# ---- block 1 ----
`config.mk`:
```
export PLATFORM = sky130hd
export DESIGN_NAME = bidsn_auction
export DESIGN_NICKNAME = d
export VERILOG_FILES = /design/src/rtl/bidsn_pkg.sv /design/src/rtl/bidsn_max_arb.sv /design/src/rtl/bidsn_auction.sv
export SDC_FILE = /design/constraint.sdc
export NUM_CORES = 1
export LEC_CHECK = 0
export ABC_AREA = 1
export CORE_ASPECT_RATIO = 0.75
export CORE_MARGIN = 8
export CORE_UTILIZATION = 45
export DETAILED_ROUTE_END_ITERATION = 6
export PLACE_DENSITY_LB_ADDON = 0.08
export SLEW_MARGIN = 15
export SYNTH_ARGS = -nofsm -noshare
export SYNTH_HDL_FRONTEND = slang
export SYNTH_HIERARCHICAL = 1
export SYNTH_SLANG_ARGS = --single-unit
```
`constraint.sdc`:
```
create_clock -name clk -period 9.1 [get_ports clk]
set_input_delay 0.91 -clock clk [delete_from_list [all_inputs] [get_ports clk]]
set_output_delay 0.91 -clock clk [all_outputs]
set_load 0.05 [all_outputs]
```
`src/rtl/bidsn_pkg.sv`:
```
// Shared types for the multi-bidder auction unit: FSM states, controller
// opcodes and controller error codes.
package bidsn_pkg;

  typedef enum logic [1:0] {
    UNLOCKED = 2'd0,
    LOCKED   = 2'd1,
    ROUND    = 2'd2,
    SETTLE   = 2'd3
  } state_t;

  typedef enum logic [2:0] {
    NOP        = 3'd0,
    UNLOCK     = 3'd1,
    LOCK       = 3'd2,
    LOADCREDIT = 3'd3,
    SETMASK    = 3'd4,
    SETCOST    = 3'd5,
    SETRESERVE = 3'd6,
    BADOP      = 3'd7
  } opcode_t;

  typedef enum logic [2:0] {
    ERR_NONE      = 3'd0,
    ERR_LOCKED    = 3'd1,
    ERR_BADKEY    = 3'd2,
    ERR_BADOP     = 3'd3,
    ERR_NOTLOCKED = 3'd4,
    ERR_BADIDX    = 3'd5,
    ERR_BUSY      = 3'd6
  } err_t;

  // Width of the bidder-index field carried in LOADCREDIT operands.
  localparam int CFG_IDX_W = 4;

endpackage

```
`src/rtl/bidsn_max_arb.sv`:
```
// Combinational arbiter: picks the highest amount among valid requests,
// resolving equal amounts in favour of the lowest index.
module bidsn_max_arb
  import bidsn_pkg::*;
#(
  parameter int N     = 4,
  parameter int BW    = 16,
  parameter int IDX_W = 2
) (
  input  logic [N-1:0]    valid_i,
  input  logic [N*BW-1:0] amt_i,
  output logic [IDX_W-1:0] idx_o,
  output logic [BW-1:0]   amt_o,
  output logic            valid_o
);

  logic [IDX_W-1:0] best_idx;
  logic [BW-1:0]    best_amt;
  logic             best_vld;

  always_comb begin
    best_idx = '0;
    best_amt = '0;
    best_vld = 1'b0;
    // Strict greater-than keeps the earliest (lowest) index on ties.
    for (int i = 0; i < N; i++) begin
      if (valid_i[i] && (!best_vld || (amt_i[i*BW +: BW] > best_amt))) begin
        best_vld = 1'b1;
        best_amt = amt_i[i*BW +: BW];
        best_idx = IDX_W'(i);
      end
    end
  end

  assign idx_o   = best_idx;
  assign amt_o   = best_amt;
  assign valid_o = best_vld;

endmodule

```
`src/rtl/bidsn_auction.sv`:
```
// Parametrised sealed-credit auction unit: key-protected configuration,
// per-bidder credit balances, rounds run while C_start is high.
module bidsn_auction
  import bidsn_pkg::*;
#(
  parameter int NUM_BIDDERS = 4,
  parameter int BID_WIDTH   = 16,
  parameter int DATA_WIDTH  = 32
) (
  input  logic                             clk,
  input  logic                             reset,
  input  logic [NUM_BIDDERS-1:0]           bid,
  input  logic [NUM_BIDDERS*BID_WIDTH-1:0] bidAmt,
  input  logic [NUM_BIDDERS-1:0]           retract,
  input  logic                             C_start,
  input  logic [2:0]                       C_op,
  input  logic [DATA_WIDTH-1:0]            C_data,
  output logic [NUM_BIDDERS-1:0]           bidAck,
  output logic [NUM_BIDDERS-1:0]           bidErr,
  output logic [2:0]                       err,
  output logic                             ready,
  output logic                             roundOver,
  output logic [NUM_BIDDERS-1:0]           winner,
  output logic [BID_WIDTH-1:0]             maxBid,
  output logic [NUM_BIDDERS*BID_WIDTH-1:0] balance
);

  localparam int IDX_W = (NUM_BIDDERS > 1) ? $clog2(NUM_BIDDERS) : 1;

  state_t                 state_q, state_d;
  logic [DATA_WIDTH-1:0]  key_q, key_d;
  logic [NUM_BIDDERS-1:0] mask_q, mask_d;
  logic [BID_WIDTH-1:0]   cost_q, cost_d;
  logic [BID_WIDTH-1:0]   reserve_q, reserve_d;
  err_t                   err_q, err_d;
  logic [BID_WIDTH-1:0]   balance_q [NUM_BIDDERS];
  logic [BID_WIDTH-1:0]   balance_d [NUM_BIDDERS];
  logic [BID_WIDTH-1:0]   maxbid_q, maxbid_d;
  logic [IDX_W-1:0]       leader_q, leader_d;
  logic                   leader_vld_q, leader_vld_d;
  logic [NUM_BIDDERS-1:0] winner_q, winner_d;
  logic [NUM_BIDDERS-1:0] part_q, part_d;
  logic [NUM_BIDDERS-1:0] ack_q, ack_d;
  logic [NUM_BIDDERS-1:0] berr_q, berr_d;
  logic                   rover_q, rover_d;

  logic [BID_WIDTH-1:0]   amt_w [NUM_BIDDERS];
  logic [NUM_BIDDERS-1:0] accept_w, reject_w, leader_oh_w;
  logic [IDX_W-1:0]       arb_idx_w;
  logic [BID_WIDTH-1:0]   arb_amt_w;
  logic                   arb_vld_w;
  logic [CFG_IDX_W-1:0]   cfg_idx_w;
  opcode_t                op_w;

  assign op_w        = opcode_t'(C_op);
  assign cfg_idx_w   = C_data[BID_WIDTH +: CFG_IDX_W];
  assign leader_oh_w = leader_vld_q ? (NUM_BIDDERS'(1) << leader_q) : '0;

  generate
    for (genvar gi = 0; gi < NUM_BIDDERS; gi++) begin : g_bidder
      assign amt_w[gi]                         = bidAmt[gi*BID_WIDTH +: BID_WIDTH];
      assign balance[gi*BID_WIDTH +: BID_WIDTH] = balance_q[gi];
    end
  endgenerate

  // Retract wins over a same-cycle bid; affordability uses one extra bit so
  // cost+amount cannot wrap.
  always_comb begin
    accept_w = '0;
    reject_w = '0;
    if (state_q == ROUND) begin
      for (int i = 0; i < NUM_BIDDERS; i++) begin
        if (retract[i]) begin
          reject_w[i] = leader_oh_w[i];
        end else if (bid[i]) begin
          if (part_q[i] && (amt_w[i] > maxbid_q) &&
              (({1'b0, cost_q} + {1'b0, amt_w[i]}) <= {1'b0, balance_q[i]}))
            accept_w[i] = 1'b1;
          else
            reject_w[i] = 1'b1;
        end
      end
    end
  end

  bidsn_max_arb #(
    .N    (NUM_BIDDERS),
    .BW   (BID_WIDTH),
    .IDX_W(IDX_W)
  ) u_arb (
    .valid_i(accept_w),
    .amt_i  (bidAmt),
    .idx_o  (arb_idx_w),
    .amt_o  (arb_amt_w),
    .valid_o(arb_vld_w)
  );

  always_comb begin
    logic [BID_WIDTH:0] sum_v;
    logic               idx_hit;
    sum_v        = '0;
    idx_hit      = 1'b0;
    state_d      = state_q;
    key_d        = key_q;
    mask_d       = mask_q;
    cost_d       = cost_q;
    reserve_d    = reserve_q;
    err_d        = err_q;
    balance_d    = balance_q;
    maxbid_d     = maxbid_q;
    leader_d     = leader_q;
    leader_vld_d = leader_vld_q;
    winner_d     = winner_q;
    part_d       = part_q;
    ack_d        = '0;
    berr_d       = '0;
    rover_d      = 1'b0;

    unique case (state_q)
      UNLOCKED: begin
        if (op_w != NOP) begin
          err_d = ERR_NONE;
          unique case (op_w)
            LOCK: begin
              key_d   = C_data;
              state_d = LOCKED;
            end
            LOADCREDIT: begin
              for (int i = 0; i < NUM_BIDDERS; i++) begin
                if (cfg_idx_w == CFG_IDX_W'(i)) begin
                  idx_hit      = 1'b1;
                  sum_v        = {1'b0, balance_q[i]} + {1'b0, C_data[BID_WIDTH-1:0]};
                  balance_d[i] = sum_v[BID_WIDTH] ? '1 : sum_v[BID_WIDTH-1:0];
                end
              end
              if (!idx_hit) err_d = ERR_BADIDX;
            end
            SETMASK:    mask_d    = C_data[NUM_BIDDERS-1:0];
            SETCOST:    cost_d    = C_data[BID_WIDTH-1:0];
            SETRESERVE: reserve_d = C_data[BID_WIDTH-1:0];
            BADOP:      err_d     = ERR_BADOP;
            default:    ;
          endcase
        end else if (C_start) begin
          err_d = ERR_NOTLOCKED;
        end
      end

      LOCKED: begin
        if (C_start) begin
          state_d      = ROUND;
          maxbid_d     = '0;
          leader_d     = '0;
          leader_vld_d = 1'b0;
          winner_d     = '0;
          part_d       = mask_q;
        end else if (op_w != NOP) begin
          unique case (op_w)
            UNLOCK: begin
              if (C_data == key_q) begin
                state_d = UNLOCKED;
                err_d   = ERR_NONE;
              end else begin
                err_d = ERR_BADKEY;
              end
            end
            BADOP:   err_d = ERR_BADOP;
            default: err_d = ERR_LOCKED;
          endcase
        end
      end

      ROUND: begin
        if (op_w != NOP) err_d = ERR_BUSY;
        for (int i = 0; i < NUM_BIDDERS; i++) begin
          if (retract[i] && !leader_oh_w[i]) part_d[i] = 1'b0;
          if (accept_w[i]) balance_d[i] = balance_q[i] - cost_q;
        end
        ack_d  = accept_w;
        berr_d = reject_w;
        if (arb_vld_w) begin
          maxbid_d     = arb_amt_w;
          leader_d     = arb_idx_w;
          leader_vld_d = 1'b1;
        end
        if (!C_start) state_d = SETTLE;
      end

      SETTLE: begin
        if (op_w != NOP) err_d = ERR_BUSY;
        if (leader_vld_q && (maxbid_q >= reserve_q)) begin
          winner_d = leader_oh_w;
          for (int i = 0; i < NUM_BIDDERS; i++) begin
            if (leader_oh_w[i]) balance_d[i] = balance_q[i] - maxbid_q;
          end
        end else begin
          winner_d = '0;
          maxbid_d = '0;
        end
        rover_d = 1'b1;
        state_d = LOCKED;
      end

      default: state_d = UNLOCKED;
    endcase
  end

  always_ff @(posedge clk) begin
    if (reset) begin
      state_q      <= UNLOCKED;
      key_q        <= '0;
      mask_q       <= '1;
      cost_q       <= BID_WIDTH'(1);
      reserve_q    <= '0;
      err_q        <= ERR_NONE;
      maxbid_q     <= '0;
      leader_q     <= '0;
      leader_vld_q <= 1'b0;
      winner_q     <= '0;
      part_q       <= '0;
      ack_q        <= '0;
      berr_q       <= '0;
      rover_q      <= 1'b0;
      for (int i = 0; i < NUM_BIDDERS; i++) balance_q[i] <= '0;
    end else begin
      state_q      <= state_d;
      key_q        <= key_d;
      mask_q       <= mask_d;
      cost_q       <= cost_d;
      reserve_q    <= reserve_d;
      err_q        <= err_d;
      maxbid_q     <= maxbid_d;
      leader_q     <= leader_d;
      leader_vld_q <= leader_vld_d;
      winner_q     <= winner_d;
      part_q       <= part_d;
      ack_q        <= ack_d;
      berr_q       <= berr_d;
      rover_q      <= rover_d;
      for (int i = 0; i < NUM_BIDDERS; i++) balance_q[i] <= balance_d[i];
    end
  end

  assign bidAck    = ack_q;
  assign bidErr    = berr_q;
  assign err       = err_q;
  assign ready     = (state_q == UNLOCKED) || (state_q == LOCKED);
  assign roundOver = rover_q;
  assign winner    = winner_q;
  assign maxBid    = maxbid_q;

endmodule

```
# ---- block 2 ----
File: src/rtl/mixer_pkg.sv
// Shared types and helpers for the mixer matrix: FSM state encoding and
// the accumulator sizing rule (product width plus growth for NI terms).
package mixer_pkg;

  typedef enum logic [1:0] {
    COLLECT = 2'd0,
    MAC     = 2'd1,
    EMIT    = 2'd2
  } mix_state_e;

  function automatic int acc_width(input int dw, input int cw, input int ni);
    return dw + cw + $clog2(ni);
  endfunction

endpackage

File: src/rtl/mixer_matrix_if.sv
// Input and output sample streams of the mixer. "master" is the
// upstream/downstream side, "slave" is the mixer block itself.
interface mixer_matrix_if #(
  parameter int DW   = 24,
  parameter int TIDW = 8
);
  logic [DW-1:0]   s_axis_tdata;
  logic            s_axis_tvalid;
  logic            s_axis_tready;
  logic [TIDW-1:0] s_axis_tid;

  logic [DW-1:0]   m_axis_tdata;
  logic            m_axis_tvalid;
  logic            m_axis_tready;
  logic [TIDW-1:0] m_axis_tid;
  logic            m_axis_tlast;

  modport master (
    output s_axis_tdata, s_axis_tvalid, s_axis_tid, m_axis_tready,
    input  s_axis_tready, m_axis_tdata, m_axis_tvalid, m_axis_tid, m_axis_tlast
  );

  modport slave (
    input  s_axis_tdata, s_axis_tvalid, s_axis_tid, m_axis_tready,
    output s_axis_tready, m_axis_tdata, m_axis_tvalid, m_axis_tid, m_axis_tlast
  );
endinterface

File: src/rtl/mixer_sat.sv
// Converts a Q(CQ) accumulator to a DW-bit sample: floor shift by CQ,
// then clamp to the signed DW-bit range.
module mixer_sat #(
  parameter int ACCW = 44,
  parameter int DW   = 24,
  parameter int CQ   = 16
) (
  input  logic signed [ACCW-1:0] acc_i,
  output logic signed [DW-1:0]   sat_o
);
  localparam logic signed [ACCW-1:0] MAXV = {{(ACCW-DW+1){1'b0}}, {(DW-1){1'b1}}};
  localparam logic signed [ACCW-1:0] MINV = {{(ACCW-DW+1){1'b1}}, {(DW-1){1'b0}}};

  logic signed [ACCW-1:0] shifted;

  // Arithmetic shift rounds toward minus infinity.
  assign shifted = acc_i >>> CQ;

  // Clamp the shifted value into the output sample range.
  always_comb begin
    sat_o = shifted[DW-1:0];
    if (shifted > MAXV) begin
      sat_o = MAXV[DW-1:0];
    end else if (shifted < MINV) begin
      sat_o = MINV[DW-1:0];
    end
  end
endmodule

File: src/rtl/mixer_matrix.sv
// NI-in / NO-out gain matrix. Collects one sample per input channel,
// snapshots the coefficients, then computes each output with one
// multiply-accumulate per cycle and emits it on the output stream.
module mixer_matrix
  import mixer_pkg::*;
#(
  parameter int DW    = 24,
  parameter int COEFW = 18,
  parameter int CQ    = 16,
  parameter int NI    = 4,
  parameter int NO    = 2,
  parameter int TIDW  = 8
) (
  input  logic                    clk,
  input  logic                    rst,
  mixer_matrix_if.slave           bus,
  input  logic signed [COEFW-1:0] coefs [NO][NI]
);
  localparam int ACCW = acc_width(DW, COEFW, NI);
  localparam int PW   = DW + COEFW;
  localparam int SW   = (NI > 1) ? $clog2(NI) : 1;
  localparam int IW   = $clog2(NI + 1);
  localparam int OW   = (NO > 1) ? $clog2(NO) : 1;

  localparam logic [IW-1:0]   I_DONE   = IW'(NI);
  localparam logic [OW-1:0]   O_LAST   = OW'(NO - 1);
  localparam logic [TIDW-1:0] TID_LAST = TIDW'(NI - 1);

  mix_state_e state_q, state_d;
  logic [OW-1:0]            o_q, o_d;
  logic [IW-1:0]            i_q, i_d;
  logic signed [ACCW-1:0]   acc_q, acc_d;
  logic signed [DW-1:0]     slot_q [NI];
  logic signed [DW-1:0]     slot_d [NI];
  logic signed [COEFW-1:0]  coef_q [NO][NI];
  logic signed [COEFW-1:0]  coef_d [NO][NI];
  logic [DW-1:0]            tdata_q, tdata_d;
  logic [TIDW-1:0]          tid_q, tid_d;
  logic                     tlast_q, tlast_d;

  logic                     s_ready, m_valid, s_fire, m_fire;
  logic [SW-1:0]            i_idx;
  logic signed [PW-1:0]     prod;
  logic signed [DW-1:0]     sat_val;

  // Handshakes are held off while reset is asserted.
  assign s_ready = (state_q == COLLECT) && !rst;
  assign m_valid = (state_q == EMIT) && !rst;
  assign s_fire  = bus.s_axis_tvalid && s_ready;
  assign m_fire  = m_valid && bus.m_axis_tready;

  assign bus.s_axis_tready = s_ready;
  assign bus.m_axis_tvalid = m_valid;
  assign bus.m_axis_tdata  = tdata_q;
  assign bus.m_axis_tid    = tid_q;
  assign bus.m_axis_tlast  = tlast_q;

  // The counter reaches NI on the output cycle; keep the index in range then.
  assign i_idx = (i_q < I_DONE) ? i_q[SW-1:0] : '0;
  assign prod  = slot_q[i_idx] * coef_q[o_q][i_idx];

  mixer_sat #(.ACCW(ACCW), .DW(DW), .CQ(CQ)) u_sat (
    .acc_i (acc_q),
    .sat_o (sat_val)
  );

  // Next-state logic: slot capture, coefficient snapshot, MAC sequencing, output.
  always_comb begin
    state_d = state_q;
    o_d     = o_q;
    i_d     = i_q;
    acc_d   = acc_q;
    slot_d  = slot_q;
    coef_d  = coef_q;
    tdata_d = tdata_q;
    tid_d   = tid_q;
    tlast_d = tlast_q;
    case (state_q)
      COLLECT: begin
        if (s_fire && (bus.s_axis_tid <= TID_LAST)) begin
          for (int k = 0; k < NI; k++) begin
            if (bus.s_axis_tid == TIDW'(k)) slot_d[k] = bus.s_axis_tdata;
          end
          if (bus.s_axis_tid == TID_LAST) begin
            coef_d  = coefs;
            state_d = MAC;
            o_d     = '0;
            i_d     = '0;
            acc_d   = '0;
          end
        end
      end
      MAC: begin
        if (i_q == I_DONE) begin
          tdata_d = sat_val;
          tid_d   = TIDW'(o_q);
          tlast_d = (o_q == O_LAST);
          state_d = EMIT;
        end else begin
          acc_d = acc_q + ACCW'(prod);
          i_d   = i_q + IW'(1);
        end
      end
      EMIT: begin
        if (m_fire) begin
          if (o_q == O_LAST) begin
            state_d = COLLECT;
          end else begin
            o_d     = o_q + OW'(1);
            i_d     = '0;
            acc_d   = '0;
            state_d = MAC;
          end
        end
      end
      default: state_d = COLLECT;
    endcase
  end

  // State registers; reset discards any frame in flight.
  always_ff @(posedge clk) begin
    if (rst) begin
      state_q <= COLLECT;
      o_q     <= '0;
      i_q     <= '0;
      acc_q   <= '0;
      tdata_q <= '0;
      tid_q   <= '0;
      tlast_q <= 1'b0;
      for (int k = 0; k < NI; k++) slot_q[k] <= '0;
      for (int o = 0; o < NO; o++) begin
        for (int k = 0; k < NI; k++) coef_q[o][k] <= '0;
      end
    end else begin
      state_q <= state_d;
      o_q     <= o_d;
      i_q     <= i_d;
      acc_q   <= acc_d;
      tdata_q <= tdata_d;
      tid_q   <= tid_d;
      tlast_q <= tlast_d;
      slot_q  <= slot_d;
      coef_q  <= coef_d;
    end
  end
endmodule

File: src/flat_wrapper.sv
// flat-port wrapper written by rule: the top's interface ports become plain ports
module mixer_matrix_flat import mixer_pkg::*;
#(
  parameter int DW    = 24,
  parameter int COEFW = 18,
  parameter int CQ    = 16,
  parameter int NI    = 4,
  parameter int NO    = 2,
  parameter int TIDW  = 8
)
  (clk, rst, coefs, bus_s_axis_tdata, bus_s_axis_tvalid, bus_s_axis_tid, bus_m_axis_tready, bus_s_axis_tready, bus_m_axis_tdata, bus_m_axis_tvalid, bus_m_axis_tid, bus_m_axis_tlast);
  mixer_matrix_if #(.DW(DW), .TIDW(TIDW)) bus_i ();
  input  logic clk;
  input  logic rst;
  input  logic signed [COEFW-1:0] coefs[NO][NI];
  input wire logic [$bits(bus_i.s_axis_tdata)-1:0] bus_s_axis_tdata;
  input wire logic [$bits(bus_i.s_axis_tvalid)-1:0] bus_s_axis_tvalid;
  input wire logic [$bits(bus_i.s_axis_tid)-1:0] bus_s_axis_tid;
  input wire logic [$bits(bus_i.m_axis_tready)-1:0] bus_m_axis_tready;
  output wire logic [$bits(bus_i.s_axis_tready)-1:0] bus_s_axis_tready;
  output wire logic [$bits(bus_i.m_axis_tdata)-1:0] bus_m_axis_tdata;
  output wire logic [$bits(bus_i.m_axis_tvalid)-1:0] bus_m_axis_tvalid;
  output wire logic [$bits(bus_i.m_axis_tid)-1:0] bus_m_axis_tid;
  output wire logic [$bits(bus_i.m_axis_tlast)-1:0] bus_m_axis_tlast;
  assign bus_i.s_axis_tdata = bus_s_axis_tdata;
  assign bus_i.s_axis_tvalid = bus_s_axis_tvalid;
  assign bus_i.s_axis_tid = bus_s_axis_tid;
  assign bus_i.m_axis_tready = bus_m_axis_tready;
  assign bus_s_axis_tready = bus_i.s_axis_tready;
  assign bus_m_axis_tdata = bus_i.m_axis_tdata;
  assign bus_m_axis_tvalid = bus_i.m_axis_tvalid;
  assign bus_m_axis_tid = bus_i.m_axis_tid;
  assign bus_m_axis_tlast = bus_i.m_axis_tlast;
  mixer_matrix #(.DW(DW), .COEFW(COEFW), .CQ(CQ), .NI(NI), .NO(NO), .TIDW(TIDW)) u_core (.clk(clk), .rst(rst), .bus(bus_i), .coefs(coefs));
endmodule
File: config.mk
export PLATFORM = sky130hd
export DESIGN_NAME = mixer_matrix_flat
export DESIGN_NICKNAME = d
export VERILOG_FILES = /design/src/rtl/mixer_pkg.sv /design/src/rtl/mixer_matrix_if.sv /design/src/rtl/mixer_sat.sv /design/src/rtl/mixer_matrix.sv /design/src/flat_wrapper.sv
export SDC_FILE = /design/constraint.sdc
export NUM_CORES = 2
export LEC_CHECK = 0
export ABC_CLOCK_PERIOD_IN_PS = 18300
export CELL_PAD_IN_SITES_DETAIL_PLACEMENT = 0
export CELL_PAD_IN_SITES_GLOBAL_PLACEMENT = 2
export CORE_ASPECT_RATIO = 0.6
export CORE_MARGIN = 1
export CORE_UTILIZATION = 41
export DETAILED_ROUTE_END_ITERATION = 8
export GPL_TIMING_DRIVEN = 0
export PLACE_DENSITY_LB_ADDON = 0.1
export SLEW_MARGIN = 25
export SYNTH_ARGS = -nofsm -noshare
export SYNTH_HDL_FRONTEND = slang
export SYNTH_HIERARCHICAL = 1
export SYNTH_SLANG_ARGS = --single-unit
File: constraint.sdc
create_clock -name clk -period 18.3 [get_ports clk]
set_input_delay 1.83 -clock clk [delete_from_list [all_inputs] [get_ports clk]]
set_output_delay 1.83 -clock clk [all_outputs]
set_load 0.02 [all_outputs]
# ---- block 3 ----
==> config.mk <==
export PLATFORM = sky130hd
export DESIGN_NAME = vga_timing_rx
export DESIGN_NICKNAME = d
export VERILOG_FILES = /design/src/rtl/vga_pkg.sv /design/src/rtl/vga_sync_edge.sv /design/src/rtl/vga_timing_rx.sv
export SDC_FILE = /design/constraint.sdc
export NUM_CORES = 1
export LEC_CHECK = 0
export CAP_MARGIN = 20
export CORE_ASPECT_RATIO = 1.75
export CORE_MARGIN = 2
export CORE_UTILIZATION = 45
export CTS_BUF_LIST = sky130_fd_sc_hd__clkbuf_2 sky130_fd_sc_hd__clkbuf_4 sky130_fd_sc_hd__clkbuf_8
export DETAILED_ROUTE_END_ITERATION = 10
export HOLD_SLACK_MARGIN = 0.1
export MAX_ROUTING_LAYER = met4
export PLACE_DENSITY = 0.65
export SKIP_CTS_REPAIR_TIMING = 1
export SYNTH_ARGS = -nofsm -noshare
export SYNTH_HDL_FRONTEND = slang
export SYNTH_SLANG_ARGS = --single-unit
==> constraint.sdc <==
create_clock -name clk_i -period 2.9 [get_ports clk_i]
set_input_delay 0.58 -clock clk_i [delete_from_list [all_inputs] [get_ports clk_i]]
set_output_delay 0.58 -clock clk_i [all_outputs]
set_load 0.05 [all_outputs]
==> src/rtl/vga_pkg.sv <==
// Shared types and defaults for the VGA timing receiver.
package vga_pkg;

    typedef enum logic [1:0] {
        UNLOCKED = 2'd0,
        MEASURE  = 2'd1,
        LOCKED   = 2'd2
    } rx_state_t;

    localparam int VGA_H_ACTIVE = 640;
    localparam int VGA_V_ACTIVE = 480;

    // True when a raw sync level equals its asserted polarity.
    function automatic logic sync_active(input logic lvl, input logic pol);
        return (lvl == pol);
    endfunction

endpackage

==> src/rtl/vga_sync_edge.sv <==
// Two-flop capture of one timing input, normalised so 1 means "asserted",
// with assertion/deassertion edge pulses derived from the two stages.
module vga_sync_edge
    import vga_pkg::*;
#(
    parameter bit POL = 1'b1
) (
    input  logic clk_i,
    input  logic rst_ni,
    input  logic sig_i,
    output logic level_o,
    output logic assert_o,
    output logic deassert_o
);

    logic s1_r;
    logic s2_r;

    // Normalise polarity at capture and keep one cycle of history for edges.
    always_ff @(posedge clk_i or negedge rst_ni) begin
        if (!rst_ni) begin
            s1_r <= 1'b0;
            s2_r <= 1'b0;
        end else begin
            s1_r <= sync_active(sig_i, POL);
            s2_r <= s1_r;
        end
    end

    assign level_o    = s1_r;
    assign assert_o   = s1_r & ~s2_r;
    assign deassert_o = ~s1_r & s2_r;

endmodule

==> src/rtl/vga_timing_rx.sv <==
// VGA timing receiver: recovers pixel coordinates from hs/vs/de, checks
// line and frame geometry, and declares lock after LOCK_FRAMES clean frames.
// Optional build macro VGA_RX_ERRCNT_EN adds a saturating 16-bit err_cnt_o.
// H_ACTIVE is expected to be below 2^CW so a saturated column cannot alias it.
module vga_timing_rx
    import vga_pkg::*;
#(
    parameter int CW          = 10,
    parameter int H_ACTIVE    = VGA_H_ACTIVE,
    parameter int V_ACTIVE    = VGA_V_ACTIVE,
    parameter int LOCK_FRAMES = 2,
    parameter int HS_POL      = 0,
    parameter int VS_POL      = 0
) (
    input  logic          clk_i,
    input  logic          rst_ni,
    input  logic          hs_i,
    input  logic          vs_i,
    input  logic          de_i,
    output logic [CW-1:0] x_o,
    output logic [CW-1:0] y_o,
    output logic          pix_valid_o,
    output logic          line_start_o,
    output logic          frame_start_o,
    output logic          locked_o,
`ifdef VGA_RX_ERRCNT_EN
    output logic [15:0]   err_cnt_o,
`endif
    output logic          err_o
);

    localparam logic [CW-1:0] CNT_MAX = {CW{1'b1}};
    localparam logic [CW-1:0] ONE_C   = {{(CW-1){1'b0}}, 1'b1};
    localparam logic [CW:0]   H_ACT_C = H_ACTIVE[CW:0];
    localparam logic [CW:0]   V_ACT_C = V_ACTIVE[CW:0];
    localparam logic [3:0]    LOCK_C  = LOCK_FRAMES[3:0];

    logic hs_lvl_s, hs_rise_s, hs_fall_s;
    logic vs_lvl_s, vs_rise_s, vs_fall_s;
    logic de_lvl_s, de_rise_s, de_fall_s;
    logic unused_s;

    vga_sync_edge #(.POL(HS_POL != 0)) u_hs (
        .clk_i(clk_i), .rst_ni(rst_ni), .sig_i(hs_i),
        .level_o(hs_lvl_s), .assert_o(hs_rise_s), .deassert_o(hs_fall_s)
    );
    vga_sync_edge #(.POL(VS_POL != 0)) u_vs (
        .clk_i(clk_i), .rst_ni(rst_ni), .sig_i(vs_i),
        .level_o(vs_lvl_s), .assert_o(vs_rise_s), .deassert_o(vs_fall_s)
    );
    vga_sync_edge #(.POL(1'b1)) u_de (
        .clk_i(clk_i), .rst_ni(rst_ni), .sig_i(de_i),
        .level_o(de_lvl_s), .assert_o(de_rise_s), .deassert_o(de_fall_s)
    );

    assign unused_s = hs_lvl_s ^ hs_fall_s ^ vs_fall_s;

    rx_state_t     state_r;
    logic [3:0]    good_cnt_r;
    logic [3:0]    good_inc_s;
    logic [CW-1:0] x_cnt_r, x_nxt_s;
    logic [CW-1:0] y_cnt_r, y_nxt_s;
    logic [CW:0]   x_len_s;
    logic          line_open_r, line_open_nxt_s;
    logic          dv_flag_r, dv_flag_nxt_s;
    logic          dirty_r, dirty_nxt_s;
    logic          err_line_s, err_short_s, err_frame_s, err_dvs_s, err_s;

    // Pixels seen in the current de run (last column index + 1).
    assign x_len_s    = {1'b0, x_cnt_r} + {{CW{1'b0}}, 1'b1};
    assign good_inc_s = good_cnt_r + 4'd1;

    // Only lines opened by a de rise (and not cut by vs) are length-checked.
    assign err_line_s  = de_fall_s & line_open_r & (x_len_s != H_ACT_C);
    assign err_short_s = vs_rise_s & de_lvl_s;
    assign err_frame_s = vs_rise_s & (state_r != UNLOCKED) & ({1'b0, y_cnt_r} != V_ACT_C);
    assign err_dvs_s   = de_lvl_s & vs_lvl_s & ~dv_flag_r;
    assign err_s       = err_line_s | err_short_s | err_frame_s | err_dvs_s;

    // Next-state of the coordinate counters and per-line/per-frame flags.
    always_comb begin
        x_nxt_s         = x_cnt_r;
        y_nxt_s         = y_cnt_r;
        line_open_nxt_s = line_open_r;
        dv_flag_nxt_s   = 1'b0;
        dirty_nxt_s     = dirty_r;

        if (de_lvl_s) begin
            if (de_rise_s) begin
                x_nxt_s = {CW{1'b0}};
            end else if (x_cnt_r != CNT_MAX) begin
                x_nxt_s = x_cnt_r + ONE_C;
            end else begin
                x_nxt_s = x_cnt_r;
            end
            dv_flag_nxt_s = dv_flag_r | vs_lvl_s;
        end else begin
            x_nxt_s       = x_cnt_r;
            dv_flag_nxt_s = 1'b0;
        end

        // Frame start wins over any line bookkeeping in the same cycle.
        if (vs_rise_s) begin
            y_nxt_s = {CW{1'b0}};
        end else if (de_fall_s && line_open_r && (y_cnt_r != CNT_MAX)) begin
            y_nxt_s = y_cnt_r + ONE_C;
        end else begin
            y_nxt_s = y_cnt_r;
        end

        if (vs_rise_s) begin
            line_open_nxt_s = 1'b0;
        end else if (de_rise_s) begin
            line_open_nxt_s = 1'b1;
        end else if (de_fall_s) begin
            line_open_nxt_s = 1'b0;
        end else begin
            line_open_nxt_s = line_open_r;
        end

        // An error anywhere in a frame disqualifies it from the clean count.
        if (vs_rise_s) begin
            dirty_nxt_s = 1'b0;
        end else begin
            dirty_nxt_s = dirty_r | err_s;
        end
    end

    // Coordinate counters and bookkeeping flags.
    always_ff @(posedge clk_i or negedge rst_ni) begin
        if (!rst_ni) begin
            x_cnt_r     <= {CW{1'b0}};
            y_cnt_r     <= {CW{1'b0}};
            line_open_r <= 1'b0;
            dv_flag_r   <= 1'b0;
            dirty_r     <= 1'b0;
        end else begin
            x_cnt_r     <= x_nxt_s;
            y_cnt_r     <= y_nxt_s;
            line_open_r <= line_open_nxt_s;
            dv_flag_r   <= dv_flag_nxt_s;
            dirty_r     <= dirty_nxt_s;
        end
    end

    // Lock FSM: counts clean frames in MEASURE, any error falls back to MEASURE.
    always_ff @(posedge clk_i or negedge rst_ni) begin
        if (!rst_ni) begin
            state_r    <= UNLOCKED;
            good_cnt_r <= 4'd0;
            locked_o   <= 1'b0;
        end else begin
            case (state_r)
                UNLOCKED: begin
                    locked_o <= 1'b0;
                    if (vs_rise_s) begin
                        state_r    <= MEASURE;
                        good_cnt_r <= 4'd0;
                    end else begin
                        state_r <= UNLOCKED;
                    end
                end
                MEASURE: begin
                    if (err_s) begin
                        good_cnt_r <= 4'd0;
                        locked_o   <= 1'b0;
                    end else if (vs_rise_s && !dirty_r) begin
                        good_cnt_r <= good_inc_s;
                        if (good_inc_s == LOCK_C) begin
                            state_r  <= LOCKED;
                            locked_o <= 1'b1;
                        end else begin
                            locked_o <= 1'b0;
                        end
                    end else begin
                        locked_o <= 1'b0;
                    end
                end
                LOCKED: begin
                    if (err_s) begin
                        state_r    <= MEASURE;
                        good_cnt_r <= 4'd0;
                        locked_o   <= 1'b0;
                    end else begin
                        locked_o <= 1'b1;
                    end
                end
                default: begin
                    state_r    <= UNLOCKED;
                    good_cnt_r <= 4'd0;
                    locked_o   <= 1'b0;
                end
            endcase
        end
    end

    // Registered pixel/pulse outputs; coordinates hold outside active video.
    always_ff @(posedge clk_i or negedge rst_ni) begin
        if (!rst_ni) begin
            x_o           <= {CW{1'b0}};
            y_o           <= {CW{1'b0}};
            pix_valid_o   <= 1'b0;
            line_start_o  <= 1'b0;
            frame_start_o <= 1'b0;
            err_o         <= 1'b0;
        end else begin
            pix_valid_o   <= de_lvl_s;
            line_start_o  <= hs_rise_s;
            frame_start_o <= vs_rise_s;
            err_o         <= err_s;
            if (de_lvl_s) begin
                x_o <= x_nxt_s;
                y_o <= y_cnt_r;
            end else begin
                x_o <= x_o;
                y_o <= y_o;
            end
        end
    end

`ifdef VGA_RX_ERRCNT_EN
    // Saturating count of err_o pulses; only a hard reset clears it.
    always_ff @(posedge clk_i or negedge rst_ni) begin
        if (!rst_ni) begin
            err_cnt_o <= 16'd0;
        end else if (err_s && (err_cnt_o != 16'hFFFF)) begin
            err_cnt_o <= err_cnt_o + 16'd1;
        end else begin
            err_cnt_o <= err_cnt_o;
        end
    end
`endif

endmodule
### The metal 4 layer, block 2

Supply wires on this layer in grey.
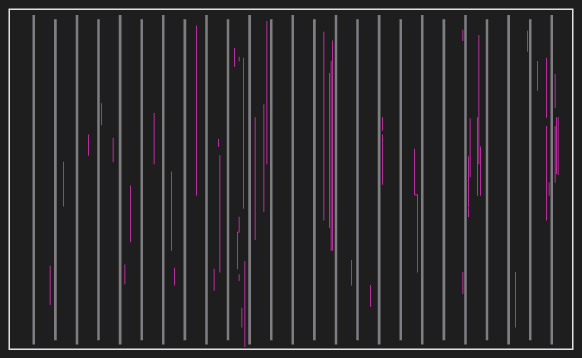
longest straight run: 132 um
wire length on this layer: 2050 um
nets with wire on the layer: 35
share of all routed wire: 1.8%
main direction: vertical
Routed Wire Length: 112000 um
Vias: 25.5k

==> out/metrics.yaml, block 2 <==
min_path:
  timing.hold.worst.class: "register to register"
setup_path:
  cp_slowest_stage_delay_ns: 0.95
  path_delay_family: "adder cells"
flow_run:
  warnings: 28
final_timing:
  worst_pin_slew_ns: 1.20
  setup_ws_ns: 6.77
  setup-tns-final_ns: 0
yosys:
  yosysSeqAreaShare_pct: 20.8
  ys_area_um2: 30400
  syn-instance-count: 3470
finish:
  comb_area_share_pct: 61.3
  clk_share_pct: 3.40
die:
  die_x_um: 353
  fp_util_pct: 41.9
clocking:
  tritoncts: "yes"
  cts_hold_buf: 0
  cts_setup_buffers: 0
global_routing:
  grt_pass1_vias: 26000
  grtUsageTotal_pct: 30.6
  antenna_found_initial: 7
status:
  status: "complete, no violations"
==> block 2: metal layers <==
metal | track usage (%) | share of wire (%)
met5 | 0 | 0
met4 | 5.70 | 1.8
met3 | 7.62 | 10
met2 | 40.7 | 38
met1 | 49.1 | 50
==> block 2: power groups by stage <==
stage	clock network (mW)	logic, mW	registers, mW
CTS	0.772	0.0701	0.686
global route	0.801	0.0744	0.685
floorplan	0	0.0149	0.701
global placement	0	0.0693	0.701
finish	0.755	0.0705	0.686
detailed placement	0	0.0697	0.701
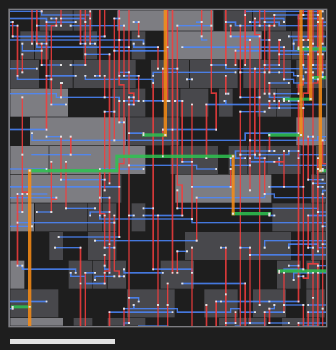
*Zoomed window, block 3*
The bar under the picture is 10 um long. Region (17, 40) to (47, 70) um. Cells in grey, sequential cells in the stronger grey; small squares are vias.
[red] metal 2
[orange] metal 4
[green] metal 3
[blue] metal 1
sequential cells in the window: 7
most frequent: nor2_1 (8), dfrtp_1 (7)
cells with their middle in the window: 58
netlist names of flops here include: `x_cnt_r` (2), `y_cnt_r` (2)

==> out/metrics.yaml, block 3 <==
global_routing:
  use_met2_pct: 32.8
  grt_max_degree: 60
power_and_ir_drop:
  peakVddDrop_mv: 0.345
  internal-power_mw: 1.44
clocking:
  clockBufferDepth: 2
route:
  drt-total-wl_um: 6010
  met1_length_um: 2380
min_path:
  timing.hold.worst.class: "input port to asynchronous set/reset pin"
yosys:
  yosys.area.top_type: "dfrtp_1"
  netlist.area_leader.share_pct: 50.6
  flop_cell: "dfrtp_1"
  ys_area_um2: 2920
  yosysMostFrequentCell: "dfrtp_1"
finish:
  drive_above_1_share_pct: 12.3
  stdcell_area_um2: 3450
  flop-count: 59
  comb_area_share_pct: 37.2
  clock_buffers: 13
final_timing:
  fin_crit_sh_pct: 88.4
  rsz0062_at_grt: "false"
  hold-worst-slack_ns: 0.380
die:
  ios: 30
  rows: 38
place:
  placedCellCount: 375
status:
  status: "complete, no violations"
[block 3: worst max-delay path, cell delays in order (launching register included)]
cell and delay (ns):
dfrtp_1 0.47, ha_1 0.37, nand4_1 0.21, nor4_1 0.32
o2111ai_1 0.19, a311o_1 0.42, a22oi_2 0.15, mux2_4 0.31
[block 3: kinds of logic after synthesis]
group / synth area share [%]
and+or+nand+nor: 13.6
AOI/OAI and AO/OA: 15.9
DFF: 50.6
buffers and inverters: 5.32
xor gates and xnor gates: 4.50
muxes: 5.75
adders and majority gates: 4.29
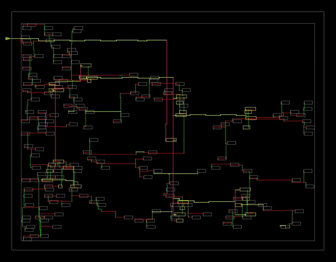
*The clock network, block 1*
clock tree sinks: 173
Clock group: 828 uW

==> out/metrics.yaml, block 1 <==
final_timing:
  finalCriticalPeriod_ns: 8.52
  skew_ns: 0.0235
  hold_violations: 0
  fin_crit_sh_pct: 93.7
  drv_slew: 0
yosys:
  syn_nets: 3937
  ys_area_um2: 22300
  simple_gate_area_share_pct: 29.0
  ys_sh_mux_pct: 0
status:
  status: "complete, no violations"
setup_path:
  startpoint: "bidAmt[2]"
  critPathKind: "input port to register"
  cpMostUsedCell: "nand2_1"
  critPathSlowestCell: "clkdlybuf4s50_1"
  critPathRequiredTime_ns: 9.52
power_and_ir_drop:
  powerDensity_nw_per_um2: 307
finish:
  clock_buffers: 17
  n_antenna_cell: 2
  largest_class: "multi-input combinational cells"
  n_all_inverters: 424
global_routing:
  use_met1_pct: 45.2
die:
  die_area_um2: 57100
  die_x_um: 273
route:
  highest_layer: "met4"
==> block 1: worst max-delay path, delay by kind of cell <==
family                   cells  cell delay [ns]
AND/OR/NAND/NOR             42             3.93
XOR/XNOR                     1             0.17
adder cells (fa/ha/maj)      5             1.52
AND-OR/OR-AND                9             1.39
buffers and inverters        6             0.97
==> block 1: power by group <==
part           internal [mW]  leakage, nW  switching [mW]  total (mW)
clock                  0.381        0.304           0.447       0.828
sequential             0.927         1.41           0.280        1.21
combinational           2.06         11.1            3.87        5.94

# ---- block 4 ----
## src/rtl/bcd_count_ctrl.sv

```systemverilog
// Run/pause/load controller for a multi-digit BCD up/down counter with a built-in tick prescaler.
// Optional feature macro: BCD_COUNT_CTRL_AUTOSTOP_EN (saturate and pause at the terminal value).
module bcd_count_ctrl #(
  parameter int CLK_FREQ  = 50_000_000,
  parameter int TICK_FREQ = 1_000,
  parameter int DIGITS    = 4
) (
  input  logic                  clk,
  input  logic                  rst,
  input  logic                  start,
  input  logic                  stop,
  input  logic                  up_down,
  input  logic                  load,
  input  logic [4*DIGITS-1:0]   load_val,
  output logic [4*DIGITS-1:0]   bcd,
  output logic                  tick,
  output logic                  running,
  output logic                  wrap
);

  localparam int DIV = (CLK_FREQ / TICK_FREQ);
  localparam int PW  = (DIV > 2) ? $clog2(DIV) : 1;
  localparam int W   = 4 * DIGITS;
  localparam logic [PW-1:0] PRE_LAST = PW'(DIV - 1);

  if (DIV < 2) begin : g_div_check
    $error("bcd_count_ctrl: CLK_FREQ / TICK_FREQ must be at least 2");
  end
  if (DIGITS < 1 || DIGITS > 8) begin : g_digits_check
    $error("bcd_count_ctrl: DIGITS must be 1 to 8");
  end

  typedef enum logic [1:0] {IDLE, RUN, PAUSED} state_t;

  state_t          state, state_next;
  logic [PW-1:0]   pre, pre_next;
  logic [W-1:0]    bcd_next, step_val, clamp_val;
  logic            tick_next, wrap_next, step_carry, advance;

  // Ripple carry/borrow through the digit chain; step_carry survives only when every digit rolled over.
  always_comb begin
    step_val   = bcd;
    step_carry = 1'b1;
    for (int i = 0; i < DIGITS; i++) begin
      if (step_carry) begin
        if (up_down) begin
          if (bcd[4*i +: 4] == 4'd9) begin
            step_val[4*i +: 4] = 4'd0;
          end else begin
            step_val[4*i +: 4] = bcd[4*i +: 4] + 4'd1;
            step_carry         = 1'b0;
          end
        end else begin
          if (bcd[4*i +: 4] == 4'd0) begin
            step_val[4*i +: 4] = 4'd9;
          end else begin
            step_val[4*i +: 4] = bcd[4*i +: 4] - 4'd1;
            step_carry         = 1'b0;
          end
        end
      end
    end
  end

  always_comb begin
    clamp_val = load_val;
    for (int i = 0; i < DIGITS; i++) begin
      if (load_val[4*i +: 4] > 4'd9) clamp_val[4*i +: 4] = 4'd9;
    end
  end

  // NOTE: every signal gets a default before the if-chain so no path leaves it unassigned (no latches).
  always_comb begin
    state_next = state;
    pre_next   = pre;
    bcd_next   = bcd;
    tick_next  = 1'b0;
    wrap_next  = 1'b0;
    advance    = 1'b0;

    if (load) begin
      bcd_next = clamp_val;
      pre_next = '0;
    end else if (stop) begin
      if (state == RUN) begin
        state_next = PAUSED;
      end else begin
        state_next = IDLE;
        bcd_next   = '0;
      end
    end else if (start && state == IDLE) begin
      state_next = RUN;
      pre_next   = '0;
    end else if (state == RUN || (start && state == PAUSED)) begin
      // Resuming from PAUSED counts on the resume edge, continuing from the frozen value.
      state_next = RUN;
      advance    = 1'b1;
    end

    if (advance) begin
      if (pre == PRE_LAST) begin
        pre_next  = '0;
        tick_next = 1'b1;
        wrap_next = step_carry;
`ifdef BCD_COUNT_CTRL_AUTOSTOP_EN
        if (step_carry) state_next = PAUSED;
        else            bcd_next   = step_val;
`else
        bcd_next = step_val;
`endif
      end else begin
        pre_next = pre + 1'b1;
      end
    end
  end

  // NOTE: sequential state uses non-blocking assignments so all flops update together on the edge.
  always_ff @(posedge clk or negedge rst) begin
    if (!rst) begin
      state   <= IDLE;
      pre     <= '0;
      bcd     <= '0;
      tick    <= 1'b0;
      wrap    <= 1'b0;
      running <= 1'b0;
    end else begin
      state   <= state_next;
      pre     <= pre_next;
      bcd     <= bcd_next;
      tick    <= tick_next;
      wrap    <= wrap_next;
      running <= (state_next == RUN);
    end
  end

endmodule

```

## config.mk

```make
export PLATFORM = sky130hd
export DESIGN_NAME = bcd_count_ctrl
export DESIGN_NICKNAME = d
export VERILOG_FILES = /design/src/rtl/bcd_count_ctrl.sv
export SDC_FILE = /design/constraint.sdc
export NUM_CORES = 1
export LEC_CHECK = 0
export ABC_AREA = 1
export CORE_ASPECT_RATIO = 0.9
export CORE_MARGIN = 1
export CORE_UTILIZATION = 50
export CTS_CLUSTER_SIZE = 16
export DETAILED_ROUTE_END_ITERATION = 16
export GPL_TIMING_DRIVEN = 0
export PLACE_DENSITY = 0.74
export SLEW_MARGIN = 20
export SYNTH_ARGS = -nofsm -noshare
export SYNTH_HDL_FRONTEND = slang
export SYNTH_SLANG_ARGS = --single-unit
```

## constraint.sdc

```tcl
create_clock -name clk -period 3.8 [get_ports clk]
set_input_delay 0.57 -clock clk [delete_from_list [all_inputs] [get_ports clk]]
set_output_delay 0.57 -clock clk [all_outputs]
set_load 0.03 [all_outputs]
```

# ---- block 5 ----
## src/rtl/des_pkg.sv

```systemverilog
// DES key schedule shared definitions: FSM states, shift
// schedule, and the PC-1 / PC-2 bit-selection wiring.
package des_pkg;

    typedef enum logic {
        ST_IDLE = 1'b0,
        ST_RUN  = 1'b1
    } state_t;

    // Left-rotation amount per round, index = round - 1
    localparam logic [1:0] SHIFTS [16] = '{
        2'd1, 2'd1, 2'd2, 2'd2, 2'd2, 2'd2, 2'd2, 2'd2,
        2'd1, 2'd2, 2'd2, 2'd2, 2'd2, 2'd2, 2'd2, 2'd1
    };

    // PC-1: 64-bit key (MSB = DES bit 1) to {C,D}, C in the MSBs.
    // Parity bits (LSB of every byte) never appear here.
    function automatic logic [55:0] pc1(input logic [63:0] k);
        return {
            k[7],  k[15], k[23], k[31], k[39], k[47], k[55],
            k[63], k[6],  k[14], k[22], k[30], k[38], k[46],
            k[54], k[62], k[5],  k[13], k[21], k[29], k[37],
            k[45], k[53], k[61], k[4],  k[12], k[20], k[28],
            k[1],  k[9],  k[17], k[25], k[33], k[41], k[49],
            k[57], k[2],  k[10], k[18], k[26], k[34], k[42],
            k[50], k[58], k[3],  k[11], k[19], k[27], k[35],
            k[43], k[51], k[59], k[36], k[44], k[52], k[60]
        };
    endfunction

    // PC-2: 56-bit {C,D} (MSB = bit 1) to 48-bit subkey
    function automatic logic [47:0] pc2(input logic [55:0] cd);
        return {
            cd[42], cd[39], cd[45], cd[32], cd[55], cd[51],
            cd[53], cd[28], cd[41], cd[50], cd[35], cd[46],
            cd[33], cd[37], cd[44], cd[52], cd[30], cd[48],
            cd[40], cd[49], cd[29], cd[36], cd[43], cd[54],
            cd[15], cd[4],  cd[25], cd[19], cd[9],  cd[1],
            cd[26], cd[16], cd[5],  cd[11], cd[23], cd[8],
            cd[12], cd[7],  cd[17], cd[0],  cd[22], cd[3],
            cd[10], cd[14], cd[6],  cd[20], cd[27], cd[24]
        };
    endfunction

    function automatic logic [27:0] rotl28(
        input logic [27:0] x,
        input logic        two
    );
        return two ? {x[25:0], x[27:26]} : {x[26:0], x[27]};
    endfunction

    function automatic logic [27:0] rotr28(
        input logic [27:0] x,
        input logic        two
    );
        return two ? {x[1:0], x[27:2]} : {x[0], x[27:1]};
    endfunction

endpackage

```

## src/rtl/des_pc2.sv

```systemverilog
// Permuted choice 2: combinational 56-bit {C,D} to
// 48-bit round subkey.
module des_pc2
    import des_pkg::*;
(
    input  logic [55:0] i_cd,
    output logic [47:0] o_subkey
);

    assign o_subkey = pc2(i_cd);

endmodule

```

## src/rtl/des_key_schedule.sv

```systemverilog
// Iterative DES key schedule: streams 16 round subkeys over
// a valid/ready handshake, forward or reverse order.
module des_key_schedule
    import des_pkg::*;
(
    input  logic        i_clk,
    input  logic        i_rst,
    input  logic [63:0] i_key,
    input  logic        i_decrypt,
    input  logic        i_start,
    output logic        o_busy,
    output logic        o_subkey_valid,
    output logic [47:0] o_subkey,
    output logic [3:0]  o_round,
    input  logic        i_ready,
    output logic        o_done
);

    state_t      r_state;
    logic [27:0] r_c;
    logic [27:0] r_d;
    logic [3:0]  r_step;
    logic        r_mode;
    logic        r_done;

    logic [55:0] w_pc1;
    logic [3:0]  w_sidx;
    logic        w_two;
    logic        w_fire;
    logic [27:0] w_c_nx;
    logic [27:0] w_d_nx;

    assign w_pc1  = pc1(i_key);
    assign w_fire = (r_state == ST_RUN) && i_ready;

    // Encrypt wants s(next round); decrypt undoes s(current
    // round), which is 16 - step in DES numbering.
    assign w_sidx = r_mode ? (4'd15 - r_step)
                           : (r_step + 4'd1);
    assign w_two  = (SHIFTS[w_sidx] == 2'd2);

    // Next C/D for the following subkey in either direction
    always_comb begin
        w_c_nx = r_c;
        w_d_nx = r_d;
        if (r_mode) begin
            w_c_nx = rotr28(r_c, w_two);
            w_d_nx = rotr28(r_d, w_two);
        end else begin
            w_c_nx = rotl28(r_c, w_two);
            w_d_nx = rotl28(r_d, w_two);
        end
    end

    // Control FSM plus C/D, step and done-pulse registers
    always_ff @(posedge i_clk) begin
        if (i_rst) begin
            r_state <= ST_IDLE;
            r_c     <= '0;
            r_d     <= '0;
            r_step  <= '0;
            r_mode  <= 1'b0;
            r_done  <= 1'b0;
        end else begin
            r_done <= 1'b0;
            unique case (r_state)
                ST_IDLE: begin
                    if (i_start) begin
                        // Decrypt starts at C0D0 == C16D16
                        if (i_decrypt) begin
                            r_c <= w_pc1[55:28];
                            r_d <= w_pc1[27:0];
                        end else begin
                            r_c <= rotl28(w_pc1[55:28], 1'b0);
                            r_d <= rotl28(w_pc1[27:0], 1'b0);
                        end
                        r_mode  <= i_decrypt;
                        r_step  <= '0;
                        r_state <= ST_RUN;
                    end
                end
                ST_RUN: begin
                    if (w_fire) begin
                        if (r_step == 4'd15) begin
                            r_state <= ST_IDLE;
                            r_done  <= 1'b1;
                        end else begin
                            r_step <= r_step + 4'd1;
                            r_c    <= w_c_nx;
                            r_d    <= w_d_nx;
                        end
                    end
                end
                default: r_state <= ST_IDLE;
            endcase
        end
    end

    des_pc2 u_pc2 (
        .i_cd     ({r_c, r_d}),
        .o_subkey (o_subkey)
    );

    assign o_busy         = (r_state == ST_RUN);
    assign o_subkey_valid = (r_state == ST_RUN);
    assign o_done         = r_done;
    assign o_round        = r_mode ? (4'd15 - r_step) : r_step;

endmodule

```

## config.mk

```make
export PLATFORM = sky130hd
export DESIGN_NAME = des_key_schedule
export DESIGN_NICKNAME = d
export VERILOG_FILES = /design/src/rtl/des_pkg.sv /design/src/rtl/des_pc2.sv /design/src/rtl/des_key_schedule.sv
export SDC_FILE = /design/constraint.sdc
export NUM_CORES = 1
export LEC_CHECK = 0
export ABC_CLOCK_PERIOD_IN_PS = 6850
export CORE_MARGIN = 2
export CORE_UTILIZATION = 56
export CTS_BUF_LIST = sky130_fd_sc_hd__clkbuf_4 sky130_fd_sc_hd__clkbuf_8
export DETAILED_ROUTE_END_ITERATION = 10
export PLACE_DENSITY_LB_ADDON = 0.1
export SYNTH_ARGS = -nofsm -noshare
export SYNTH_HDL_FRONTEND = slang
export SYNTH_SLANG_ARGS = --single-unit
```

## constraint.sdc

```tcl
create_clock -name i_clk -period 6.85 [get_ports i_clk]
set_clock_uncertainty 0.2 [all_clocks]
set_input_delay 0.685 -clock i_clk [delete_from_list [all_inputs] [get_ports i_clk]]
set_output_delay 0.685 -clock i_clk [all_outputs]
set_load 0.02 [all_outputs]
```

# ---- block 6 ----
<file path="config.mk">
export PLATFORM = sky130hd
export DESIGN_NAME = keypad_entry_flat
export DESIGN_NICKNAME = d
export VERILOG_FILES = /design/src/rtl/keypad_entry_pkg.sv /design/src/rtl/keypad_entry_if.sv /design/src/rtl/keypad_entry_key_edge.sv /design/src/rtl/keypad_entry.sv /design/src/flat_wrapper.sv
export SDC_FILE = /design/constraint.sdc
export NUM_CORES = 1
export LEC_CHECK = 0
export ABC_AREA = 0
export CORE_ASPECT_RATIO = 0.7
export CORE_UTILIZATION = 52
export CTS_BUF_LIST = sky130_fd_sc_hd__clkbuf_8 sky130_fd_sc_hd__clkbuf_16
export DETAILED_ROUTE_END_ITERATION = 16
export GPL_ROUTABILITY_DRIVEN = 1
export PLACE_DENSITY = 0.83
export SYNTH_ARGS = -nofsm -noshare
export SYNTH_HDL_FRONTEND = slang
export SYNTH_SLANG_ARGS = --single-unit
</file>
<file path="constraint.sdc">
create_clock -name clk -period 4.8 [get_ports clk]
set_clock_uncertainty 0.1 [all_clocks]
set_input_delay 0.96 -clock clk [delete_from_list [all_inputs] [get_ports clk]]
set_output_delay 0.96 -clock clk [all_outputs]
set_load 0.01 [all_outputs]
</file>
<file path="src/rtl/keypad_entry_pkg.sv">
// Shared constants for the keypad entry stage and the countdown chain it feeds.
package keypad_entry_pkg;

    typedef enum logic [1:0] {
        EMPTY  = 2'd0,
        ENTRY  = 2'd1,
        LOAD   = 2'd2,
        LOCKED = 2'd3
    } state_t;

    localparam logic [3:0] KEY_CLEAR = 4'd10;
    localparam logic [3:0] KEY_START = 4'd11;

    // Codes 0..9 are decimal digits; 10/11 are commands; 12..15 are dead keys.
    function automatic logic is_digit(input logic [3:0] c);
        return c <= 4'd9;
    endfunction

endpackage

</file>
<file path="src/rtl/keypad_entry_if.sv">
// Keypad/counter-chain side signals of the entry stage.
interface keypad_entry_if #(
    parameter int NDIGITS = 4
);
    logic                   key_valid;
    logic [3:0]             key_code;
    logic                   done;
    logic [4*NDIGITS-1:0]   digits;
    logic                   loadn;
    logic                   run_en;
    logic [2:0]             ndig;
    logic                   err;

    modport master (
        output key_valid, key_code, done,
        input  digits, loadn, run_en, ndig, err
    );

    modport slave (
        input  key_valid, key_code, done,
        output digits, loadn, run_en, ndig, err
    );
endinterface

</file>
<file path="src/rtl/keypad_entry_key_edge.sv">
// Rising-edge detector on the keypad level: one press per held key.
module key_edge (
    input  logic       clk,
    input  logic       clrn,
    input  logic       key_valid,
    input  logic [3:0] key_code,
    output logic       press,
    output logic [3:0] code
);
    logic key_q;

    // Previous key level; cleared on reset so a key held through reset counts once.
    always_ff @(posedge clk or negedge clrn) begin
        if (!clrn) key_q <= 1'b0;
        else       key_q <= key_valid;
    end

    // Press is the first cycle of a high level; the code is taken alongside it so
    // the FSM acts on it at the same edge (one clock of latency overall).
    assign press = key_valid & ~key_q;
    assign code  = key_code;
endmodule

</file>
<file path="src/rtl/keypad_entry.sv">
// Collects BCD MM:SS digits, validates them, loads the down-counter chain and
// holds its enable until the chain reports zero.
module keypad_entry
    import keypad_entry_pkg::*;
#(
    parameter int NDIGITS      = 4,
    parameter int TENS_SEC_MAX = 5
) (
    input logic           clk,
    input logic           clrn,
    keypad_entry_if.slave bus
);
    localparam int W = 4 * NDIGITS;

    state_t         state;
    logic [W-1:0]   digits;
    logic [2:0]     ndig;
    logic           loadn;
    logic           run_en;
    logic           err;
    logic           press;
    logic [3:0]     code;

    key_edge u_key_edge (
        .clk       (clk),
        .clrn      (clrn),
        .key_valid (bus.key_valid),
        .key_code  (bus.key_code),
        .press     (press),
        .code      (code)
    );

    // Entry FSM, digit shift register and registered counter-chain controls.
    always_ff @(posedge clk or negedge clrn) begin
        if (!clrn) begin
            state  <= EMPTY;
            digits <= '0;
            ndig   <= '0;
            loadn  <= 1'b1;
            run_en <= 1'b0;
            err    <= 1'b0;
        end else begin
            err <= 1'b0;
            case (state)
                EMPTY: begin
                    if (press && is_digit(code)) begin
                        digits <= {digits[W-5:0], code};
                        ndig   <= 3'd1;
                        state  <= ENTRY;
                    end
                end
                ENTRY: begin
                    if (press) begin
                        if (is_digit(code)) begin
                            // A full buffer silently drops extra digits.
                            if (ndig < 3'(NDIGITS)) begin
                                digits <= {digits[W-5:0], code};
                                ndig   <= ndig + 3'd1;
                            end
                        end else if (code == KEY_CLEAR) begin
                            digits <= '0;
                            ndig   <= '0;
                            state  <= EMPTY;
                        end else if (code == KEY_START) begin
                            if (digits[7:4] > 4'(TENS_SEC_MAX)) begin
                                err <= 1'b1;
                            end else begin
                                loadn <= 1'b0;
                                state <= LOAD;
                            end
                        end
                    end
                end
                LOAD: begin
                    loadn  <= 1'b1;
                    run_en <= 1'b1;
                    state  <= LOCKED;
                end
                LOCKED: begin
                    // Zero from the chain and CLEAR share the same unlock path.
                    if (bus.done || (press && code == KEY_CLEAR)) begin
                        run_en <= 1'b0;
                        digits <= '0;
                        ndig   <= '0;
                        state  <= EMPTY;
                    end
                end
                default: state <= EMPTY;
            endcase
        end
    end

    assign bus.digits = digits;
    assign bus.ndig   = ndig;
    assign bus.loadn  = loadn;
    assign bus.run_en = run_en;
    assign bus.err    = err;
endmodule

</file>
<file path="src/flat_wrapper.sv">
// flat-port wrapper written by rule: the top's interface ports become plain ports
module keypad_entry_flat import keypad_entry_pkg::*;
#(
    parameter int NDIGITS      = 4,
    parameter int TENS_SEC_MAX = 5
)
  (clk, clrn, bus_key_valid, bus_key_code, bus_done, bus_digits, bus_loadn, bus_run_en, bus_ndig, bus_err);
  keypad_entry_if #(.NDIGITS(NDIGITS)) bus_i ();
  input logic clk;
  input logic clrn;
  input wire logic [$bits(bus_i.key_valid)-1:0] bus_key_valid;
  input wire logic [$bits(bus_i.key_code)-1:0] bus_key_code;
  input wire logic [$bits(bus_i.done)-1:0] bus_done;
  output wire logic [$bits(bus_i.digits)-1:0] bus_digits;
  output wire logic [$bits(bus_i.loadn)-1:0] bus_loadn;
  output wire logic [$bits(bus_i.run_en)-1:0] bus_run_en;
  output wire logic [$bits(bus_i.ndig)-1:0] bus_ndig;
  output wire logic [$bits(bus_i.err)-1:0] bus_err;
  assign bus_i.key_valid = bus_key_valid;
  assign bus_i.key_code = bus_key_code;
  assign bus_i.done = bus_done;
  assign bus_digits = bus_i.digits;
  assign bus_loadn = bus_i.loadn;
  assign bus_run_en = bus_i.run_en;
  assign bus_ndig = bus_i.ndig;
  assign bus_err = bus_i.err;
  keypad_entry #(.NDIGITS(NDIGITS), .TENS_SEC_MAX(TENS_SEC_MAX)) u_core (.clk(clk), .clrn(clrn), .bus(bus_i));
endmodule
</file>
# ---- block 7 ----
===== config.mk =====
export PLATFORM = sky130hd
export DESIGN_NAME = uart_mem_master
export DESIGN_NICKNAME = d
export VERILOG_FILES = /design/src/rtl/uart_mem_master.sv
export SDC_FILE = /design/constraint.sdc
export NUM_CORES = 1
export LEC_CHECK = 0
export ABC_AREA = 1
export ABC_CLOCK_PERIOD_IN_PS = 7050
export CAP_MARGIN = 10
export CORE_UTILIZATION = 50
export CTS_CLUSTER_DIAMETER = 120
export CTS_CLUSTER_SIZE = 25
export DETAILED_ROUTE_END_ITERATION = 8
export PLACE_DENSITY = 0.83
export RECOVER_POWER = 100
export REMOVE_ABC_BUFFERS = 1
export SLEW_MARGIN = 20
export SYNTH_ARGS = -nofsm -noshare
export SYNTH_HDL_FRONTEND = slang
export SYNTH_SLANG_ARGS = --single-unit

===== constraint.sdc =====
create_clock -name clk -period 7.05 [get_ports clk]
set_input_delay 1.0575 -clock clk [delete_from_list [all_inputs] [get_ports clk]]
set_output_delay 1.0575 -clock clk [all_outputs]
set_load 0.05 [all_outputs]

===== src/rtl/uart_mem_master.sv =====
// UART command bridge: host frames over 8N1 serial become single 32-bit bus transactions.
// Parser: IDLE wait cmd | ADDR collect A0..A3 | DATA collect D0..D3 | BUS hold request | RESP hand bytes to TX
module uart_mem_master #(
  parameter int CLK_DIV = 104,
  parameter int TIMEOUT = 1000000
) (
  input  logic        clk,
  input  logic        reset,
  input  logic        ser_rx,
  output logic        ser_tx,
  output logic        mem_m_valid,
  output logic [31:0] mem_m_addr,
  output logic [31:0] mem_m_wdata,
  output logic [3:0]  mem_m_wstrb,
  input  logic        mem_m_ready,
  input  logic [31:0] mem_m_rdata,
  output logic        busy
);

  localparam int TO_W = $clog2(TIMEOUT + 1);
  localparam logic [15:0] DIV_M1  = 16'(CLK_DIV - 1);
  localparam logic [15:0] HALF_M1 = 16'(CLK_DIV / 2 - 1);
  localparam logic [TO_W-1:0] TO_M1 = TO_W'(TIMEOUT - 1);

  typedef enum logic [1:0] {RX_IDLE, RX_START, RX_DATA, RX_STOP} rx_state_t;
  typedef enum logic [2:0] {P_IDLE, P_ADDR, P_DATA, P_BUS, P_RESP} p_state_t;

  // ---------------- receiver ----------------
  logic [1:0]  rx_sync_q;
  logic        rx_prev_q;
  logic        rx_s;
  rx_state_t   rx_state_q, rx_state_d;
  logic [15:0] rx_cnt_q, rx_cnt_d;
  logic [2:0]  rx_bit_q, rx_bit_d;
  logic [7:0]  rx_shift_q, rx_shift_d;
  logic        rx_done, rx_ferr;

  assign rx_s = rx_sync_q[1];

  always_ff @(posedge clk or posedge reset) begin
    if (reset) begin
      rx_sync_q  <= 2'b11;
      rx_prev_q  <= 1'b1;
      rx_state_q <= RX_IDLE;
      rx_cnt_q   <= '0;
      rx_bit_q   <= '0;
      rx_shift_q <= '0;
    end else begin
      rx_sync_q  <= {rx_sync_q[0], ser_rx};
      rx_prev_q  <= rx_s;
      rx_state_q <= rx_state_d;
      rx_cnt_q   <= rx_cnt_d;
      rx_bit_q   <= rx_bit_d;
      rx_shift_q <= rx_shift_d;
    end
  end

  always_comb begin
    rx_state_d = rx_state_q;
    rx_cnt_d   = rx_cnt_q;
    rx_bit_d   = rx_bit_q;
    rx_shift_d = rx_shift_q;
    rx_done    = 1'b0;
    rx_ferr    = 1'b0;
    case (rx_state_q)
      RX_IDLE: begin
        if (rx_prev_q && !rx_s) begin
          rx_state_d = RX_START;
          rx_cnt_d   = HALF_M1;
        end
      end
      RX_START: begin
        if (rx_cnt_q != 16'd0) begin
          rx_cnt_d = rx_cnt_q - 16'd1;
        end else if (rx_s) begin
          rx_state_d = RX_IDLE;
        end else begin
          rx_state_d = RX_DATA;
          rx_cnt_d   = DIV_M1;
          rx_bit_d   = 3'd0;
        end
      end
      RX_DATA: begin
        if (rx_cnt_q != 16'd0) begin
          rx_cnt_d = rx_cnt_q - 16'd1;
        end else begin
          rx_shift_d = {rx_s, rx_shift_q[7:1]};
          rx_cnt_d   = DIV_M1;
          if (rx_bit_q == 3'd7) rx_state_d = RX_STOP;
          else                  rx_bit_d   = rx_bit_q + 3'd1;
        end
      end
      RX_STOP: begin
        if (rx_cnt_q != 16'd0) begin
          rx_cnt_d = rx_cnt_q - 16'd1;
        end else begin
          rx_state_d = RX_IDLE;
          rx_done    = rx_s;
          rx_ferr    = !rx_s;
        end
      end
      default: rx_state_d = RX_IDLE;
    endcase
  end

  // ---------------- parser / bus master ----------------
  p_state_t         p_state_q, p_state_d;
  logic [1:0]       p_idx_q, p_idx_d;
  logic             is_wr_q, is_wr_d;
  logic [29:0]      addr_q, addr_d;
  logic [31:0]      wdata_q, wdata_d;
  logic [31:0]      resp_q, resp_d;
  logic [2:0]       resp_left_q, resp_left_d;
  logic [TO_W-1:0]  to_cnt_q, to_cnt_d;
  logic             tx_wr, tx_acc;
  logic             hold_valid_q, hold_valid_d;

  assign tx_acc      = tx_wr && !hold_valid_q;
  assign mem_m_valid = (p_state_q == P_BUS);
  assign mem_m_addr  = {addr_q, 2'b00};
  assign mem_m_wdata = wdata_q;
  assign mem_m_wstrb = (p_state_q == P_BUS && is_wr_q) ? 4'hF : 4'h0;

  always_ff @(posedge clk or posedge reset) begin
    if (reset) begin
      p_state_q   <= P_IDLE;
      p_idx_q     <= '0;
      is_wr_q     <= 1'b0;
      addr_q      <= '0;
      wdata_q     <= '0;
      resp_q      <= '0;
      resp_left_q <= '0;
      to_cnt_q    <= '0;
    end else begin
      p_state_q   <= p_state_d;
      p_idx_q     <= p_idx_d;
      is_wr_q     <= is_wr_d;
      addr_q      <= addr_d;
      wdata_q     <= wdata_d;
      resp_q      <= resp_d;
      resp_left_q <= resp_left_d;
      to_cnt_q    <= to_cnt_d;
    end
  end

  always_comb begin
    p_state_d   = p_state_q;
    p_idx_d     = p_idx_q;
    is_wr_d     = is_wr_q;
    addr_d      = addr_q;
    wdata_d     = wdata_q;
    resp_d      = resp_q;
    resp_left_d = resp_left_q;
    to_cnt_d    = to_cnt_q;
    tx_wr       = 1'b0;
    case (p_state_q)
      P_IDLE: begin
        if (rx_done) begin
          p_idx_d  = 2'd0;
          to_cnt_d = TO_M1;
          if (rx_shift_q == 8'h57 || rx_shift_q == 8'h52) begin
            p_state_d = P_ADDR;
            is_wr_d   = (rx_shift_q == 8'h57);
          end else begin
            p_state_d   = P_RESP;
            resp_d      = 32'h0000_0045;
            resp_left_d = 3'd1;
          end
        end
      end
      P_ADDR, P_DATA: begin
        if (rx_ferr) begin
          p_state_d = P_IDLE;
        end else if (rx_done) begin
          to_cnt_d = TO_M1;
          p_idx_d  = p_idx_q + 2'd1;
          // Shifting in from the top leaves A0[7:2] in the low bits once A3 lands.
          if (p_state_q == P_ADDR) addr_d  = {rx_shift_q, addr_q[29:8]};
          else                     wdata_d = {rx_shift_q, wdata_q[31:8]};
          if (p_idx_q == 2'd3) begin
            if (p_state_q == P_ADDR && is_wr_q) p_state_d = P_DATA;
            else                                p_state_d = P_BUS;
          end
        end else if (to_cnt_q == '0) begin
          p_state_d = P_IDLE;
        end else begin
          to_cnt_d = to_cnt_q - 1'b1;
        end
      end
      P_BUS: begin
        if (mem_m_ready) begin
          p_state_d   = P_RESP;
          resp_d      = is_wr_q ? 32'h0000_004B : mem_m_rdata;
          resp_left_d = is_wr_q ? 3'd1 : 3'd4;
        end
      end
      P_RESP: begin
        tx_wr = 1'b1;
        if (tx_acc) begin
          resp_d      = {8'h00, resp_q[31:8]};
          resp_left_d = resp_left_q - 3'd1;
          if (resp_left_q == 3'd1) p_state_d = P_IDLE;
        end
      end
      default: p_state_d = P_IDLE;
    endcase
  end

  // ---------------- transmitter ----------------
  logic [9:0]  tx_shift_q, tx_shift_d;
  logic [3:0]  tx_bits_q, tx_bits_d;
  logic [15:0] tx_cnt_q, tx_cnt_d;
  logic        tx_active_q, tx_active_d;
  logic [7:0]  hold_q, hold_d;
  logic        tx_last, tx_free;

  assign ser_tx = tx_shift_q[0];
  assign busy   = (p_state_q != P_IDLE) || tx_active_q || hold_valid_q;

  always_ff @(posedge clk or posedge reset) begin
    if (reset) begin
      tx_shift_q   <= '1;
      tx_bits_q    <= '0;
      tx_cnt_q     <= '0;
      tx_active_q  <= 1'b0;
      hold_q       <= '0;
      hold_valid_q <= 1'b0;
    end else begin
      tx_shift_q   <= tx_shift_d;
      tx_bits_q    <= tx_bits_d;
      tx_cnt_q     <= tx_cnt_d;
      tx_active_q  <= tx_active_d;
      hold_q       <= hold_d;
      hold_valid_q <= hold_valid_d;
    end
  end

  always_comb begin
    tx_shift_d   = tx_shift_q;
    tx_bits_d    = tx_bits_q;
    tx_cnt_d     = tx_cnt_q;
    tx_active_d  = tx_active_q;
    hold_d       = hold_q;
    hold_valid_d = hold_valid_q;
    tx_last      = tx_active_q && tx_cnt_q == 16'd0 && tx_bits_q == 4'd0;
    tx_free      = !tx_active_q || tx_last;
    if (tx_active_q && !tx_last) begin
      if (tx_cnt_q == 16'd0) begin
        tx_shift_d = {1'b1, tx_shift_q[9:1]};
        tx_bits_d  = tx_bits_q - 4'd1;
        tx_cnt_d   = DIV_M1;
      end else begin
        tx_cnt_d = tx_cnt_q - 16'd1;
      end
    end
    // The engine reloads on the stop bit's final cycle so queued bytes leave back-to-back.
    if (tx_free) begin
      if (hold_valid_q || tx_acc) begin
        tx_shift_d   = {1'b1, (hold_valid_q ? hold_q : resp_q[7:0]), 1'b0};
        tx_bits_d    = 4'd9;
        tx_cnt_d     = DIV_M1;
        tx_active_d  = 1'b1;
        hold_valid_d = 1'b0;
      end else begin
        tx_active_d = 1'b0;
      end
    end else if (tx_acc) begin
      hold_d       = resp_q[7:0];
      hold_valid_d = 1'b1;
    end
  end

endmodule



==> notes/layouts.md <==
Pictures saved along the way, in no particular order.

Signal wires by layer.
Two of the layers only.
shot_01.png
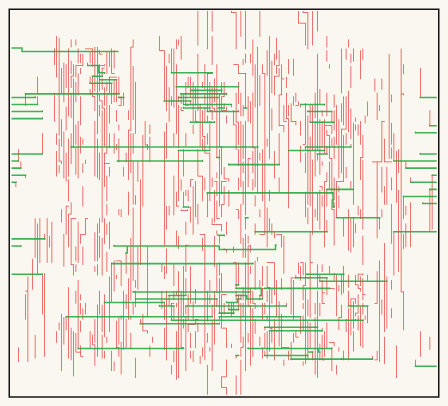
shot_02.png
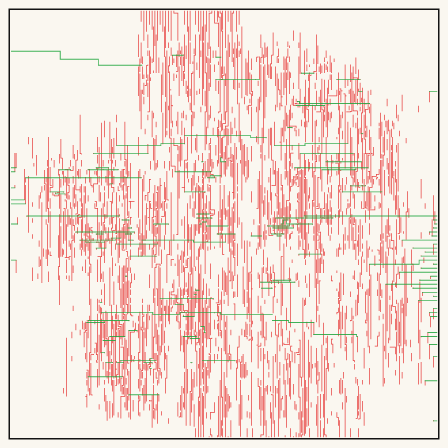
shot_03.png
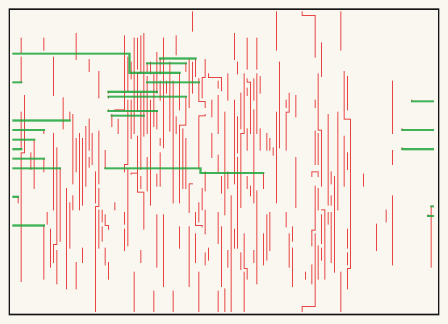
shot_04.png
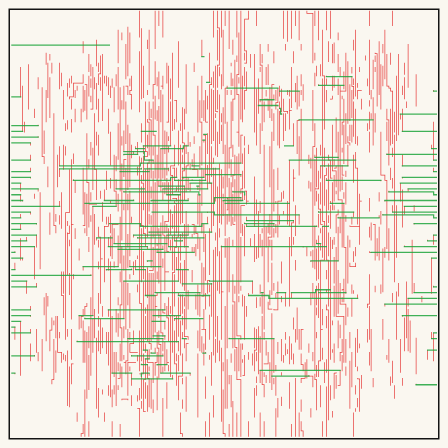
| picture | from |
|---|---|
| shot_04.png | block 5 |
| shot_03.png | block 6 |
| shot_01.png | block 4 |
| shot_02.png | block 7 |
Of these, least wire: shot_03.png
Of these, most wire: shot_02.png

### The clock network, block 4

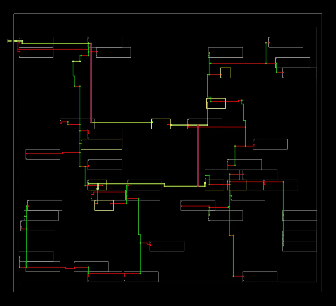
clk latency of the worst-skew pair: 0.29 ns
Worst Clk Skew: 0.00398 ns
Clock group: 367 uW
CTS Buf Count: 5
flip-flop and latch count: 37

==> out/metrics.yaml, block 4 <==
status:
  status: "complete, no violations"
finish:
  logic_gates: 353
  final_common_cell: "nand2_1"
  final_cells: 578
  comb_area_share_pct: 47.3
  combGateArea_um2: 1670
  syn2layout_area_growth_pct: 21.3
yosys:
  syn_nets: 486
  ys_area_um2: 2900
  compound_area_share_pct: 12.5
  synth.avg_cell_area_um2: 6.27
  yosys.area.top_type: "dfrtp_1"
final_timing:
  finalCriticalPeriod_ns: 2.11
  setup_viol: 0
  drv_slew: 0
die:
  ios: 41
  die_x_um: 82.3
  die_y_um: 74.3
clocking:
  cts_hold_buf: 0
  cts.sinks: 37
  tritoncts: "yes"
  cts.clk_slew.worst_paths_ns: 0.08
setup_path:
  crit_cells: 1
  worstReg2RegStart: "bcd[1]$_DFF_PN0_"
global_routing:
  use_met2_pct: 41.0
## block 4: per-layer routing
| metal | share of wire, % | up-vias |
|---|---|---|
| met4 | 1.3 | 0 |
| met1 | 47 | 1479 |
| met3 | 9.3 | 14 |
| met2 | 43 | 163 |
| met5 | 0 | - |
| li1 | - | 1598 |
## block 4: cells in the mapped netlist, drive strengths merged
master and number:
o31ai 3, xor2 4, nor2 52, inv 61
nand3 65, o21ai 36, nand2 145, clkbuf 6
a22oi 1, a21oi 17, nand4 14, a31oi 1
o22ai 4, nor3 8, a211oi 1, ha 1
buf 6, dfrtp 37, o21bai 1
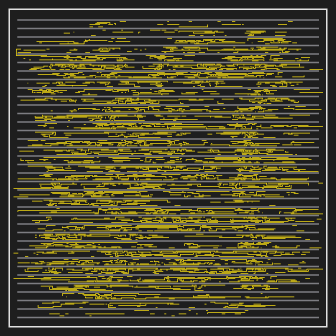
*The metal 1 layer, block 5*
Supply wires on this layer in grey.
wire length on this layer: 6430 um
share of all routed wire: 44%
main direction: horizontal
routing usage on met1: 38.8%
Routed Wire Length: 14700 um

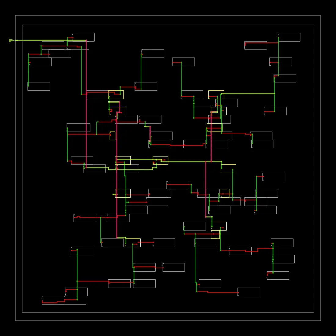
*The clock network, block 5*
flip-flop and latch count: 63
CTS Buf Count: 9
Clock group: 294 uW
clock tree sinks: 63

==> out/metrics.yaml, block 5 <==
setup_path:
  crit_buf_inv: 1
  critPathSlowestCell: "nor2_4"
power_and_ir_drop:
  powerDensity_nw_per_um2: 186
  p_comb_uw: 396
  p_leak_nw: 2.36
status:
  status: "complete, no violations"
route:
  drc: 0
finish:
  n_antenna_cell: 0
  seq_area_um2: 1260
  n_all_inverters: 8
yosys:
  syn_nets: 755
  syn-instance-count: 683
  ys_async_sr_fraction_pct: 0
  yosysWarnings: 0
  ys_sh_mux_pct: 11.9
place:
  post-place-ws_ns: 2.97
block 5: final timing paths:
path | start | end | slack, ns | cells after the start
max | r_mode$_SDFFE_PP0P_ | r_d[25]$_SDFFE_PP0P_ | 2.88 | 8
min | r_c[3]$_SDFFE_PP0P_ | r_c[3]$_SDFFE_PP0P_ | 0.31 | 2
min reg2reg | r_c[3]$_SDFFE_PP0P_ | r_c[3]$_SDFFE_PP0P_ | 0.31 | 2
max reg2reg | r_mode$_SDFFE_PP0P_ | r_d[25]$_SDFFE_PP0P_ | 2.88 | 8
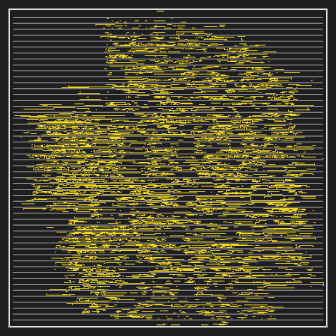
*The metal 1 layer, block 7*
Supply wires on this layer in grey.
longest straight run: 39.6 um
share of all routed wire: 44%
Vias: 8679
Routed Wire Length: 22200 um
routing usage on met1: 30.3%

==> out/metrics.yaml, block 7 <==
final_timing:
  drv_slew: 320
  fin_crit_sh_pct: 64.9
finish:
  final_common_cell: "nand2_1"
  final_util_pct: 59.3
  logic_gates: 887
  seq_area_um2: 4900
  final_nets: 1419
flow_run:
  max-cap-violations: 5
min_path:
  hp-start: "rx_sync_q[0]$_DFF_PP1_"
status:
  violations: "capacitance limit, slew limit"
  status: "finished, violations left"
yosys:
  ys_sh_mux_pct: 0
  xor_share_pct: 1.29
  ys_async_sr_fraction_pct: 100
die:
  die_x_um: 145
  coreArea_um2: 19700
  fp_util_pct: 51.7
global_routing:
  grtUsageTotal_pct: 22.9
clocking:
  insertion_delay_ns: 0.43
power_and_ir_drop:
  pwr-share-comb_pct: 26.5
route:
  met1_length_um: 9870
-- block 7: state kept, by name (all words and copies together), names as in the netlist, 3 cells and up, named ones only --
name         count
mem_m_wdata     32
resp_q          32
addr_q          30
to_cnt_q        20
rx_cnt_q        16
tx_cnt_q        16
tx_shift_q      10
hold_q           8
rx_shift_q       8
tx_bits_q        4
p_state_q        3
resp_left_q      3
rx_bit_q         3
-- block 7: stage by stage --
step / worst slack (ns) / cell area, um^2
after global routing: 1.71 / 11700
after CTS: 3.43 / 11900
after floorplan: 0.702 / 9910
after detailed placement: 3.59 / 11300
after global placement: 3.69 / 11300
final: 2.47 / 11700
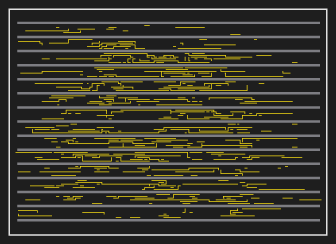
*The metal 1 layer, block 6*
Supply wires on this layer in grey.
main direction: horizontal
share of all routed wire: 48%
wire length on this layer: 1220 um
nets with wire on the layer: 141
longest straight run: 17.0 um
routing usage on met1: 31.5%
Vias: 949
Routed Wire Length: 2570 um

==> out/metrics.yaml, block 6 <==
status:
  status: "complete, no violations"
setup_path:
  crit_arrival_ns: 2.77
  endpoint: "u_core.bus.ndig[1]$_DFFE_PN0P_"
  critPathSlowestCell: "clkdlybuf4s50_1"
  endpoint_kind: "register"
global_routing:
  grt_max_degree: 26
  grt_pass1_vias: 964
  grt_pass1_wl_um: 4400
finish:
  n_all_inverters: 19
  syn2layout_area_growth_pct: 26.8
  top_register: "u_core.bus.digits"
final_timing:
  rsz0062_at_grt: "false"
  finalCriticalPeriod_ns: 2.71
  setup_viol: 0
  max_slew_margin_pct: 26.0
  setup-tns-final_ns: 0
min_path:
  timing.hold.worst.class: "register to register"
power_and_ir_drop:
  seq_power_share_pct: 41.3
  peakVddDrop_mv: 0.373
  p_sw_share_pct: 34.8
route:
  wl_met3_um: 143
  drc: 0
yosys:
  ys.flops: 25
  yosysCellCount: 120
  yosysWarnings: 0
clocking:
  insertion_delay_ns: 0.27
  cts_htree_levels: 1
-- block 6: cell usage after synthesis, types with 3 or more instances --
master	n	area, um^2
nand2_1	17	63.8
mux2i_1	16	160
nand2b_1	3	18.8
inv_1	18	67.6
dfrtp_1	24	601
a21oi_1	6	30.0
-- block 6: logic make-up after synthesis --
family / count (synthesis) / share of synthesized area [%]
buffers and inverters: 24 / 9.68
AND-OR/OR-AND: 20 / 11.3
adder cells (fa/ha/maj): 1 / 0.988
flip-flops: 25 / 49.5
AND/OR/NAND/NOR: 32 / 13.5
multiplexers: 18 / 15.0

# ---- block 8 ----
### The metal 1 layer, block 8

Supply wires on this layer in grey.
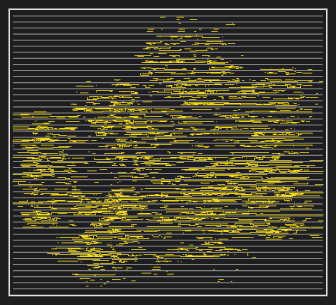

<file path="src/rtl/secuenciador_rtc_pkg.sv">
// secuenciador_rtc_pkg: shared definitions for the RTC transaction sequencer.
// This package holds the FSM state encoding, the fixed refresh transaction
// list, and a helper function that maps a list index to its RTC address.
package secuenciador_rtc_pkg;

  typedef enum logic [2:0] {
    S_IDLE   = 3'd0,
    S_ISSUE  = 3'd1,
    S_WAIT   = 3'd2,
    S_GAP    = 3'd3,
    S_COMMIT = 3'd4
  } estado_t;

  // The refresh sequence has seven transactions. Index 0 is the transfer
  // command write. Indexes 1..6 are the time-register reads.
  localparam int N_TRANS    = 7;
  localparam int N_LECTURAS = N_TRANS - 1;

  localparam logic [7:0] ADDR_CMD          = 8'hF0;
  localparam logic [7:0] CMD_TRANSFER_DATA = 8'h00;

  // Read addresses packed low-to-high: seg, min, hora, fecha, mes, anio.
  localparam logic [N_LECTURAS*8-1:0] ADDR_LECTURA = {
    8'h26, 8'h25, 8'h24, 8'h23, 8'h22, 8'h21
  };

  // Return the RTC address used by refresh list entry 'indice'.
  // Index 0 returns the command register address.
  function automatic logic [7:0] addr_de_indice(input logic [2:0] indice);
    logic [7:0] a;
    a = ADDR_CMD;
    for (int i = 1; i < N_TRANS; i++) begin
      if (indice == 3'(i)) a = ADDR_LECTURA[8*(i-1) +: 8];
    end
    return a;
  endfunction

endpackage

</file>
<file path="src/rtl/secuenciador_rtc_contador.sv">
// contador_refresco_rtc: free-running counter that runs 0..REFRESH_CYCLES-1
// and wraps. The tick output is high during the last count. The counter
// therefore wraps on the same clock edge that samples the tick.
module contador_refresco_rtc #(
  parameter int REFRESH_CYCLES = 10000000
) (
  input  logic clk,
  input  logic reset,
  output logic tick
);

  localparam int CNT_W = (REFRESH_CYCLES > 1) ? $clog2(REFRESH_CYCLES) : 1;
  localparam logic [CNT_W-1:0] CNT_LAST = CNT_W'(REFRESH_CYCLES - 1);

  logic [CNT_W-1:0] cnt_reg;

  // Count up and wrap at the end of the refresh period.
  always_ff @(posedge clk) begin
    if (!reset) begin
      cnt_reg <= '0;
    end else if (cnt_reg == CNT_LAST) begin
      cnt_reg <= '0;
    end else begin
      cnt_reg <= cnt_reg + CNT_W'(1);
    end
  end

  assign tick = (cnt_reg == CNT_LAST);

endmodule

</file>
<file path="src/rtl/secuenciador_rtc.sv">
// secuenciador_rtc: upstream controller for the RTC reader/writer stage.
// It periodically runs a command write followed by six time reads. It commits
// the six bytes to the time outputs together. It also arbitrates single user
// writes into the same transaction interface.
// Optional build macro SECUENCIADOR_RTC_TIMEOUT_EN adds a bounded wait for
// fin_lectura_escritura and the sticky error_timeout flag.
module secuenciador_rtc
  import secuenciador_rtc_pkg::*;
#(
  parameter int REFRESH_CYCLES = 10000000,
  parameter int GAP_CYCLES     = 4
`ifdef SECUENCIADOR_RTC_TIMEOUT_EN
  ,
  parameter int TIMEOUT_CYCLES = 256
`endif
) (
  input  logic       clk,
  input  logic       reset,
  input  logic       req_escritura,
  input  logic [7:0] addr_escritura,
  input  logic [7:0] dato_escritura,
  output logic       ack_escritura,
  output logic       en_funcion,
  output logic       escribir_leer,
  output logic [7:0] addr_RAM,
  output logic [7:0] in_dato,
  input  logic       fin_lectura_escritura,
  input  logic [7:0] out_dato,
  output logic [7:0] segundos,
  output logic [7:0] minutos,
  output logic [7:0] horas,
  output logic [7:0] fecha,
  output logic [7:0] mes,
  output logic [7:0] anio,
  output logic       actualizado,
  output logic       error_timeout
);

  localparam int GAP_W = $clog2(GAP_CYCLES + 1);
  localparam logic [GAP_W-1:0] GAP_LAST      = GAP_W'(GAP_CYCLES - 1);
  localparam logic [2:0]       ULTIMO_INDICE = 3'(N_TRANS - 1);

  estado_t          state_reg, state_next;
  logic [2:0]       index_reg, index_next;
  logic             es_usuario_reg, es_usuario_next;
  logic             refresh_pend_reg;
  logic [GAP_W-1:0] gap_cnt_reg;
  logic             ack_escritura_reg;
  logic             escribir_leer_reg;
  logic [7:0]       addr_reg;
  logic [7:0]       dato_reg;
  logic             tick;
  logic             vencido;
  logic             acepta_usuario;
  logic             acepta_refresco;
  logic             carga_campos;
  logic             carga_commit;
  logic             captura;
  logic [7:0]       tiempo [N_LECTURAS];

  contador_refresco_rtc #(
    .REFRESH_CYCLES(REFRESH_CYCLES)
  ) u_contador (
    .clk  (clk),
    .reset(reset),
    .tick (tick)
  );

  // A user request is held until it is acknowledged. Blocking it during the
  // ack cycle prevents the same request from being accepted twice.
  assign acepta_usuario  = (state_reg == S_IDLE) && req_escritura && !ack_escritura_reg;
  assign acepta_refresco = (state_reg == S_IDLE) && !acepta_usuario && refresh_pend_reg;
  assign carga_campos    = (state_next == S_ISSUE) && (state_reg != S_ISSUE);
  assign carga_commit    = (state_reg == S_GAP) && (state_next == S_COMMIT);
  assign captura         = (state_reg == S_WAIT) && fin_lectura_escritura && !es_usuario_reg;

  // State register, including the transaction index and the user/refresh owner.
  always_ff @(posedge clk) begin
    if (!reset) begin
      state_reg      <= S_IDLE;
      index_reg      <= '0;
      es_usuario_reg <= 1'b0;
    end else begin
      state_reg      <= state_next;
      index_reg      <= index_next;
      es_usuario_reg <= es_usuario_next;
    end
  end

  // Next-state logic. A user write wins over a pending refresh.
  // Refresh sequences are never interrupted.
  always_comb begin
    state_next      = state_reg;
    index_next      = index_reg;
    es_usuario_next = es_usuario_reg;
    case (state_reg)
      S_IDLE: begin
        if (acepta_usuario) begin
          state_next      = S_ISSUE;
          es_usuario_next = 1'b1;
        end else if (acepta_refresco) begin
          state_next      = S_ISSUE;
          es_usuario_next = 1'b0;
          index_next      = '0;
        end
      end
      S_ISSUE: state_next = S_WAIT;
      S_WAIT: begin
        if (fin_lectura_escritura) begin
          state_next = S_GAP;
        end else if (vencido) begin
          state_next = S_IDLE;
        end
      end
      S_GAP: begin
        if (gap_cnt_reg == GAP_LAST) begin
          if (es_usuario_reg) begin
            state_next = S_IDLE;
          end else if (index_reg < ULTIMO_INDICE) begin
            state_next = S_ISSUE;
            index_next = index_reg + 3'd1;
          end else begin
            state_next = S_COMMIT;
          end
        end
      end
      S_COMMIT: state_next = S_IDLE;
      default:  state_next = S_IDLE;
    endcase
  end

  // Moore outputs: the start pulse and the commit pulse.
  always_comb begin
    en_funcion  = (state_reg == S_ISSUE);
    actualizado = (state_reg == S_COMMIT);
  end

  // Latch the transaction fields on entry to S_ISSUE.
  // They stay stable until the next transaction.
  always_ff @(posedge clk) begin
    if (!reset) begin
      escribir_leer_reg <= 1'b0;
      addr_reg          <= '0;
      dato_reg          <= '0;
    end else if (carga_campos) begin
      if (es_usuario_next) begin
        escribir_leer_reg <= 1'b1;
        addr_reg          <= addr_escritura;
        dato_reg          <= dato_escritura;
      end else begin
        escribir_leer_reg <= (index_next == 3'd0);
        addr_reg          <= addr_de_indice(index_next);
        dato_reg          <= CMD_TRANSFER_DATA;
      end
    end
  end

  // Count the idle gap after each completed transaction.
  always_ff @(posedge clk) begin
    if (!reset || state_reg != S_GAP) begin
      gap_cnt_reg <= '0;
    end else begin
      gap_cnt_reg <= gap_cnt_reg + GAP_W'(1);
    end
  end

  // Hold at most one pending refresh. A new tick always re-arms the flag,
  // even in the cycle where a user write is accepted.
  always_ff @(posedge clk) begin
    if (!reset) begin
      refresh_pend_reg <= 1'b0;
    end else if (tick) begin
      refresh_pend_reg <= 1'b1;
    end else if (acepta_refresco) begin
      refresh_pend_reg <= 1'b0;
    end
  end

  // Pulse the user acknowledge when a user write leaves the gap.
  // A user write that times out also acknowledges.
  always_ff @(posedge clk) begin
    if (!reset) begin
      ack_escritura_reg <= 1'b0;
    end else begin
      ack_escritura_reg <= es_usuario_reg &&
                           (((state_reg == S_GAP) && (gap_cnt_reg == GAP_LAST)) || vencido);
    end
  end

  // One shadow byte and one committed output byte per time register.
  // The committed bytes load on entry to S_COMMIT, so they are valid
  // together with the actualizado pulse.
  for (genvar gi = 0; gi < N_LECTURAS; gi++) begin : g_sombra
    logic [7:0] sombra_reg;
    logic [7:0] hora_reg;

    // Capture the read byte that belongs to this register.
    always_ff @(posedge clk) begin
      if (!reset) begin
        sombra_reg <= '0;
      end else if (captura && index_reg == 3'(gi + 1)) begin
        sombra_reg <= out_dato;
      end
    end

    // Publish the shadow only when the whole sequence has completed.
    always_ff @(posedge clk) begin
      if (!reset) begin
        hora_reg <= '0;
      end else if (carga_commit) begin
        hora_reg <= sombra_reg;
      end
    end

    assign tiempo[gi] = hora_reg;
  end

`ifdef SECUENCIADOR_RTC_TIMEOUT_EN
  localparam int TO_W = $clog2(TIMEOUT_CYCLES + 1);
  localparam logic [TO_W-1:0] TO_LAST = TO_W'(TIMEOUT_CYCLES - 1);

  logic [TO_W-1:0] espera_cnt_reg;
  logic            error_timeout_reg;

  // Count the cycles spent in S_WAIT for the current transaction.
  always_ff @(posedge clk) begin
    if (!reset || state_reg != S_WAIT) begin
      espera_cnt_reg <= '0;
    end else begin
      espera_cnt_reg <= espera_cnt_reg + TO_W'(1);
    end
  end

  assign vencido = (state_reg == S_WAIT) && !fin_lectura_escritura &&
                   (espera_cnt_reg == TO_LAST);

  // Sticky timeout flag. It is set on abort and cleared by the next commit.
  always_ff @(posedge clk) begin
    if (!reset) begin
      error_timeout_reg <= 1'b0;
    end else if (vencido) begin
      error_timeout_reg <= 1'b1;
    end else if (carga_commit) begin
      error_timeout_reg <= 1'b0;
    end
  end

  assign error_timeout = error_timeout_reg;
`else
  assign vencido       = 1'b0;
  assign error_timeout = 1'b0;
`endif

  assign ack_escritura = ack_escritura_reg;
  assign escribir_leer = escribir_leer_reg;
  assign addr_RAM      = addr_reg;
  assign in_dato       = dato_reg;
  assign segundos      = tiempo[0];
  assign minutos       = tiempo[1];
  assign horas         = tiempo[2];
  assign fecha         = tiempo[3];
  assign mes           = tiempo[4];
  assign anio          = tiempo[5];

endmodule

</file>
<file path="config.mk">
export PLATFORM = sky130hd
export DESIGN_NAME = secuenciador_rtc
export DESIGN_NICKNAME = d
export VERILOG_FILES = /design/src/rtl/secuenciador_rtc_pkg.sv /design/src/rtl/secuenciador_rtc_contador.sv /design/src/rtl/secuenciador_rtc.sv
export SDC_FILE = /design/constraint.sdc
export NUM_CORES = 1
export LEC_CHECK = 0
export CORE_ASPECT_RATIO = 0.9
export CORE_UTILIZATION = 35
export CTS_CLUSTER_DIAMETER = 200
export DETAILED_ROUTE_END_ITERATION = 8
export PLACE_DENSITY = 0.66
export SYNTH_ARGS = -nofsm -noshare
export SYNTH_HDL_FRONTEND = slang
export SYNTH_SLANG_ARGS = --single-unit
export TNS_END_PERCENT = 100
</file>
<file path="constraint.sdc">
create_clock -name clk -period 3.6 [get_ports clk]
set_clock_uncertainty 0.2 [all_clocks]
set_input_delay 0.9 -clock clk [delete_from_list [all_inputs] [get_ports clk]]
set_output_delay 0.9 -clock clk [all_outputs]
set_load 0.05 [all_outputs]
</file>
# ---- block 9 ----
File: config.mk
export PLATFORM = sky130hd
export DESIGN_NAME = mac_vec_feeder
export DESIGN_NICKNAME = d
export VERILOG_FILES = /design/src/rtl/mac_vec_feeder.sv
export SDC_FILE = /design/constraint.sdc
export NUM_CORES = 1
export LEC_CHECK = 0
export CAP_MARGIN = 20
export CORE_ASPECT_RATIO = 0.75
export CORE_MARGIN = 1.5
export CORE_UTILIZATION = 40
export DETAILED_ROUTE_END_ITERATION = 8
export PLACE_DENSITY = 0.71
export RECOVER_POWER = 100
export SLEW_MARGIN = 10
export SYNTH_ARGS = -nofsm -noshare
export SYNTH_HDL_FRONTEND = slang
export SYNTH_SLANG_ARGS = --single-unit
File: constraint.sdc
create_clock -name clk -period 4.5 [get_ports clk]
set_clock_uncertainty 0.05 [all_clocks]
set_input_delay 0.675 -clock clk [delete_from_list [all_inputs] [get_ports clk]]
set_output_delay 0.675 -clock clk [all_outputs]
set_load 0.1 [all_outputs]
File: src/rtl/mac_vec_feeder.sv
// -----------------------------------------------------------------------------
// mac_vec_feeder
//
// Upstream sequencer for an external multiply-accumulate unit. Operand pairs
// are buffered in a small FIFO. A length command then streams exactly that
// many a/b/en beats into the mac. The block then reports the dot product of
// that vector. The result is taken as the change in mac_out since the command
// was accepted, so the accumulator never needs clearing.
//
// Optional build macro: MAC_FEEDER_OVF_EN
//   defined   -> a WIDTH+1 bit shadow sum tracks the true dot product and
//                res_ovf flags results that do not fit in WIDTH bits
//   undefined -> shadow logic absent, res_ovf tied low
//
// Ports:
//   clk, reset            clock, synchronous active-high reset
//   op_valid/op_ready     operand pair push handshake (op_a, op_b)
//   cmd_valid/cmd_ready   command handshake, cmd_len = products to accumulate
//   mac_a/mac_b/mac_en    drive to the mac
//   mac_out               accumulator value returned by the mac
//   res_valid/res_ready   result handshake (res_data, res_ovf)
//   busy                  high whenever a command is in progress
// -----------------------------------------------------------------------------
module mac_vec_feeder #(
  parameter int WIDTH = 16,
  parameter int DEPTH = 4,
  parameter int LEN_W = 8
) (
  input  logic               clk,
  input  logic               reset,
  input  logic               op_valid,
  output logic               op_ready,
  input  logic [WIDTH/2-1:0] op_a,
  input  logic [WIDTH/2-1:0] op_b,
  input  logic               cmd_valid,
  output logic               cmd_ready,
  input  logic [LEN_W-1:0]   cmd_len,
  output logic [WIDTH/2-1:0] mac_a,
  output logic [WIDTH/2-1:0] mac_b,
  output logic               mac_en,
  input  logic [WIDTH-1:0]   mac_out,
  output logic               res_valid,
  input  logic               res_ready,
  output logic [WIDTH-1:0]   res_data,
  output logic               res_ovf,
  output logic               busy
);

  localparam int HW = WIDTH / 2;
  localparam int AW = $clog2(DEPTH);

  typedef enum logic [1:0] {
    IDLE,
    RUN,
    DRAIN,
    RESP
  } state_e;

  typedef struct packed {
    logic [HW-1:0] a;
    logic [HW-1:0] b;
  } op_t;

  // ---------------------------------------------------------------------------
  // Operand FIFO
  // Pointers carry one extra wrap bit so full and empty are distinguishable
  // without a separate occupancy counter.
  // ---------------------------------------------------------------------------
  op_t           mem_q [DEPTH];
  op_t           mem_d [DEPTH];
  logic [AW:0]   wr_ptr_q, wr_ptr_d;
  logic [AW:0]   rd_ptr_q, rd_ptr_d;
  logic          fifo_empty;
  logic          fifo_full;
  logic          push;
  logic          pop;
  op_t           head;

  assign fifo_empty = (wr_ptr_q == rd_ptr_q);
  assign fifo_full  = (wr_ptr_q[AW] != rd_ptr_q[AW]) &&
                      (wr_ptr_q[AW-1:0] == rd_ptr_q[AW-1:0]);

  // A simultaneous pop does not free a slot for a push in the same cycle.
  assign op_ready = !fifo_full;
  assign push     = op_valid && op_ready;
  assign head     = mem_q[rd_ptr_q[AW-1:0]];

  always_comb begin
    mem_d = mem_q;
    if (push) begin
      mem_d[wr_ptr_q[AW-1:0]] = '{a: op_a, b: op_b};
    end
    wr_ptr_d = wr_ptr_q + (AW+1)'(push);
    rd_ptr_d = rd_ptr_q + (AW+1)'(pop);
  end

  // NOTE: storage is deliberately left out of reset; the pointers alone define
  // which entries are valid, and a reset-free array maps onto plain RAM/regs.
  always_ff @(posedge clk) begin
    mem_q <= mem_d;
  end

  // ---------------------------------------------------------------------------
  // Sequencer
  // ---------------------------------------------------------------------------
  state_e            state_q, state_d;
  logic [LEN_W-1:0]  remaining_q, remaining_d;
  logic [WIDTH-1:0]  base_q, base_d;
  logic [WIDTH-1:0]  res_data_q, res_data_d;
  logic              cmd_accept;

  // A beat is issued on every RUN cycle that has an operand available.
  assign mac_en     = (state_q == RUN) && !fifo_empty;
  assign pop        = mac_en;
  assign mac_a      = mac_en ? head.a : '0;
  assign mac_b      = mac_en ? head.b : '0;
  assign cmd_accept = (state_q == IDLE) && cmd_valid;

  assign res_valid  = (state_q == RESP);
  assign busy       = (state_q != IDLE);
  assign res_data   = res_data_q;

  // NOTE: every signal written here gets a default first, so no path through
  // the case statement can leave a value unassigned and infer a latch.
  always_comb begin
    state_d     = state_q;
    remaining_d = remaining_q;
    base_d      = base_q;
    res_data_d  = res_data_q;
    cmd_ready   = 1'b0;

    case (state_q)
      IDLE: begin
        cmd_ready = 1'b1;
        if (cmd_valid) begin
          // Snapshot the accumulator so the result is a delta, not an absolute.
          base_d      = mac_out;
          remaining_d = cmd_len;
          state_d     = (cmd_len == '0) ? DRAIN : RUN;
        end
      end
      RUN: begin
        if (!fifo_empty) begin
          remaining_d = remaining_q - 1'b1;
          if (remaining_q == LEN_W'(1)) begin
            state_d = DRAIN;
          end
        end
      end
      DRAIN: begin
        // The mac has registered the final product by now.
        res_data_d = mac_out - base_q;
        state_d    = RESP;
      end
      RESP: begin
        if (res_ready) begin
          state_d = IDLE;
        end
      end
      default: state_d = IDLE;
    endcase
  end

  // NOTE: sequential state uses non-blocking assignments so every flop samples
  // the pre-edge value of its neighbours regardless of evaluation order.
  always_ff @(posedge clk) begin
    if (reset) begin
      state_q     <= IDLE;
      wr_ptr_q    <= '0;
      rd_ptr_q    <= '0;
      remaining_q <= '0;
      base_q      <= '0;
      res_data_q  <= '0;
    end else begin
      state_q     <= state_d;
      wr_ptr_q    <= wr_ptr_d;
      rd_ptr_q    <= rd_ptr_d;
      remaining_q <= remaining_d;
      base_q      <= base_d;
      res_data_q  <= res_data_d;
    end
  end

  // ---------------------------------------------------------------------------
  // Overflow detection
  // ---------------------------------------------------------------------------
`ifdef MAC_FEEDER_OVF_EN
  logic [WIDTH:0]   shadow_q, shadow_d;
  logic [WIDTH:0]   shadow_sum;
  logic [WIDTH-1:0] prod;
  logic             res_ovf_q, res_ovf_d;

  // Two WIDTH/2-bit operands always fit in a WIDTH-bit product.
  assign prod = WIDTH'(mac_a) * WIDTH'(mac_b);

  always_comb begin
    shadow_d   = shadow_q;
    res_ovf_d  = res_ovf_q;
    shadow_sum = {1'b0, shadow_q[WIDTH-1:0]} + {1'b0, prod};

    if (cmd_accept) begin
      shadow_d = '0;
    end else if (mac_en) begin
      // Top bit is sticky: once any partial sum carries out, the result overflowed.
      shadow_d = {shadow_q[WIDTH] | shadow_sum[WIDTH], shadow_sum[WIDTH-1:0]};
    end

    if (state_q == DRAIN) begin
      res_ovf_d = shadow_q[WIDTH];
    end
  end

  always_ff @(posedge clk) begin
    if (reset) begin
      shadow_q  <= '0;
      res_ovf_q <= 1'b0;
    end else begin
      shadow_q  <= shadow_d;
      res_ovf_q <= res_ovf_d;
    end
  end

  assign res_ovf = res_ovf_q;
`else
  assign res_ovf = 1'b0;
`endif

endmodule

# ---- block 10 ----
<file path="src/rtl/recovery_sequencer_if.sv">
// Config/event bundle between software registers, the recovery sequencer and event selection.
// recovered_events_i bits: [2] any_valid_edge, [1] diff_rising_edge_violation, [0] diff_falling_edge_violation.
interface recovery_sequencer_if #(
  parameter int VIOLATION_LIMIT = 4
);
  localparam int VCW = $clog2(VIOLATION_LIMIT + 1);

  logic           enable_i;
  logic [2:0]     mode_req_i;
  logic           mode_update_i;
  logic           fault_clear_i;
  logic [2:0]     recovered_events_i;
  logic           recovery_en_o;
  logic [2:0]     recovery_mode_o;
  logic           locked_o;
  logic           paused_o;
  logic           fault_o;
  logic [1:0]     fault_cause_o;
  logic [2:0]     state_o;
  logic [VCW-1:0] violation_count_o;

  modport master (
    output enable_i, mode_req_i, mode_update_i, fault_clear_i, recovered_events_i,
    input  recovery_en_o, recovery_mode_o, locked_o, paused_o, fault_o,
           fault_cause_o, state_o, violation_count_o
  );

  modport slave (
    input  enable_i, mode_req_i, mode_update_i, fault_clear_i, recovered_events_i,
    output recovery_en_o, recovery_mode_o, locked_o, paused_o, fault_o,
           fault_cause_o, state_o, violation_count_o
  );
endinterface

</file>
<file path="src/rtl/recovery_sequencer.sv">
// Sequences clock recovery: arm delay, lock qualification on clean edges, loss/pause/violation supervision.
// Every output registered, 1 cycle after the triggering input; no backpressure, inputs sampled each cycle.
module recovery_sequencer #(
  parameter int ARM_CYCLES      = 4,
  parameter int LOCK_EDGES      = 8,
  parameter int TIMEOUT_CYCLES  = 64,
  parameter int VIOLATION_LIMIT = 4
) (
  input logic                 clk,
  input logic                 rst,
  recovery_sequencer_if.slave bus
);
  typedef enum logic [2:0] {
    SINGLE_CONTINUOUS = 3'd0, SINGLE_PAUSABLE = 3'd1, DIF_CONTINUOUS = 3'd2,
    DIF_PAUSABLE      = 3'd3, QUAD_CONTINUOUS = 3'd4, QUAD_PAUSABLE  = 3'd5
  } recovery_mode_e;

  typedef struct packed {
    logic any_valid_edge;
    logic diff_rising_edge_violation;
    logic diff_falling_edge_violation;
  } recovered_events_s;

  typedef enum logic [2:0] {
    IDLE = 3'd0, ARMING = 3'd1, ACQUIRE = 3'd2, LOCKED = 3'd3, PAUSED = 3'd4, FAULT = 3'd5
  } state_e;

  localparam int AW = $clog2(ARM_CYCLES + 1);
  localparam int EW = $clog2(LOCK_EDGES + 1);
  localparam int TW = $clog2(TIMEOUT_CYCLES);
  localparam int VW = $clog2(VIOLATION_LIMIT + 1);
  localparam logic [AW-1:0] ARM_LAST  = AW'(ARM_CYCLES - 1);
  localparam logic [EW-1:0] EDGE_LAST = EW'(LOCK_EDGES - 1);
  localparam logic [EW-1:0] EDGE_FULL = EW'(LOCK_EDGES);
  localparam logic [TW-1:0] IDLE_LAST = TW'(TIMEOUT_CYCLES - 1);
  localparam logic [VW-1:0] VIOL_FULL = VW'(VIOLATION_LIMIT);

  state_e            state_q, state_d;
  logic [AW-1:0]     arm_q, arm_d;
  logic [EW-1:0]     edge_q, edge_d;
  logic [TW-1:0]     idle_q, idle_d;
  logic [VW-1:0]     viol_q, viol_d;
  logic [1:0]        cause_q, cause_d;
  recovery_mode_e    mode_q, mode_d;
  logic              en_q, locked_q, paused_q, fault_q;
  recovered_events_s ev;
  logic              viol, clean_edge, pausable, idle_exp, enter_arm;

  assign ev         = bus.recovered_events_i;
  assign viol       = ev.diff_rising_edge_violation | ev.diff_falling_edge_violation;
  assign clean_edge = ev.any_valid_edge & ~viol;
  assign pausable   = (mode_q == SINGLE_PAUSABLE) || (mode_q == DIF_PAUSABLE) ||
                      (mode_q == QUAD_PAUSABLE);

  always_comb begin
    state_d   = state_q;
    arm_d     = arm_q;
    edge_d    = edge_q;
    idle_d    = idle_q;
    viol_d    = viol_q;
    cause_d   = cause_q;
    mode_d    = mode_q;
    idle_exp  = 1'b0;
    enter_arm = 1'b0;

    // Idle timer; any valid edge (even a violating one) proves the clock is alive.
    if (state_q == ACQUIRE || state_q == LOCKED) begin
      if (ev.any_valid_edge) begin
        idle_d = '0;
      end else if (idle_q == IDLE_LAST) begin
        idle_exp = 1'b1;
        idle_d   = '0;
      end else begin
        idle_d = idle_q + TW'(1);
      end
    end

    if (!bus.enable_i) begin
      state_d = IDLE;
    end else if (bus.mode_update_i) begin
      mode_d    = recovery_mode_e'(bus.mode_req_i);
      enter_arm = 1'b1;
    end else if (bus.fault_clear_i && state_q == FAULT) begin
      enter_arm = 1'b1;
    end else begin
      case (state_q)
        IDLE:   enter_arm = 1'b1;
        ARMING: begin
          if (arm_q == ARM_LAST) state_d = ACQUIRE;
          else                   arm_d   = arm_q + AW'(1);
        end
        ACQUIRE: begin
          if (viol || idle_exp) begin
            edge_d = '0;
          end else if (clean_edge) begin
            if (edge_q == EDGE_LAST) begin
              edge_d  = EDGE_FULL;
              state_d = LOCKED;
            end else begin
              edge_d = edge_q + EW'(1);
            end
          end
        end
        LOCKED: begin
          if (viol && viol_q != VIOL_FULL) viol_d = viol_q + VW'(1);
          // Violation limit outranks a simultaneous timer expiry.
          if (viol && viol_d == VIOL_FULL) begin
            state_d = FAULT;
            cause_d = 2'd2;
          end else if (idle_exp) begin
            if (pausable) begin
              state_d = PAUSED;
            end else begin
              state_d = FAULT;
              cause_d = 2'd1;
            end
          end
        end
        PAUSED: begin
          if (viol) begin
            state_d = ACQUIRE;
            edge_d  = '0;
            idle_d  = '0;
          end else if (clean_edge) begin
            state_d = LOCKED;
            idle_d  = '0;
          end
        end
        FAULT:   ;
        default: state_d = IDLE;
      endcase
    end

    if (enter_arm) begin
      state_d = ARMING;
      arm_d   = '0;
      edge_d  = '0;
      idle_d  = '0;
      viol_d  = '0;
      cause_d = 2'd0;
    end
  end

  always_ff @(posedge clk) begin
    if (rst) begin
      state_q  <= IDLE;
      arm_q    <= '0;
      edge_q   <= '0;
      idle_q   <= '0;
      viol_q   <= '0;
      cause_q  <= 2'd0;
      mode_q   <= SINGLE_CONTINUOUS;
      en_q     <= 1'b0;
      locked_q <= 1'b0;
      paused_q <= 1'b0;
      fault_q  <= 1'b0;
    end else begin
      state_q  <= state_d;
      arm_q    <= arm_d;
      edge_q   <= edge_d;
      idle_q   <= idle_d;
      viol_q   <= viol_d;
      cause_q  <= cause_d;
      mode_q   <= mode_d;
      en_q     <= (state_d == ACQUIRE) || (state_d == LOCKED) || (state_d == PAUSED);
      locked_q <= (state_d == LOCKED);
      paused_q <= (state_d == PAUSED);
      fault_q  <= (state_d == FAULT);
    end
  end

  assign bus.recovery_en_o     = en_q;
  assign bus.recovery_mode_o   = mode_q;
  assign bus.locked_o          = locked_q;
  assign bus.paused_o          = paused_q;
  assign bus.fault_o           = fault_q;
  assign bus.fault_cause_o     = cause_q;
  assign bus.state_o           = state_q;
  assign bus.violation_count_o = viol_q;
endmodule

</file>
<file path="src/flat_wrapper.sv">
// flat-port wrapper written by rule: the top's interface ports become plain ports
module recovery_sequencer_flat 
#(
  parameter int ARM_CYCLES      = 4,
  parameter int LOCK_EDGES      = 8,
  parameter int TIMEOUT_CYCLES  = 64,
  parameter int VIOLATION_LIMIT = 4
)
  (clk, rst, bus_enable_i, bus_mode_req_i, bus_mode_update_i, bus_fault_clear_i, bus_recovered_events_i, bus_recovery_en_o, bus_recovery_mode_o, bus_locked_o, bus_paused_o, bus_fault_o, bus_fault_cause_o, bus_state_o, bus_violation_count_o);
  recovery_sequencer_if #(.VIOLATION_LIMIT(VIOLATION_LIMIT)) bus_i ();
  input logic clk;
  input logic rst;
  input wire logic [$bits(bus_i.enable_i)-1:0] bus_enable_i;
  input wire logic [$bits(bus_i.mode_req_i)-1:0] bus_mode_req_i;
  input wire logic [$bits(bus_i.mode_update_i)-1:0] bus_mode_update_i;
  input wire logic [$bits(bus_i.fault_clear_i)-1:0] bus_fault_clear_i;
  input wire logic [$bits(bus_i.recovered_events_i)-1:0] bus_recovered_events_i;
  output wire logic [$bits(bus_i.recovery_en_o)-1:0] bus_recovery_en_o;
  output wire logic [$bits(bus_i.recovery_mode_o)-1:0] bus_recovery_mode_o;
  output wire logic [$bits(bus_i.locked_o)-1:0] bus_locked_o;
  output wire logic [$bits(bus_i.paused_o)-1:0] bus_paused_o;
  output wire logic [$bits(bus_i.fault_o)-1:0] bus_fault_o;
  output wire logic [$bits(bus_i.fault_cause_o)-1:0] bus_fault_cause_o;
  output wire logic [$bits(bus_i.state_o)-1:0] bus_state_o;
  output wire logic [$bits(bus_i.violation_count_o)-1:0] bus_violation_count_o;
  assign bus_i.enable_i = bus_enable_i;
  assign bus_i.mode_req_i = bus_mode_req_i;
  assign bus_i.mode_update_i = bus_mode_update_i;
  assign bus_i.fault_clear_i = bus_fault_clear_i;
  assign bus_i.recovered_events_i = bus_recovered_events_i;
  assign bus_recovery_en_o = bus_i.recovery_en_o;
  assign bus_recovery_mode_o = bus_i.recovery_mode_o;
  assign bus_locked_o = bus_i.locked_o;
  assign bus_paused_o = bus_i.paused_o;
  assign bus_fault_o = bus_i.fault_o;
  assign bus_fault_cause_o = bus_i.fault_cause_o;
  assign bus_state_o = bus_i.state_o;
  assign bus_violation_count_o = bus_i.violation_count_o;
  recovery_sequencer #(.ARM_CYCLES(ARM_CYCLES), .LOCK_EDGES(LOCK_EDGES), .TIMEOUT_CYCLES(TIMEOUT_CYCLES), .VIOLATION_LIMIT(VIOLATION_LIMIT)) u_core (.clk(clk), .rst(rst), .bus(bus_i));
endmodule
</file>
<file path="config.mk">
export PLATFORM = sky130hd
export DESIGN_NAME = recovery_sequencer_flat
export DESIGN_NICKNAME = d
export VERILOG_FILES = /design/src/rtl/recovery_sequencer_if.sv /design/src/rtl/recovery_sequencer.sv /design/src/flat_wrapper.sv
export SDC_FILE = /design/constraint.sdc
export NUM_CORES = 1
export LEC_CHECK = 0
export ABC_CLOCK_PERIOD_IN_PS = 2500
export CAP_MARGIN = 10
export CORE_MARGIN = 2
export CORE_UTILIZATION = 53
export CTS_CLUSTER_DIAMETER = 50
export DETAILED_ROUTE_END_ITERATION = 7
export PLACE_DENSITY = 0.88
export SYNTH_ARGS = -nofsm -noshare
export SYNTH_HDL_FRONTEND = slang
export SYNTH_SLANG_ARGS = --single-unit
</file>
<file path="constraint.sdc">
create_clock -name clk -period 2.5 [get_ports clk]
set_input_delay 0.75 -clock clk [delete_from_list [all_inputs] [get_ports clk]]
set_output_delay 0.75 -clock clk [all_outputs]
set_load 0.005 [all_outputs]
</file>
### Zoomed window, block 9

The bar under the picture is 10 um long. Region (53, 36) to (83, 66) um. Cells in grey, sequential cells in the stronger grey; small squares are vias.
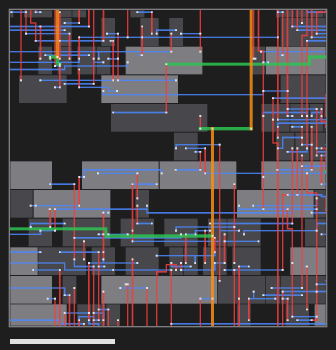
[green] metal 3
[orange] metal 4
[red] metal 2
[blue] metal 1
cells with their middle in the window: 55
netlist names of flops here include: `wr_ptr_q` (3), `base_q` (2), `remaining_q` (2)
sequential cells in the window: 10
most frequent: dfxtp_1 (9), nand2_1 (7), ha_1 (6)

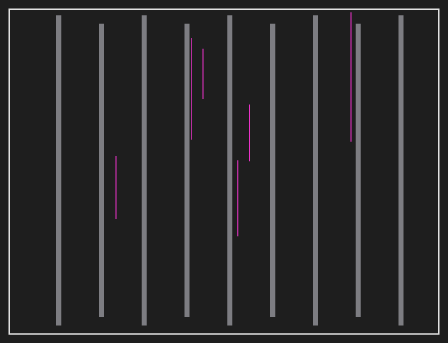
*The metal 4 layer, block 9*
Supply wires on this layer in grey.
main direction: vertical
share of all routed wire: 1.3%

==> out/metrics.yaml, block 9 <==
flow_run:
  max-cap-violations: 1
die:
  die_x_um: 136
  die_area_um2: 13900
  coreArea_um2: 12900
status:
  status: "finished, violations left"
  violations: "capacitance limit, slew limit"
yosys:
  synth.top_cells.by_count: "64 x edfxtp_1, 57 x nand2_1, 48 x dfxtp_1"
  yosys.area.top_type: "edfxtp_1"
setup_path:
  r2r_cells: 8
  critPathSlowestCell: "clkbuf_1"
finish:
  syn2layout_area_growth_pct: 22.4
  largest_reg_flops: 64
final_timing:
  drv_slew: 34
power_and_ir_drop:
  seq_power_share_pct: 33.7
  seq-power_mw: 1.30
  internal-power_mw: 2.12
global_routing:
  grt-ovfl-total: 0
[block 9: final cells by class]
type	instances	area [um^2]	share of cell area (%)
Clock inverter	7	96.3	1.49
Sequential cell	112	2880	44.6
Inverter	32	120	1.86
Multi-Input combinational cell	305	2180	33.8
Timing Repair Buffer	89	743	11.5
Clock buffer	9	225	3.48
Tap cell	171	214	3.31
[block 9: layer usage]
layer  up-vias  global-route usage, %  routed length, um
li1       1877                      -                  -
met1      1886                   24.5               5590
met2        96                   29.1               5600
met3        14                   3.88                529
met4         0                   4.63                149
met5         -                      0                  0
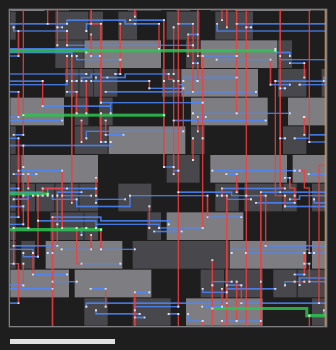
*Zoomed window, block 8*
The bar under the picture is 10 um long. Region (56, 49) to (86, 79) um. Cells in grey, sequential cells in the stronger grey; small squares are vias.
[red] metal 2
[orange] metal 4
[blue] metal 1
[green] metal 3
sequential cells in the window: 14
netlist names of flops here include: `u_contador.cnt_reg` (9), `g_sombra.sombra_reg` (4)
most frequent: dfxtp_1 (14), nor2_1 (9)
cells with their middle in the window: 54

## Picture notes: 'The metal 1 layer' of block 8
main direction: horizontal
nets with wire on the layer: 700
wire length on this layer: 6670 um
share of all routed wire: 49%
Vias: 4727
Routed Wire Length: 13600 um
routing usage on met1: 21.5%

==> out/metrics.yaml, block 8 <==
status:
  status: "complete, no violations"
yosys:
  ys_area_um2: 6150
  yosysCellCount: 661
  ys.flops: 149
final_timing:
  finalCriticalPeriod_ns: 3.15
  setup_ws_ns: 0.446
power_and_ir_drop:
  pwr-share-clk_pct: 47.8
  internal-power_mw: 2.90
  p_leak_nw: 2.89
finish:
  syn2layout_area_growth_pct: 27.8
  n_fill_cell: 1669
  buffers: 101
  drive_above_1_share_pct: 8.45
  seq_area_um2: 2980
clocking:
  cts_made_buffers: 17
global_routing:
  antenna_found_initial: 0
setup_path:
  cp_slowest_stage_delay_ns: 0.83
  endpoint: "en_funcion"
  r2r_end: "u_contador.cnt_reg[21]$_SDFF_PP0_"
route:
  wl_per_cell_um: 13.7
==> block 8: metal layers <==
metal	track usage (%)	up-vias	wire length (um)
met5	0	-	0
met2	23.1	128	5880
met1	21.5	2171	6670
met3	4.71	16	833
li1	-	2412	-
met4	6.51	0	217
==> block 8: logic make-up (layout without fill, tap and decap cells) <==
group,Yosys count,after routing,synth area share [%]
other cells,1,1,0.0610
compound gates,114,114,13.7
fa+ha+maj,8,8,1.63
xor+xnor,20,20,2.85
buf+inv,42,138,3.50
flops,149,149,48.5
simple gates,287,287,23.3
mux,40,40,6.51
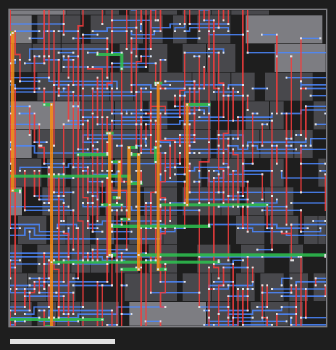
*Zoomed window, block 10*
The bar under the picture is 10 um long. Region (14, 14) to (44, 44) um. Cells in grey, sequential cells in the stronger grey; small squares are vias.
[green] metal 3
[red] metal 2
[orange] metal 4
[blue] metal 1
most frequent: o21ai_0 (8), nor3_1 (7)
cells with their middle in the window: 96
sequential cells in the window: 4
netlist names of flops here include: `u_core.edge_q` (2)

==> out/metrics.yaml, block 10 <==
status:
  violations: "DRC"
  status: "finished, violations left"
finish:
  final_nets: 245
  seq_share_pct: 28.8
  n_all_inverters: 9
  clock_buffers: 4
clocking:
  cts_setup_buffers: 0
  cts_hold_buf: 0
  tritoncts: "yes"
final_timing:
  finalCriticalPeriod_ns: 2.32
route:
  via_per_inst: 6.10
  wl_per_cell_um: 14.2
  drc: 1
flow_run:
  warnings: 27
  max-cap-violations: 0
global_routing:
  use_met1_pct: 29.9
  grtUsageTotal_pct: 21.9
  grt_max_degree: 17
setup_path:
  cp_max_fo: 16
power_and_ir_drop:
  p_leak_nw: 0.732
yosys:
  yosysMostFrequentCell: "dfxtp_1"
min_path:
  hold_end: "u_core.idle_q[1]$_SDFF_PP0_"
die:
  coreArea_um2: 2810
[block 10: worst max-delay path by stage]
stage	endpoint	slack [ns]	depth (start not counted)
6_report	bus_state_o[1]	0.18	1
3_3_place_gp	u_core.bus.recovery_en_o$_SDFF_PP0_	0.06	6
5_1_grt	bus_state_o[1]	0.10	1
4_1_cts	bus_state_o[1]	0.19	1
3_5_place_dp	u_core.bus.recovery_en_o$_SDFF_PP0_	0.02	6
2_1_floorplan	u_core.edge_q[1]$_SDFFE_PP0P_	0.48	6

# ---- block 11 ----
### The metal 4 layer, block 11

Supply wires on this layer in grey.
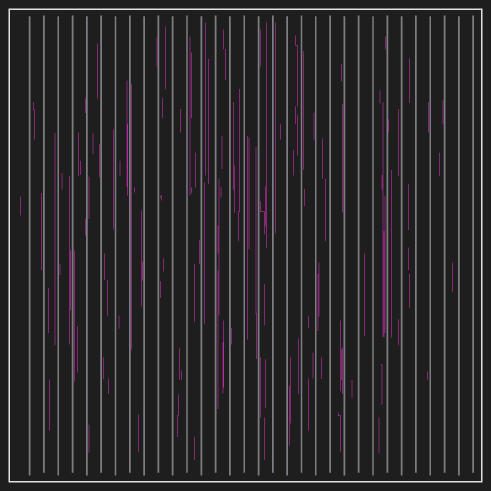

$ cat config.mk
export PLATFORM = sky130hd
export DESIGN_NAME = prog_loader_mem_flat
export DESIGN_NICKNAME = d
export VERILOG_FILES = /design/src/rtl/prog_loader_mem_if.sv /design/src/rtl/prog_loader_mem.sv /design/src/flat_wrapper.sv
export SDC_FILE = /design/constraint.sdc
export NUM_CORES = 2
export LEC_CHECK = 0
export CAP_MARGIN = 10
export CELL_PAD_IN_SITES_DETAIL_PLACEMENT = 0
export CELL_PAD_IN_SITES_GLOBAL_PLACEMENT = 1
export CORE_MARGIN = 5
export CORE_UTILIZATION = 47
export CTS_CLUSTER_DIAMETER = 80
export DETAILED_ROUTE_END_ITERATION = 7
export PLACE_DENSITY_LB_ADDON = 0.1
export RECOVER_POWER = 50
export SLEW_MARGIN = 30
export SYNTH_ARGS = -nofsm -noshare
export SYNTH_HDL_FRONTEND = slang
export SYNTH_SLANG_ARGS = --single-unit
$ cat constraint.sdc
create_clock -name clk1 -period 6.6 [get_ports clk1]
set_input_delay 1.32 -clock clk1 [delete_from_list [all_inputs] [get_ports clk1]]
set_output_delay 1.32 -clock clk1 [all_outputs]
set_load 0.1 [all_outputs]
$ cat src/rtl/prog_loader_mem_if.sv
// Host/core bus of the program loader: load words, handoff control, fetch port and status.
// The master modport is the host/core side; the slave modport is the loader itself.
interface prog_loader_mem_if #(
  parameter int AW = 8,
  parameter int IW = 8
);
  logic [AW+IW-1:0] in;
  logic             done;
  logic             start;
  logic [AW-1:0]    fetch_addr;
  logic [IW-1:0]    fetch_data;
  logic             cpu_rst;
  logic             load_ack;
  logic [AW:0]      word_cnt;
  logic [AW-1:0]    hi_addr;
  logic [1:0]       state;
  logic             err;
  logic [IW-1:0]    checksum;

  modport master (
    output in, done, start, fetch_addr,
    input  fetch_data, cpu_rst, load_ack, word_cnt, hi_addr, state, err, checksum
  );

  modport slave (
    input  in, done, start, fetch_addr,
    output fetch_data, cpu_rst, load_ack, word_cnt, hi_addr, state, err, checksum
  );
endinterface

$ cat src/rtl/prog_loader_mem.sv
// Program loader and instruction store: edge-strobed {addr,instr} writes, valid bitmap,
// core reset handoff and registered fetch. Optional running checksum under LOAD_CHECKSUM_EN.
module prog_loader_mem #(
  parameter int            AW       = 8,
  parameter int            IW       = 8,
  parameter logic [IW-1:0] NOP_WORD = '0
) (
  input  logic              clk1,
  input  logic              rst,
  prog_loader_mem_if.slave  bus
);

  typedef enum logic [1:0] {
    ST_IDLE = 2'b00,
    ST_LOAD = 2'b01,
    ST_RUN  = 2'b10
  } state_t;

  localparam int DEPTH = 2 ** AW;

  state_t            state_q, state_d;
  logic              done_q;
  logic              accept;
  logic              wr_en;
  logic              err_set;
  logic              err_q;
  logic              cpu_rst_q;
  logic              load_ack_q;
  logic [AW:0]       word_cnt_q;
  logic [AW-1:0]     hi_addr_q;
  logic [IW-1:0]     fetch_data_q;
  logic [DEPTH-1:0]  valid_q;
  logic [IW-1:0]     mem [DEPTH];
  logic [AW-1:0]     ld_addr;
  logic [IW-1:0]     ld_instr;

  function automatic logic [AW:0] sat_inc(input logic [AW:0] v);
    return (v == {(AW+1){1'b1}}) ? v : v + 1'b1;
  endfunction

  function automatic logic [AW-1:0] max_addr(input logic [AW-1:0] a, input logic [AW-1:0] b);
    return (a > b) ? a : b;
  endfunction

  assign ld_addr  = bus.in[AW+IW-1:IW];
  assign ld_instr = bus.in[IW-1:0];
  assign accept   = bus.done & ~done_q;

  // Next state, write enable and error detection
  always_comb begin
    state_d = state_q;
    wr_en   = 1'b0;
    err_set = 1'b0;
    unique case (state_q)
      ST_IDLE: begin
        wr_en = accept;
        if (accept) begin
          state_d = ST_LOAD;
        end else if (bus.start) begin
          err_set = 1'b1;
        end
      end
      ST_LOAD: begin
        // A word strobed alongside start is still written before handoff.
        wr_en = accept;
        if (bus.start) begin
          state_d = ST_RUN;
        end
      end
      ST_RUN: begin
        err_set = accept;
      end
      default: begin
        state_d = ST_IDLE;
      end
    endcase
  end

  // Control and status registers
  always_ff @(posedge clk1) begin
    if (rst) begin
      state_q    <= ST_IDLE;
      done_q     <= 1'b0;
      cpu_rst_q  <= 1'b1;
      load_ack_q <= 1'b0;
      word_cnt_q <= '0;
      hi_addr_q  <= '0;
      err_q      <= 1'b0;
      valid_q    <= '0;
    end else begin
      state_q    <= state_d;
      done_q     <= bus.done;
      cpu_rst_q  <= (state_d != ST_RUN);
      load_ack_q <= wr_en;
      err_q      <= err_q | err_set;
      if (wr_en) begin
        word_cnt_q       <= sat_inc(word_cnt_q);
        hi_addr_q        <= max_addr(hi_addr_q, ld_addr);
        valid_q[ld_addr] <= 1'b1;
      end
    end
  end

  // Instruction RAM: contents survive reset, the valid bitmap hides stale words
  always_ff @(posedge clk1) begin
    if (wr_en) begin
      mem[ld_addr] <= ld_instr;
    end
  end

  // Registered fetch, one cycle latency
  always_ff @(posedge clk1) begin
    if (rst) begin
      fetch_data_q <= NOP_WORD;
    end else if (state_q == ST_RUN && valid_q[bus.fetch_addr]) begin
      fetch_data_q <= mem[bus.fetch_addr];
    end else begin
      fetch_data_q <= NOP_WORD;
    end
  end

`ifdef LOAD_CHECKSUM_EN
  localparam int XW = (AW > IW) ? AW : IW;

  logic [IW-1:0] checksum_q;

  function automatic logic [IW-1:0] fold_addr(input logic [AW-1:0] a);
    logic [XW-1:0] ext;
    ext = XW'(a);
    return ext[IW-1:0];
  endfunction

  // Writes stop once in RUN, so the checksum freezes there naturally
  always_ff @(posedge clk1) begin
    if (rst) begin
      checksum_q <= '0;
    end else if (wr_en) begin
      checksum_q <= checksum_q ^ ld_instr ^ fold_addr(ld_addr);
    end
  end

  assign bus.checksum = checksum_q;
`else
  assign bus.checksum = '0;
`endif

  assign bus.fetch_data = fetch_data_q;
  assign bus.cpu_rst    = cpu_rst_q;
  assign bus.load_ack   = load_ack_q;
  assign bus.word_cnt   = word_cnt_q;
  assign bus.hi_addr    = hi_addr_q;
  assign bus.state      = state_q;
  assign bus.err        = err_q;

endmodule
$ cat src/flat_wrapper.sv
// flat-port wrapper written by rule: the top's interface ports become plain ports
module prog_loader_mem_flat 
#(
  parameter int            AW       = 8,
  parameter int            IW       = 8,
  parameter logic [IW-1:0] NOP_WORD = '0
)
  (clk1, rst, bus_in, bus_done, bus_start, bus_fetch_addr, bus_fetch_data, bus_cpu_rst, bus_load_ack, bus_word_cnt, bus_hi_addr, bus_state, bus_err, bus_checksum);
  prog_loader_mem_if #(.AW(AW), .IW(IW)) bus_i ();
  input  logic clk1;
  input  logic rst;
  input wire logic [$bits(bus_i.in)-1:0] bus_in;
  input wire logic [$bits(bus_i.done)-1:0] bus_done;
  input wire logic [$bits(bus_i.start)-1:0] bus_start;
  input wire logic [$bits(bus_i.fetch_addr)-1:0] bus_fetch_addr;
  output wire logic [$bits(bus_i.fetch_data)-1:0] bus_fetch_data;
  output wire logic [$bits(bus_i.cpu_rst)-1:0] bus_cpu_rst;
  output wire logic [$bits(bus_i.load_ack)-1:0] bus_load_ack;
  output wire logic [$bits(bus_i.word_cnt)-1:0] bus_word_cnt;
  output wire logic [$bits(bus_i.hi_addr)-1:0] bus_hi_addr;
  output wire logic [$bits(bus_i.state)-1:0] bus_state;
  output wire logic [$bits(bus_i.err)-1:0] bus_err;
  output wire logic [$bits(bus_i.checksum)-1:0] bus_checksum;
  assign bus_i.in = bus_in;
  assign bus_i.done = bus_done;
  assign bus_i.start = bus_start;
  assign bus_i.fetch_addr = bus_fetch_addr;
  assign bus_fetch_data = bus_i.fetch_data;
  assign bus_cpu_rst = bus_i.cpu_rst;
  assign bus_load_ack = bus_i.load_ack;
  assign bus_word_cnt = bus_i.word_cnt;
  assign bus_hi_addr = bus_i.hi_addr;
  assign bus_state = bus_i.state;
  assign bus_err = bus_i.err;
  assign bus_checksum = bus_i.checksum;
  prog_loader_mem #(.AW(AW), .IW(IW), .NOP_WORD(NOP_WORD)) u_core (.clk1(clk1), .rst(rst), .bus(bus_i));
endmodule
# ---- block 12 ----
$ cat config.mk
export PLATFORM = sky130hd
export DESIGN_NAME = mem_access_ctrl_flat
export DESIGN_NICKNAME = d
export VERILOG_FILES = /design/src/rtl/mem_access_ctrl_if.sv /design/src/rtl/mem_access_ctrl.sv /design/src/flat_wrapper.sv
export SDC_FILE = /design/constraint.sdc
export NUM_CORES = 1
export LEC_CHECK = 0
export ABC_AREA = 1
export CORE_AREA = 2 2 107 109
export CTS_CLUSTER_SIZE = 24
export DETAILED_ROUTE_END_ITERATION = 6
export DIE_AREA = 0 0 109 111
export PLACE_DENSITY = 0.87
export SYNTH_ARGS = -nofsm -noshare
export SYNTH_HDL_FRONTEND = slang
export SYNTH_SLANG_ARGS = --single-unit
export TNS_END_PERCENT = 1
$ cat constraint.sdc
create_clock -name clk -period 5 [get_ports clk]
set_clock_uncertainty 0.15 [all_clocks]
set_input_delay 1 -clock clk [delete_from_list [all_inputs] [get_ports clk]]
set_output_delay 1 -clock clk [all_outputs]
set_load 0.005 [all_outputs]
$ cat src/rtl/mem_access_ctrl_if.sv
// Request/response handshake, RAM port and debug counters of mem_access_ctrl.
// The master modport is the requester/RAM side; the slave modport is the controller.
interface mem_access_ctrl_if #(
  parameter int ADDR_WIDTH = 4,
  parameter int DATA_WIDTH = 32,
  parameter int CNT_WIDTH  = 16
);
  logic                  req_valid;
  logic                  req_ready;
  logic                  req_we;
  logic [ADDR_WIDTH-1:0] req_addr;
  logic [DATA_WIDTH-1:0] req_wdata;

  logic                  rsp_valid;
  logic                  rsp_ready;
  logic [DATA_WIDTH-1:0] rsp_data;
  logic                  rsp_err;
  logic                  wr_done;

  logic                  mem_en;
  logic [ADDR_WIDTH-1:0] mem_addr;
  logic [DATA_WIDTH-1:0] mem_wdata;
  logic [DATA_WIDTH-1:0] mem_rdata;
  logic                  mem_valid;

  logic [CNT_WIDTH-1:0]  wr_count;
  logic [CNT_WIDTH-1:0]  rd_count;

  modport master (
    output req_valid, req_we, req_addr, req_wdata, rsp_ready, mem_rdata, mem_valid,
    input  req_ready, rsp_valid, rsp_data, rsp_err, wr_done,
    input  mem_en, mem_addr, mem_wdata, wr_count, rd_count
  );

  modport slave (
    input  req_valid, req_we, req_addr, req_wdata, rsp_ready, mem_rdata, mem_valid,
    output req_ready, rsp_valid, rsp_data, rsp_err, wr_done,
    output mem_en, mem_addr, mem_wdata, wr_count, rd_count
  );
endinterface

$ cat src/rtl/mem_access_ctrl.sv
// Single-outstanding request controller in front of a single-port RAM with registered read data.
// Sequences one write (2 cycles) or one read (3 cycles plus backpressure) at a time.
module mem_access_ctrl #(
  parameter int ADDR_WIDTH = 4,
  parameter int DATA_WIDTH = 32,
  parameter int CNT_WIDTH  = 16
) (
  input  logic              clk,
  input  logic              reset,
  mem_access_ctrl_if.slave  bus
);

  typedef enum logic [2:0] {
    IDLE    = 3'd0,
    WRITE   = 3'd1,
    READ    = 3'd2,
    CAPTURE = 3'd3,
    RESP    = 3'd4
  } state_t;

  state_t                state_reg, state_next;
  logic                  accept, commit, capture, consume;

  logic [ADDR_WIDTH-1:0] mem_addr_reg;
  logic [DATA_WIDTH-1:0] mem_wdata_reg;
  logic [DATA_WIDTH-1:0] rsp_data_reg;
  logic                  rsp_err_reg;
  logic                  rsp_valid_reg;
  logic                  wr_done_reg;

  // ---------------------------------------------------------------- FSM
  always_ff @(posedge clk or posedge reset) begin
    if (reset) begin
      state_reg <= IDLE;
    end else begin
      state_reg <= state_next;
    end
  end

  always_comb begin
    state_next = state_reg;
    accept     = 1'b0;
    commit     = 1'b0;
    capture    = 1'b0;
    consume    = 1'b0;
    case (state_reg)
      IDLE: begin
        if (bus.req_valid) begin
          accept     = 1'b1;
          state_next = bus.req_we ? WRITE : READ;
        end
      end
      WRITE: begin
        commit     = 1'b1;
        state_next = IDLE;
      end
      READ: begin
        state_next = CAPTURE;
      end
      CAPTURE: begin
        capture    = 1'b1;
        state_next = RESP;
      end
      RESP: begin
        // rsp_valid_reg is high throughout RESP, so rsp_ready alone completes the handshake
        if (bus.rsp_ready && rsp_valid_reg) begin
          consume    = 1'b1;
          state_next = IDLE;
        end
      end
      default: begin
        state_next = IDLE;
      end
    endcase
  end

  // ---------------------------------------------------------------- datapath
  always_ff @(posedge clk or posedge reset) begin
    if (reset) begin
      mem_addr_reg  <= '0;
      mem_wdata_reg <= '0;
    end else if (accept) begin
      mem_addr_reg  <= bus.req_addr;
      mem_wdata_reg <= bus.req_wdata;
    end
  end

  always_ff @(posedge clk or posedge reset) begin
    if (reset) begin
      rsp_data_reg  <= '0;
      rsp_err_reg   <= 1'b0;
      rsp_valid_reg <= 1'b0;
    end else if (capture) begin
      rsp_data_reg  <= bus.mem_rdata;
      rsp_err_reg   <= ~bus.mem_valid;
      rsp_valid_reg <= 1'b1;
    end else if (consume) begin
      rsp_valid_reg <= 1'b0;
    end
  end

  always_ff @(posedge clk or posedge reset) begin
    if (reset) begin
      wr_done_reg <= 1'b0;
    end else begin
      wr_done_reg <= commit;
    end
  end

  // ---------------------------------------------------------------- saturating counters
  // index 0 counts committed writes, index 1 counts consumed read responses
  logic [1:0] cnt_inc;
  assign cnt_inc = {consume, commit};

  genvar gi;
  generate
    for (gi = 0; gi < 2; gi++) begin : g_cnt
      logic [CNT_WIDTH-1:0] count_reg;
      always_ff @(posedge clk or posedge reset) begin
        if (reset) begin
          count_reg <= '0;
        end else if (cnt_inc[gi] && (count_reg != {CNT_WIDTH{1'b1}})) begin
          count_reg <= count_reg + CNT_WIDTH'(1);
        end
      end
    end
  endgenerate

  // ---------------------------------------------------------------- outputs
  assign bus.req_ready = (state_reg == IDLE);
  assign bus.mem_en    = (state_reg == WRITE);
  assign bus.mem_addr  = mem_addr_reg;
  assign bus.mem_wdata = mem_wdata_reg;
  assign bus.rsp_valid = rsp_valid_reg;
  assign bus.rsp_data  = rsp_data_reg;
  assign bus.rsp_err   = rsp_err_reg;
  assign bus.wr_done   = wr_done_reg;
  assign bus.wr_count  = g_cnt[0].count_reg;
  assign bus.rd_count  = g_cnt[1].count_reg;

endmodule

$ cat src/flat_wrapper.sv
// flat-port wrapper written by rule: the top's interface ports become plain ports
module mem_access_ctrl_flat 
#(
  parameter int ADDR_WIDTH = 4,
  parameter int DATA_WIDTH = 32,
  parameter int CNT_WIDTH  = 16
)
  (clk, reset, bus_req_valid, bus_req_we, bus_req_addr, bus_req_wdata, bus_rsp_ready, bus_mem_rdata, bus_mem_valid, bus_req_ready, bus_rsp_valid, bus_rsp_data, bus_rsp_err, bus_wr_done, bus_mem_en, bus_mem_addr, bus_mem_wdata, bus_wr_count, bus_rd_count);
  mem_access_ctrl_if #(.ADDR_WIDTH(ADDR_WIDTH), .DATA_WIDTH(DATA_WIDTH), .CNT_WIDTH(CNT_WIDTH)) bus_i ();
  input  logic clk;
  input  logic reset;
  input wire logic [$bits(bus_i.req_valid)-1:0] bus_req_valid;
  input wire logic [$bits(bus_i.req_we)-1:0] bus_req_we;
  input wire logic [$bits(bus_i.req_addr)-1:0] bus_req_addr;
  input wire logic [$bits(bus_i.req_wdata)-1:0] bus_req_wdata;
  input wire logic [$bits(bus_i.rsp_ready)-1:0] bus_rsp_ready;
  input wire logic [$bits(bus_i.mem_rdata)-1:0] bus_mem_rdata;
  input wire logic [$bits(bus_i.mem_valid)-1:0] bus_mem_valid;
  output wire logic [$bits(bus_i.req_ready)-1:0] bus_req_ready;
  output wire logic [$bits(bus_i.rsp_valid)-1:0] bus_rsp_valid;
  output wire logic [$bits(bus_i.rsp_data)-1:0] bus_rsp_data;
  output wire logic [$bits(bus_i.rsp_err)-1:0] bus_rsp_err;
  output wire logic [$bits(bus_i.wr_done)-1:0] bus_wr_done;
  output wire logic [$bits(bus_i.mem_en)-1:0] bus_mem_en;
  output wire logic [$bits(bus_i.mem_addr)-1:0] bus_mem_addr;
  output wire logic [$bits(bus_i.mem_wdata)-1:0] bus_mem_wdata;
  output wire logic [$bits(bus_i.wr_count)-1:0] bus_wr_count;
  output wire logic [$bits(bus_i.rd_count)-1:0] bus_rd_count;
  assign bus_i.req_valid = bus_req_valid;
  assign bus_i.req_we = bus_req_we;
  assign bus_i.req_addr = bus_req_addr;
  assign bus_i.req_wdata = bus_req_wdata;
  assign bus_i.rsp_ready = bus_rsp_ready;
  assign bus_i.mem_rdata = bus_mem_rdata;
  assign bus_i.mem_valid = bus_mem_valid;
  assign bus_req_ready = bus_i.req_ready;
  assign bus_rsp_valid = bus_i.rsp_valid;
  assign bus_rsp_data = bus_i.rsp_data;
  assign bus_rsp_err = bus_i.rsp_err;
  assign bus_wr_done = bus_i.wr_done;
  assign bus_mem_en = bus_i.mem_en;
  assign bus_mem_addr = bus_i.mem_addr;
  assign bus_mem_wdata = bus_i.mem_wdata;
  assign bus_wr_count = bus_i.wr_count;
  assign bus_rd_count = bus_i.rd_count;
  mem_access_ctrl #(.ADDR_WIDTH(ADDR_WIDTH), .DATA_WIDTH(DATA_WIDTH), .CNT_WIDTH(CNT_WIDTH)) u_core (.clk(clk), .reset(reset), .bus(bus_i));
endmodule
# ---- block 13 ----
--- src/rtl/fetch_controller_if.sv ---
// Front-end fetch bus: memory port, predictor query, decoder handoff and ROB redirect.
interface fetch_controller_if #(
   parameter int ADDR_W = 32,
   parameter int INST_W = 32
);
   logic              mem_req_valid;
   logic [ADDR_W-1:0] mem_req_addr;
   logic              mem_req_ready;
   logic              mem_resp_valid;
   logic [INST_W-1:0] mem_resp_inst;
   logic [ADDR_W-1:0] query_pc;
   logic [INST_W-1:0] query_inst;
   logic              predicted_jump;
   logic [ADDR_W-1:0] predicted_imm;
   logic              out_valid;
   logic [INST_W-1:0] out_inst;
   logic [ADDR_W-1:0] out_pc;
   logic              out_pred_jump;
   logic              dec_ready;
   logic              rollback_valid;
   logic [ADDR_W-1:0] rollback_pc;

   modport master (
      output mem_req_valid, mem_req_addr, query_pc, query_inst,
             out_valid, out_inst, out_pc, out_pred_jump,
      input  mem_req_ready, mem_resp_valid, mem_resp_inst, predicted_jump,
             predicted_imm, dec_ready, rollback_valid, rollback_pc
   );

   modport slave (
      input  mem_req_valid, mem_req_addr, query_pc, query_inst,
             out_valid, out_inst, out_pc, out_pred_jump,
      output mem_req_ready, mem_resp_valid, mem_resp_inst, predicted_jump,
             predicted_imm, dec_ready, rollback_valid, rollback_pc
   );
endinterface

--- src/rtl/fetch_controller.sv ---
// Instruction fetch sequencer: one outstanding memory request, predictor lookup,
// decoder handoff and ROB rollback redirect.
//
//   state   | meaning
//   --------+-----------------------------------------------------------
//   S_REQ   | presenting fetch request at pc
//   S_WAIT  | request accepted, waiting for the instruction
//   S_ISSUE | instruction held for the decoder, predictor queried
//   S_DRAIN | redirected while a request is in flight; discard its response
module fetch_controller #(
   parameter int                ADDR_W   = 32,
   parameter int                INST_W   = 32,
   parameter logic [ADDR_W-1:0] RESET_PC = '0
) (
   input  logic                clk,
   input  logic                rst_n,
   input  logic                rdy,
   fetch_controller_if.master  bus
);

   typedef enum logic [1:0] {
      S_REQ   = 2'd0,
      S_WAIT  = 2'd1,
      S_ISSUE = 2'd2,
      S_DRAIN = 2'd3
   } state_t;

   state_t            state, state_nxt;
   logic [ADDR_W-1:0] pc, pc_nxt;
   logic [INST_W-1:0] inst_reg, inst_nxt;

   always_ff @(posedge clk) begin
      if (!rst_n) begin
         state    <= S_REQ;
         pc       <= RESET_PC;
         inst_reg <= '0;
      end else begin
         state    <= state_nxt;
         pc       <= pc_nxt;
         inst_reg <= inst_nxt;
      end
   end

   always_comb begin
      state_nxt = state;
      pc_nxt    = pc;
      inst_nxt  = inst_reg;
      if (rdy) begin
         if (bus.rollback_valid) begin
            // Redirect wins over everything; only an in-flight request forces a drain.
            pc_nxt = bus.rollback_pc;
            unique case (state)
               S_REQ:   state_nxt = bus.mem_req_ready  ? S_DRAIN : S_REQ;
               S_WAIT:  state_nxt = bus.mem_resp_valid ? S_REQ   : S_DRAIN;
               S_ISSUE: state_nxt = S_REQ;
               S_DRAIN: state_nxt = bus.mem_resp_valid ? S_REQ   : S_DRAIN;
               default: state_nxt = S_REQ;
            endcase
         end else begin
            unique case (state)
               S_REQ: begin
                  if (bus.mem_req_ready) state_nxt = S_WAIT;
               end
               S_WAIT: begin
                  if (bus.mem_resp_valid) begin
                     inst_nxt  = bus.mem_resp_inst;
                     state_nxt = S_ISSUE;
                  end
               end
               S_ISSUE: begin
                  if (bus.dec_ready) begin
                     pc_nxt    = bus.predicted_jump ? pc + bus.predicted_imm
                                                    : pc + ADDR_W'(4);
                     state_nxt = S_REQ;
                  end
               end
               S_DRAIN: begin
                  if (bus.mem_resp_valid) state_nxt = S_REQ;
               end
               default: state_nxt = S_REQ;
            endcase
         end
      end
   end

   logic in_req, in_issue;
   assign in_req   = (state == S_REQ);
   assign in_issue = (state == S_ISSUE);

   assign bus.mem_req_valid = in_req;
   assign bus.mem_req_addr  = in_req   ? pc       : '0;
   assign bus.query_pc      = in_issue ? pc       : '0;
   assign bus.query_inst    = in_issue ? inst_reg : '0;
   assign bus.out_valid     = in_issue;
   assign bus.out_inst      = in_issue ? inst_reg : '0;
   assign bus.out_pc        = in_issue ? pc       : '0;
   assign bus.out_pred_jump = in_issue & bus.predicted_jump;

endmodule

--- src/flat_wrapper.sv ---
// flat-port wrapper written by rule: the top's interface ports become plain ports
module fetch_controller_flat 
#(
   parameter int                ADDR_W   = 32,
   parameter int                INST_W   = 32,
   parameter logic [ADDR_W-1:0] RESET_PC = '0
)
  (clk, rst_n, rdy, bus_mem_req_valid, bus_mem_req_addr, bus_query_pc, bus_query_inst, bus_out_valid, bus_out_inst, bus_out_pc, bus_out_pred_jump, bus_mem_req_ready, bus_mem_resp_valid, bus_mem_resp_inst, bus_predicted_jump, bus_predicted_imm, bus_dec_ready, bus_rollback_valid, bus_rollback_pc);
  fetch_controller_if #(.ADDR_W(ADDR_W), .INST_W(INST_W)) bus_i ();
  input  logic clk;
  input  logic rst_n;
  input  logic rdy;
  output wire logic [$bits(bus_i.mem_req_valid)-1:0] bus_mem_req_valid;
  output wire logic [$bits(bus_i.mem_req_addr)-1:0] bus_mem_req_addr;
  output wire logic [$bits(bus_i.query_pc)-1:0] bus_query_pc;
  output wire logic [$bits(bus_i.query_inst)-1:0] bus_query_inst;
  output wire logic [$bits(bus_i.out_valid)-1:0] bus_out_valid;
  output wire logic [$bits(bus_i.out_inst)-1:0] bus_out_inst;
  output wire logic [$bits(bus_i.out_pc)-1:0] bus_out_pc;
  output wire logic [$bits(bus_i.out_pred_jump)-1:0] bus_out_pred_jump;
  input wire logic [$bits(bus_i.mem_req_ready)-1:0] bus_mem_req_ready;
  input wire logic [$bits(bus_i.mem_resp_valid)-1:0] bus_mem_resp_valid;
  input wire logic [$bits(bus_i.mem_resp_inst)-1:0] bus_mem_resp_inst;
  input wire logic [$bits(bus_i.predicted_jump)-1:0] bus_predicted_jump;
  input wire logic [$bits(bus_i.predicted_imm)-1:0] bus_predicted_imm;
  input wire logic [$bits(bus_i.dec_ready)-1:0] bus_dec_ready;
  input wire logic [$bits(bus_i.rollback_valid)-1:0] bus_rollback_valid;
  input wire logic [$bits(bus_i.rollback_pc)-1:0] bus_rollback_pc;
  assign bus_mem_req_valid = bus_i.mem_req_valid;
  assign bus_mem_req_addr = bus_i.mem_req_addr;
  assign bus_query_pc = bus_i.query_pc;
  assign bus_query_inst = bus_i.query_inst;
  assign bus_out_valid = bus_i.out_valid;
  assign bus_out_inst = bus_i.out_inst;
  assign bus_out_pc = bus_i.out_pc;
  assign bus_out_pred_jump = bus_i.out_pred_jump;
  assign bus_i.mem_req_ready = bus_mem_req_ready;
  assign bus_i.mem_resp_valid = bus_mem_resp_valid;
  assign bus_i.mem_resp_inst = bus_mem_resp_inst;
  assign bus_i.predicted_jump = bus_predicted_jump;
  assign bus_i.predicted_imm = bus_predicted_imm;
  assign bus_i.dec_ready = bus_dec_ready;
  assign bus_i.rollback_valid = bus_rollback_valid;
  assign bus_i.rollback_pc = bus_rollback_pc;
  fetch_controller #(.ADDR_W(ADDR_W), .INST_W(INST_W), .RESET_PC(RESET_PC)) u_core (.clk(clk), .rst_n(rst_n), .rdy(rdy), .bus(bus_i));
endmodule
--- config.mk ---
export PLATFORM = sky130hd
export DESIGN_NAME = fetch_controller_flat
export DESIGN_NICKNAME = d
export VERILOG_FILES = /design/src/rtl/fetch_controller_if.sv /design/src/rtl/fetch_controller.sv /design/src/flat_wrapper.sv
export SDC_FILE = /design/constraint.sdc
export NUM_CORES = 1
export LEC_CHECK = 0
export ABC_CLOCK_PERIOD_IN_PS = 2700
export CORE_ASPECT_RATIO = 1.25
export CORE_MARGIN = 4
export CORE_UTILIZATION = 40
export DETAILED_ROUTE_END_ITERATION = 12
export GPL_TIMING_DRIVEN = 0
export PLACE_DENSITY_LB_ADDON = 0.08
export SETUP_SLACK_MARGIN = 0.4
export SKIP_LAST_GASP = 1
export SLEW_MARGIN = 15
export SYNTH_ARGS = -nofsm -noshare
export SYNTH_HDL_FRONTEND = slang
export SYNTH_SLANG_ARGS = --single-unit
--- constraint.sdc ---
create_clock -name clk -period 2.7 [get_ports clk]
set_clock_uncertainty 0.15 [all_clocks]
set_input_delay 0.54 -clock clk [delete_from_list [all_inputs] [get_ports clk]]
set_output_delay 0.54 -clock clk [all_outputs]
set_load 0.05 [all_outputs]
# ---- block 14 ----
File: src/rtl/reduce_pkg.sv
// Shared types and elaboration helpers for the pipelined reduction tree.
// Provides the operator enum, tree sizing functions and the padding identity.
package reduce_pkg;

  typedef enum logic [1:0] {
    REDUCE_OR,
    REDUCE_AND,
    REDUCE_XOR
  } reduce_op_t;

  // base**exp for elaboration-time sizing
  function automatic int unsigned reduce_pow(input int unsigned base, input int unsigned exp);
    int unsigned p;
    p = 1;
    for (int unsigned i = 0; i < exp; i++) p = p * base;
    return p;
  endfunction

  // ceil(log_radix(width)), never below 1; a degenerate radix returns 1 so the
  // elaboration error, not an endless loop, reports the problem
  function automatic int unsigned reduce_levels(input int unsigned width, input int unsigned radix);
    int unsigned lv;
    int unsigned cap;
    lv  = 1;
    cap = radix;
    if (radix < 2) return 1;
    while (cap < width) begin
      cap = cap * radix;
      lv  = lv + 1;
    end
    return lv;
  endfunction

  // Bit offset of tree level m inside the flattened level bus: sum of radix**i, i<m
  function automatic int unsigned reduce_offset(input int unsigned radix, input int unsigned m);
    int unsigned off;
    off = 0;
    for (int unsigned i = 0; i < m; i++) off = off + reduce_pow(radix, i);
    return off;
  endfunction

  // Identity element of the operator, used to pad the input to a full tree
  function automatic logic reduce_identity(input reduce_op_t op);
    return (op == REDUCE_AND);
  endfunction

endpackage

File: src/rtl/reduce_tree_stage.sv
// One registered tree level: reduces each RADIX-bit group of vals_i with OP and
// registers the result together with the valid bit and tag.
// Ports: clk, reset_n (async, active low), flush_i (sync valid clear),
//        load_i (downstream ready for this stage), valid_i/vals_i/tag_i from the
//        previous level, valid_o/vals_o/tag_o registered towards the next level.
module reduce_tree_stage
  import reduce_pkg::*;
#(
  parameter int unsigned IN_W  = 4,
  parameter int unsigned RADIX = 4,
  parameter reduce_op_t  OP    = REDUCE_OR,
  parameter int unsigned TAG_W = 6
) (
  input  logic                    clk,
  input  logic                    reset_n,
  input  logic                    flush_i,
  input  logic                    load_i,
  input  logic                    valid_i,
  input  logic [IN_W-1:0]         vals_i,
  input  logic [TAG_W-1:0]        tag_i,
  output logic                    valid_o,
  output logic [IN_W/RADIX-1:0]   vals_o,
  output logic [TAG_W-1:0]        tag_o
);

  localparam int unsigned OUT_W = IN_W / RADIX;

  logic             valid_q, valid_d;
  logic [OUT_W-1:0] node_c;
  logic [OUT_W-1:0] vals_q, vals_d;
  logic [TAG_W-1:0] tag_q, tag_d;

  // One tree node per output bit
  for (genvar j = 0; j < OUT_W; j++) begin : g_node
    logic [RADIX-1:0] grp;
    assign grp = vals_i[j*RADIX +: RADIX];
    if (OP == REDUCE_AND) begin : g_and
      assign node_c[j] = &grp;
    end else if (OP == REDUCE_XOR) begin : g_xor
      assign node_c[j] = ^grp;
    end else begin : g_or
      assign node_c[j] = |grp;
    end
  end

  // Next state: flush beats a simultaneous load; data loads whenever the stage
  // may advance, regardless of valid
  always_comb begin : p_next
    valid_d = valid_q;
    vals_d  = vals_q;
    tag_d   = tag_q;
    if (load_i) begin
      valid_d = valid_i;
      vals_d  = node_c;
      tag_d   = tag_i;
    end
    if (flush_i) valid_d = 1'b0;
  end

  // Valid bit: the only state that needs reset
  always_ff @(posedge clk or negedge reset_n) begin : p_valid
    if (!reset_n) valid_q <= 1'b0;
    else          valid_q <= valid_d;
  end

  // Payload registers
  always_ff @(posedge clk) begin : p_data
    vals_q <= vals_d;
    tag_q  <= tag_d;
  end

  assign valid_o = valid_q;
  assign vals_o  = vals_q;
  assign tag_o   = tag_q;

endmodule

File: src/rtl/reduce_tree_pipe.sv
// Pipelined WIDTH-input bitwise reduction (OR/AND/XOR), one register per tree
// level, tag carried alongside, valid/ready at both ends, synchronous flush.
// Ports: clk, reset_n (async, active low), flush,
//        in_valid/in_ready/in_vals/in_tag   operand side,
//        out_valid/out_ready/out_val/out_tag result side,
//        busy  any stage holds a valid operand.
module reduce_tree_pipe
  import reduce_pkg::*;
#(
  parameter int unsigned WIDTH = 64,
  parameter int unsigned RADIX = 4,
  parameter reduce_op_t  OP    = REDUCE_OR,
  parameter int unsigned TAG_W = 6
) (
  input  logic             clk,
  input  logic             reset_n,
  input  logic             flush,
  input  logic             in_valid,
  output logic             in_ready,
  input  logic [WIDTH-1:0] in_vals,
  input  logic [TAG_W-1:0] in_tag,
  output logic             out_valid,
  input  logic             out_ready,
  output logic             out_val,
  output logic [TAG_W-1:0] out_tag,
  output logic             busy
);

  localparam int unsigned LEVELS  = reduce_levels(WIDTH, RADIX);
  localparam int unsigned PAD_W   = reduce_pow(RADIX, LEVELS);
  localparam int unsigned PAD_OFF = reduce_offset(RADIX, LEVELS);
  localparam int unsigned TOT_W   = reduce_offset(RADIX, LEVELS + 1);
  localparam logic        IDENT   = reduce_identity(OP);

  if (WIDTH < 2) begin : g_err_width
    $error("reduce_tree_pipe: WIDTH must be >= 2");
  end
  if (RADIX < 2 || RADIX > 8) begin : g_err_radix
    $error("reduce_tree_pipe: RADIX must be in 2..8");
  end

  // Level m (width RADIX**m) lives at reduce_offset(RADIX, m); level LEVELS is
  // the padded input, level 0 the single result bit
  logic [TOT_W-1:0]  lvl_bus;
  logic [LEVELS:0]   valid_s;
  logic [TAG_W-1:0]  tag_s [LEVELS+1];
  logic [LEVELS-1:0] ready_c;

  if (PAD_W > WIDTH) begin : g_pad
    assign lvl_bus[PAD_OFF +: PAD_W] = {{(PAD_W - WIDTH){IDENT}}, in_vals};
  end else begin : g_nopad
    assign lvl_bus[PAD_OFF +: PAD_W] = in_vals;
  end

  assign valid_s[0] = in_valid;
  assign tag_s[0]   = in_tag;

  for (genvar k = 0; k < LEVELS; k++) begin : g_stage
    localparam int unsigned IN_W    = reduce_pow(RADIX, LEVELS - k);
    localparam int unsigned IN_OFF  = reduce_offset(RADIX, LEVELS - k);
    localparam int unsigned OUT_OFF = reduce_offset(RADIX, LEVELS - k - 1);

    // Unrolled ready chain: stage k may advance unless it and every stage
    // downstream of it are full while the consumer stalls
    assign ready_c[k] = out_ready | ~(&valid_s[LEVELS:k+1]);

    reduce_tree_stage #(
      .IN_W  (IN_W),
      .RADIX (RADIX),
      .OP    (OP),
      .TAG_W (TAG_W)
    ) u_stage (
      .clk     (clk),
      .reset_n (reset_n),
      .flush_i (flush),
      .load_i  (ready_c[k]),
      .valid_i (valid_s[k]),
      .vals_i  (lvl_bus[IN_OFF +: IN_W]),
      .tag_i   (tag_s[k]),
      .valid_o (valid_s[k+1]),
      .vals_o  (lvl_bus[OUT_OFF +: IN_W/RADIX]),
      .tag_o   (tag_s[k+1])
    );
  end

  assign in_ready  = ready_c[0];
  assign out_valid = valid_s[LEVELS];
  assign out_val   = lvl_bus[0];
  assign out_tag   = tag_s[LEVELS];
  assign busy      = |valid_s[LEVELS:1];

endmodule

File: config.mk
export PLATFORM = sky130hd
export DESIGN_NAME = reduce_tree_pipe
export DESIGN_NICKNAME = d
export VERILOG_FILES = /design/src/rtl/reduce_pkg.sv /design/src/rtl/reduce_tree_stage.sv /design/src/rtl/reduce_tree_pipe.sv
export SDC_FILE = /design/constraint.sdc
export NUM_CORES = 1
export LEC_CHECK = 0
export ABC_CLOCK_PERIOD_IN_PS = 3100
export CORE_ASPECT_RATIO = 1.75
export CORE_UTILIZATION = 55
export CTS_CLUSTER_DIAMETER = 60
export DETAILED_ROUTE_END_ITERATION = 12
export DONT_BUFFER_PORTS = 1
export PLACE_DENSITY = 0.67
export SYNTH_ARGS = -nofsm -noshare
export SYNTH_HDL_FRONTEND = slang
export SYNTH_HIERARCHICAL = 1
export SYNTH_SLANG_ARGS = --single-unit
export TNS_END_PERCENT = 30
File: constraint.sdc
create_clock -name clk -period 3.1 [get_ports clk]
set_input_delay 0.62 -clock clk [delete_from_list [all_inputs] [get_ports clk]]
set_output_delay 0.62 -clock clk [all_outputs]
set_load 0.01 [all_outputs]
### Signal wires by layer, block 12

Two of the layers only.
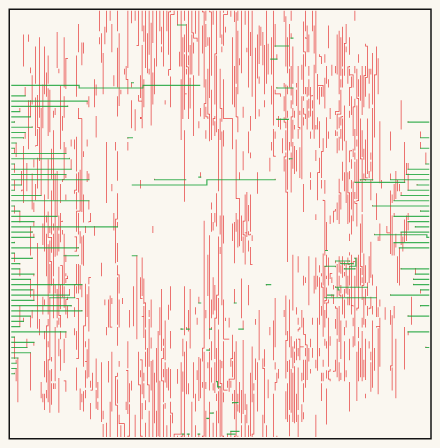
[red] metal 2 | wire length: 6160 um
[green] metal 3 | wire length: 756 um

==> out/metrics.yaml, block 12 <==
finish:
  logic_gates: 378
  final_cell_mix: "205 x nand2_1, 178 x clkdlybuf4s50_1, 106 x dfrtp_1, 53 x nand3_1, 35 x nor2_1"
  stdcell_area_um2: 6940
power_and_ir_drop:
  powerDensity_nw_per_um2: 493
  pwr-share-comb_pct: 40.6
clocking:
  cts_hold_buf: 0
  clockBufferDepth: 2
status:
  status: "complete, no violations"
die:
  ios: 179
  n_tap_cell: 143
global_routing:
  use_met2_pct: 35.5
yosys:
  yosysMostFrequentCell: "nand2_1"
  ys.flops: 106
  flop_cell: "dfrtp_1"
  yosys.area.top_type: "dfrtp_1"
  ys_types: 28
min_path:
  timing.hold.worst.class: "register to register"
route:
  met1_length_um: 4570
setup_path:
  endpoint: "bus_req_ready"
  startpoint_type: "register"
final_timing:
  fin_crit_sh_pct: 66.0
## block 12: critical path, stage by stage (launching register included)
cell             delay, ns
dfrtp_1               0.43
nor2_2                0.18
nand2_1               0.12
inv_2                 0.47
clkdlybuf4s50_1       0.62
## block 12: logic make-up after synthesis
kind of cell | share of synthesized area (%)
flip-flops | 55.1
XOR/XNOR | 2.18
AND-OR/OR-AND | 1.04
AND/OR/NAND/NOR | 29.1
adder cells (fa/ha/maj) | 0.520
multiplexers | 7.49
buffers and inverters | 4.60
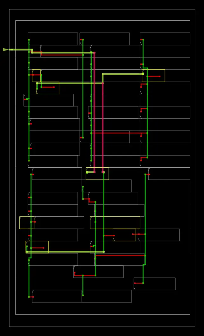
*The clock network, block 14*
CLK BUF: 5
flip-flop and latch count: 42
Clock group: 416 uW
CTS Buf Count: 5
Worst Clk Skew: 0.00806 ns

==> out/metrics.yaml, block 14 <==
final_timing:
  max_freq_ghz: 0.546
  setup_viol: 0
die:
  n_tap_cell: 26
  die_area_um2: 2900
setup_path:
  startpoint_type: "register"
  endpoint: "in_ready"
route:
  wl_met3_um: 186
  num_vias: 729
status:
  status: "complete, no violations"
power_and_ir_drop:
  peakVddDrop_mv: 0.441
  power.group.top: "registers"
clocking:
  cts_root_buffer: "clkbuf_8"
place:
  placed_cell_area_um2: 1520
yosys:
  synth.avg_cell_area_um2: 20.2
finish:
  nonClkBufAreaFrac_pct: 1.07
==> block 14: logic make-up after synthesis <==
logic type    after synthesis
flops                      42
simple gates               28
mux                         3
==> block 14: registers in the layout, summed over array words and instances (netlist names) <==
| signal | flops |
|---|---|
| g_stage.u_stage/valid_o | 3 |
| g_stage.u_stage/tag_o | 18 |
| g_stage.u_stage/vals_o | 21 |
==> block 14: worst max-delay path, delay by kind of cell, from the launching register on <==
kind	cells	cell delay (ns)
simple gates	1	0.14
buf+inv	1	0.31
flops	1	0.46
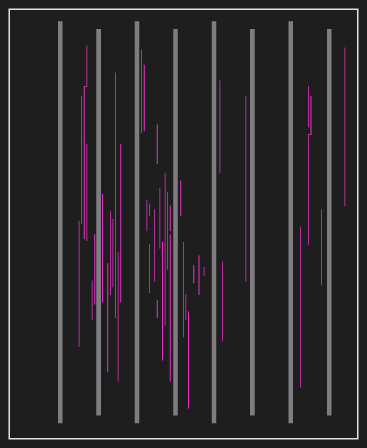
*The metal 4 layer, block 13*
Supply wires on this layer in grey.
longest straight run: 86.4 um
main direction: vertical
nets with wire on the layer: 40

==> out/metrics.yaml, block 13 <==
status:
  status: "finished, violations left"
  violations: "setup timing"
yosys:
  xor_share_pct: 5.61
  ys_top_logic_family: "simple AND/OR/NAND/NOR gates"
  syn-instance-count: 933
  netlist.area_leader.share_pct: 20.2
  ys_top_cells_by_area: "dfxtp_1 20%, and2_1 9.3%, a21oi_1 7.3%, buf_4 7.3%, nand2_1 6.8%"
power_and_ir_drop:
  p_sw_share_pct: 36.8
  seq_power_share_pct: 25.8
flow_run:
  warnings: 29
route:
  wl_met3_um: 3040
  ant_nets: 0
  drc: 0
global_routing:
  grtUsageTotal_pct: 30.2
  grt-ovfl-total: 0
die:
  die_y_um: 151
  coreArea_um2: 16100
  die_x_um: 122
final_timing:
  setup_viol: 6
  setup_ws_ns: -0.149
  hold_violations: 0
  finalCriticalPeriod_ns: 2.85
finish:
  drive_above_1_share_pct: 42.7
  buffers: 472
  logic_gates: 722
clocking:
  insertion_delay_ns: 0.34
place:
  gp_congestion: 0.941
setup_path:
  r2r_end: "u_core.pc[30]$_SDFFE_PN0P_"
  startpoint_type: "register"
  critPathSlowestCell: "dfxtp_4"
## block 13: through the flow
step           worst slack [ns]  total power, mW  hold slack [ns]
2_1_floorplan            -0.103             2.02            0.282
3_3_place_gp              -1.58             2.54            0.289
3_5_place_dp              -1.60             2.55            0.296
4_1_cts                  -0.155             4.00            0.304
5_1_grt                  -0.218             4.42            0.331
6_report                 -0.149             4.29            0.305
## block 13: power groups by stage
stage	clock network (mW)	registers, mW	logic (mW)
detailed placement	0	1.11	1.44
CTS	1.26	1.09	1.64
global route	1.29	1.11	2.02
floorplan	0	1.08	0.934
finish	1.26	1.11	1.92
global placement	0	1.11	1.43
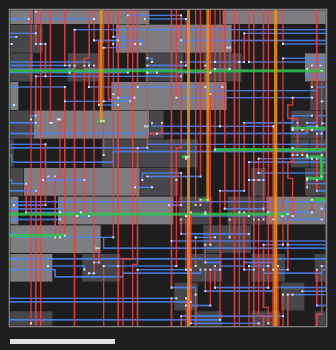
*Zoomed window, block 11*
The bar under the picture is 10 um long. Region (208, 208) to (238, 238) um. Cells in grey, sequential cells in the stronger grey; small squares are vias.
[green] metal 3
[blue] metal 1
[orange] metal 4
[red] metal 2
most frequent: mux2i_1 (6), edfxtp_1 (6)
netlist names of flops here include: `u_core.mem` (6), `u_core.bus.fetch_data` (1)
sequential cells in the window: 7
cells with their middle in the window: 32

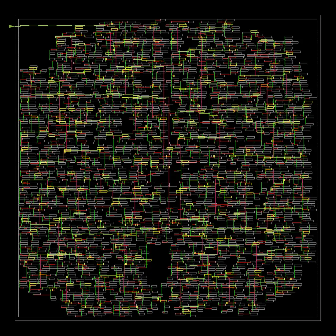
*The clock network, block 11*
CLK BUF: 327
flip-flop and latch count: 2335
clock tree sinks: 2335
CTS Buf Count: 235

Notes on 'The metal 4 layer' of block 11 above:
wire length on this layer: 7080 um
longest straight run: 252 um
main direction: vertical
nets with wire on the layer: 61
share of all routed wire: 2.9%

==> out/metrics.yaml, block 11 <==
setup_path:
  cp_max_fo: 16
  critPathRequiredTime_ns: 6.94
  crit_cells: 7
flow_run:
  max-cap-violations: 14
finish:
  n_fill_cell: 15000
  largest_class: "registers"
  final_nets: 4976
place:
  placed_cell_area_um2: 93400
route:
  via_per_inst: 6.03
  drt-total-wl_um: 247000
yosys:
  netlist.area_leader.share_pct: 68.6
  yosysCellCount: 4788
  yosysSeqAreaShare_pct: 75.0
  xor_share_pct: 0.0488
  syn-instance-count: 4788
  ys_types: 62
final_timing:
  rsz0062_at_grt: "false"
  hold_violations: 0
  drv_slew: 908
die:
  die_y_um: 447
  n_tap_cell: 2511
clocking:
  cts_setup_buffers: 0
status:
  status: "finished, violations left"
  violations: "capacitance limit, slew limit"
power_and_ir_drop:
  pwr-share-comb_pct: 4.9
global_routing:
  grtUsageTotal_pct: 24.7
[block 11: power groups by stage]
| stage | Combinational [mW] | Clock [mW] | Sequential, mW |
|---|---|---|---|
| 2_1_floorplan | 0.797 | 0 | 16.4 |
| 3_3_place_gp | 1.54 | 0 | 16.4 |
| 3_5_place_dp | 1.55 | 0 | 16.4 |
| 4_1_cts | 1.55 | 13.7 | 16.1 |
| 5_1_grt | 1.61 | 14.3 | 16.1 |
| 6_report | 1.53 | 13.5 | 16.1 |

# ---- block 15 ----
File: src/rtl/inst_fetch_queue_if.sv
// Fetch-queue bus: PC/back-pressure, instruction-memory port, decode handshake.
// With FETCH_STATS_EN defined, the bus also carries the FetchCnt/FlushCnt statistics outputs.
interface inst_fetch_queue_if #(
  parameter int unsigned W     = 8,
  parameter int unsigned IW    = 9,
  parameter int unsigned DEPTH = 4
);
  localparam int unsigned CW = $clog2(DEPTH) + 1;

  logic [W-1:0]  PC;
  logic          PCAdvance;
  logic          Flush;
  logic [W-1:0]  ImemAddr;
  logic          ImemRdEn;
  logic [IW-1:0] ImemData;
  logic          InstValid;
  logic          InstReady;
  logic [IW-1:0] Inst;
  logic [W-1:0]  InstPC;
  logic [CW-1:0] Count;
`ifdef FETCH_STATS_EN
  logic [15:0]   FetchCnt;
  logic [15:0]   FlushCnt;
`else
`endif

  // Fetch queue side
  modport master (
    input  PC, Flush, ImemData, InstReady,
    output PCAdvance, ImemAddr, ImemRdEn, InstValid, Inst, InstPC, Count
`ifdef FETCH_STATS_EN
    , output FetchCnt, FlushCnt
`endif
  );

  // Program counter / memory / decode side
  modport slave (
    output PC, Flush, ImemData, InstReady,
    input  PCAdvance, ImemAddr, ImemRdEn, InstValid, Inst, InstPC, Count
`ifdef FETCH_STATS_EN
    , input FetchCnt, FlushCnt
`endif
  );
endinterface

File: src/rtl/inst_fetch_queue.sv
// Instruction fetch queue: issues PC to a synchronous imem, queues {word, PC}, hands to decode.
// Optional FETCH_STATS_EN adds saturating push and flush counters.
module inst_fetch_queue #(
  parameter int unsigned W     = 8,
  parameter int unsigned IW    = 9,
  parameter int unsigned DEPTH = 4
) (
  input logic            Clk,
  input logic            Reset_n,
  inst_fetch_queue_if.master bus
);
  localparam int unsigned PW = $clog2(DEPTH);
  localparam int unsigned CW = PW + 1;
  localparam int unsigned SW = CW + 1;

  typedef struct packed {
    logic [IW-1:0] inst;
    logic [W-1:0]  pc;
  } entry_t;

  entry_t          mem [DEPTH];
  logic [PW-1:0]   rd_ptr;
  logic [PW-1:0]   wr_ptr;
  logic [CW-1:0]   count;
  logic            inflight;
  logic [W-1:0]    pc_pipe;

  logic            issue_c;
  logic            push_c;
  logic            pop_c;
  logic            valid_c;
  entry_t          head_c;

  // Issue gate reserves a slot for the in-flight fetch so a push can never overflow
  always_comb begin
    issue_c = 1'b0;
    push_c  = 1'b0;
    pop_c   = 1'b0;
    valid_c = (count != '0);
    head_c  = mem[rd_ptr];
    issue_c = Reset_n & ~bus.Flush & ((SW'(count) + SW'(inflight)) < SW'(DEPTH));
    push_c  = inflight & ~bus.Flush;
    pop_c   = valid_c & bus.InstReady;
  end

  assign bus.ImemAddr  = bus.PC;
  assign bus.ImemRdEn  = issue_c;
  assign bus.PCAdvance = issue_c;
  assign bus.InstValid = valid_c;
  assign bus.Count     = count;
  assign bus.Inst      = valid_c ? head_c.inst : '0;
  assign bus.InstPC    = valid_c ? head_c.pc   : '0;

  // Pointers, occupancy and the one-deep fetch pipe; Flush overrides everything
  always_ff @(posedge Clk or negedge Reset_n) begin
    if (!Reset_n) begin
      rd_ptr   <= '0;
      wr_ptr   <= '0;
      count    <= '0;
      inflight <= 1'b0;
      pc_pipe  <= '0;
    end else if (bus.Flush) begin
      rd_ptr   <= '0;
      wr_ptr   <= '0;
      count    <= '0;
      inflight <= 1'b0;
    end else begin
      inflight <= issue_c;
      if (issue_c) pc_pipe <= bus.PC;
      if (push_c)  wr_ptr  <= wr_ptr + PW'(1);
      if (pop_c)   rd_ptr  <= rd_ptr + PW'(1);
      count <= count + CW'(push_c) - CW'(pop_c);
    end
  end

  // Storage needs no reset: reads are masked while the queue is empty
  always_ff @(posedge Clk) begin
    if (push_c) mem[wr_ptr] <= '{inst: bus.ImemData, pc: pc_pipe};
  end

`ifdef FETCH_STATS_EN
  logic [15:0] fetch_cnt;
  logic [15:0] flush_cnt;

  always_ff @(posedge Clk or negedge Reset_n) begin
    if (!Reset_n) begin
      fetch_cnt <= '0;
      flush_cnt <= '0;
    end else begin
      if (push_c && (fetch_cnt != 16'hFFFF))    fetch_cnt <= fetch_cnt + 16'd1;
      if (bus.Flush && (flush_cnt != 16'hFFFF)) flush_cnt <= flush_cnt + 16'd1;
    end
  end

  assign bus.FetchCnt = fetch_cnt;
  assign bus.FlushCnt = flush_cnt;
`else
  // Statistics counters are not built; core behaviour is unaffected.
`endif

endmodule
File: src/flat_wrapper.sv
// flat-port wrapper written by rule: the top's interface ports become plain ports
module inst_fetch_queue_flat 
#(
  parameter int unsigned W     = 8,
  parameter int unsigned IW    = 9,
  parameter int unsigned DEPTH = 4
)
  (Clk, Reset_n, bus_PC, bus_Flush, bus_ImemData, bus_InstReady, bus_PCAdvance, bus_ImemAddr, bus_ImemRdEn, bus_InstValid, bus_Inst, bus_InstPC, bus_Count);
  inst_fetch_queue_if #(.W(W), .IW(IW), .DEPTH(DEPTH)) bus_i ();
  input logic Clk;
  input logic Reset_n;
  input wire logic [$bits(bus_i.PC)-1:0] bus_PC;
  input wire logic [$bits(bus_i.Flush)-1:0] bus_Flush;
  input wire logic [$bits(bus_i.ImemData)-1:0] bus_ImemData;
  input wire logic [$bits(bus_i.InstReady)-1:0] bus_InstReady;
  output wire logic [$bits(bus_i.PCAdvance)-1:0] bus_PCAdvance;
  output wire logic [$bits(bus_i.ImemAddr)-1:0] bus_ImemAddr;
  output wire logic [$bits(bus_i.ImemRdEn)-1:0] bus_ImemRdEn;
  output wire logic [$bits(bus_i.InstValid)-1:0] bus_InstValid;
  output wire logic [$bits(bus_i.Inst)-1:0] bus_Inst;
  output wire logic [$bits(bus_i.InstPC)-1:0] bus_InstPC;
  output wire logic [$bits(bus_i.Count)-1:0] bus_Count;
  assign bus_i.PC = bus_PC;
  assign bus_i.Flush = bus_Flush;
  assign bus_i.ImemData = bus_ImemData;
  assign bus_i.InstReady = bus_InstReady;
  assign bus_PCAdvance = bus_i.PCAdvance;
  assign bus_ImemAddr = bus_i.ImemAddr;
  assign bus_ImemRdEn = bus_i.ImemRdEn;
  assign bus_InstValid = bus_i.InstValid;
  assign bus_Inst = bus_i.Inst;
  assign bus_InstPC = bus_i.InstPC;
  assign bus_Count = bus_i.Count;
  inst_fetch_queue #(.W(W), .IW(IW), .DEPTH(DEPTH)) u_core (.Clk(Clk), .Reset_n(Reset_n), .bus(bus_i));
endmodule
File: config.mk
export PLATFORM = sky130hd
export DESIGN_NAME = inst_fetch_queue_flat
export DESIGN_NICKNAME = d
export VERILOG_FILES = /design/src/rtl/inst_fetch_queue_if.sv /design/src/rtl/inst_fetch_queue.sv /design/src/flat_wrapper.sv
export SDC_FILE = /design/constraint.sdc
export NUM_CORES = 1
export LEC_CHECK = 0
export ABC_CLOCK_PERIOD_IN_PS = 5300
export CORE_MARGIN = 10
export CORE_UTILIZATION = 40
export CTS_CLUSTER_SIZE = 12
export DETAILED_ROUTE_END_ITERATION = 7
export GPL_TIMING_DRIVEN = 0
export PLACE_DENSITY = 0.6
export SLEW_MARGIN = 20
export SYNTH_ARGS = -nofsm -noshare
export SYNTH_HDL_FRONTEND = slang
export SYNTH_SLANG_ARGS = --single-unit
export TNS_END_PERCENT = 20
File: constraint.sdc
create_clock -name Clk -period 5.3 [get_ports Clk]
set_input_delay 0.795 -clock Clk [delete_from_list [all_inputs] [get_ports Clk]]
set_output_delay 0.795 -clock Clk [all_outputs]
set_load 0.02 [all_outputs]
# ---- block 16 ----
## src/rtl/pipe_skid_stage.sv

```systemverilog
`default_nettype none
// ============================================================================
//  Module      : pipe_skid_stage
//  Description : Single-clock valid/ready pipeline stage. SKID=1 provides a
//                head register plus a skid register so in_ready depends only
//                on registered state. SKID=0 provides a single head register
//                with a pass-through ready.
//  Revision    : 1.0 - initial release
// ============================================================================
module pipe_skid_stage #(
  parameter int unsigned      WIDTH   = 32,
  parameter int unsigned      SKID    = 1,
  parameter logic [WIDTH-1:0] RST_VAL = '0
) (
  input  logic             clk,
  input  logic             rst,
  input  logic             flush,
  input  logic             in_valid,
  output logic             in_ready,
  input  logic [WIDTH-1:0] in_data,
  output logic             out_valid,
  input  logic             out_ready,
  output logic [WIDTH-1:0] out_data,
  output logic [1:0]       count
);

  // The state encoding doubles as the occupancy count.
  typedef enum logic [1:0] {
    ST_EMPTY = 2'd0,
    ST_ONE   = 2'd1,
    ST_TWO   = 2'd2
  } state_t;

  state_t           state_q;
  logic [WIDTH-1:0] head_q;
  logic [WIDTH-1:0] w_skid_data;
  logic             w_in_fire;
  logic             w_out_fire;

  assign out_valid  = (state_q != ST_EMPTY);
  assign out_data   = head_q;
  assign count      = state_q;
  assign w_in_fire  = in_valid & in_ready;
  assign w_out_fire = out_valid & out_ready;

  generate
    if (SKID != 0) begin : g_skid
      logic [WIDTH-1:0] skid_q;
      logic             w_skid_load;

      // Ready depends on registered state only, breaking the out_ready path.
      assign in_ready = (state_q != ST_TWO);

      // A second entry arrives while the head is stalled.
      assign w_skid_load = ~flush & (state_q == ST_ONE) & w_in_fire & ~w_out_fire;

      // Skid register: captures the overflow entry and holds it otherwise.
      always_ff @(posedge clk) begin
        if (rst) begin
          skid_q <= RST_VAL;
        end else if (w_skid_load) begin
          skid_q <= in_data;
        end
      end

      assign w_skid_data = skid_q;
    end else begin : g_no_skid
      // Single entry: accept only when empty or when the head drains this cycle.
      assign in_ready    = (state_q == ST_EMPTY) | out_ready;
      assign w_skid_data = RST_VAL;
    end
  endgenerate

  // Occupancy FSM and head register; reset beats flush beats handshakes.
  always_ff @(posedge clk) begin
    if (rst) begin
      state_q <= ST_EMPTY;
      head_q  <= RST_VAL;
    end else if (flush) begin
      state_q <= ST_EMPTY;
      head_q  <= RST_VAL;
    end else begin
      case (state_q)
        ST_EMPTY: begin
          if (w_in_fire) begin
            head_q  <= in_data;
            state_q <= ST_ONE;
          end
        end
        ST_ONE: begin
          if (w_in_fire && w_out_fire) begin
            head_q <= in_data;
          end else if (w_in_fire && (SKID != 0)) begin
            state_q <= ST_TWO;
          end else if (w_out_fire) begin
            state_q <= ST_EMPTY;
          end
        end
        ST_TWO: begin
          if (w_out_fire) begin
            head_q  <= w_skid_data;
            state_q <= ST_ONE;
          end
        end
        default: begin
          state_q <= ST_EMPTY;
        end
      endcase
    end
  end

endmodule
`default_nettype wire

```

## config.mk

```make
export PLATFORM = sky130hd
export DESIGN_NAME = pipe_skid_stage
export DESIGN_NICKNAME = d
export VERILOG_FILES = /design/src/rtl/pipe_skid_stage.sv
export SDC_FILE = /design/constraint.sdc
export NUM_CORES = 1
export LEC_CHECK = 0
export CORE_MARGIN = 2
export CORE_UTILIZATION = 35
export DETAILED_ROUTE_END_ITERATION = 16
export GPL_TIMING_DRIVEN = 0
export PLACE_DENSITY = 0.72
export SYNTH_ARGS = -nofsm -noshare
export SYNTH_HDL_FRONTEND = slang
export SYNTH_SLANG_ARGS = --single-unit
```

## constraint.sdc

```tcl
create_clock -name clk -period 1.52 [get_ports clk]
set_input_delay 0.152 -clock clk [delete_from_list [all_inputs] [get_ports clk]]
set_output_delay 0.152 -clock clk [all_outputs]
set_load 0.01 [all_outputs]
```

# ---- block 17 ----
## config.mk

```make
export PLATFORM = sky130hd
export DESIGN_NAME = mem_port_arbiter_flat
export DESIGN_NICKNAME = d
export VERILOG_FILES = /design/src/rtl/mem_port_arbiter_pkg.sv /design/src/rtl/mem_port_arbiter_if.sv /design/src/rtl/mem_timeout_counter.sv /design/src/rtl/mem_port_arbiter.sv /design/src/flat_wrapper.sv
export SDC_FILE = /design/constraint.sdc
export NUM_CORES = 1
export LEC_CHECK = 0
export CORE_ASPECT_RATIO = 1.2
export CORE_MARGIN = 2
export CORE_UTILIZATION = 30
export DETAILED_ROUTE_END_ITERATION = 7
export SYNTH_ARGS = -nofsm -noshare
export SYNTH_HDL_FRONTEND = slang
export SYNTH_SLANG_ARGS = --single-unit
```

## constraint.sdc

```tcl
create_clock -name clk -period 2.2 [get_ports clk]
set_input_delay 0.44 -clock clk [delete_from_list [all_inputs] [get_ports clk]]
set_output_delay 0.44 -clock clk [all_outputs]
set_load 0.03 [all_outputs]
```

## src/rtl/mem_port_arbiter_pkg.sv

```systemverilog
// mem_port_arbiter_pkg
// Shared definitions for the memory port arbiter.
// Contents:
//   - the arbiter state encoding
//   - the grant encoding used by the round-robin bit
//   - the default widths and timeout
//   - the width of the BUSY cycle counter
package mem_port_arbiter_pkg;

  localparam int DEF_ADDR_W  = 32;
  localparam int DEF_DATA_W  = 32;
  localparam int DEF_TIMEOUT = 255;

  // Wide enough for any TIMEOUT in 1..255.
  localparam int CNT_W = 8;

  typedef enum logic [1:0] {
    IDLE    = 2'd0,
    IF_BUSY = 2'd1,
    D_BUSY  = 2'd2
  } state_t;

  typedef enum logic {
    GRANT_IF = 1'b0,
    GRANT_D  = 1'b1
  } grant_t;

endpackage

```

## src/rtl/mem_port_arbiter_if.sv

```systemverilog
// mem_port_arbiter_if
// Bundles the three handshakes around the arbiter.
// Signal groups:
//   - fetch requester: if_req/if_addr in, if_ack/if_rdata back
//   - data requester:  d_req/d_we/d_addr/d_wdata in, d_ack/d_rdata back
//   - memory port:     mem_req/mem_we/mem_addr/mem_wdata out, mem_ack/mem_rdata back
// Modports:
//   - master: the arbiter's view
//   - slave:  the view of the requesters and the memory around it
interface mem_port_arbiter_if
  import mem_port_arbiter_pkg::*;
#(
  parameter int ADDR_W = DEF_ADDR_W,
  parameter int DATA_W = DEF_DATA_W
);
  logic              if_req;
  logic [ADDR_W-1:0] if_addr;
  logic              if_ack;
  logic [DATA_W-1:0] if_rdata;

  logic              d_req;
  logic              d_we;
  logic [ADDR_W-1:0] d_addr;
  logic [DATA_W-1:0] d_wdata;
  logic              d_ack;
  logic [DATA_W-1:0] d_rdata;

  logic              mem_req;
  logic              mem_we;
  logic [ADDR_W-1:0] mem_addr;
  logic [DATA_W-1:0] mem_wdata;
  logic              mem_ack;
  logic [DATA_W-1:0] mem_rdata;

  modport master (
    input  if_req, if_addr, d_req, d_we, d_addr, d_wdata, mem_ack, mem_rdata,
    output if_ack, if_rdata, d_ack, d_rdata, mem_req, mem_we, mem_addr, mem_wdata
  );

  modport slave (
    output if_req, if_addr, d_req, d_we, d_addr, d_wdata, mem_ack, mem_rdata,
    input  if_ack, if_rdata, d_ack, d_rdata, mem_req, mem_we, mem_addr, mem_wdata
  );

endinterface

```

## src/rtl/mem_timeout_counter.sv

```systemverilog
// mem_timeout_counter
// Counts BUSY cycles for the arbiter's memory timeout.
// Ports:
//   clk, reset - clock, asynchronous active-low reset
//   clear      - hold the count at zero (arbiter idle)
//   enable     - count one per cycle (arbiter busy)
//   expired    - high in the cycle whose closing edge brings the count to TIMEOUT
module mem_timeout_counter
  import mem_port_arbiter_pkg::*;
#(
  parameter int TIMEOUT = DEF_TIMEOUT
) (
  input  logic clk,
  input  logic reset,
  input  logic clear,
  input  logic enable,
  output logic expired
);

  logic [CNT_W-1:0] count;

  // Look-ahead so the arbiter can register its timeout completion on the
  // same edge that the count reaches TIMEOUT.
  assign expired = enable && (count == CNT_W'(TIMEOUT - 1));

  always_ff @(posedge clk or negedge reset) begin
    if (!reset) begin
      count <= '0;
    end else if (clear) begin
      count <= '0;
    end else if (enable && !expired) begin
      count <= count + CNT_W'(1);
    end
  end

endmodule

```

## src/rtl/mem_port_arbiter.sv

```systemverilog
// mem_port_arbiter
// Shares one memory port between an instruction-fetch and a data requester.
// Ports:
//   clk   - clock
//   reset - asynchronous active-low reset
//   bus   - fetch, data and memory handshakes (master modport)
//   busy  - high while a memory transaction is outstanding
//   err   - one-cycle pulse alongside an ack that ended by timeout
// Behaviour:
//   - conflicts are settled round-robin
//   - the granted request is latched onto the memory port until mem_ack
//     or until the timeout expires
//   - every output comes straight from a flop
module mem_port_arbiter
  import mem_port_arbiter_pkg::*;
#(
  parameter int ADDR_W  = DEF_ADDR_W,
  parameter int DATA_W  = DEF_DATA_W,
  parameter int TIMEOUT = DEF_TIMEOUT
) (
  input  logic               clk,
  input  logic               reset,
  mem_port_arbiter_if.master bus,
  output logic               busy,
  output logic               err
);

  state_t            state;
  grant_t            last_grant;
  logic              mem_req_q, mem_we_q;
  logic [ADDR_W-1:0] mem_addr_q;
  logic [DATA_W-1:0] mem_wdata_q;
  logic              if_ack_q, d_ack_q;
  logic [DATA_W-1:0] if_rdata_q, d_rdata_q;
  logic              busy_q, err_q;
  logic              tmo_expired;

  // A requester is ignored during its own ack cycle: it may still be holding
  // req while it sees the ack, and that must not start a second transaction.
  logic if_elig, d_elig, contested, grant_if, grant_d;
  assign if_elig   = bus.if_req & ~if_ack_q;
  assign d_elig    = bus.d_req & ~d_ack_q;
  assign contested = if_elig & d_elig;
  assign grant_if  = if_elig & (~d_elig | (last_grant == GRANT_D));
  assign grant_d   = d_elig & ~grant_if;

  mem_timeout_counter #(.TIMEOUT(TIMEOUT)) u_timeout (
    .clk     (clk),
    .reset   (reset),
    .clear   (state == IDLE),
    .enable  (state != IDLE),
    .expired (tmo_expired)
  );

  always_ff @(posedge clk or negedge reset) begin
    if (!reset) begin
      state       <= IDLE;
      last_grant  <= GRANT_D;
      mem_req_q   <= 1'b0;
      mem_we_q    <= 1'b0;
      mem_addr_q  <= '0;
      mem_wdata_q <= '0;
      if_ack_q    <= 1'b0;
      d_ack_q     <= 1'b0;
      if_rdata_q  <= '0;
      d_rdata_q   <= '0;
      busy_q      <= 1'b0;
      err_q       <= 1'b0;
    end else begin
      if_ack_q <= 1'b0;
      d_ack_q  <= 1'b0;
      err_q    <= 1'b0;
      case (state)
        IDLE: begin
          // The round-robin bit only moves when both sides contended, so a
          // lone request never costs the other side its next conflict win.
          if (grant_if) begin
            state       <= IF_BUSY;
            busy_q      <= 1'b1;
            mem_req_q   <= 1'b1;
            mem_we_q    <= 1'b0;
            mem_addr_q  <= bus.if_addr;
            mem_wdata_q <= '0;
            if (contested) last_grant <= GRANT_IF;
          end else if (grant_d) begin
            state       <= D_BUSY;
            busy_q      <= 1'b1;
            mem_req_q   <= 1'b1;
            mem_we_q    <= bus.d_we;
            mem_addr_q  <= bus.d_addr;
            mem_wdata_q <= bus.d_wdata;
            if (contested) last_grant <= GRANT_D;
          end
        end
        IF_BUSY, D_BUSY: begin
          // mem_ack takes priority over a coincident timeout.
          if (bus.mem_ack || tmo_expired) begin
            state     <= IDLE;
            busy_q    <= 1'b0;
            mem_req_q <= 1'b0;
            err_q     <= ~bus.mem_ack;
            if (state == IF_BUSY) begin
              if_ack_q   <= 1'b1;
              if_rdata_q <= bus.mem_ack ? bus.mem_rdata : '0;
            end else begin
              d_ack_q   <= 1'b1;
              d_rdata_q <= (bus.mem_ack && !mem_we_q) ? bus.mem_rdata : '0;
            end
          end
        end
        default: begin
          state     <= IDLE;
          busy_q    <= 1'b0;
          mem_req_q <= 1'b0;
        end
      endcase
    end
  end

  assign bus.mem_req   = mem_req_q;
  assign bus.mem_we    = mem_we_q;
  assign bus.mem_addr  = mem_addr_q;
  assign bus.mem_wdata = mem_wdata_q;
  assign bus.if_ack    = if_ack_q;
  assign bus.if_rdata  = if_rdata_q;
  assign bus.d_ack     = d_ack_q;
  assign bus.d_rdata   = d_rdata_q;
  assign busy          = busy_q;
  assign err           = err_q;

endmodule

```

## src/flat_wrapper.sv

```systemverilog
// flat-port wrapper written by rule: the top's interface ports become plain ports
module mem_port_arbiter_flat import mem_port_arbiter_pkg::*;
#(
  parameter int ADDR_W  = DEF_ADDR_W,
  parameter int DATA_W  = DEF_DATA_W,
  parameter int TIMEOUT = DEF_TIMEOUT
)
  (clk, reset, busy, err, bus_if_req, bus_if_addr, bus_d_req, bus_d_we, bus_d_addr, bus_d_wdata, bus_mem_ack, bus_mem_rdata, bus_if_ack, bus_if_rdata, bus_d_ack, bus_d_rdata, bus_mem_req, bus_mem_we, bus_mem_addr, bus_mem_wdata);
  mem_port_arbiter_if #(.ADDR_W(ADDR_W), .DATA_W(DATA_W)) bus_i ();
  input  logic clk;
  input  logic reset;
  output logic busy;
  output logic err;
  input wire logic [$bits(bus_i.if_req)-1:0] bus_if_req;
  input wire logic [$bits(bus_i.if_addr)-1:0] bus_if_addr;
  input wire logic [$bits(bus_i.d_req)-1:0] bus_d_req;
  input wire logic [$bits(bus_i.d_we)-1:0] bus_d_we;
  input wire logic [$bits(bus_i.d_addr)-1:0] bus_d_addr;
  input wire logic [$bits(bus_i.d_wdata)-1:0] bus_d_wdata;
  input wire logic [$bits(bus_i.mem_ack)-1:0] bus_mem_ack;
  input wire logic [$bits(bus_i.mem_rdata)-1:0] bus_mem_rdata;
  output wire logic [$bits(bus_i.if_ack)-1:0] bus_if_ack;
  output wire logic [$bits(bus_i.if_rdata)-1:0] bus_if_rdata;
  output wire logic [$bits(bus_i.d_ack)-1:0] bus_d_ack;
  output wire logic [$bits(bus_i.d_rdata)-1:0] bus_d_rdata;
  output wire logic [$bits(bus_i.mem_req)-1:0] bus_mem_req;
  output wire logic [$bits(bus_i.mem_we)-1:0] bus_mem_we;
  output wire logic [$bits(bus_i.mem_addr)-1:0] bus_mem_addr;
  output wire logic [$bits(bus_i.mem_wdata)-1:0] bus_mem_wdata;
  assign bus_i.if_req = bus_if_req;
  assign bus_i.if_addr = bus_if_addr;
  assign bus_i.d_req = bus_d_req;
  assign bus_i.d_we = bus_d_we;
  assign bus_i.d_addr = bus_d_addr;
  assign bus_i.d_wdata = bus_d_wdata;
  assign bus_i.mem_ack = bus_mem_ack;
  assign bus_i.mem_rdata = bus_mem_rdata;
  assign bus_if_ack = bus_i.if_ack;
  assign bus_if_rdata = bus_i.if_rdata;
  assign bus_d_ack = bus_i.d_ack;
  assign bus_d_rdata = bus_i.d_rdata;
  assign bus_mem_req = bus_i.mem_req;
  assign bus_mem_we = bus_i.mem_we;
  assign bus_mem_addr = bus_i.mem_addr;
  assign bus_mem_wdata = bus_i.mem_wdata;
  mem_port_arbiter #(.ADDR_W(ADDR_W), .DATA_W(DATA_W), .TIMEOUT(TIMEOUT)) u_core (.clk(clk), .reset(reset), .bus(bus_i), .busy(busy), .err(err));
endmodule
```

# ---- block 18 ----
### config.mk
export PLATFORM = sky130hd
export DESIGN_NAME = inst_rom_loader_flat
export DESIGN_NICKNAME = d
export VERILOG_FILES = /design/src/rtl/inst_rom_loader_if.sv /design/src/rtl/inst_rom_loader.sv /design/src/flat_wrapper.sv
export SDC_FILE = /design/constraint.sdc
export NUM_CORES = 1
export LEC_CHECK = 0
export CORE_AREA = 3 3 143 131
export DETAILED_ROUTE_END_ITERATION = 8
export DIE_AREA = 0 0 146 134
export GPL_TIMING_DRIVEN = 1
export PLACE_DENSITY = 0.57
export SKIP_CTS_REPAIR_TIMING = 1
export SYNTH_ARGS = -nofsm -noshare
export SYNTH_HDL_FRONTEND = slang
export SYNTH_SLANG_ARGS = --single-unit
### constraint.sdc
create_clock -name clk -period 2.08 [get_ports clk]
set_input_delay 0.624 -clock clk [delete_from_list [all_inputs] [get_ports clk]]
set_output_delay 0.624 -clock clk [all_outputs]
set_load 0.02 [all_outputs]
### src/rtl/inst_rom_loader_if.sv
// Byte-stream and instruction-ROM write port of the boot loader.
// The loader side uses the slave modport: it consumes the byte stream and
// drives the ROM write strobe. The master modport is the environment side.
interface inst_rom_loader_if #(
   parameter int unsigned ADDR_W = 17
);
   logic              byte_valid;
   logic [7:0]        byte_data;
   logic              byte_ready;
   logic              rom_we;
   logic [ADDR_W-1:0] rom_addr;
   logic [31:0]       rom_wdata;

   modport master (
      output byte_valid, byte_data,
      input  byte_ready, rom_we, rom_addr, rom_wdata
   );

   modport slave (
      input  byte_valid, byte_data,
      output byte_ready, rom_we, rom_addr, rom_wdata
   );
endinterface

### src/rtl/inst_rom_loader.sv
// Boot-time instruction ROM loader. Reads a 32-bit big-endian word count,
// then that many big-endian instruction words, writes them to consecutive
// ROM word addresses and finally releases the CPU reset after a short hold.
module inst_rom_loader #(
   parameter int unsigned ADDR_W        = 17,
   parameter int unsigned RELEASE_DELAY = 4
) (
   input  logic               clk,
   input  logic               rst,
   inst_rom_loader_if.slave   bus,
   output logic               cpu_rst,
   output logic               load_done,
   output logic               load_err
);

   typedef enum logic [2:0] {BOOT, HDR, DATA, HOLD, RUN, ERR} state_e;

   // One past the highest word address: largest legal word count.
   localparam logic [32:0]       CAPACITY = 33'(1) << ADDR_W;
   localparam logic [ADDR_W:0]   CNT_ONE  = (ADDR_W+1)'(1);
   localparam logic [7:0]        DELAY_LAST = 8'(RELEASE_DELAY);

   state_e            state_q, state_d;
   logic [1:0]        lane_q, lane_d;
   logic [23:0]       shift_q, shift_d;
   logic [ADDR_W:0]   word_cnt_q, word_cnt_d;
   logic [ADDR_W:0]   n_q, n_d;
   logic [7:0]        delay_q, delay_d;
   logic              byte_ready_q, byte_ready_d;
   logic              rom_we_q, rom_we_d;
   logic [ADDR_W-1:0] rom_addr_q, rom_addr_d;
   logic [31:0]       rom_wdata_q, rom_wdata_d;
   logic              cpu_rst_q, cpu_rst_d;
   logic              load_done_q, load_done_d;
   logic              load_err_q, load_err_d;

   logic              xfer;
   logic [31:0]       word;

   assign xfer = bus.byte_valid && byte_ready_q;
   // The incoming byte completes the big-endian word / header value.
   assign word = {shift_q, bus.byte_data};

   // Next-state and next-output logic for the load sequence.
   always_comb begin
      // NOTE: every variable gets a default first so no path leaves one unassigned and infers a latch.
      state_d     = state_q;
      lane_d      = lane_q;
      shift_d     = shift_q;
      word_cnt_d  = word_cnt_q;
      n_d         = n_q;
      delay_d     = delay_q;
      rom_we_d    = 1'b0;
      rom_addr_d  = rom_addr_q;
      rom_wdata_d = rom_wdata_q;

      unique case (state_q)
         BOOT: begin
            // The lane counter marks the single idle BOOT cycle so byte_ready
            // rises on the second edge after reset release.
            if (lane_q == 2'd0) begin
               lane_d = 2'd1;
            end else begin
               state_d = HDR;
               lane_d  = 2'd0;
            end
         end

         HDR: begin
            if (xfer) begin
               shift_d = word[23:0];
               lane_d  = lane_q + 2'd1;
               if (lane_q == 2'd3) begin
                  lane_d  = 2'd0;
                  delay_d = 8'd0;
                  if (word == 32'd0) begin
                     state_d = HOLD;
                  end else if ({1'b0, word} > CAPACITY) begin
                     state_d = ERR;
                  end else begin
                     state_d = DATA;
                     n_d     = word[ADDR_W:0];
                  end
               end
            end
         end

         DATA: begin
            // Leave while the N-th strobe is on the port; a byte offered in
            // that cycle is dropped since the image is already complete.
            if (rom_we_q && (word_cnt_q == n_q)) begin
               state_d = HOLD;
               lane_d  = 2'd0;
               delay_d = 8'd0;
            end else if (xfer) begin
               shift_d = word[23:0];
               lane_d  = lane_q + 2'd1;
               if (lane_q == 2'd3) begin
                  rom_we_d    = 1'b1;
                  rom_addr_d  = word_cnt_q[ADDR_W-1:0];
                  rom_wdata_d = word;
                  word_cnt_d  = word_cnt_q + CNT_ONE;
               end
            end
         end

         HOLD: begin
            delay_d = delay_q + 8'd1;
            if ((delay_q + 8'd1) == DELAY_LAST) begin
               state_d = RUN;
               lane_d  = 2'd0;
            end
         end

         RUN, ERR: ;

         default: state_d = BOOT;
      endcase

      // Status outputs are registered from the state being entered.
      byte_ready_d = (state_d == HDR) || (state_d == DATA);
      cpu_rst_d    = (state_d != RUN);
      load_done_d  = (state_d == RUN);
      load_err_d   = (state_d == ERR);
   end

   // State and output registers with asynchronous active-low reset.
   always_ff @(posedge clk or negedge rst) begin
      if (!rst) begin
         state_q      <= BOOT;
         lane_q       <= 2'd0;
         shift_q      <= 24'd0;
         word_cnt_q   <= '0;
         n_q          <= '0;
         delay_q      <= 8'd0;
         byte_ready_q <= 1'b0;
         rom_we_q     <= 1'b0;
         rom_addr_q   <= '0;
         rom_wdata_q  <= 32'd0;
         cpu_rst_q    <= 1'b1;
         load_done_q  <= 1'b0;
         load_err_q   <= 1'b0;
      end else begin
         // NOTE: non-blocking assignments so every register samples pre-edge values.
         state_q      <= state_d;
         lane_q       <= lane_d;
         shift_q      <= shift_d;
         word_cnt_q   <= word_cnt_d;
         n_q          <= n_d;
         delay_q      <= delay_d;
         byte_ready_q <= byte_ready_d;
         rom_we_q     <= rom_we_d;
         rom_addr_q   <= rom_addr_d;
         rom_wdata_q  <= rom_wdata_d;
         cpu_rst_q    <= cpu_rst_d;
         load_done_q  <= load_done_d;
         load_err_q   <= load_err_d;
      end
   end

   assign bus.byte_ready = byte_ready_q;
   assign bus.rom_we     = rom_we_q;
   assign bus.rom_addr   = rom_addr_q;
   assign bus.rom_wdata  = rom_wdata_q;
   assign cpu_rst        = cpu_rst_q;
   assign load_done      = load_done_q;
   assign load_err       = load_err_q;

endmodule

### src/flat_wrapper.sv
// flat-port wrapper written by rule: the top's interface ports become plain ports
module inst_rom_loader_flat 
#(
   parameter int unsigned ADDR_W        = 17,
   parameter int unsigned RELEASE_DELAY = 4
)
  (clk, rst, cpu_rst, load_done, load_err, bus_byte_valid, bus_byte_data, bus_byte_ready, bus_rom_we, bus_rom_addr, bus_rom_wdata);
  inst_rom_loader_if #(.ADDR_W(ADDR_W)) bus_i ();
  input  logic clk;
  input  logic rst;
  output logic cpu_rst;
  output logic load_done;
  output logic load_err;
  input wire logic [$bits(bus_i.byte_valid)-1:0] bus_byte_valid;
  input wire logic [$bits(bus_i.byte_data)-1:0] bus_byte_data;
  output wire logic [$bits(bus_i.byte_ready)-1:0] bus_byte_ready;
  output wire logic [$bits(bus_i.rom_we)-1:0] bus_rom_we;
  output wire logic [$bits(bus_i.rom_addr)-1:0] bus_rom_addr;
  output wire logic [$bits(bus_i.rom_wdata)-1:0] bus_rom_wdata;
  assign bus_i.byte_valid = bus_byte_valid;
  assign bus_i.byte_data = bus_byte_data;
  assign bus_byte_ready = bus_i.byte_ready;
  assign bus_rom_we = bus_i.rom_we;
  assign bus_rom_addr = bus_i.rom_addr;
  assign bus_rom_wdata = bus_i.rom_wdata;
  inst_rom_loader #(.ADDR_W(ADDR_W), .RELEASE_DELAY(RELEASE_DELAY)) u_core (.clk(clk), .rst(rst), .bus(bus_i), .cpu_rst(cpu_rst), .load_done(load_done), .load_err(load_err));
endmodule
### The clock network, block 16

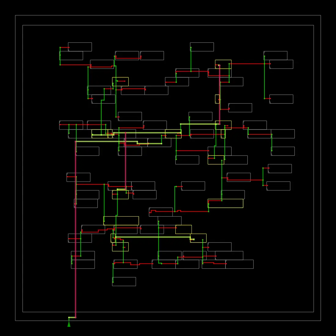
CLK BUF: 14
Clock group: 1.59 mW
clk latency of the worst-skew pair: 0.33 ns
Worst Clk Skew: 0.00578 ns

==> out/metrics.yaml, block 16 <==
clocking:
  cts_setup_buffers: 3
finish:
  drive_above_1_share_pct: 21.4
  largest_class: "multi-input combinational cells"
  n_all_inverters: 2
  final_cell_mix: "68 x clkdlybuf4s50_1, 64 x dfxtp_1, 34 x a211oi_1, 33 x a21oi_1"
  final_cells: 512
status:
  status: "complete, no violations"
place:
  portBuffers: 71
route:
  num_vias: 2812
  wl_met3_um: 440
  drt-total-wl_um: 8220
  met1_length_um: 3570
global_routing:
  use_met2_pct: 29.3
  grt_pass1_vias: 2631
final_timing:
  max_freq_ghz: 0.668
block 16: power by group through the flow:
stage / clock network (mW) / logic [mW] / registers (mW)
floorplan: 0 / 0.259 / 1.87
global placement: 0 / 0.554 / 1.86
detailed placement: 0 / 0.558 / 1.86
CTS: 1.62 / 0.573 / 1.82
global route: 1.68 / 0.693 / 1.83
finish: 1.59 / 0.644 / 1.82
block 16: synthesized netlist by cell type, drive strengths merged, types with 2 or more instances:
cell type,instances
a21oi,33
nand3,32
o21ai,32
or2,2
a21o,2
buf,20
mux2i,32
nand2,2
dfxtp,66
a211oi,65
clkbuf,18
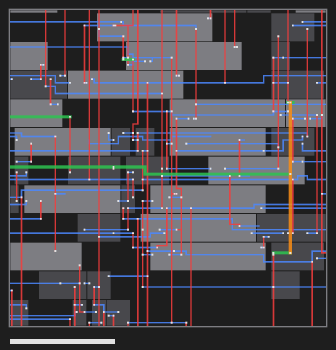
*Zoomed window, block 15*
The bar under the picture is 10 um long. Region (41, 41) to (71, 71) um. Cells in grey, sequential cells in the stronger grey; small squares are vias.
[green] metal 3
[orange] metal 4
[red] metal 2
[blue] metal 1
sequential cells in the window: 12
cells with their middle in the window: 32
netlist names of flops here include: `u_core.mem` (7), `u_core.pc_pipe` (2), `u_core.rd_ptr` (2)
most frequent: edfxtp_1 (7), dfrtp_1 (5), clkbuf_8 (3)

==> out/metrics.yaml, block 15 <==
yosys:
  simple_gate_area_share_pct: 5.54
  syn-cell-area_um2: 3450
  edf_count: 68
  synth.avg_cell_area_um2: 18.9
  yosys.area.top_type: "edfxtp_1"
die:
  die_area_um2: 12700
  coreArea_um2: 8300
  n_tap_cell: 105
  die_x_um: 113
global_routing:
  use_met2_pct: 16.1
  gr-usage-met3_pct: 3.22
finish:
  buffers: 65
  final_nets: 273
  logic_gates: 74
  clk_share_pct: 3.94
  largest_class: "registers"
clocking:
  cts.sinks: 84
  cts.clk_slew.worst_paths_ns: 0.08
  cts_root_buffer: "clkbuf_8"
final_timing:
  finalCriticalPeriod_ns: 3.96
  worst_pin_slew_ns: 0.929
  max_freq_ghz: 0.253
route:
  drt-pass1-iter-count: 4
  ant_nets: 0
setup_path:
  worstReg2RegStart: "u_core.bus.Count[1]$_DFF_PN0_"
  crit_buf_inv: 4
power_and_ir_drop:
  powerDensity_nw_per_um2: 465
status:
  status: "complete, no violations"
min_path:
  hp-start: "u_core.pc_pipe[7]$_DFFE_PN0P_"
==> block 15: power breakdown <==
group / leakage, nW / switching [mW] / total (mW) / internal, mW
Clock: 0.0763 / 0.223 / 0.392 / 0.170
Sequential: 0.815 / 0.0568 / 0.849 / 0.792
Combinational: 0.585 / 0.363 / 0.734 / 0.371
==> block 15: stage by stage <==
stage	instances	hold WS (ns)	power, mW
floorplan	183	0.471	1.30
global placement	338	0.495	1.61
detailed placement	338	0.504	1.62
CTS	354	0.524	2.01
global route	354	0.548	2.10
finish	354	0.520	1.98
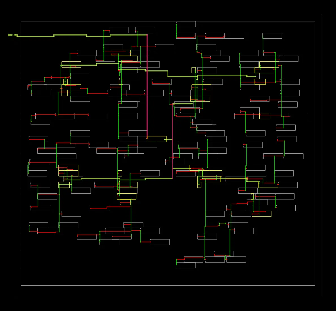
*The clock network, block 18*
clock tree sinks: 127
Worst Clk Skew: 0.00531 ns
clk latency of the worst-skew pair: 0.41 ns
CTS Buf Count: 17
Clock group: 2.78 mW

==> out/metrics.yaml, block 18 <==
status:
  status: "finished, violations left"
  violations: "setup timing"
final_timing:
  hold-worst-slack_ns: 0.139
  setup_viol: 78
  setup_ws_ns: -0.106
  rsz0062_at_grt: "true"
route:
  drt-pass1-iter-count: 4
  ant_nets: 0
finish:
  final_cell_mix: "126 x dfrtp_1, 86 x buf_4, 63 x mux2_4, 54 x clkdlybuf4s50_1, 43 x nor2_1"
  n_all_inverters: 10
  seq_area_um2: 3180
setup_path:
  r2r_cells: 9
  r2r_end: "u_core.bus.rom_wdata[27]$_DFFE_PN0P_"
die:
  ios: 65
  die_area_um2: 19600
global_routing:
  use_met2_pct: 26.7
  grtUsageTotal_pct: 17.7
  grt_max_degree: 45
place:
  placed_cell_area_um2: 7850
block 18: worst register-to-register path, cell delays in order, from the launching register on:
cell and delay (ns):
dfrtp_1 0.39, xor2_1 0.16, nor4_1 0.28, buf_4 0.16
and4_4 0.24, a2111oi_4 0.07, buf_4 0.17, buf_6 0.14
clkbuf_16 0.17, mux2_4 0.30
block 18: power by group:
part	internal, mW	switching, mW
Combinational	0.0375	0.0817
Clock	1.74	1.04
Sequential	2.47	0
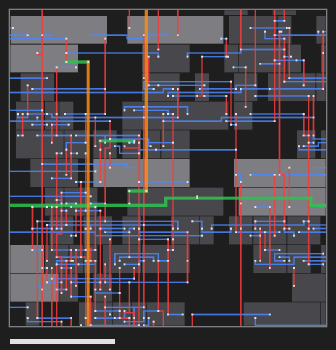
*Zoomed window, block 17*
The bar under the picture is 10 um long. Region (51, 63) to (81, 93) um. Cells in grey, sequential cells in the stronger grey; small squares are vias.
[blue] metal 1
[green] metal 3
[orange] metal 4
[red] metal 2
sequential cells in the window: 7
netlist names of flops here include: `u_core.u_timeout.count` (4), `u_core.state` (2)
cells with their middle in the window: 59
most frequent: inv_1 (7), dfrtp_1 (7), ha_1 (5)

==> out/metrics.yaml, block 17 <==
yosys:
  yosysWarnings: 0
  ys_area_um2: 5810
  compound_area_share_pct: 25.6
  yosys.area.top_type: "dfrtp_1"
  syn_nets: 586
  simple_gate_area_share_pct: 5.90
global_routing:
  grtUsageTotal_pct: 17.9
  use_met2_pct: 31.0
clocking:
  cts_setup_buffers: 0
  cts_resized: 0
setup_path:
  critPathRequiredTime_ns: 1.76
  critPathKind: "register to primary output"
  path_delay_family: "buffers and inverters"
  crit_buf_inv: 1
finish:
  comb_area_share_pct: 20.7
  largest_class: "registers"
  n_fill_cell: 1674
flow_run:
  max-cap-violations: 0
die:
  die_y_um: 156
place:
  placed_cell_area_um2: 8780
status:
  status: "complete, no violations"
block 17: state kept, by name, summed over array words and instances (netlist names):
signal                  cells
u_core.bus.if_ack           1
u_core.bus.d_ack            1
u_core.u_timeout.count      8
u_core.bus.mem_req          1
u_core.bus.if_rdata        32
u_core.bus.mem_addr        32
u_core.bus.mem_wdata       32
u_core.bus.d_rdata         32
u_core.state                2
u_core.bus.mem_we           1
u_core.err                  1
u_core.last_grant           1
block 17: report_power, final:
group	leakage [nW]	total, mW	switching (mW)	internal [mW]
Clock	0.291	2.93	1.18	1.75
Combinational	2.04	7.59	4.14	3.45
Sequential	1.79	4.49	0.698	3.79

## Gallery

The metal 1 layer.
Supply wires on this layer in grey.
Plate I
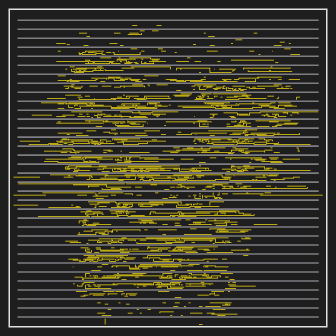
Plate II
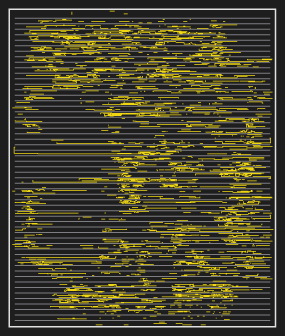
Plate III
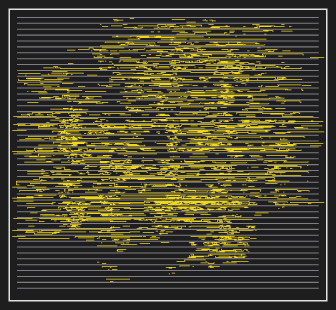
Plate IV
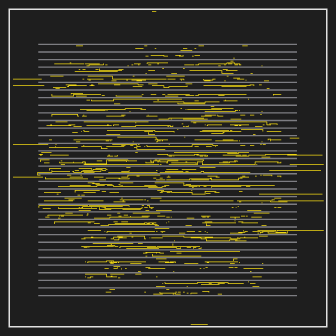
Plate IV comes from block 15.
Plate I comes from block 16.
Plate III comes from block 18.
Plate II comes from block 17.

Key to Plate I:
share of all routed wire: 43%
main direction: horizontal
longest straight run: 32.2 um



==> layout pictures side by side <==
The metal 1 layer.
Supply wires on this layer in grey.
(a)
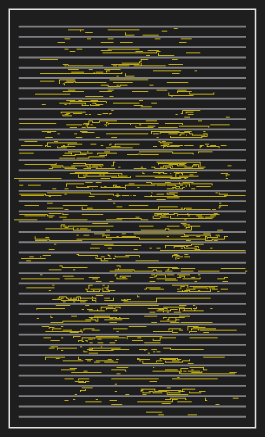
(b)
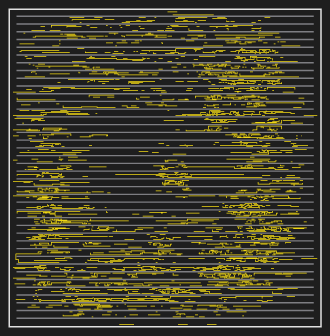
(c)
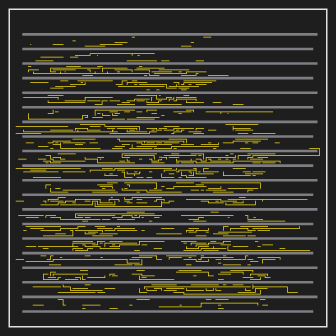
(d)
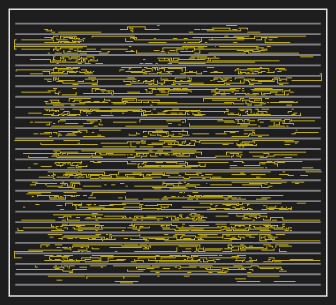
(e)
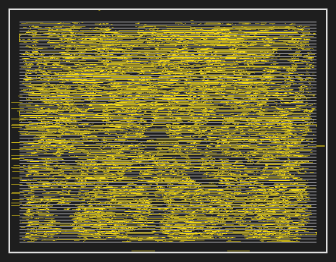
(f)
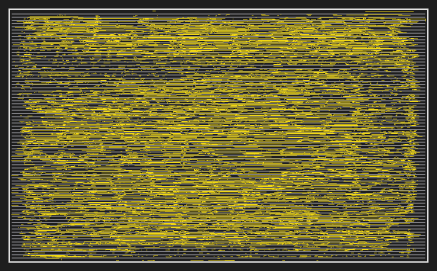
Block 12 is (b).
Block 1 is (e).
Block 3 is (a).
Block 4 is (d).
Block 10 is (c).
Block 2 is (f).

Key to (e):
longest straight run: 121 um
wire length on this layer: 42.5 mm
nets with wire on the layer: 3959


==> gallery <==
Zoomed window.
image #1
The bar under the picture is 10 um long. Region (58, 52) to (88, 82) um. Cells in grey, sequential cells in the stronger grey; small squares are vias.
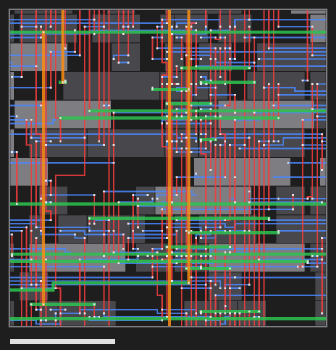
image #2
The bar under the picture is 10 um long. Region (26, 22) to (56, 52) um. Cells in grey, sequential cells in the stronger grey; small squares are vias.
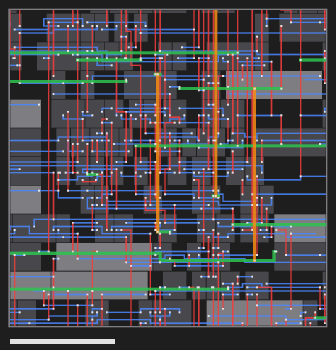
image #3
The bar under the picture is 10 um long. Region (33, 33) to (63, 63) um. Cells in grey, sequential cells in the stronger grey; small squares are vias.
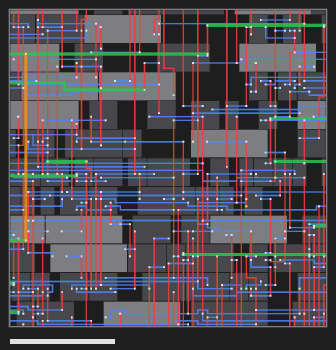
image #4
The bar under the picture is 10 um long. Region (36, 36) to (66, 66) um. Cells in grey, sequential cells in the stronger grey; small squares are vias.
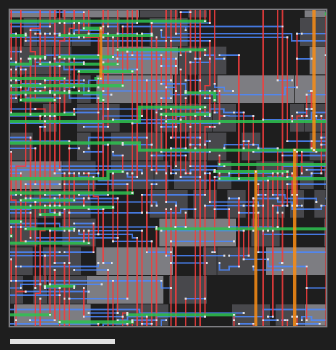
image #5
The bar under the picture is 10 um long. Region (122, 89) to (152, 119) um. Cells in grey, sequential cells in the stronger grey; small squares are vias.
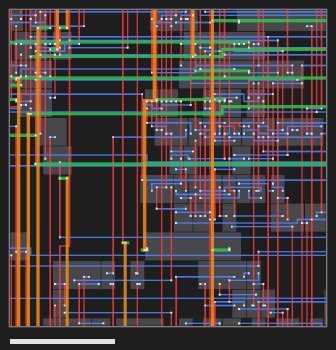
image #6
The bar under the picture is 10 um long. Region (162, 91) to (192, 121) um. Cells in grey, sequential cells in the stronger grey; small squares are vias.
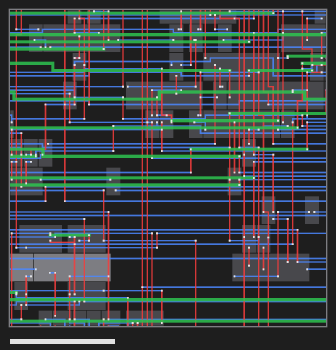
Image #6 is block 2.
Image #1 is block 18.
Image #5 is block 1.
Image #3 is block 16.
Image #4 is block 5.
Image #2 is block 4.
- smallest die: image #2
- largest die: image #6

Power and IR drop assume default switching activity.
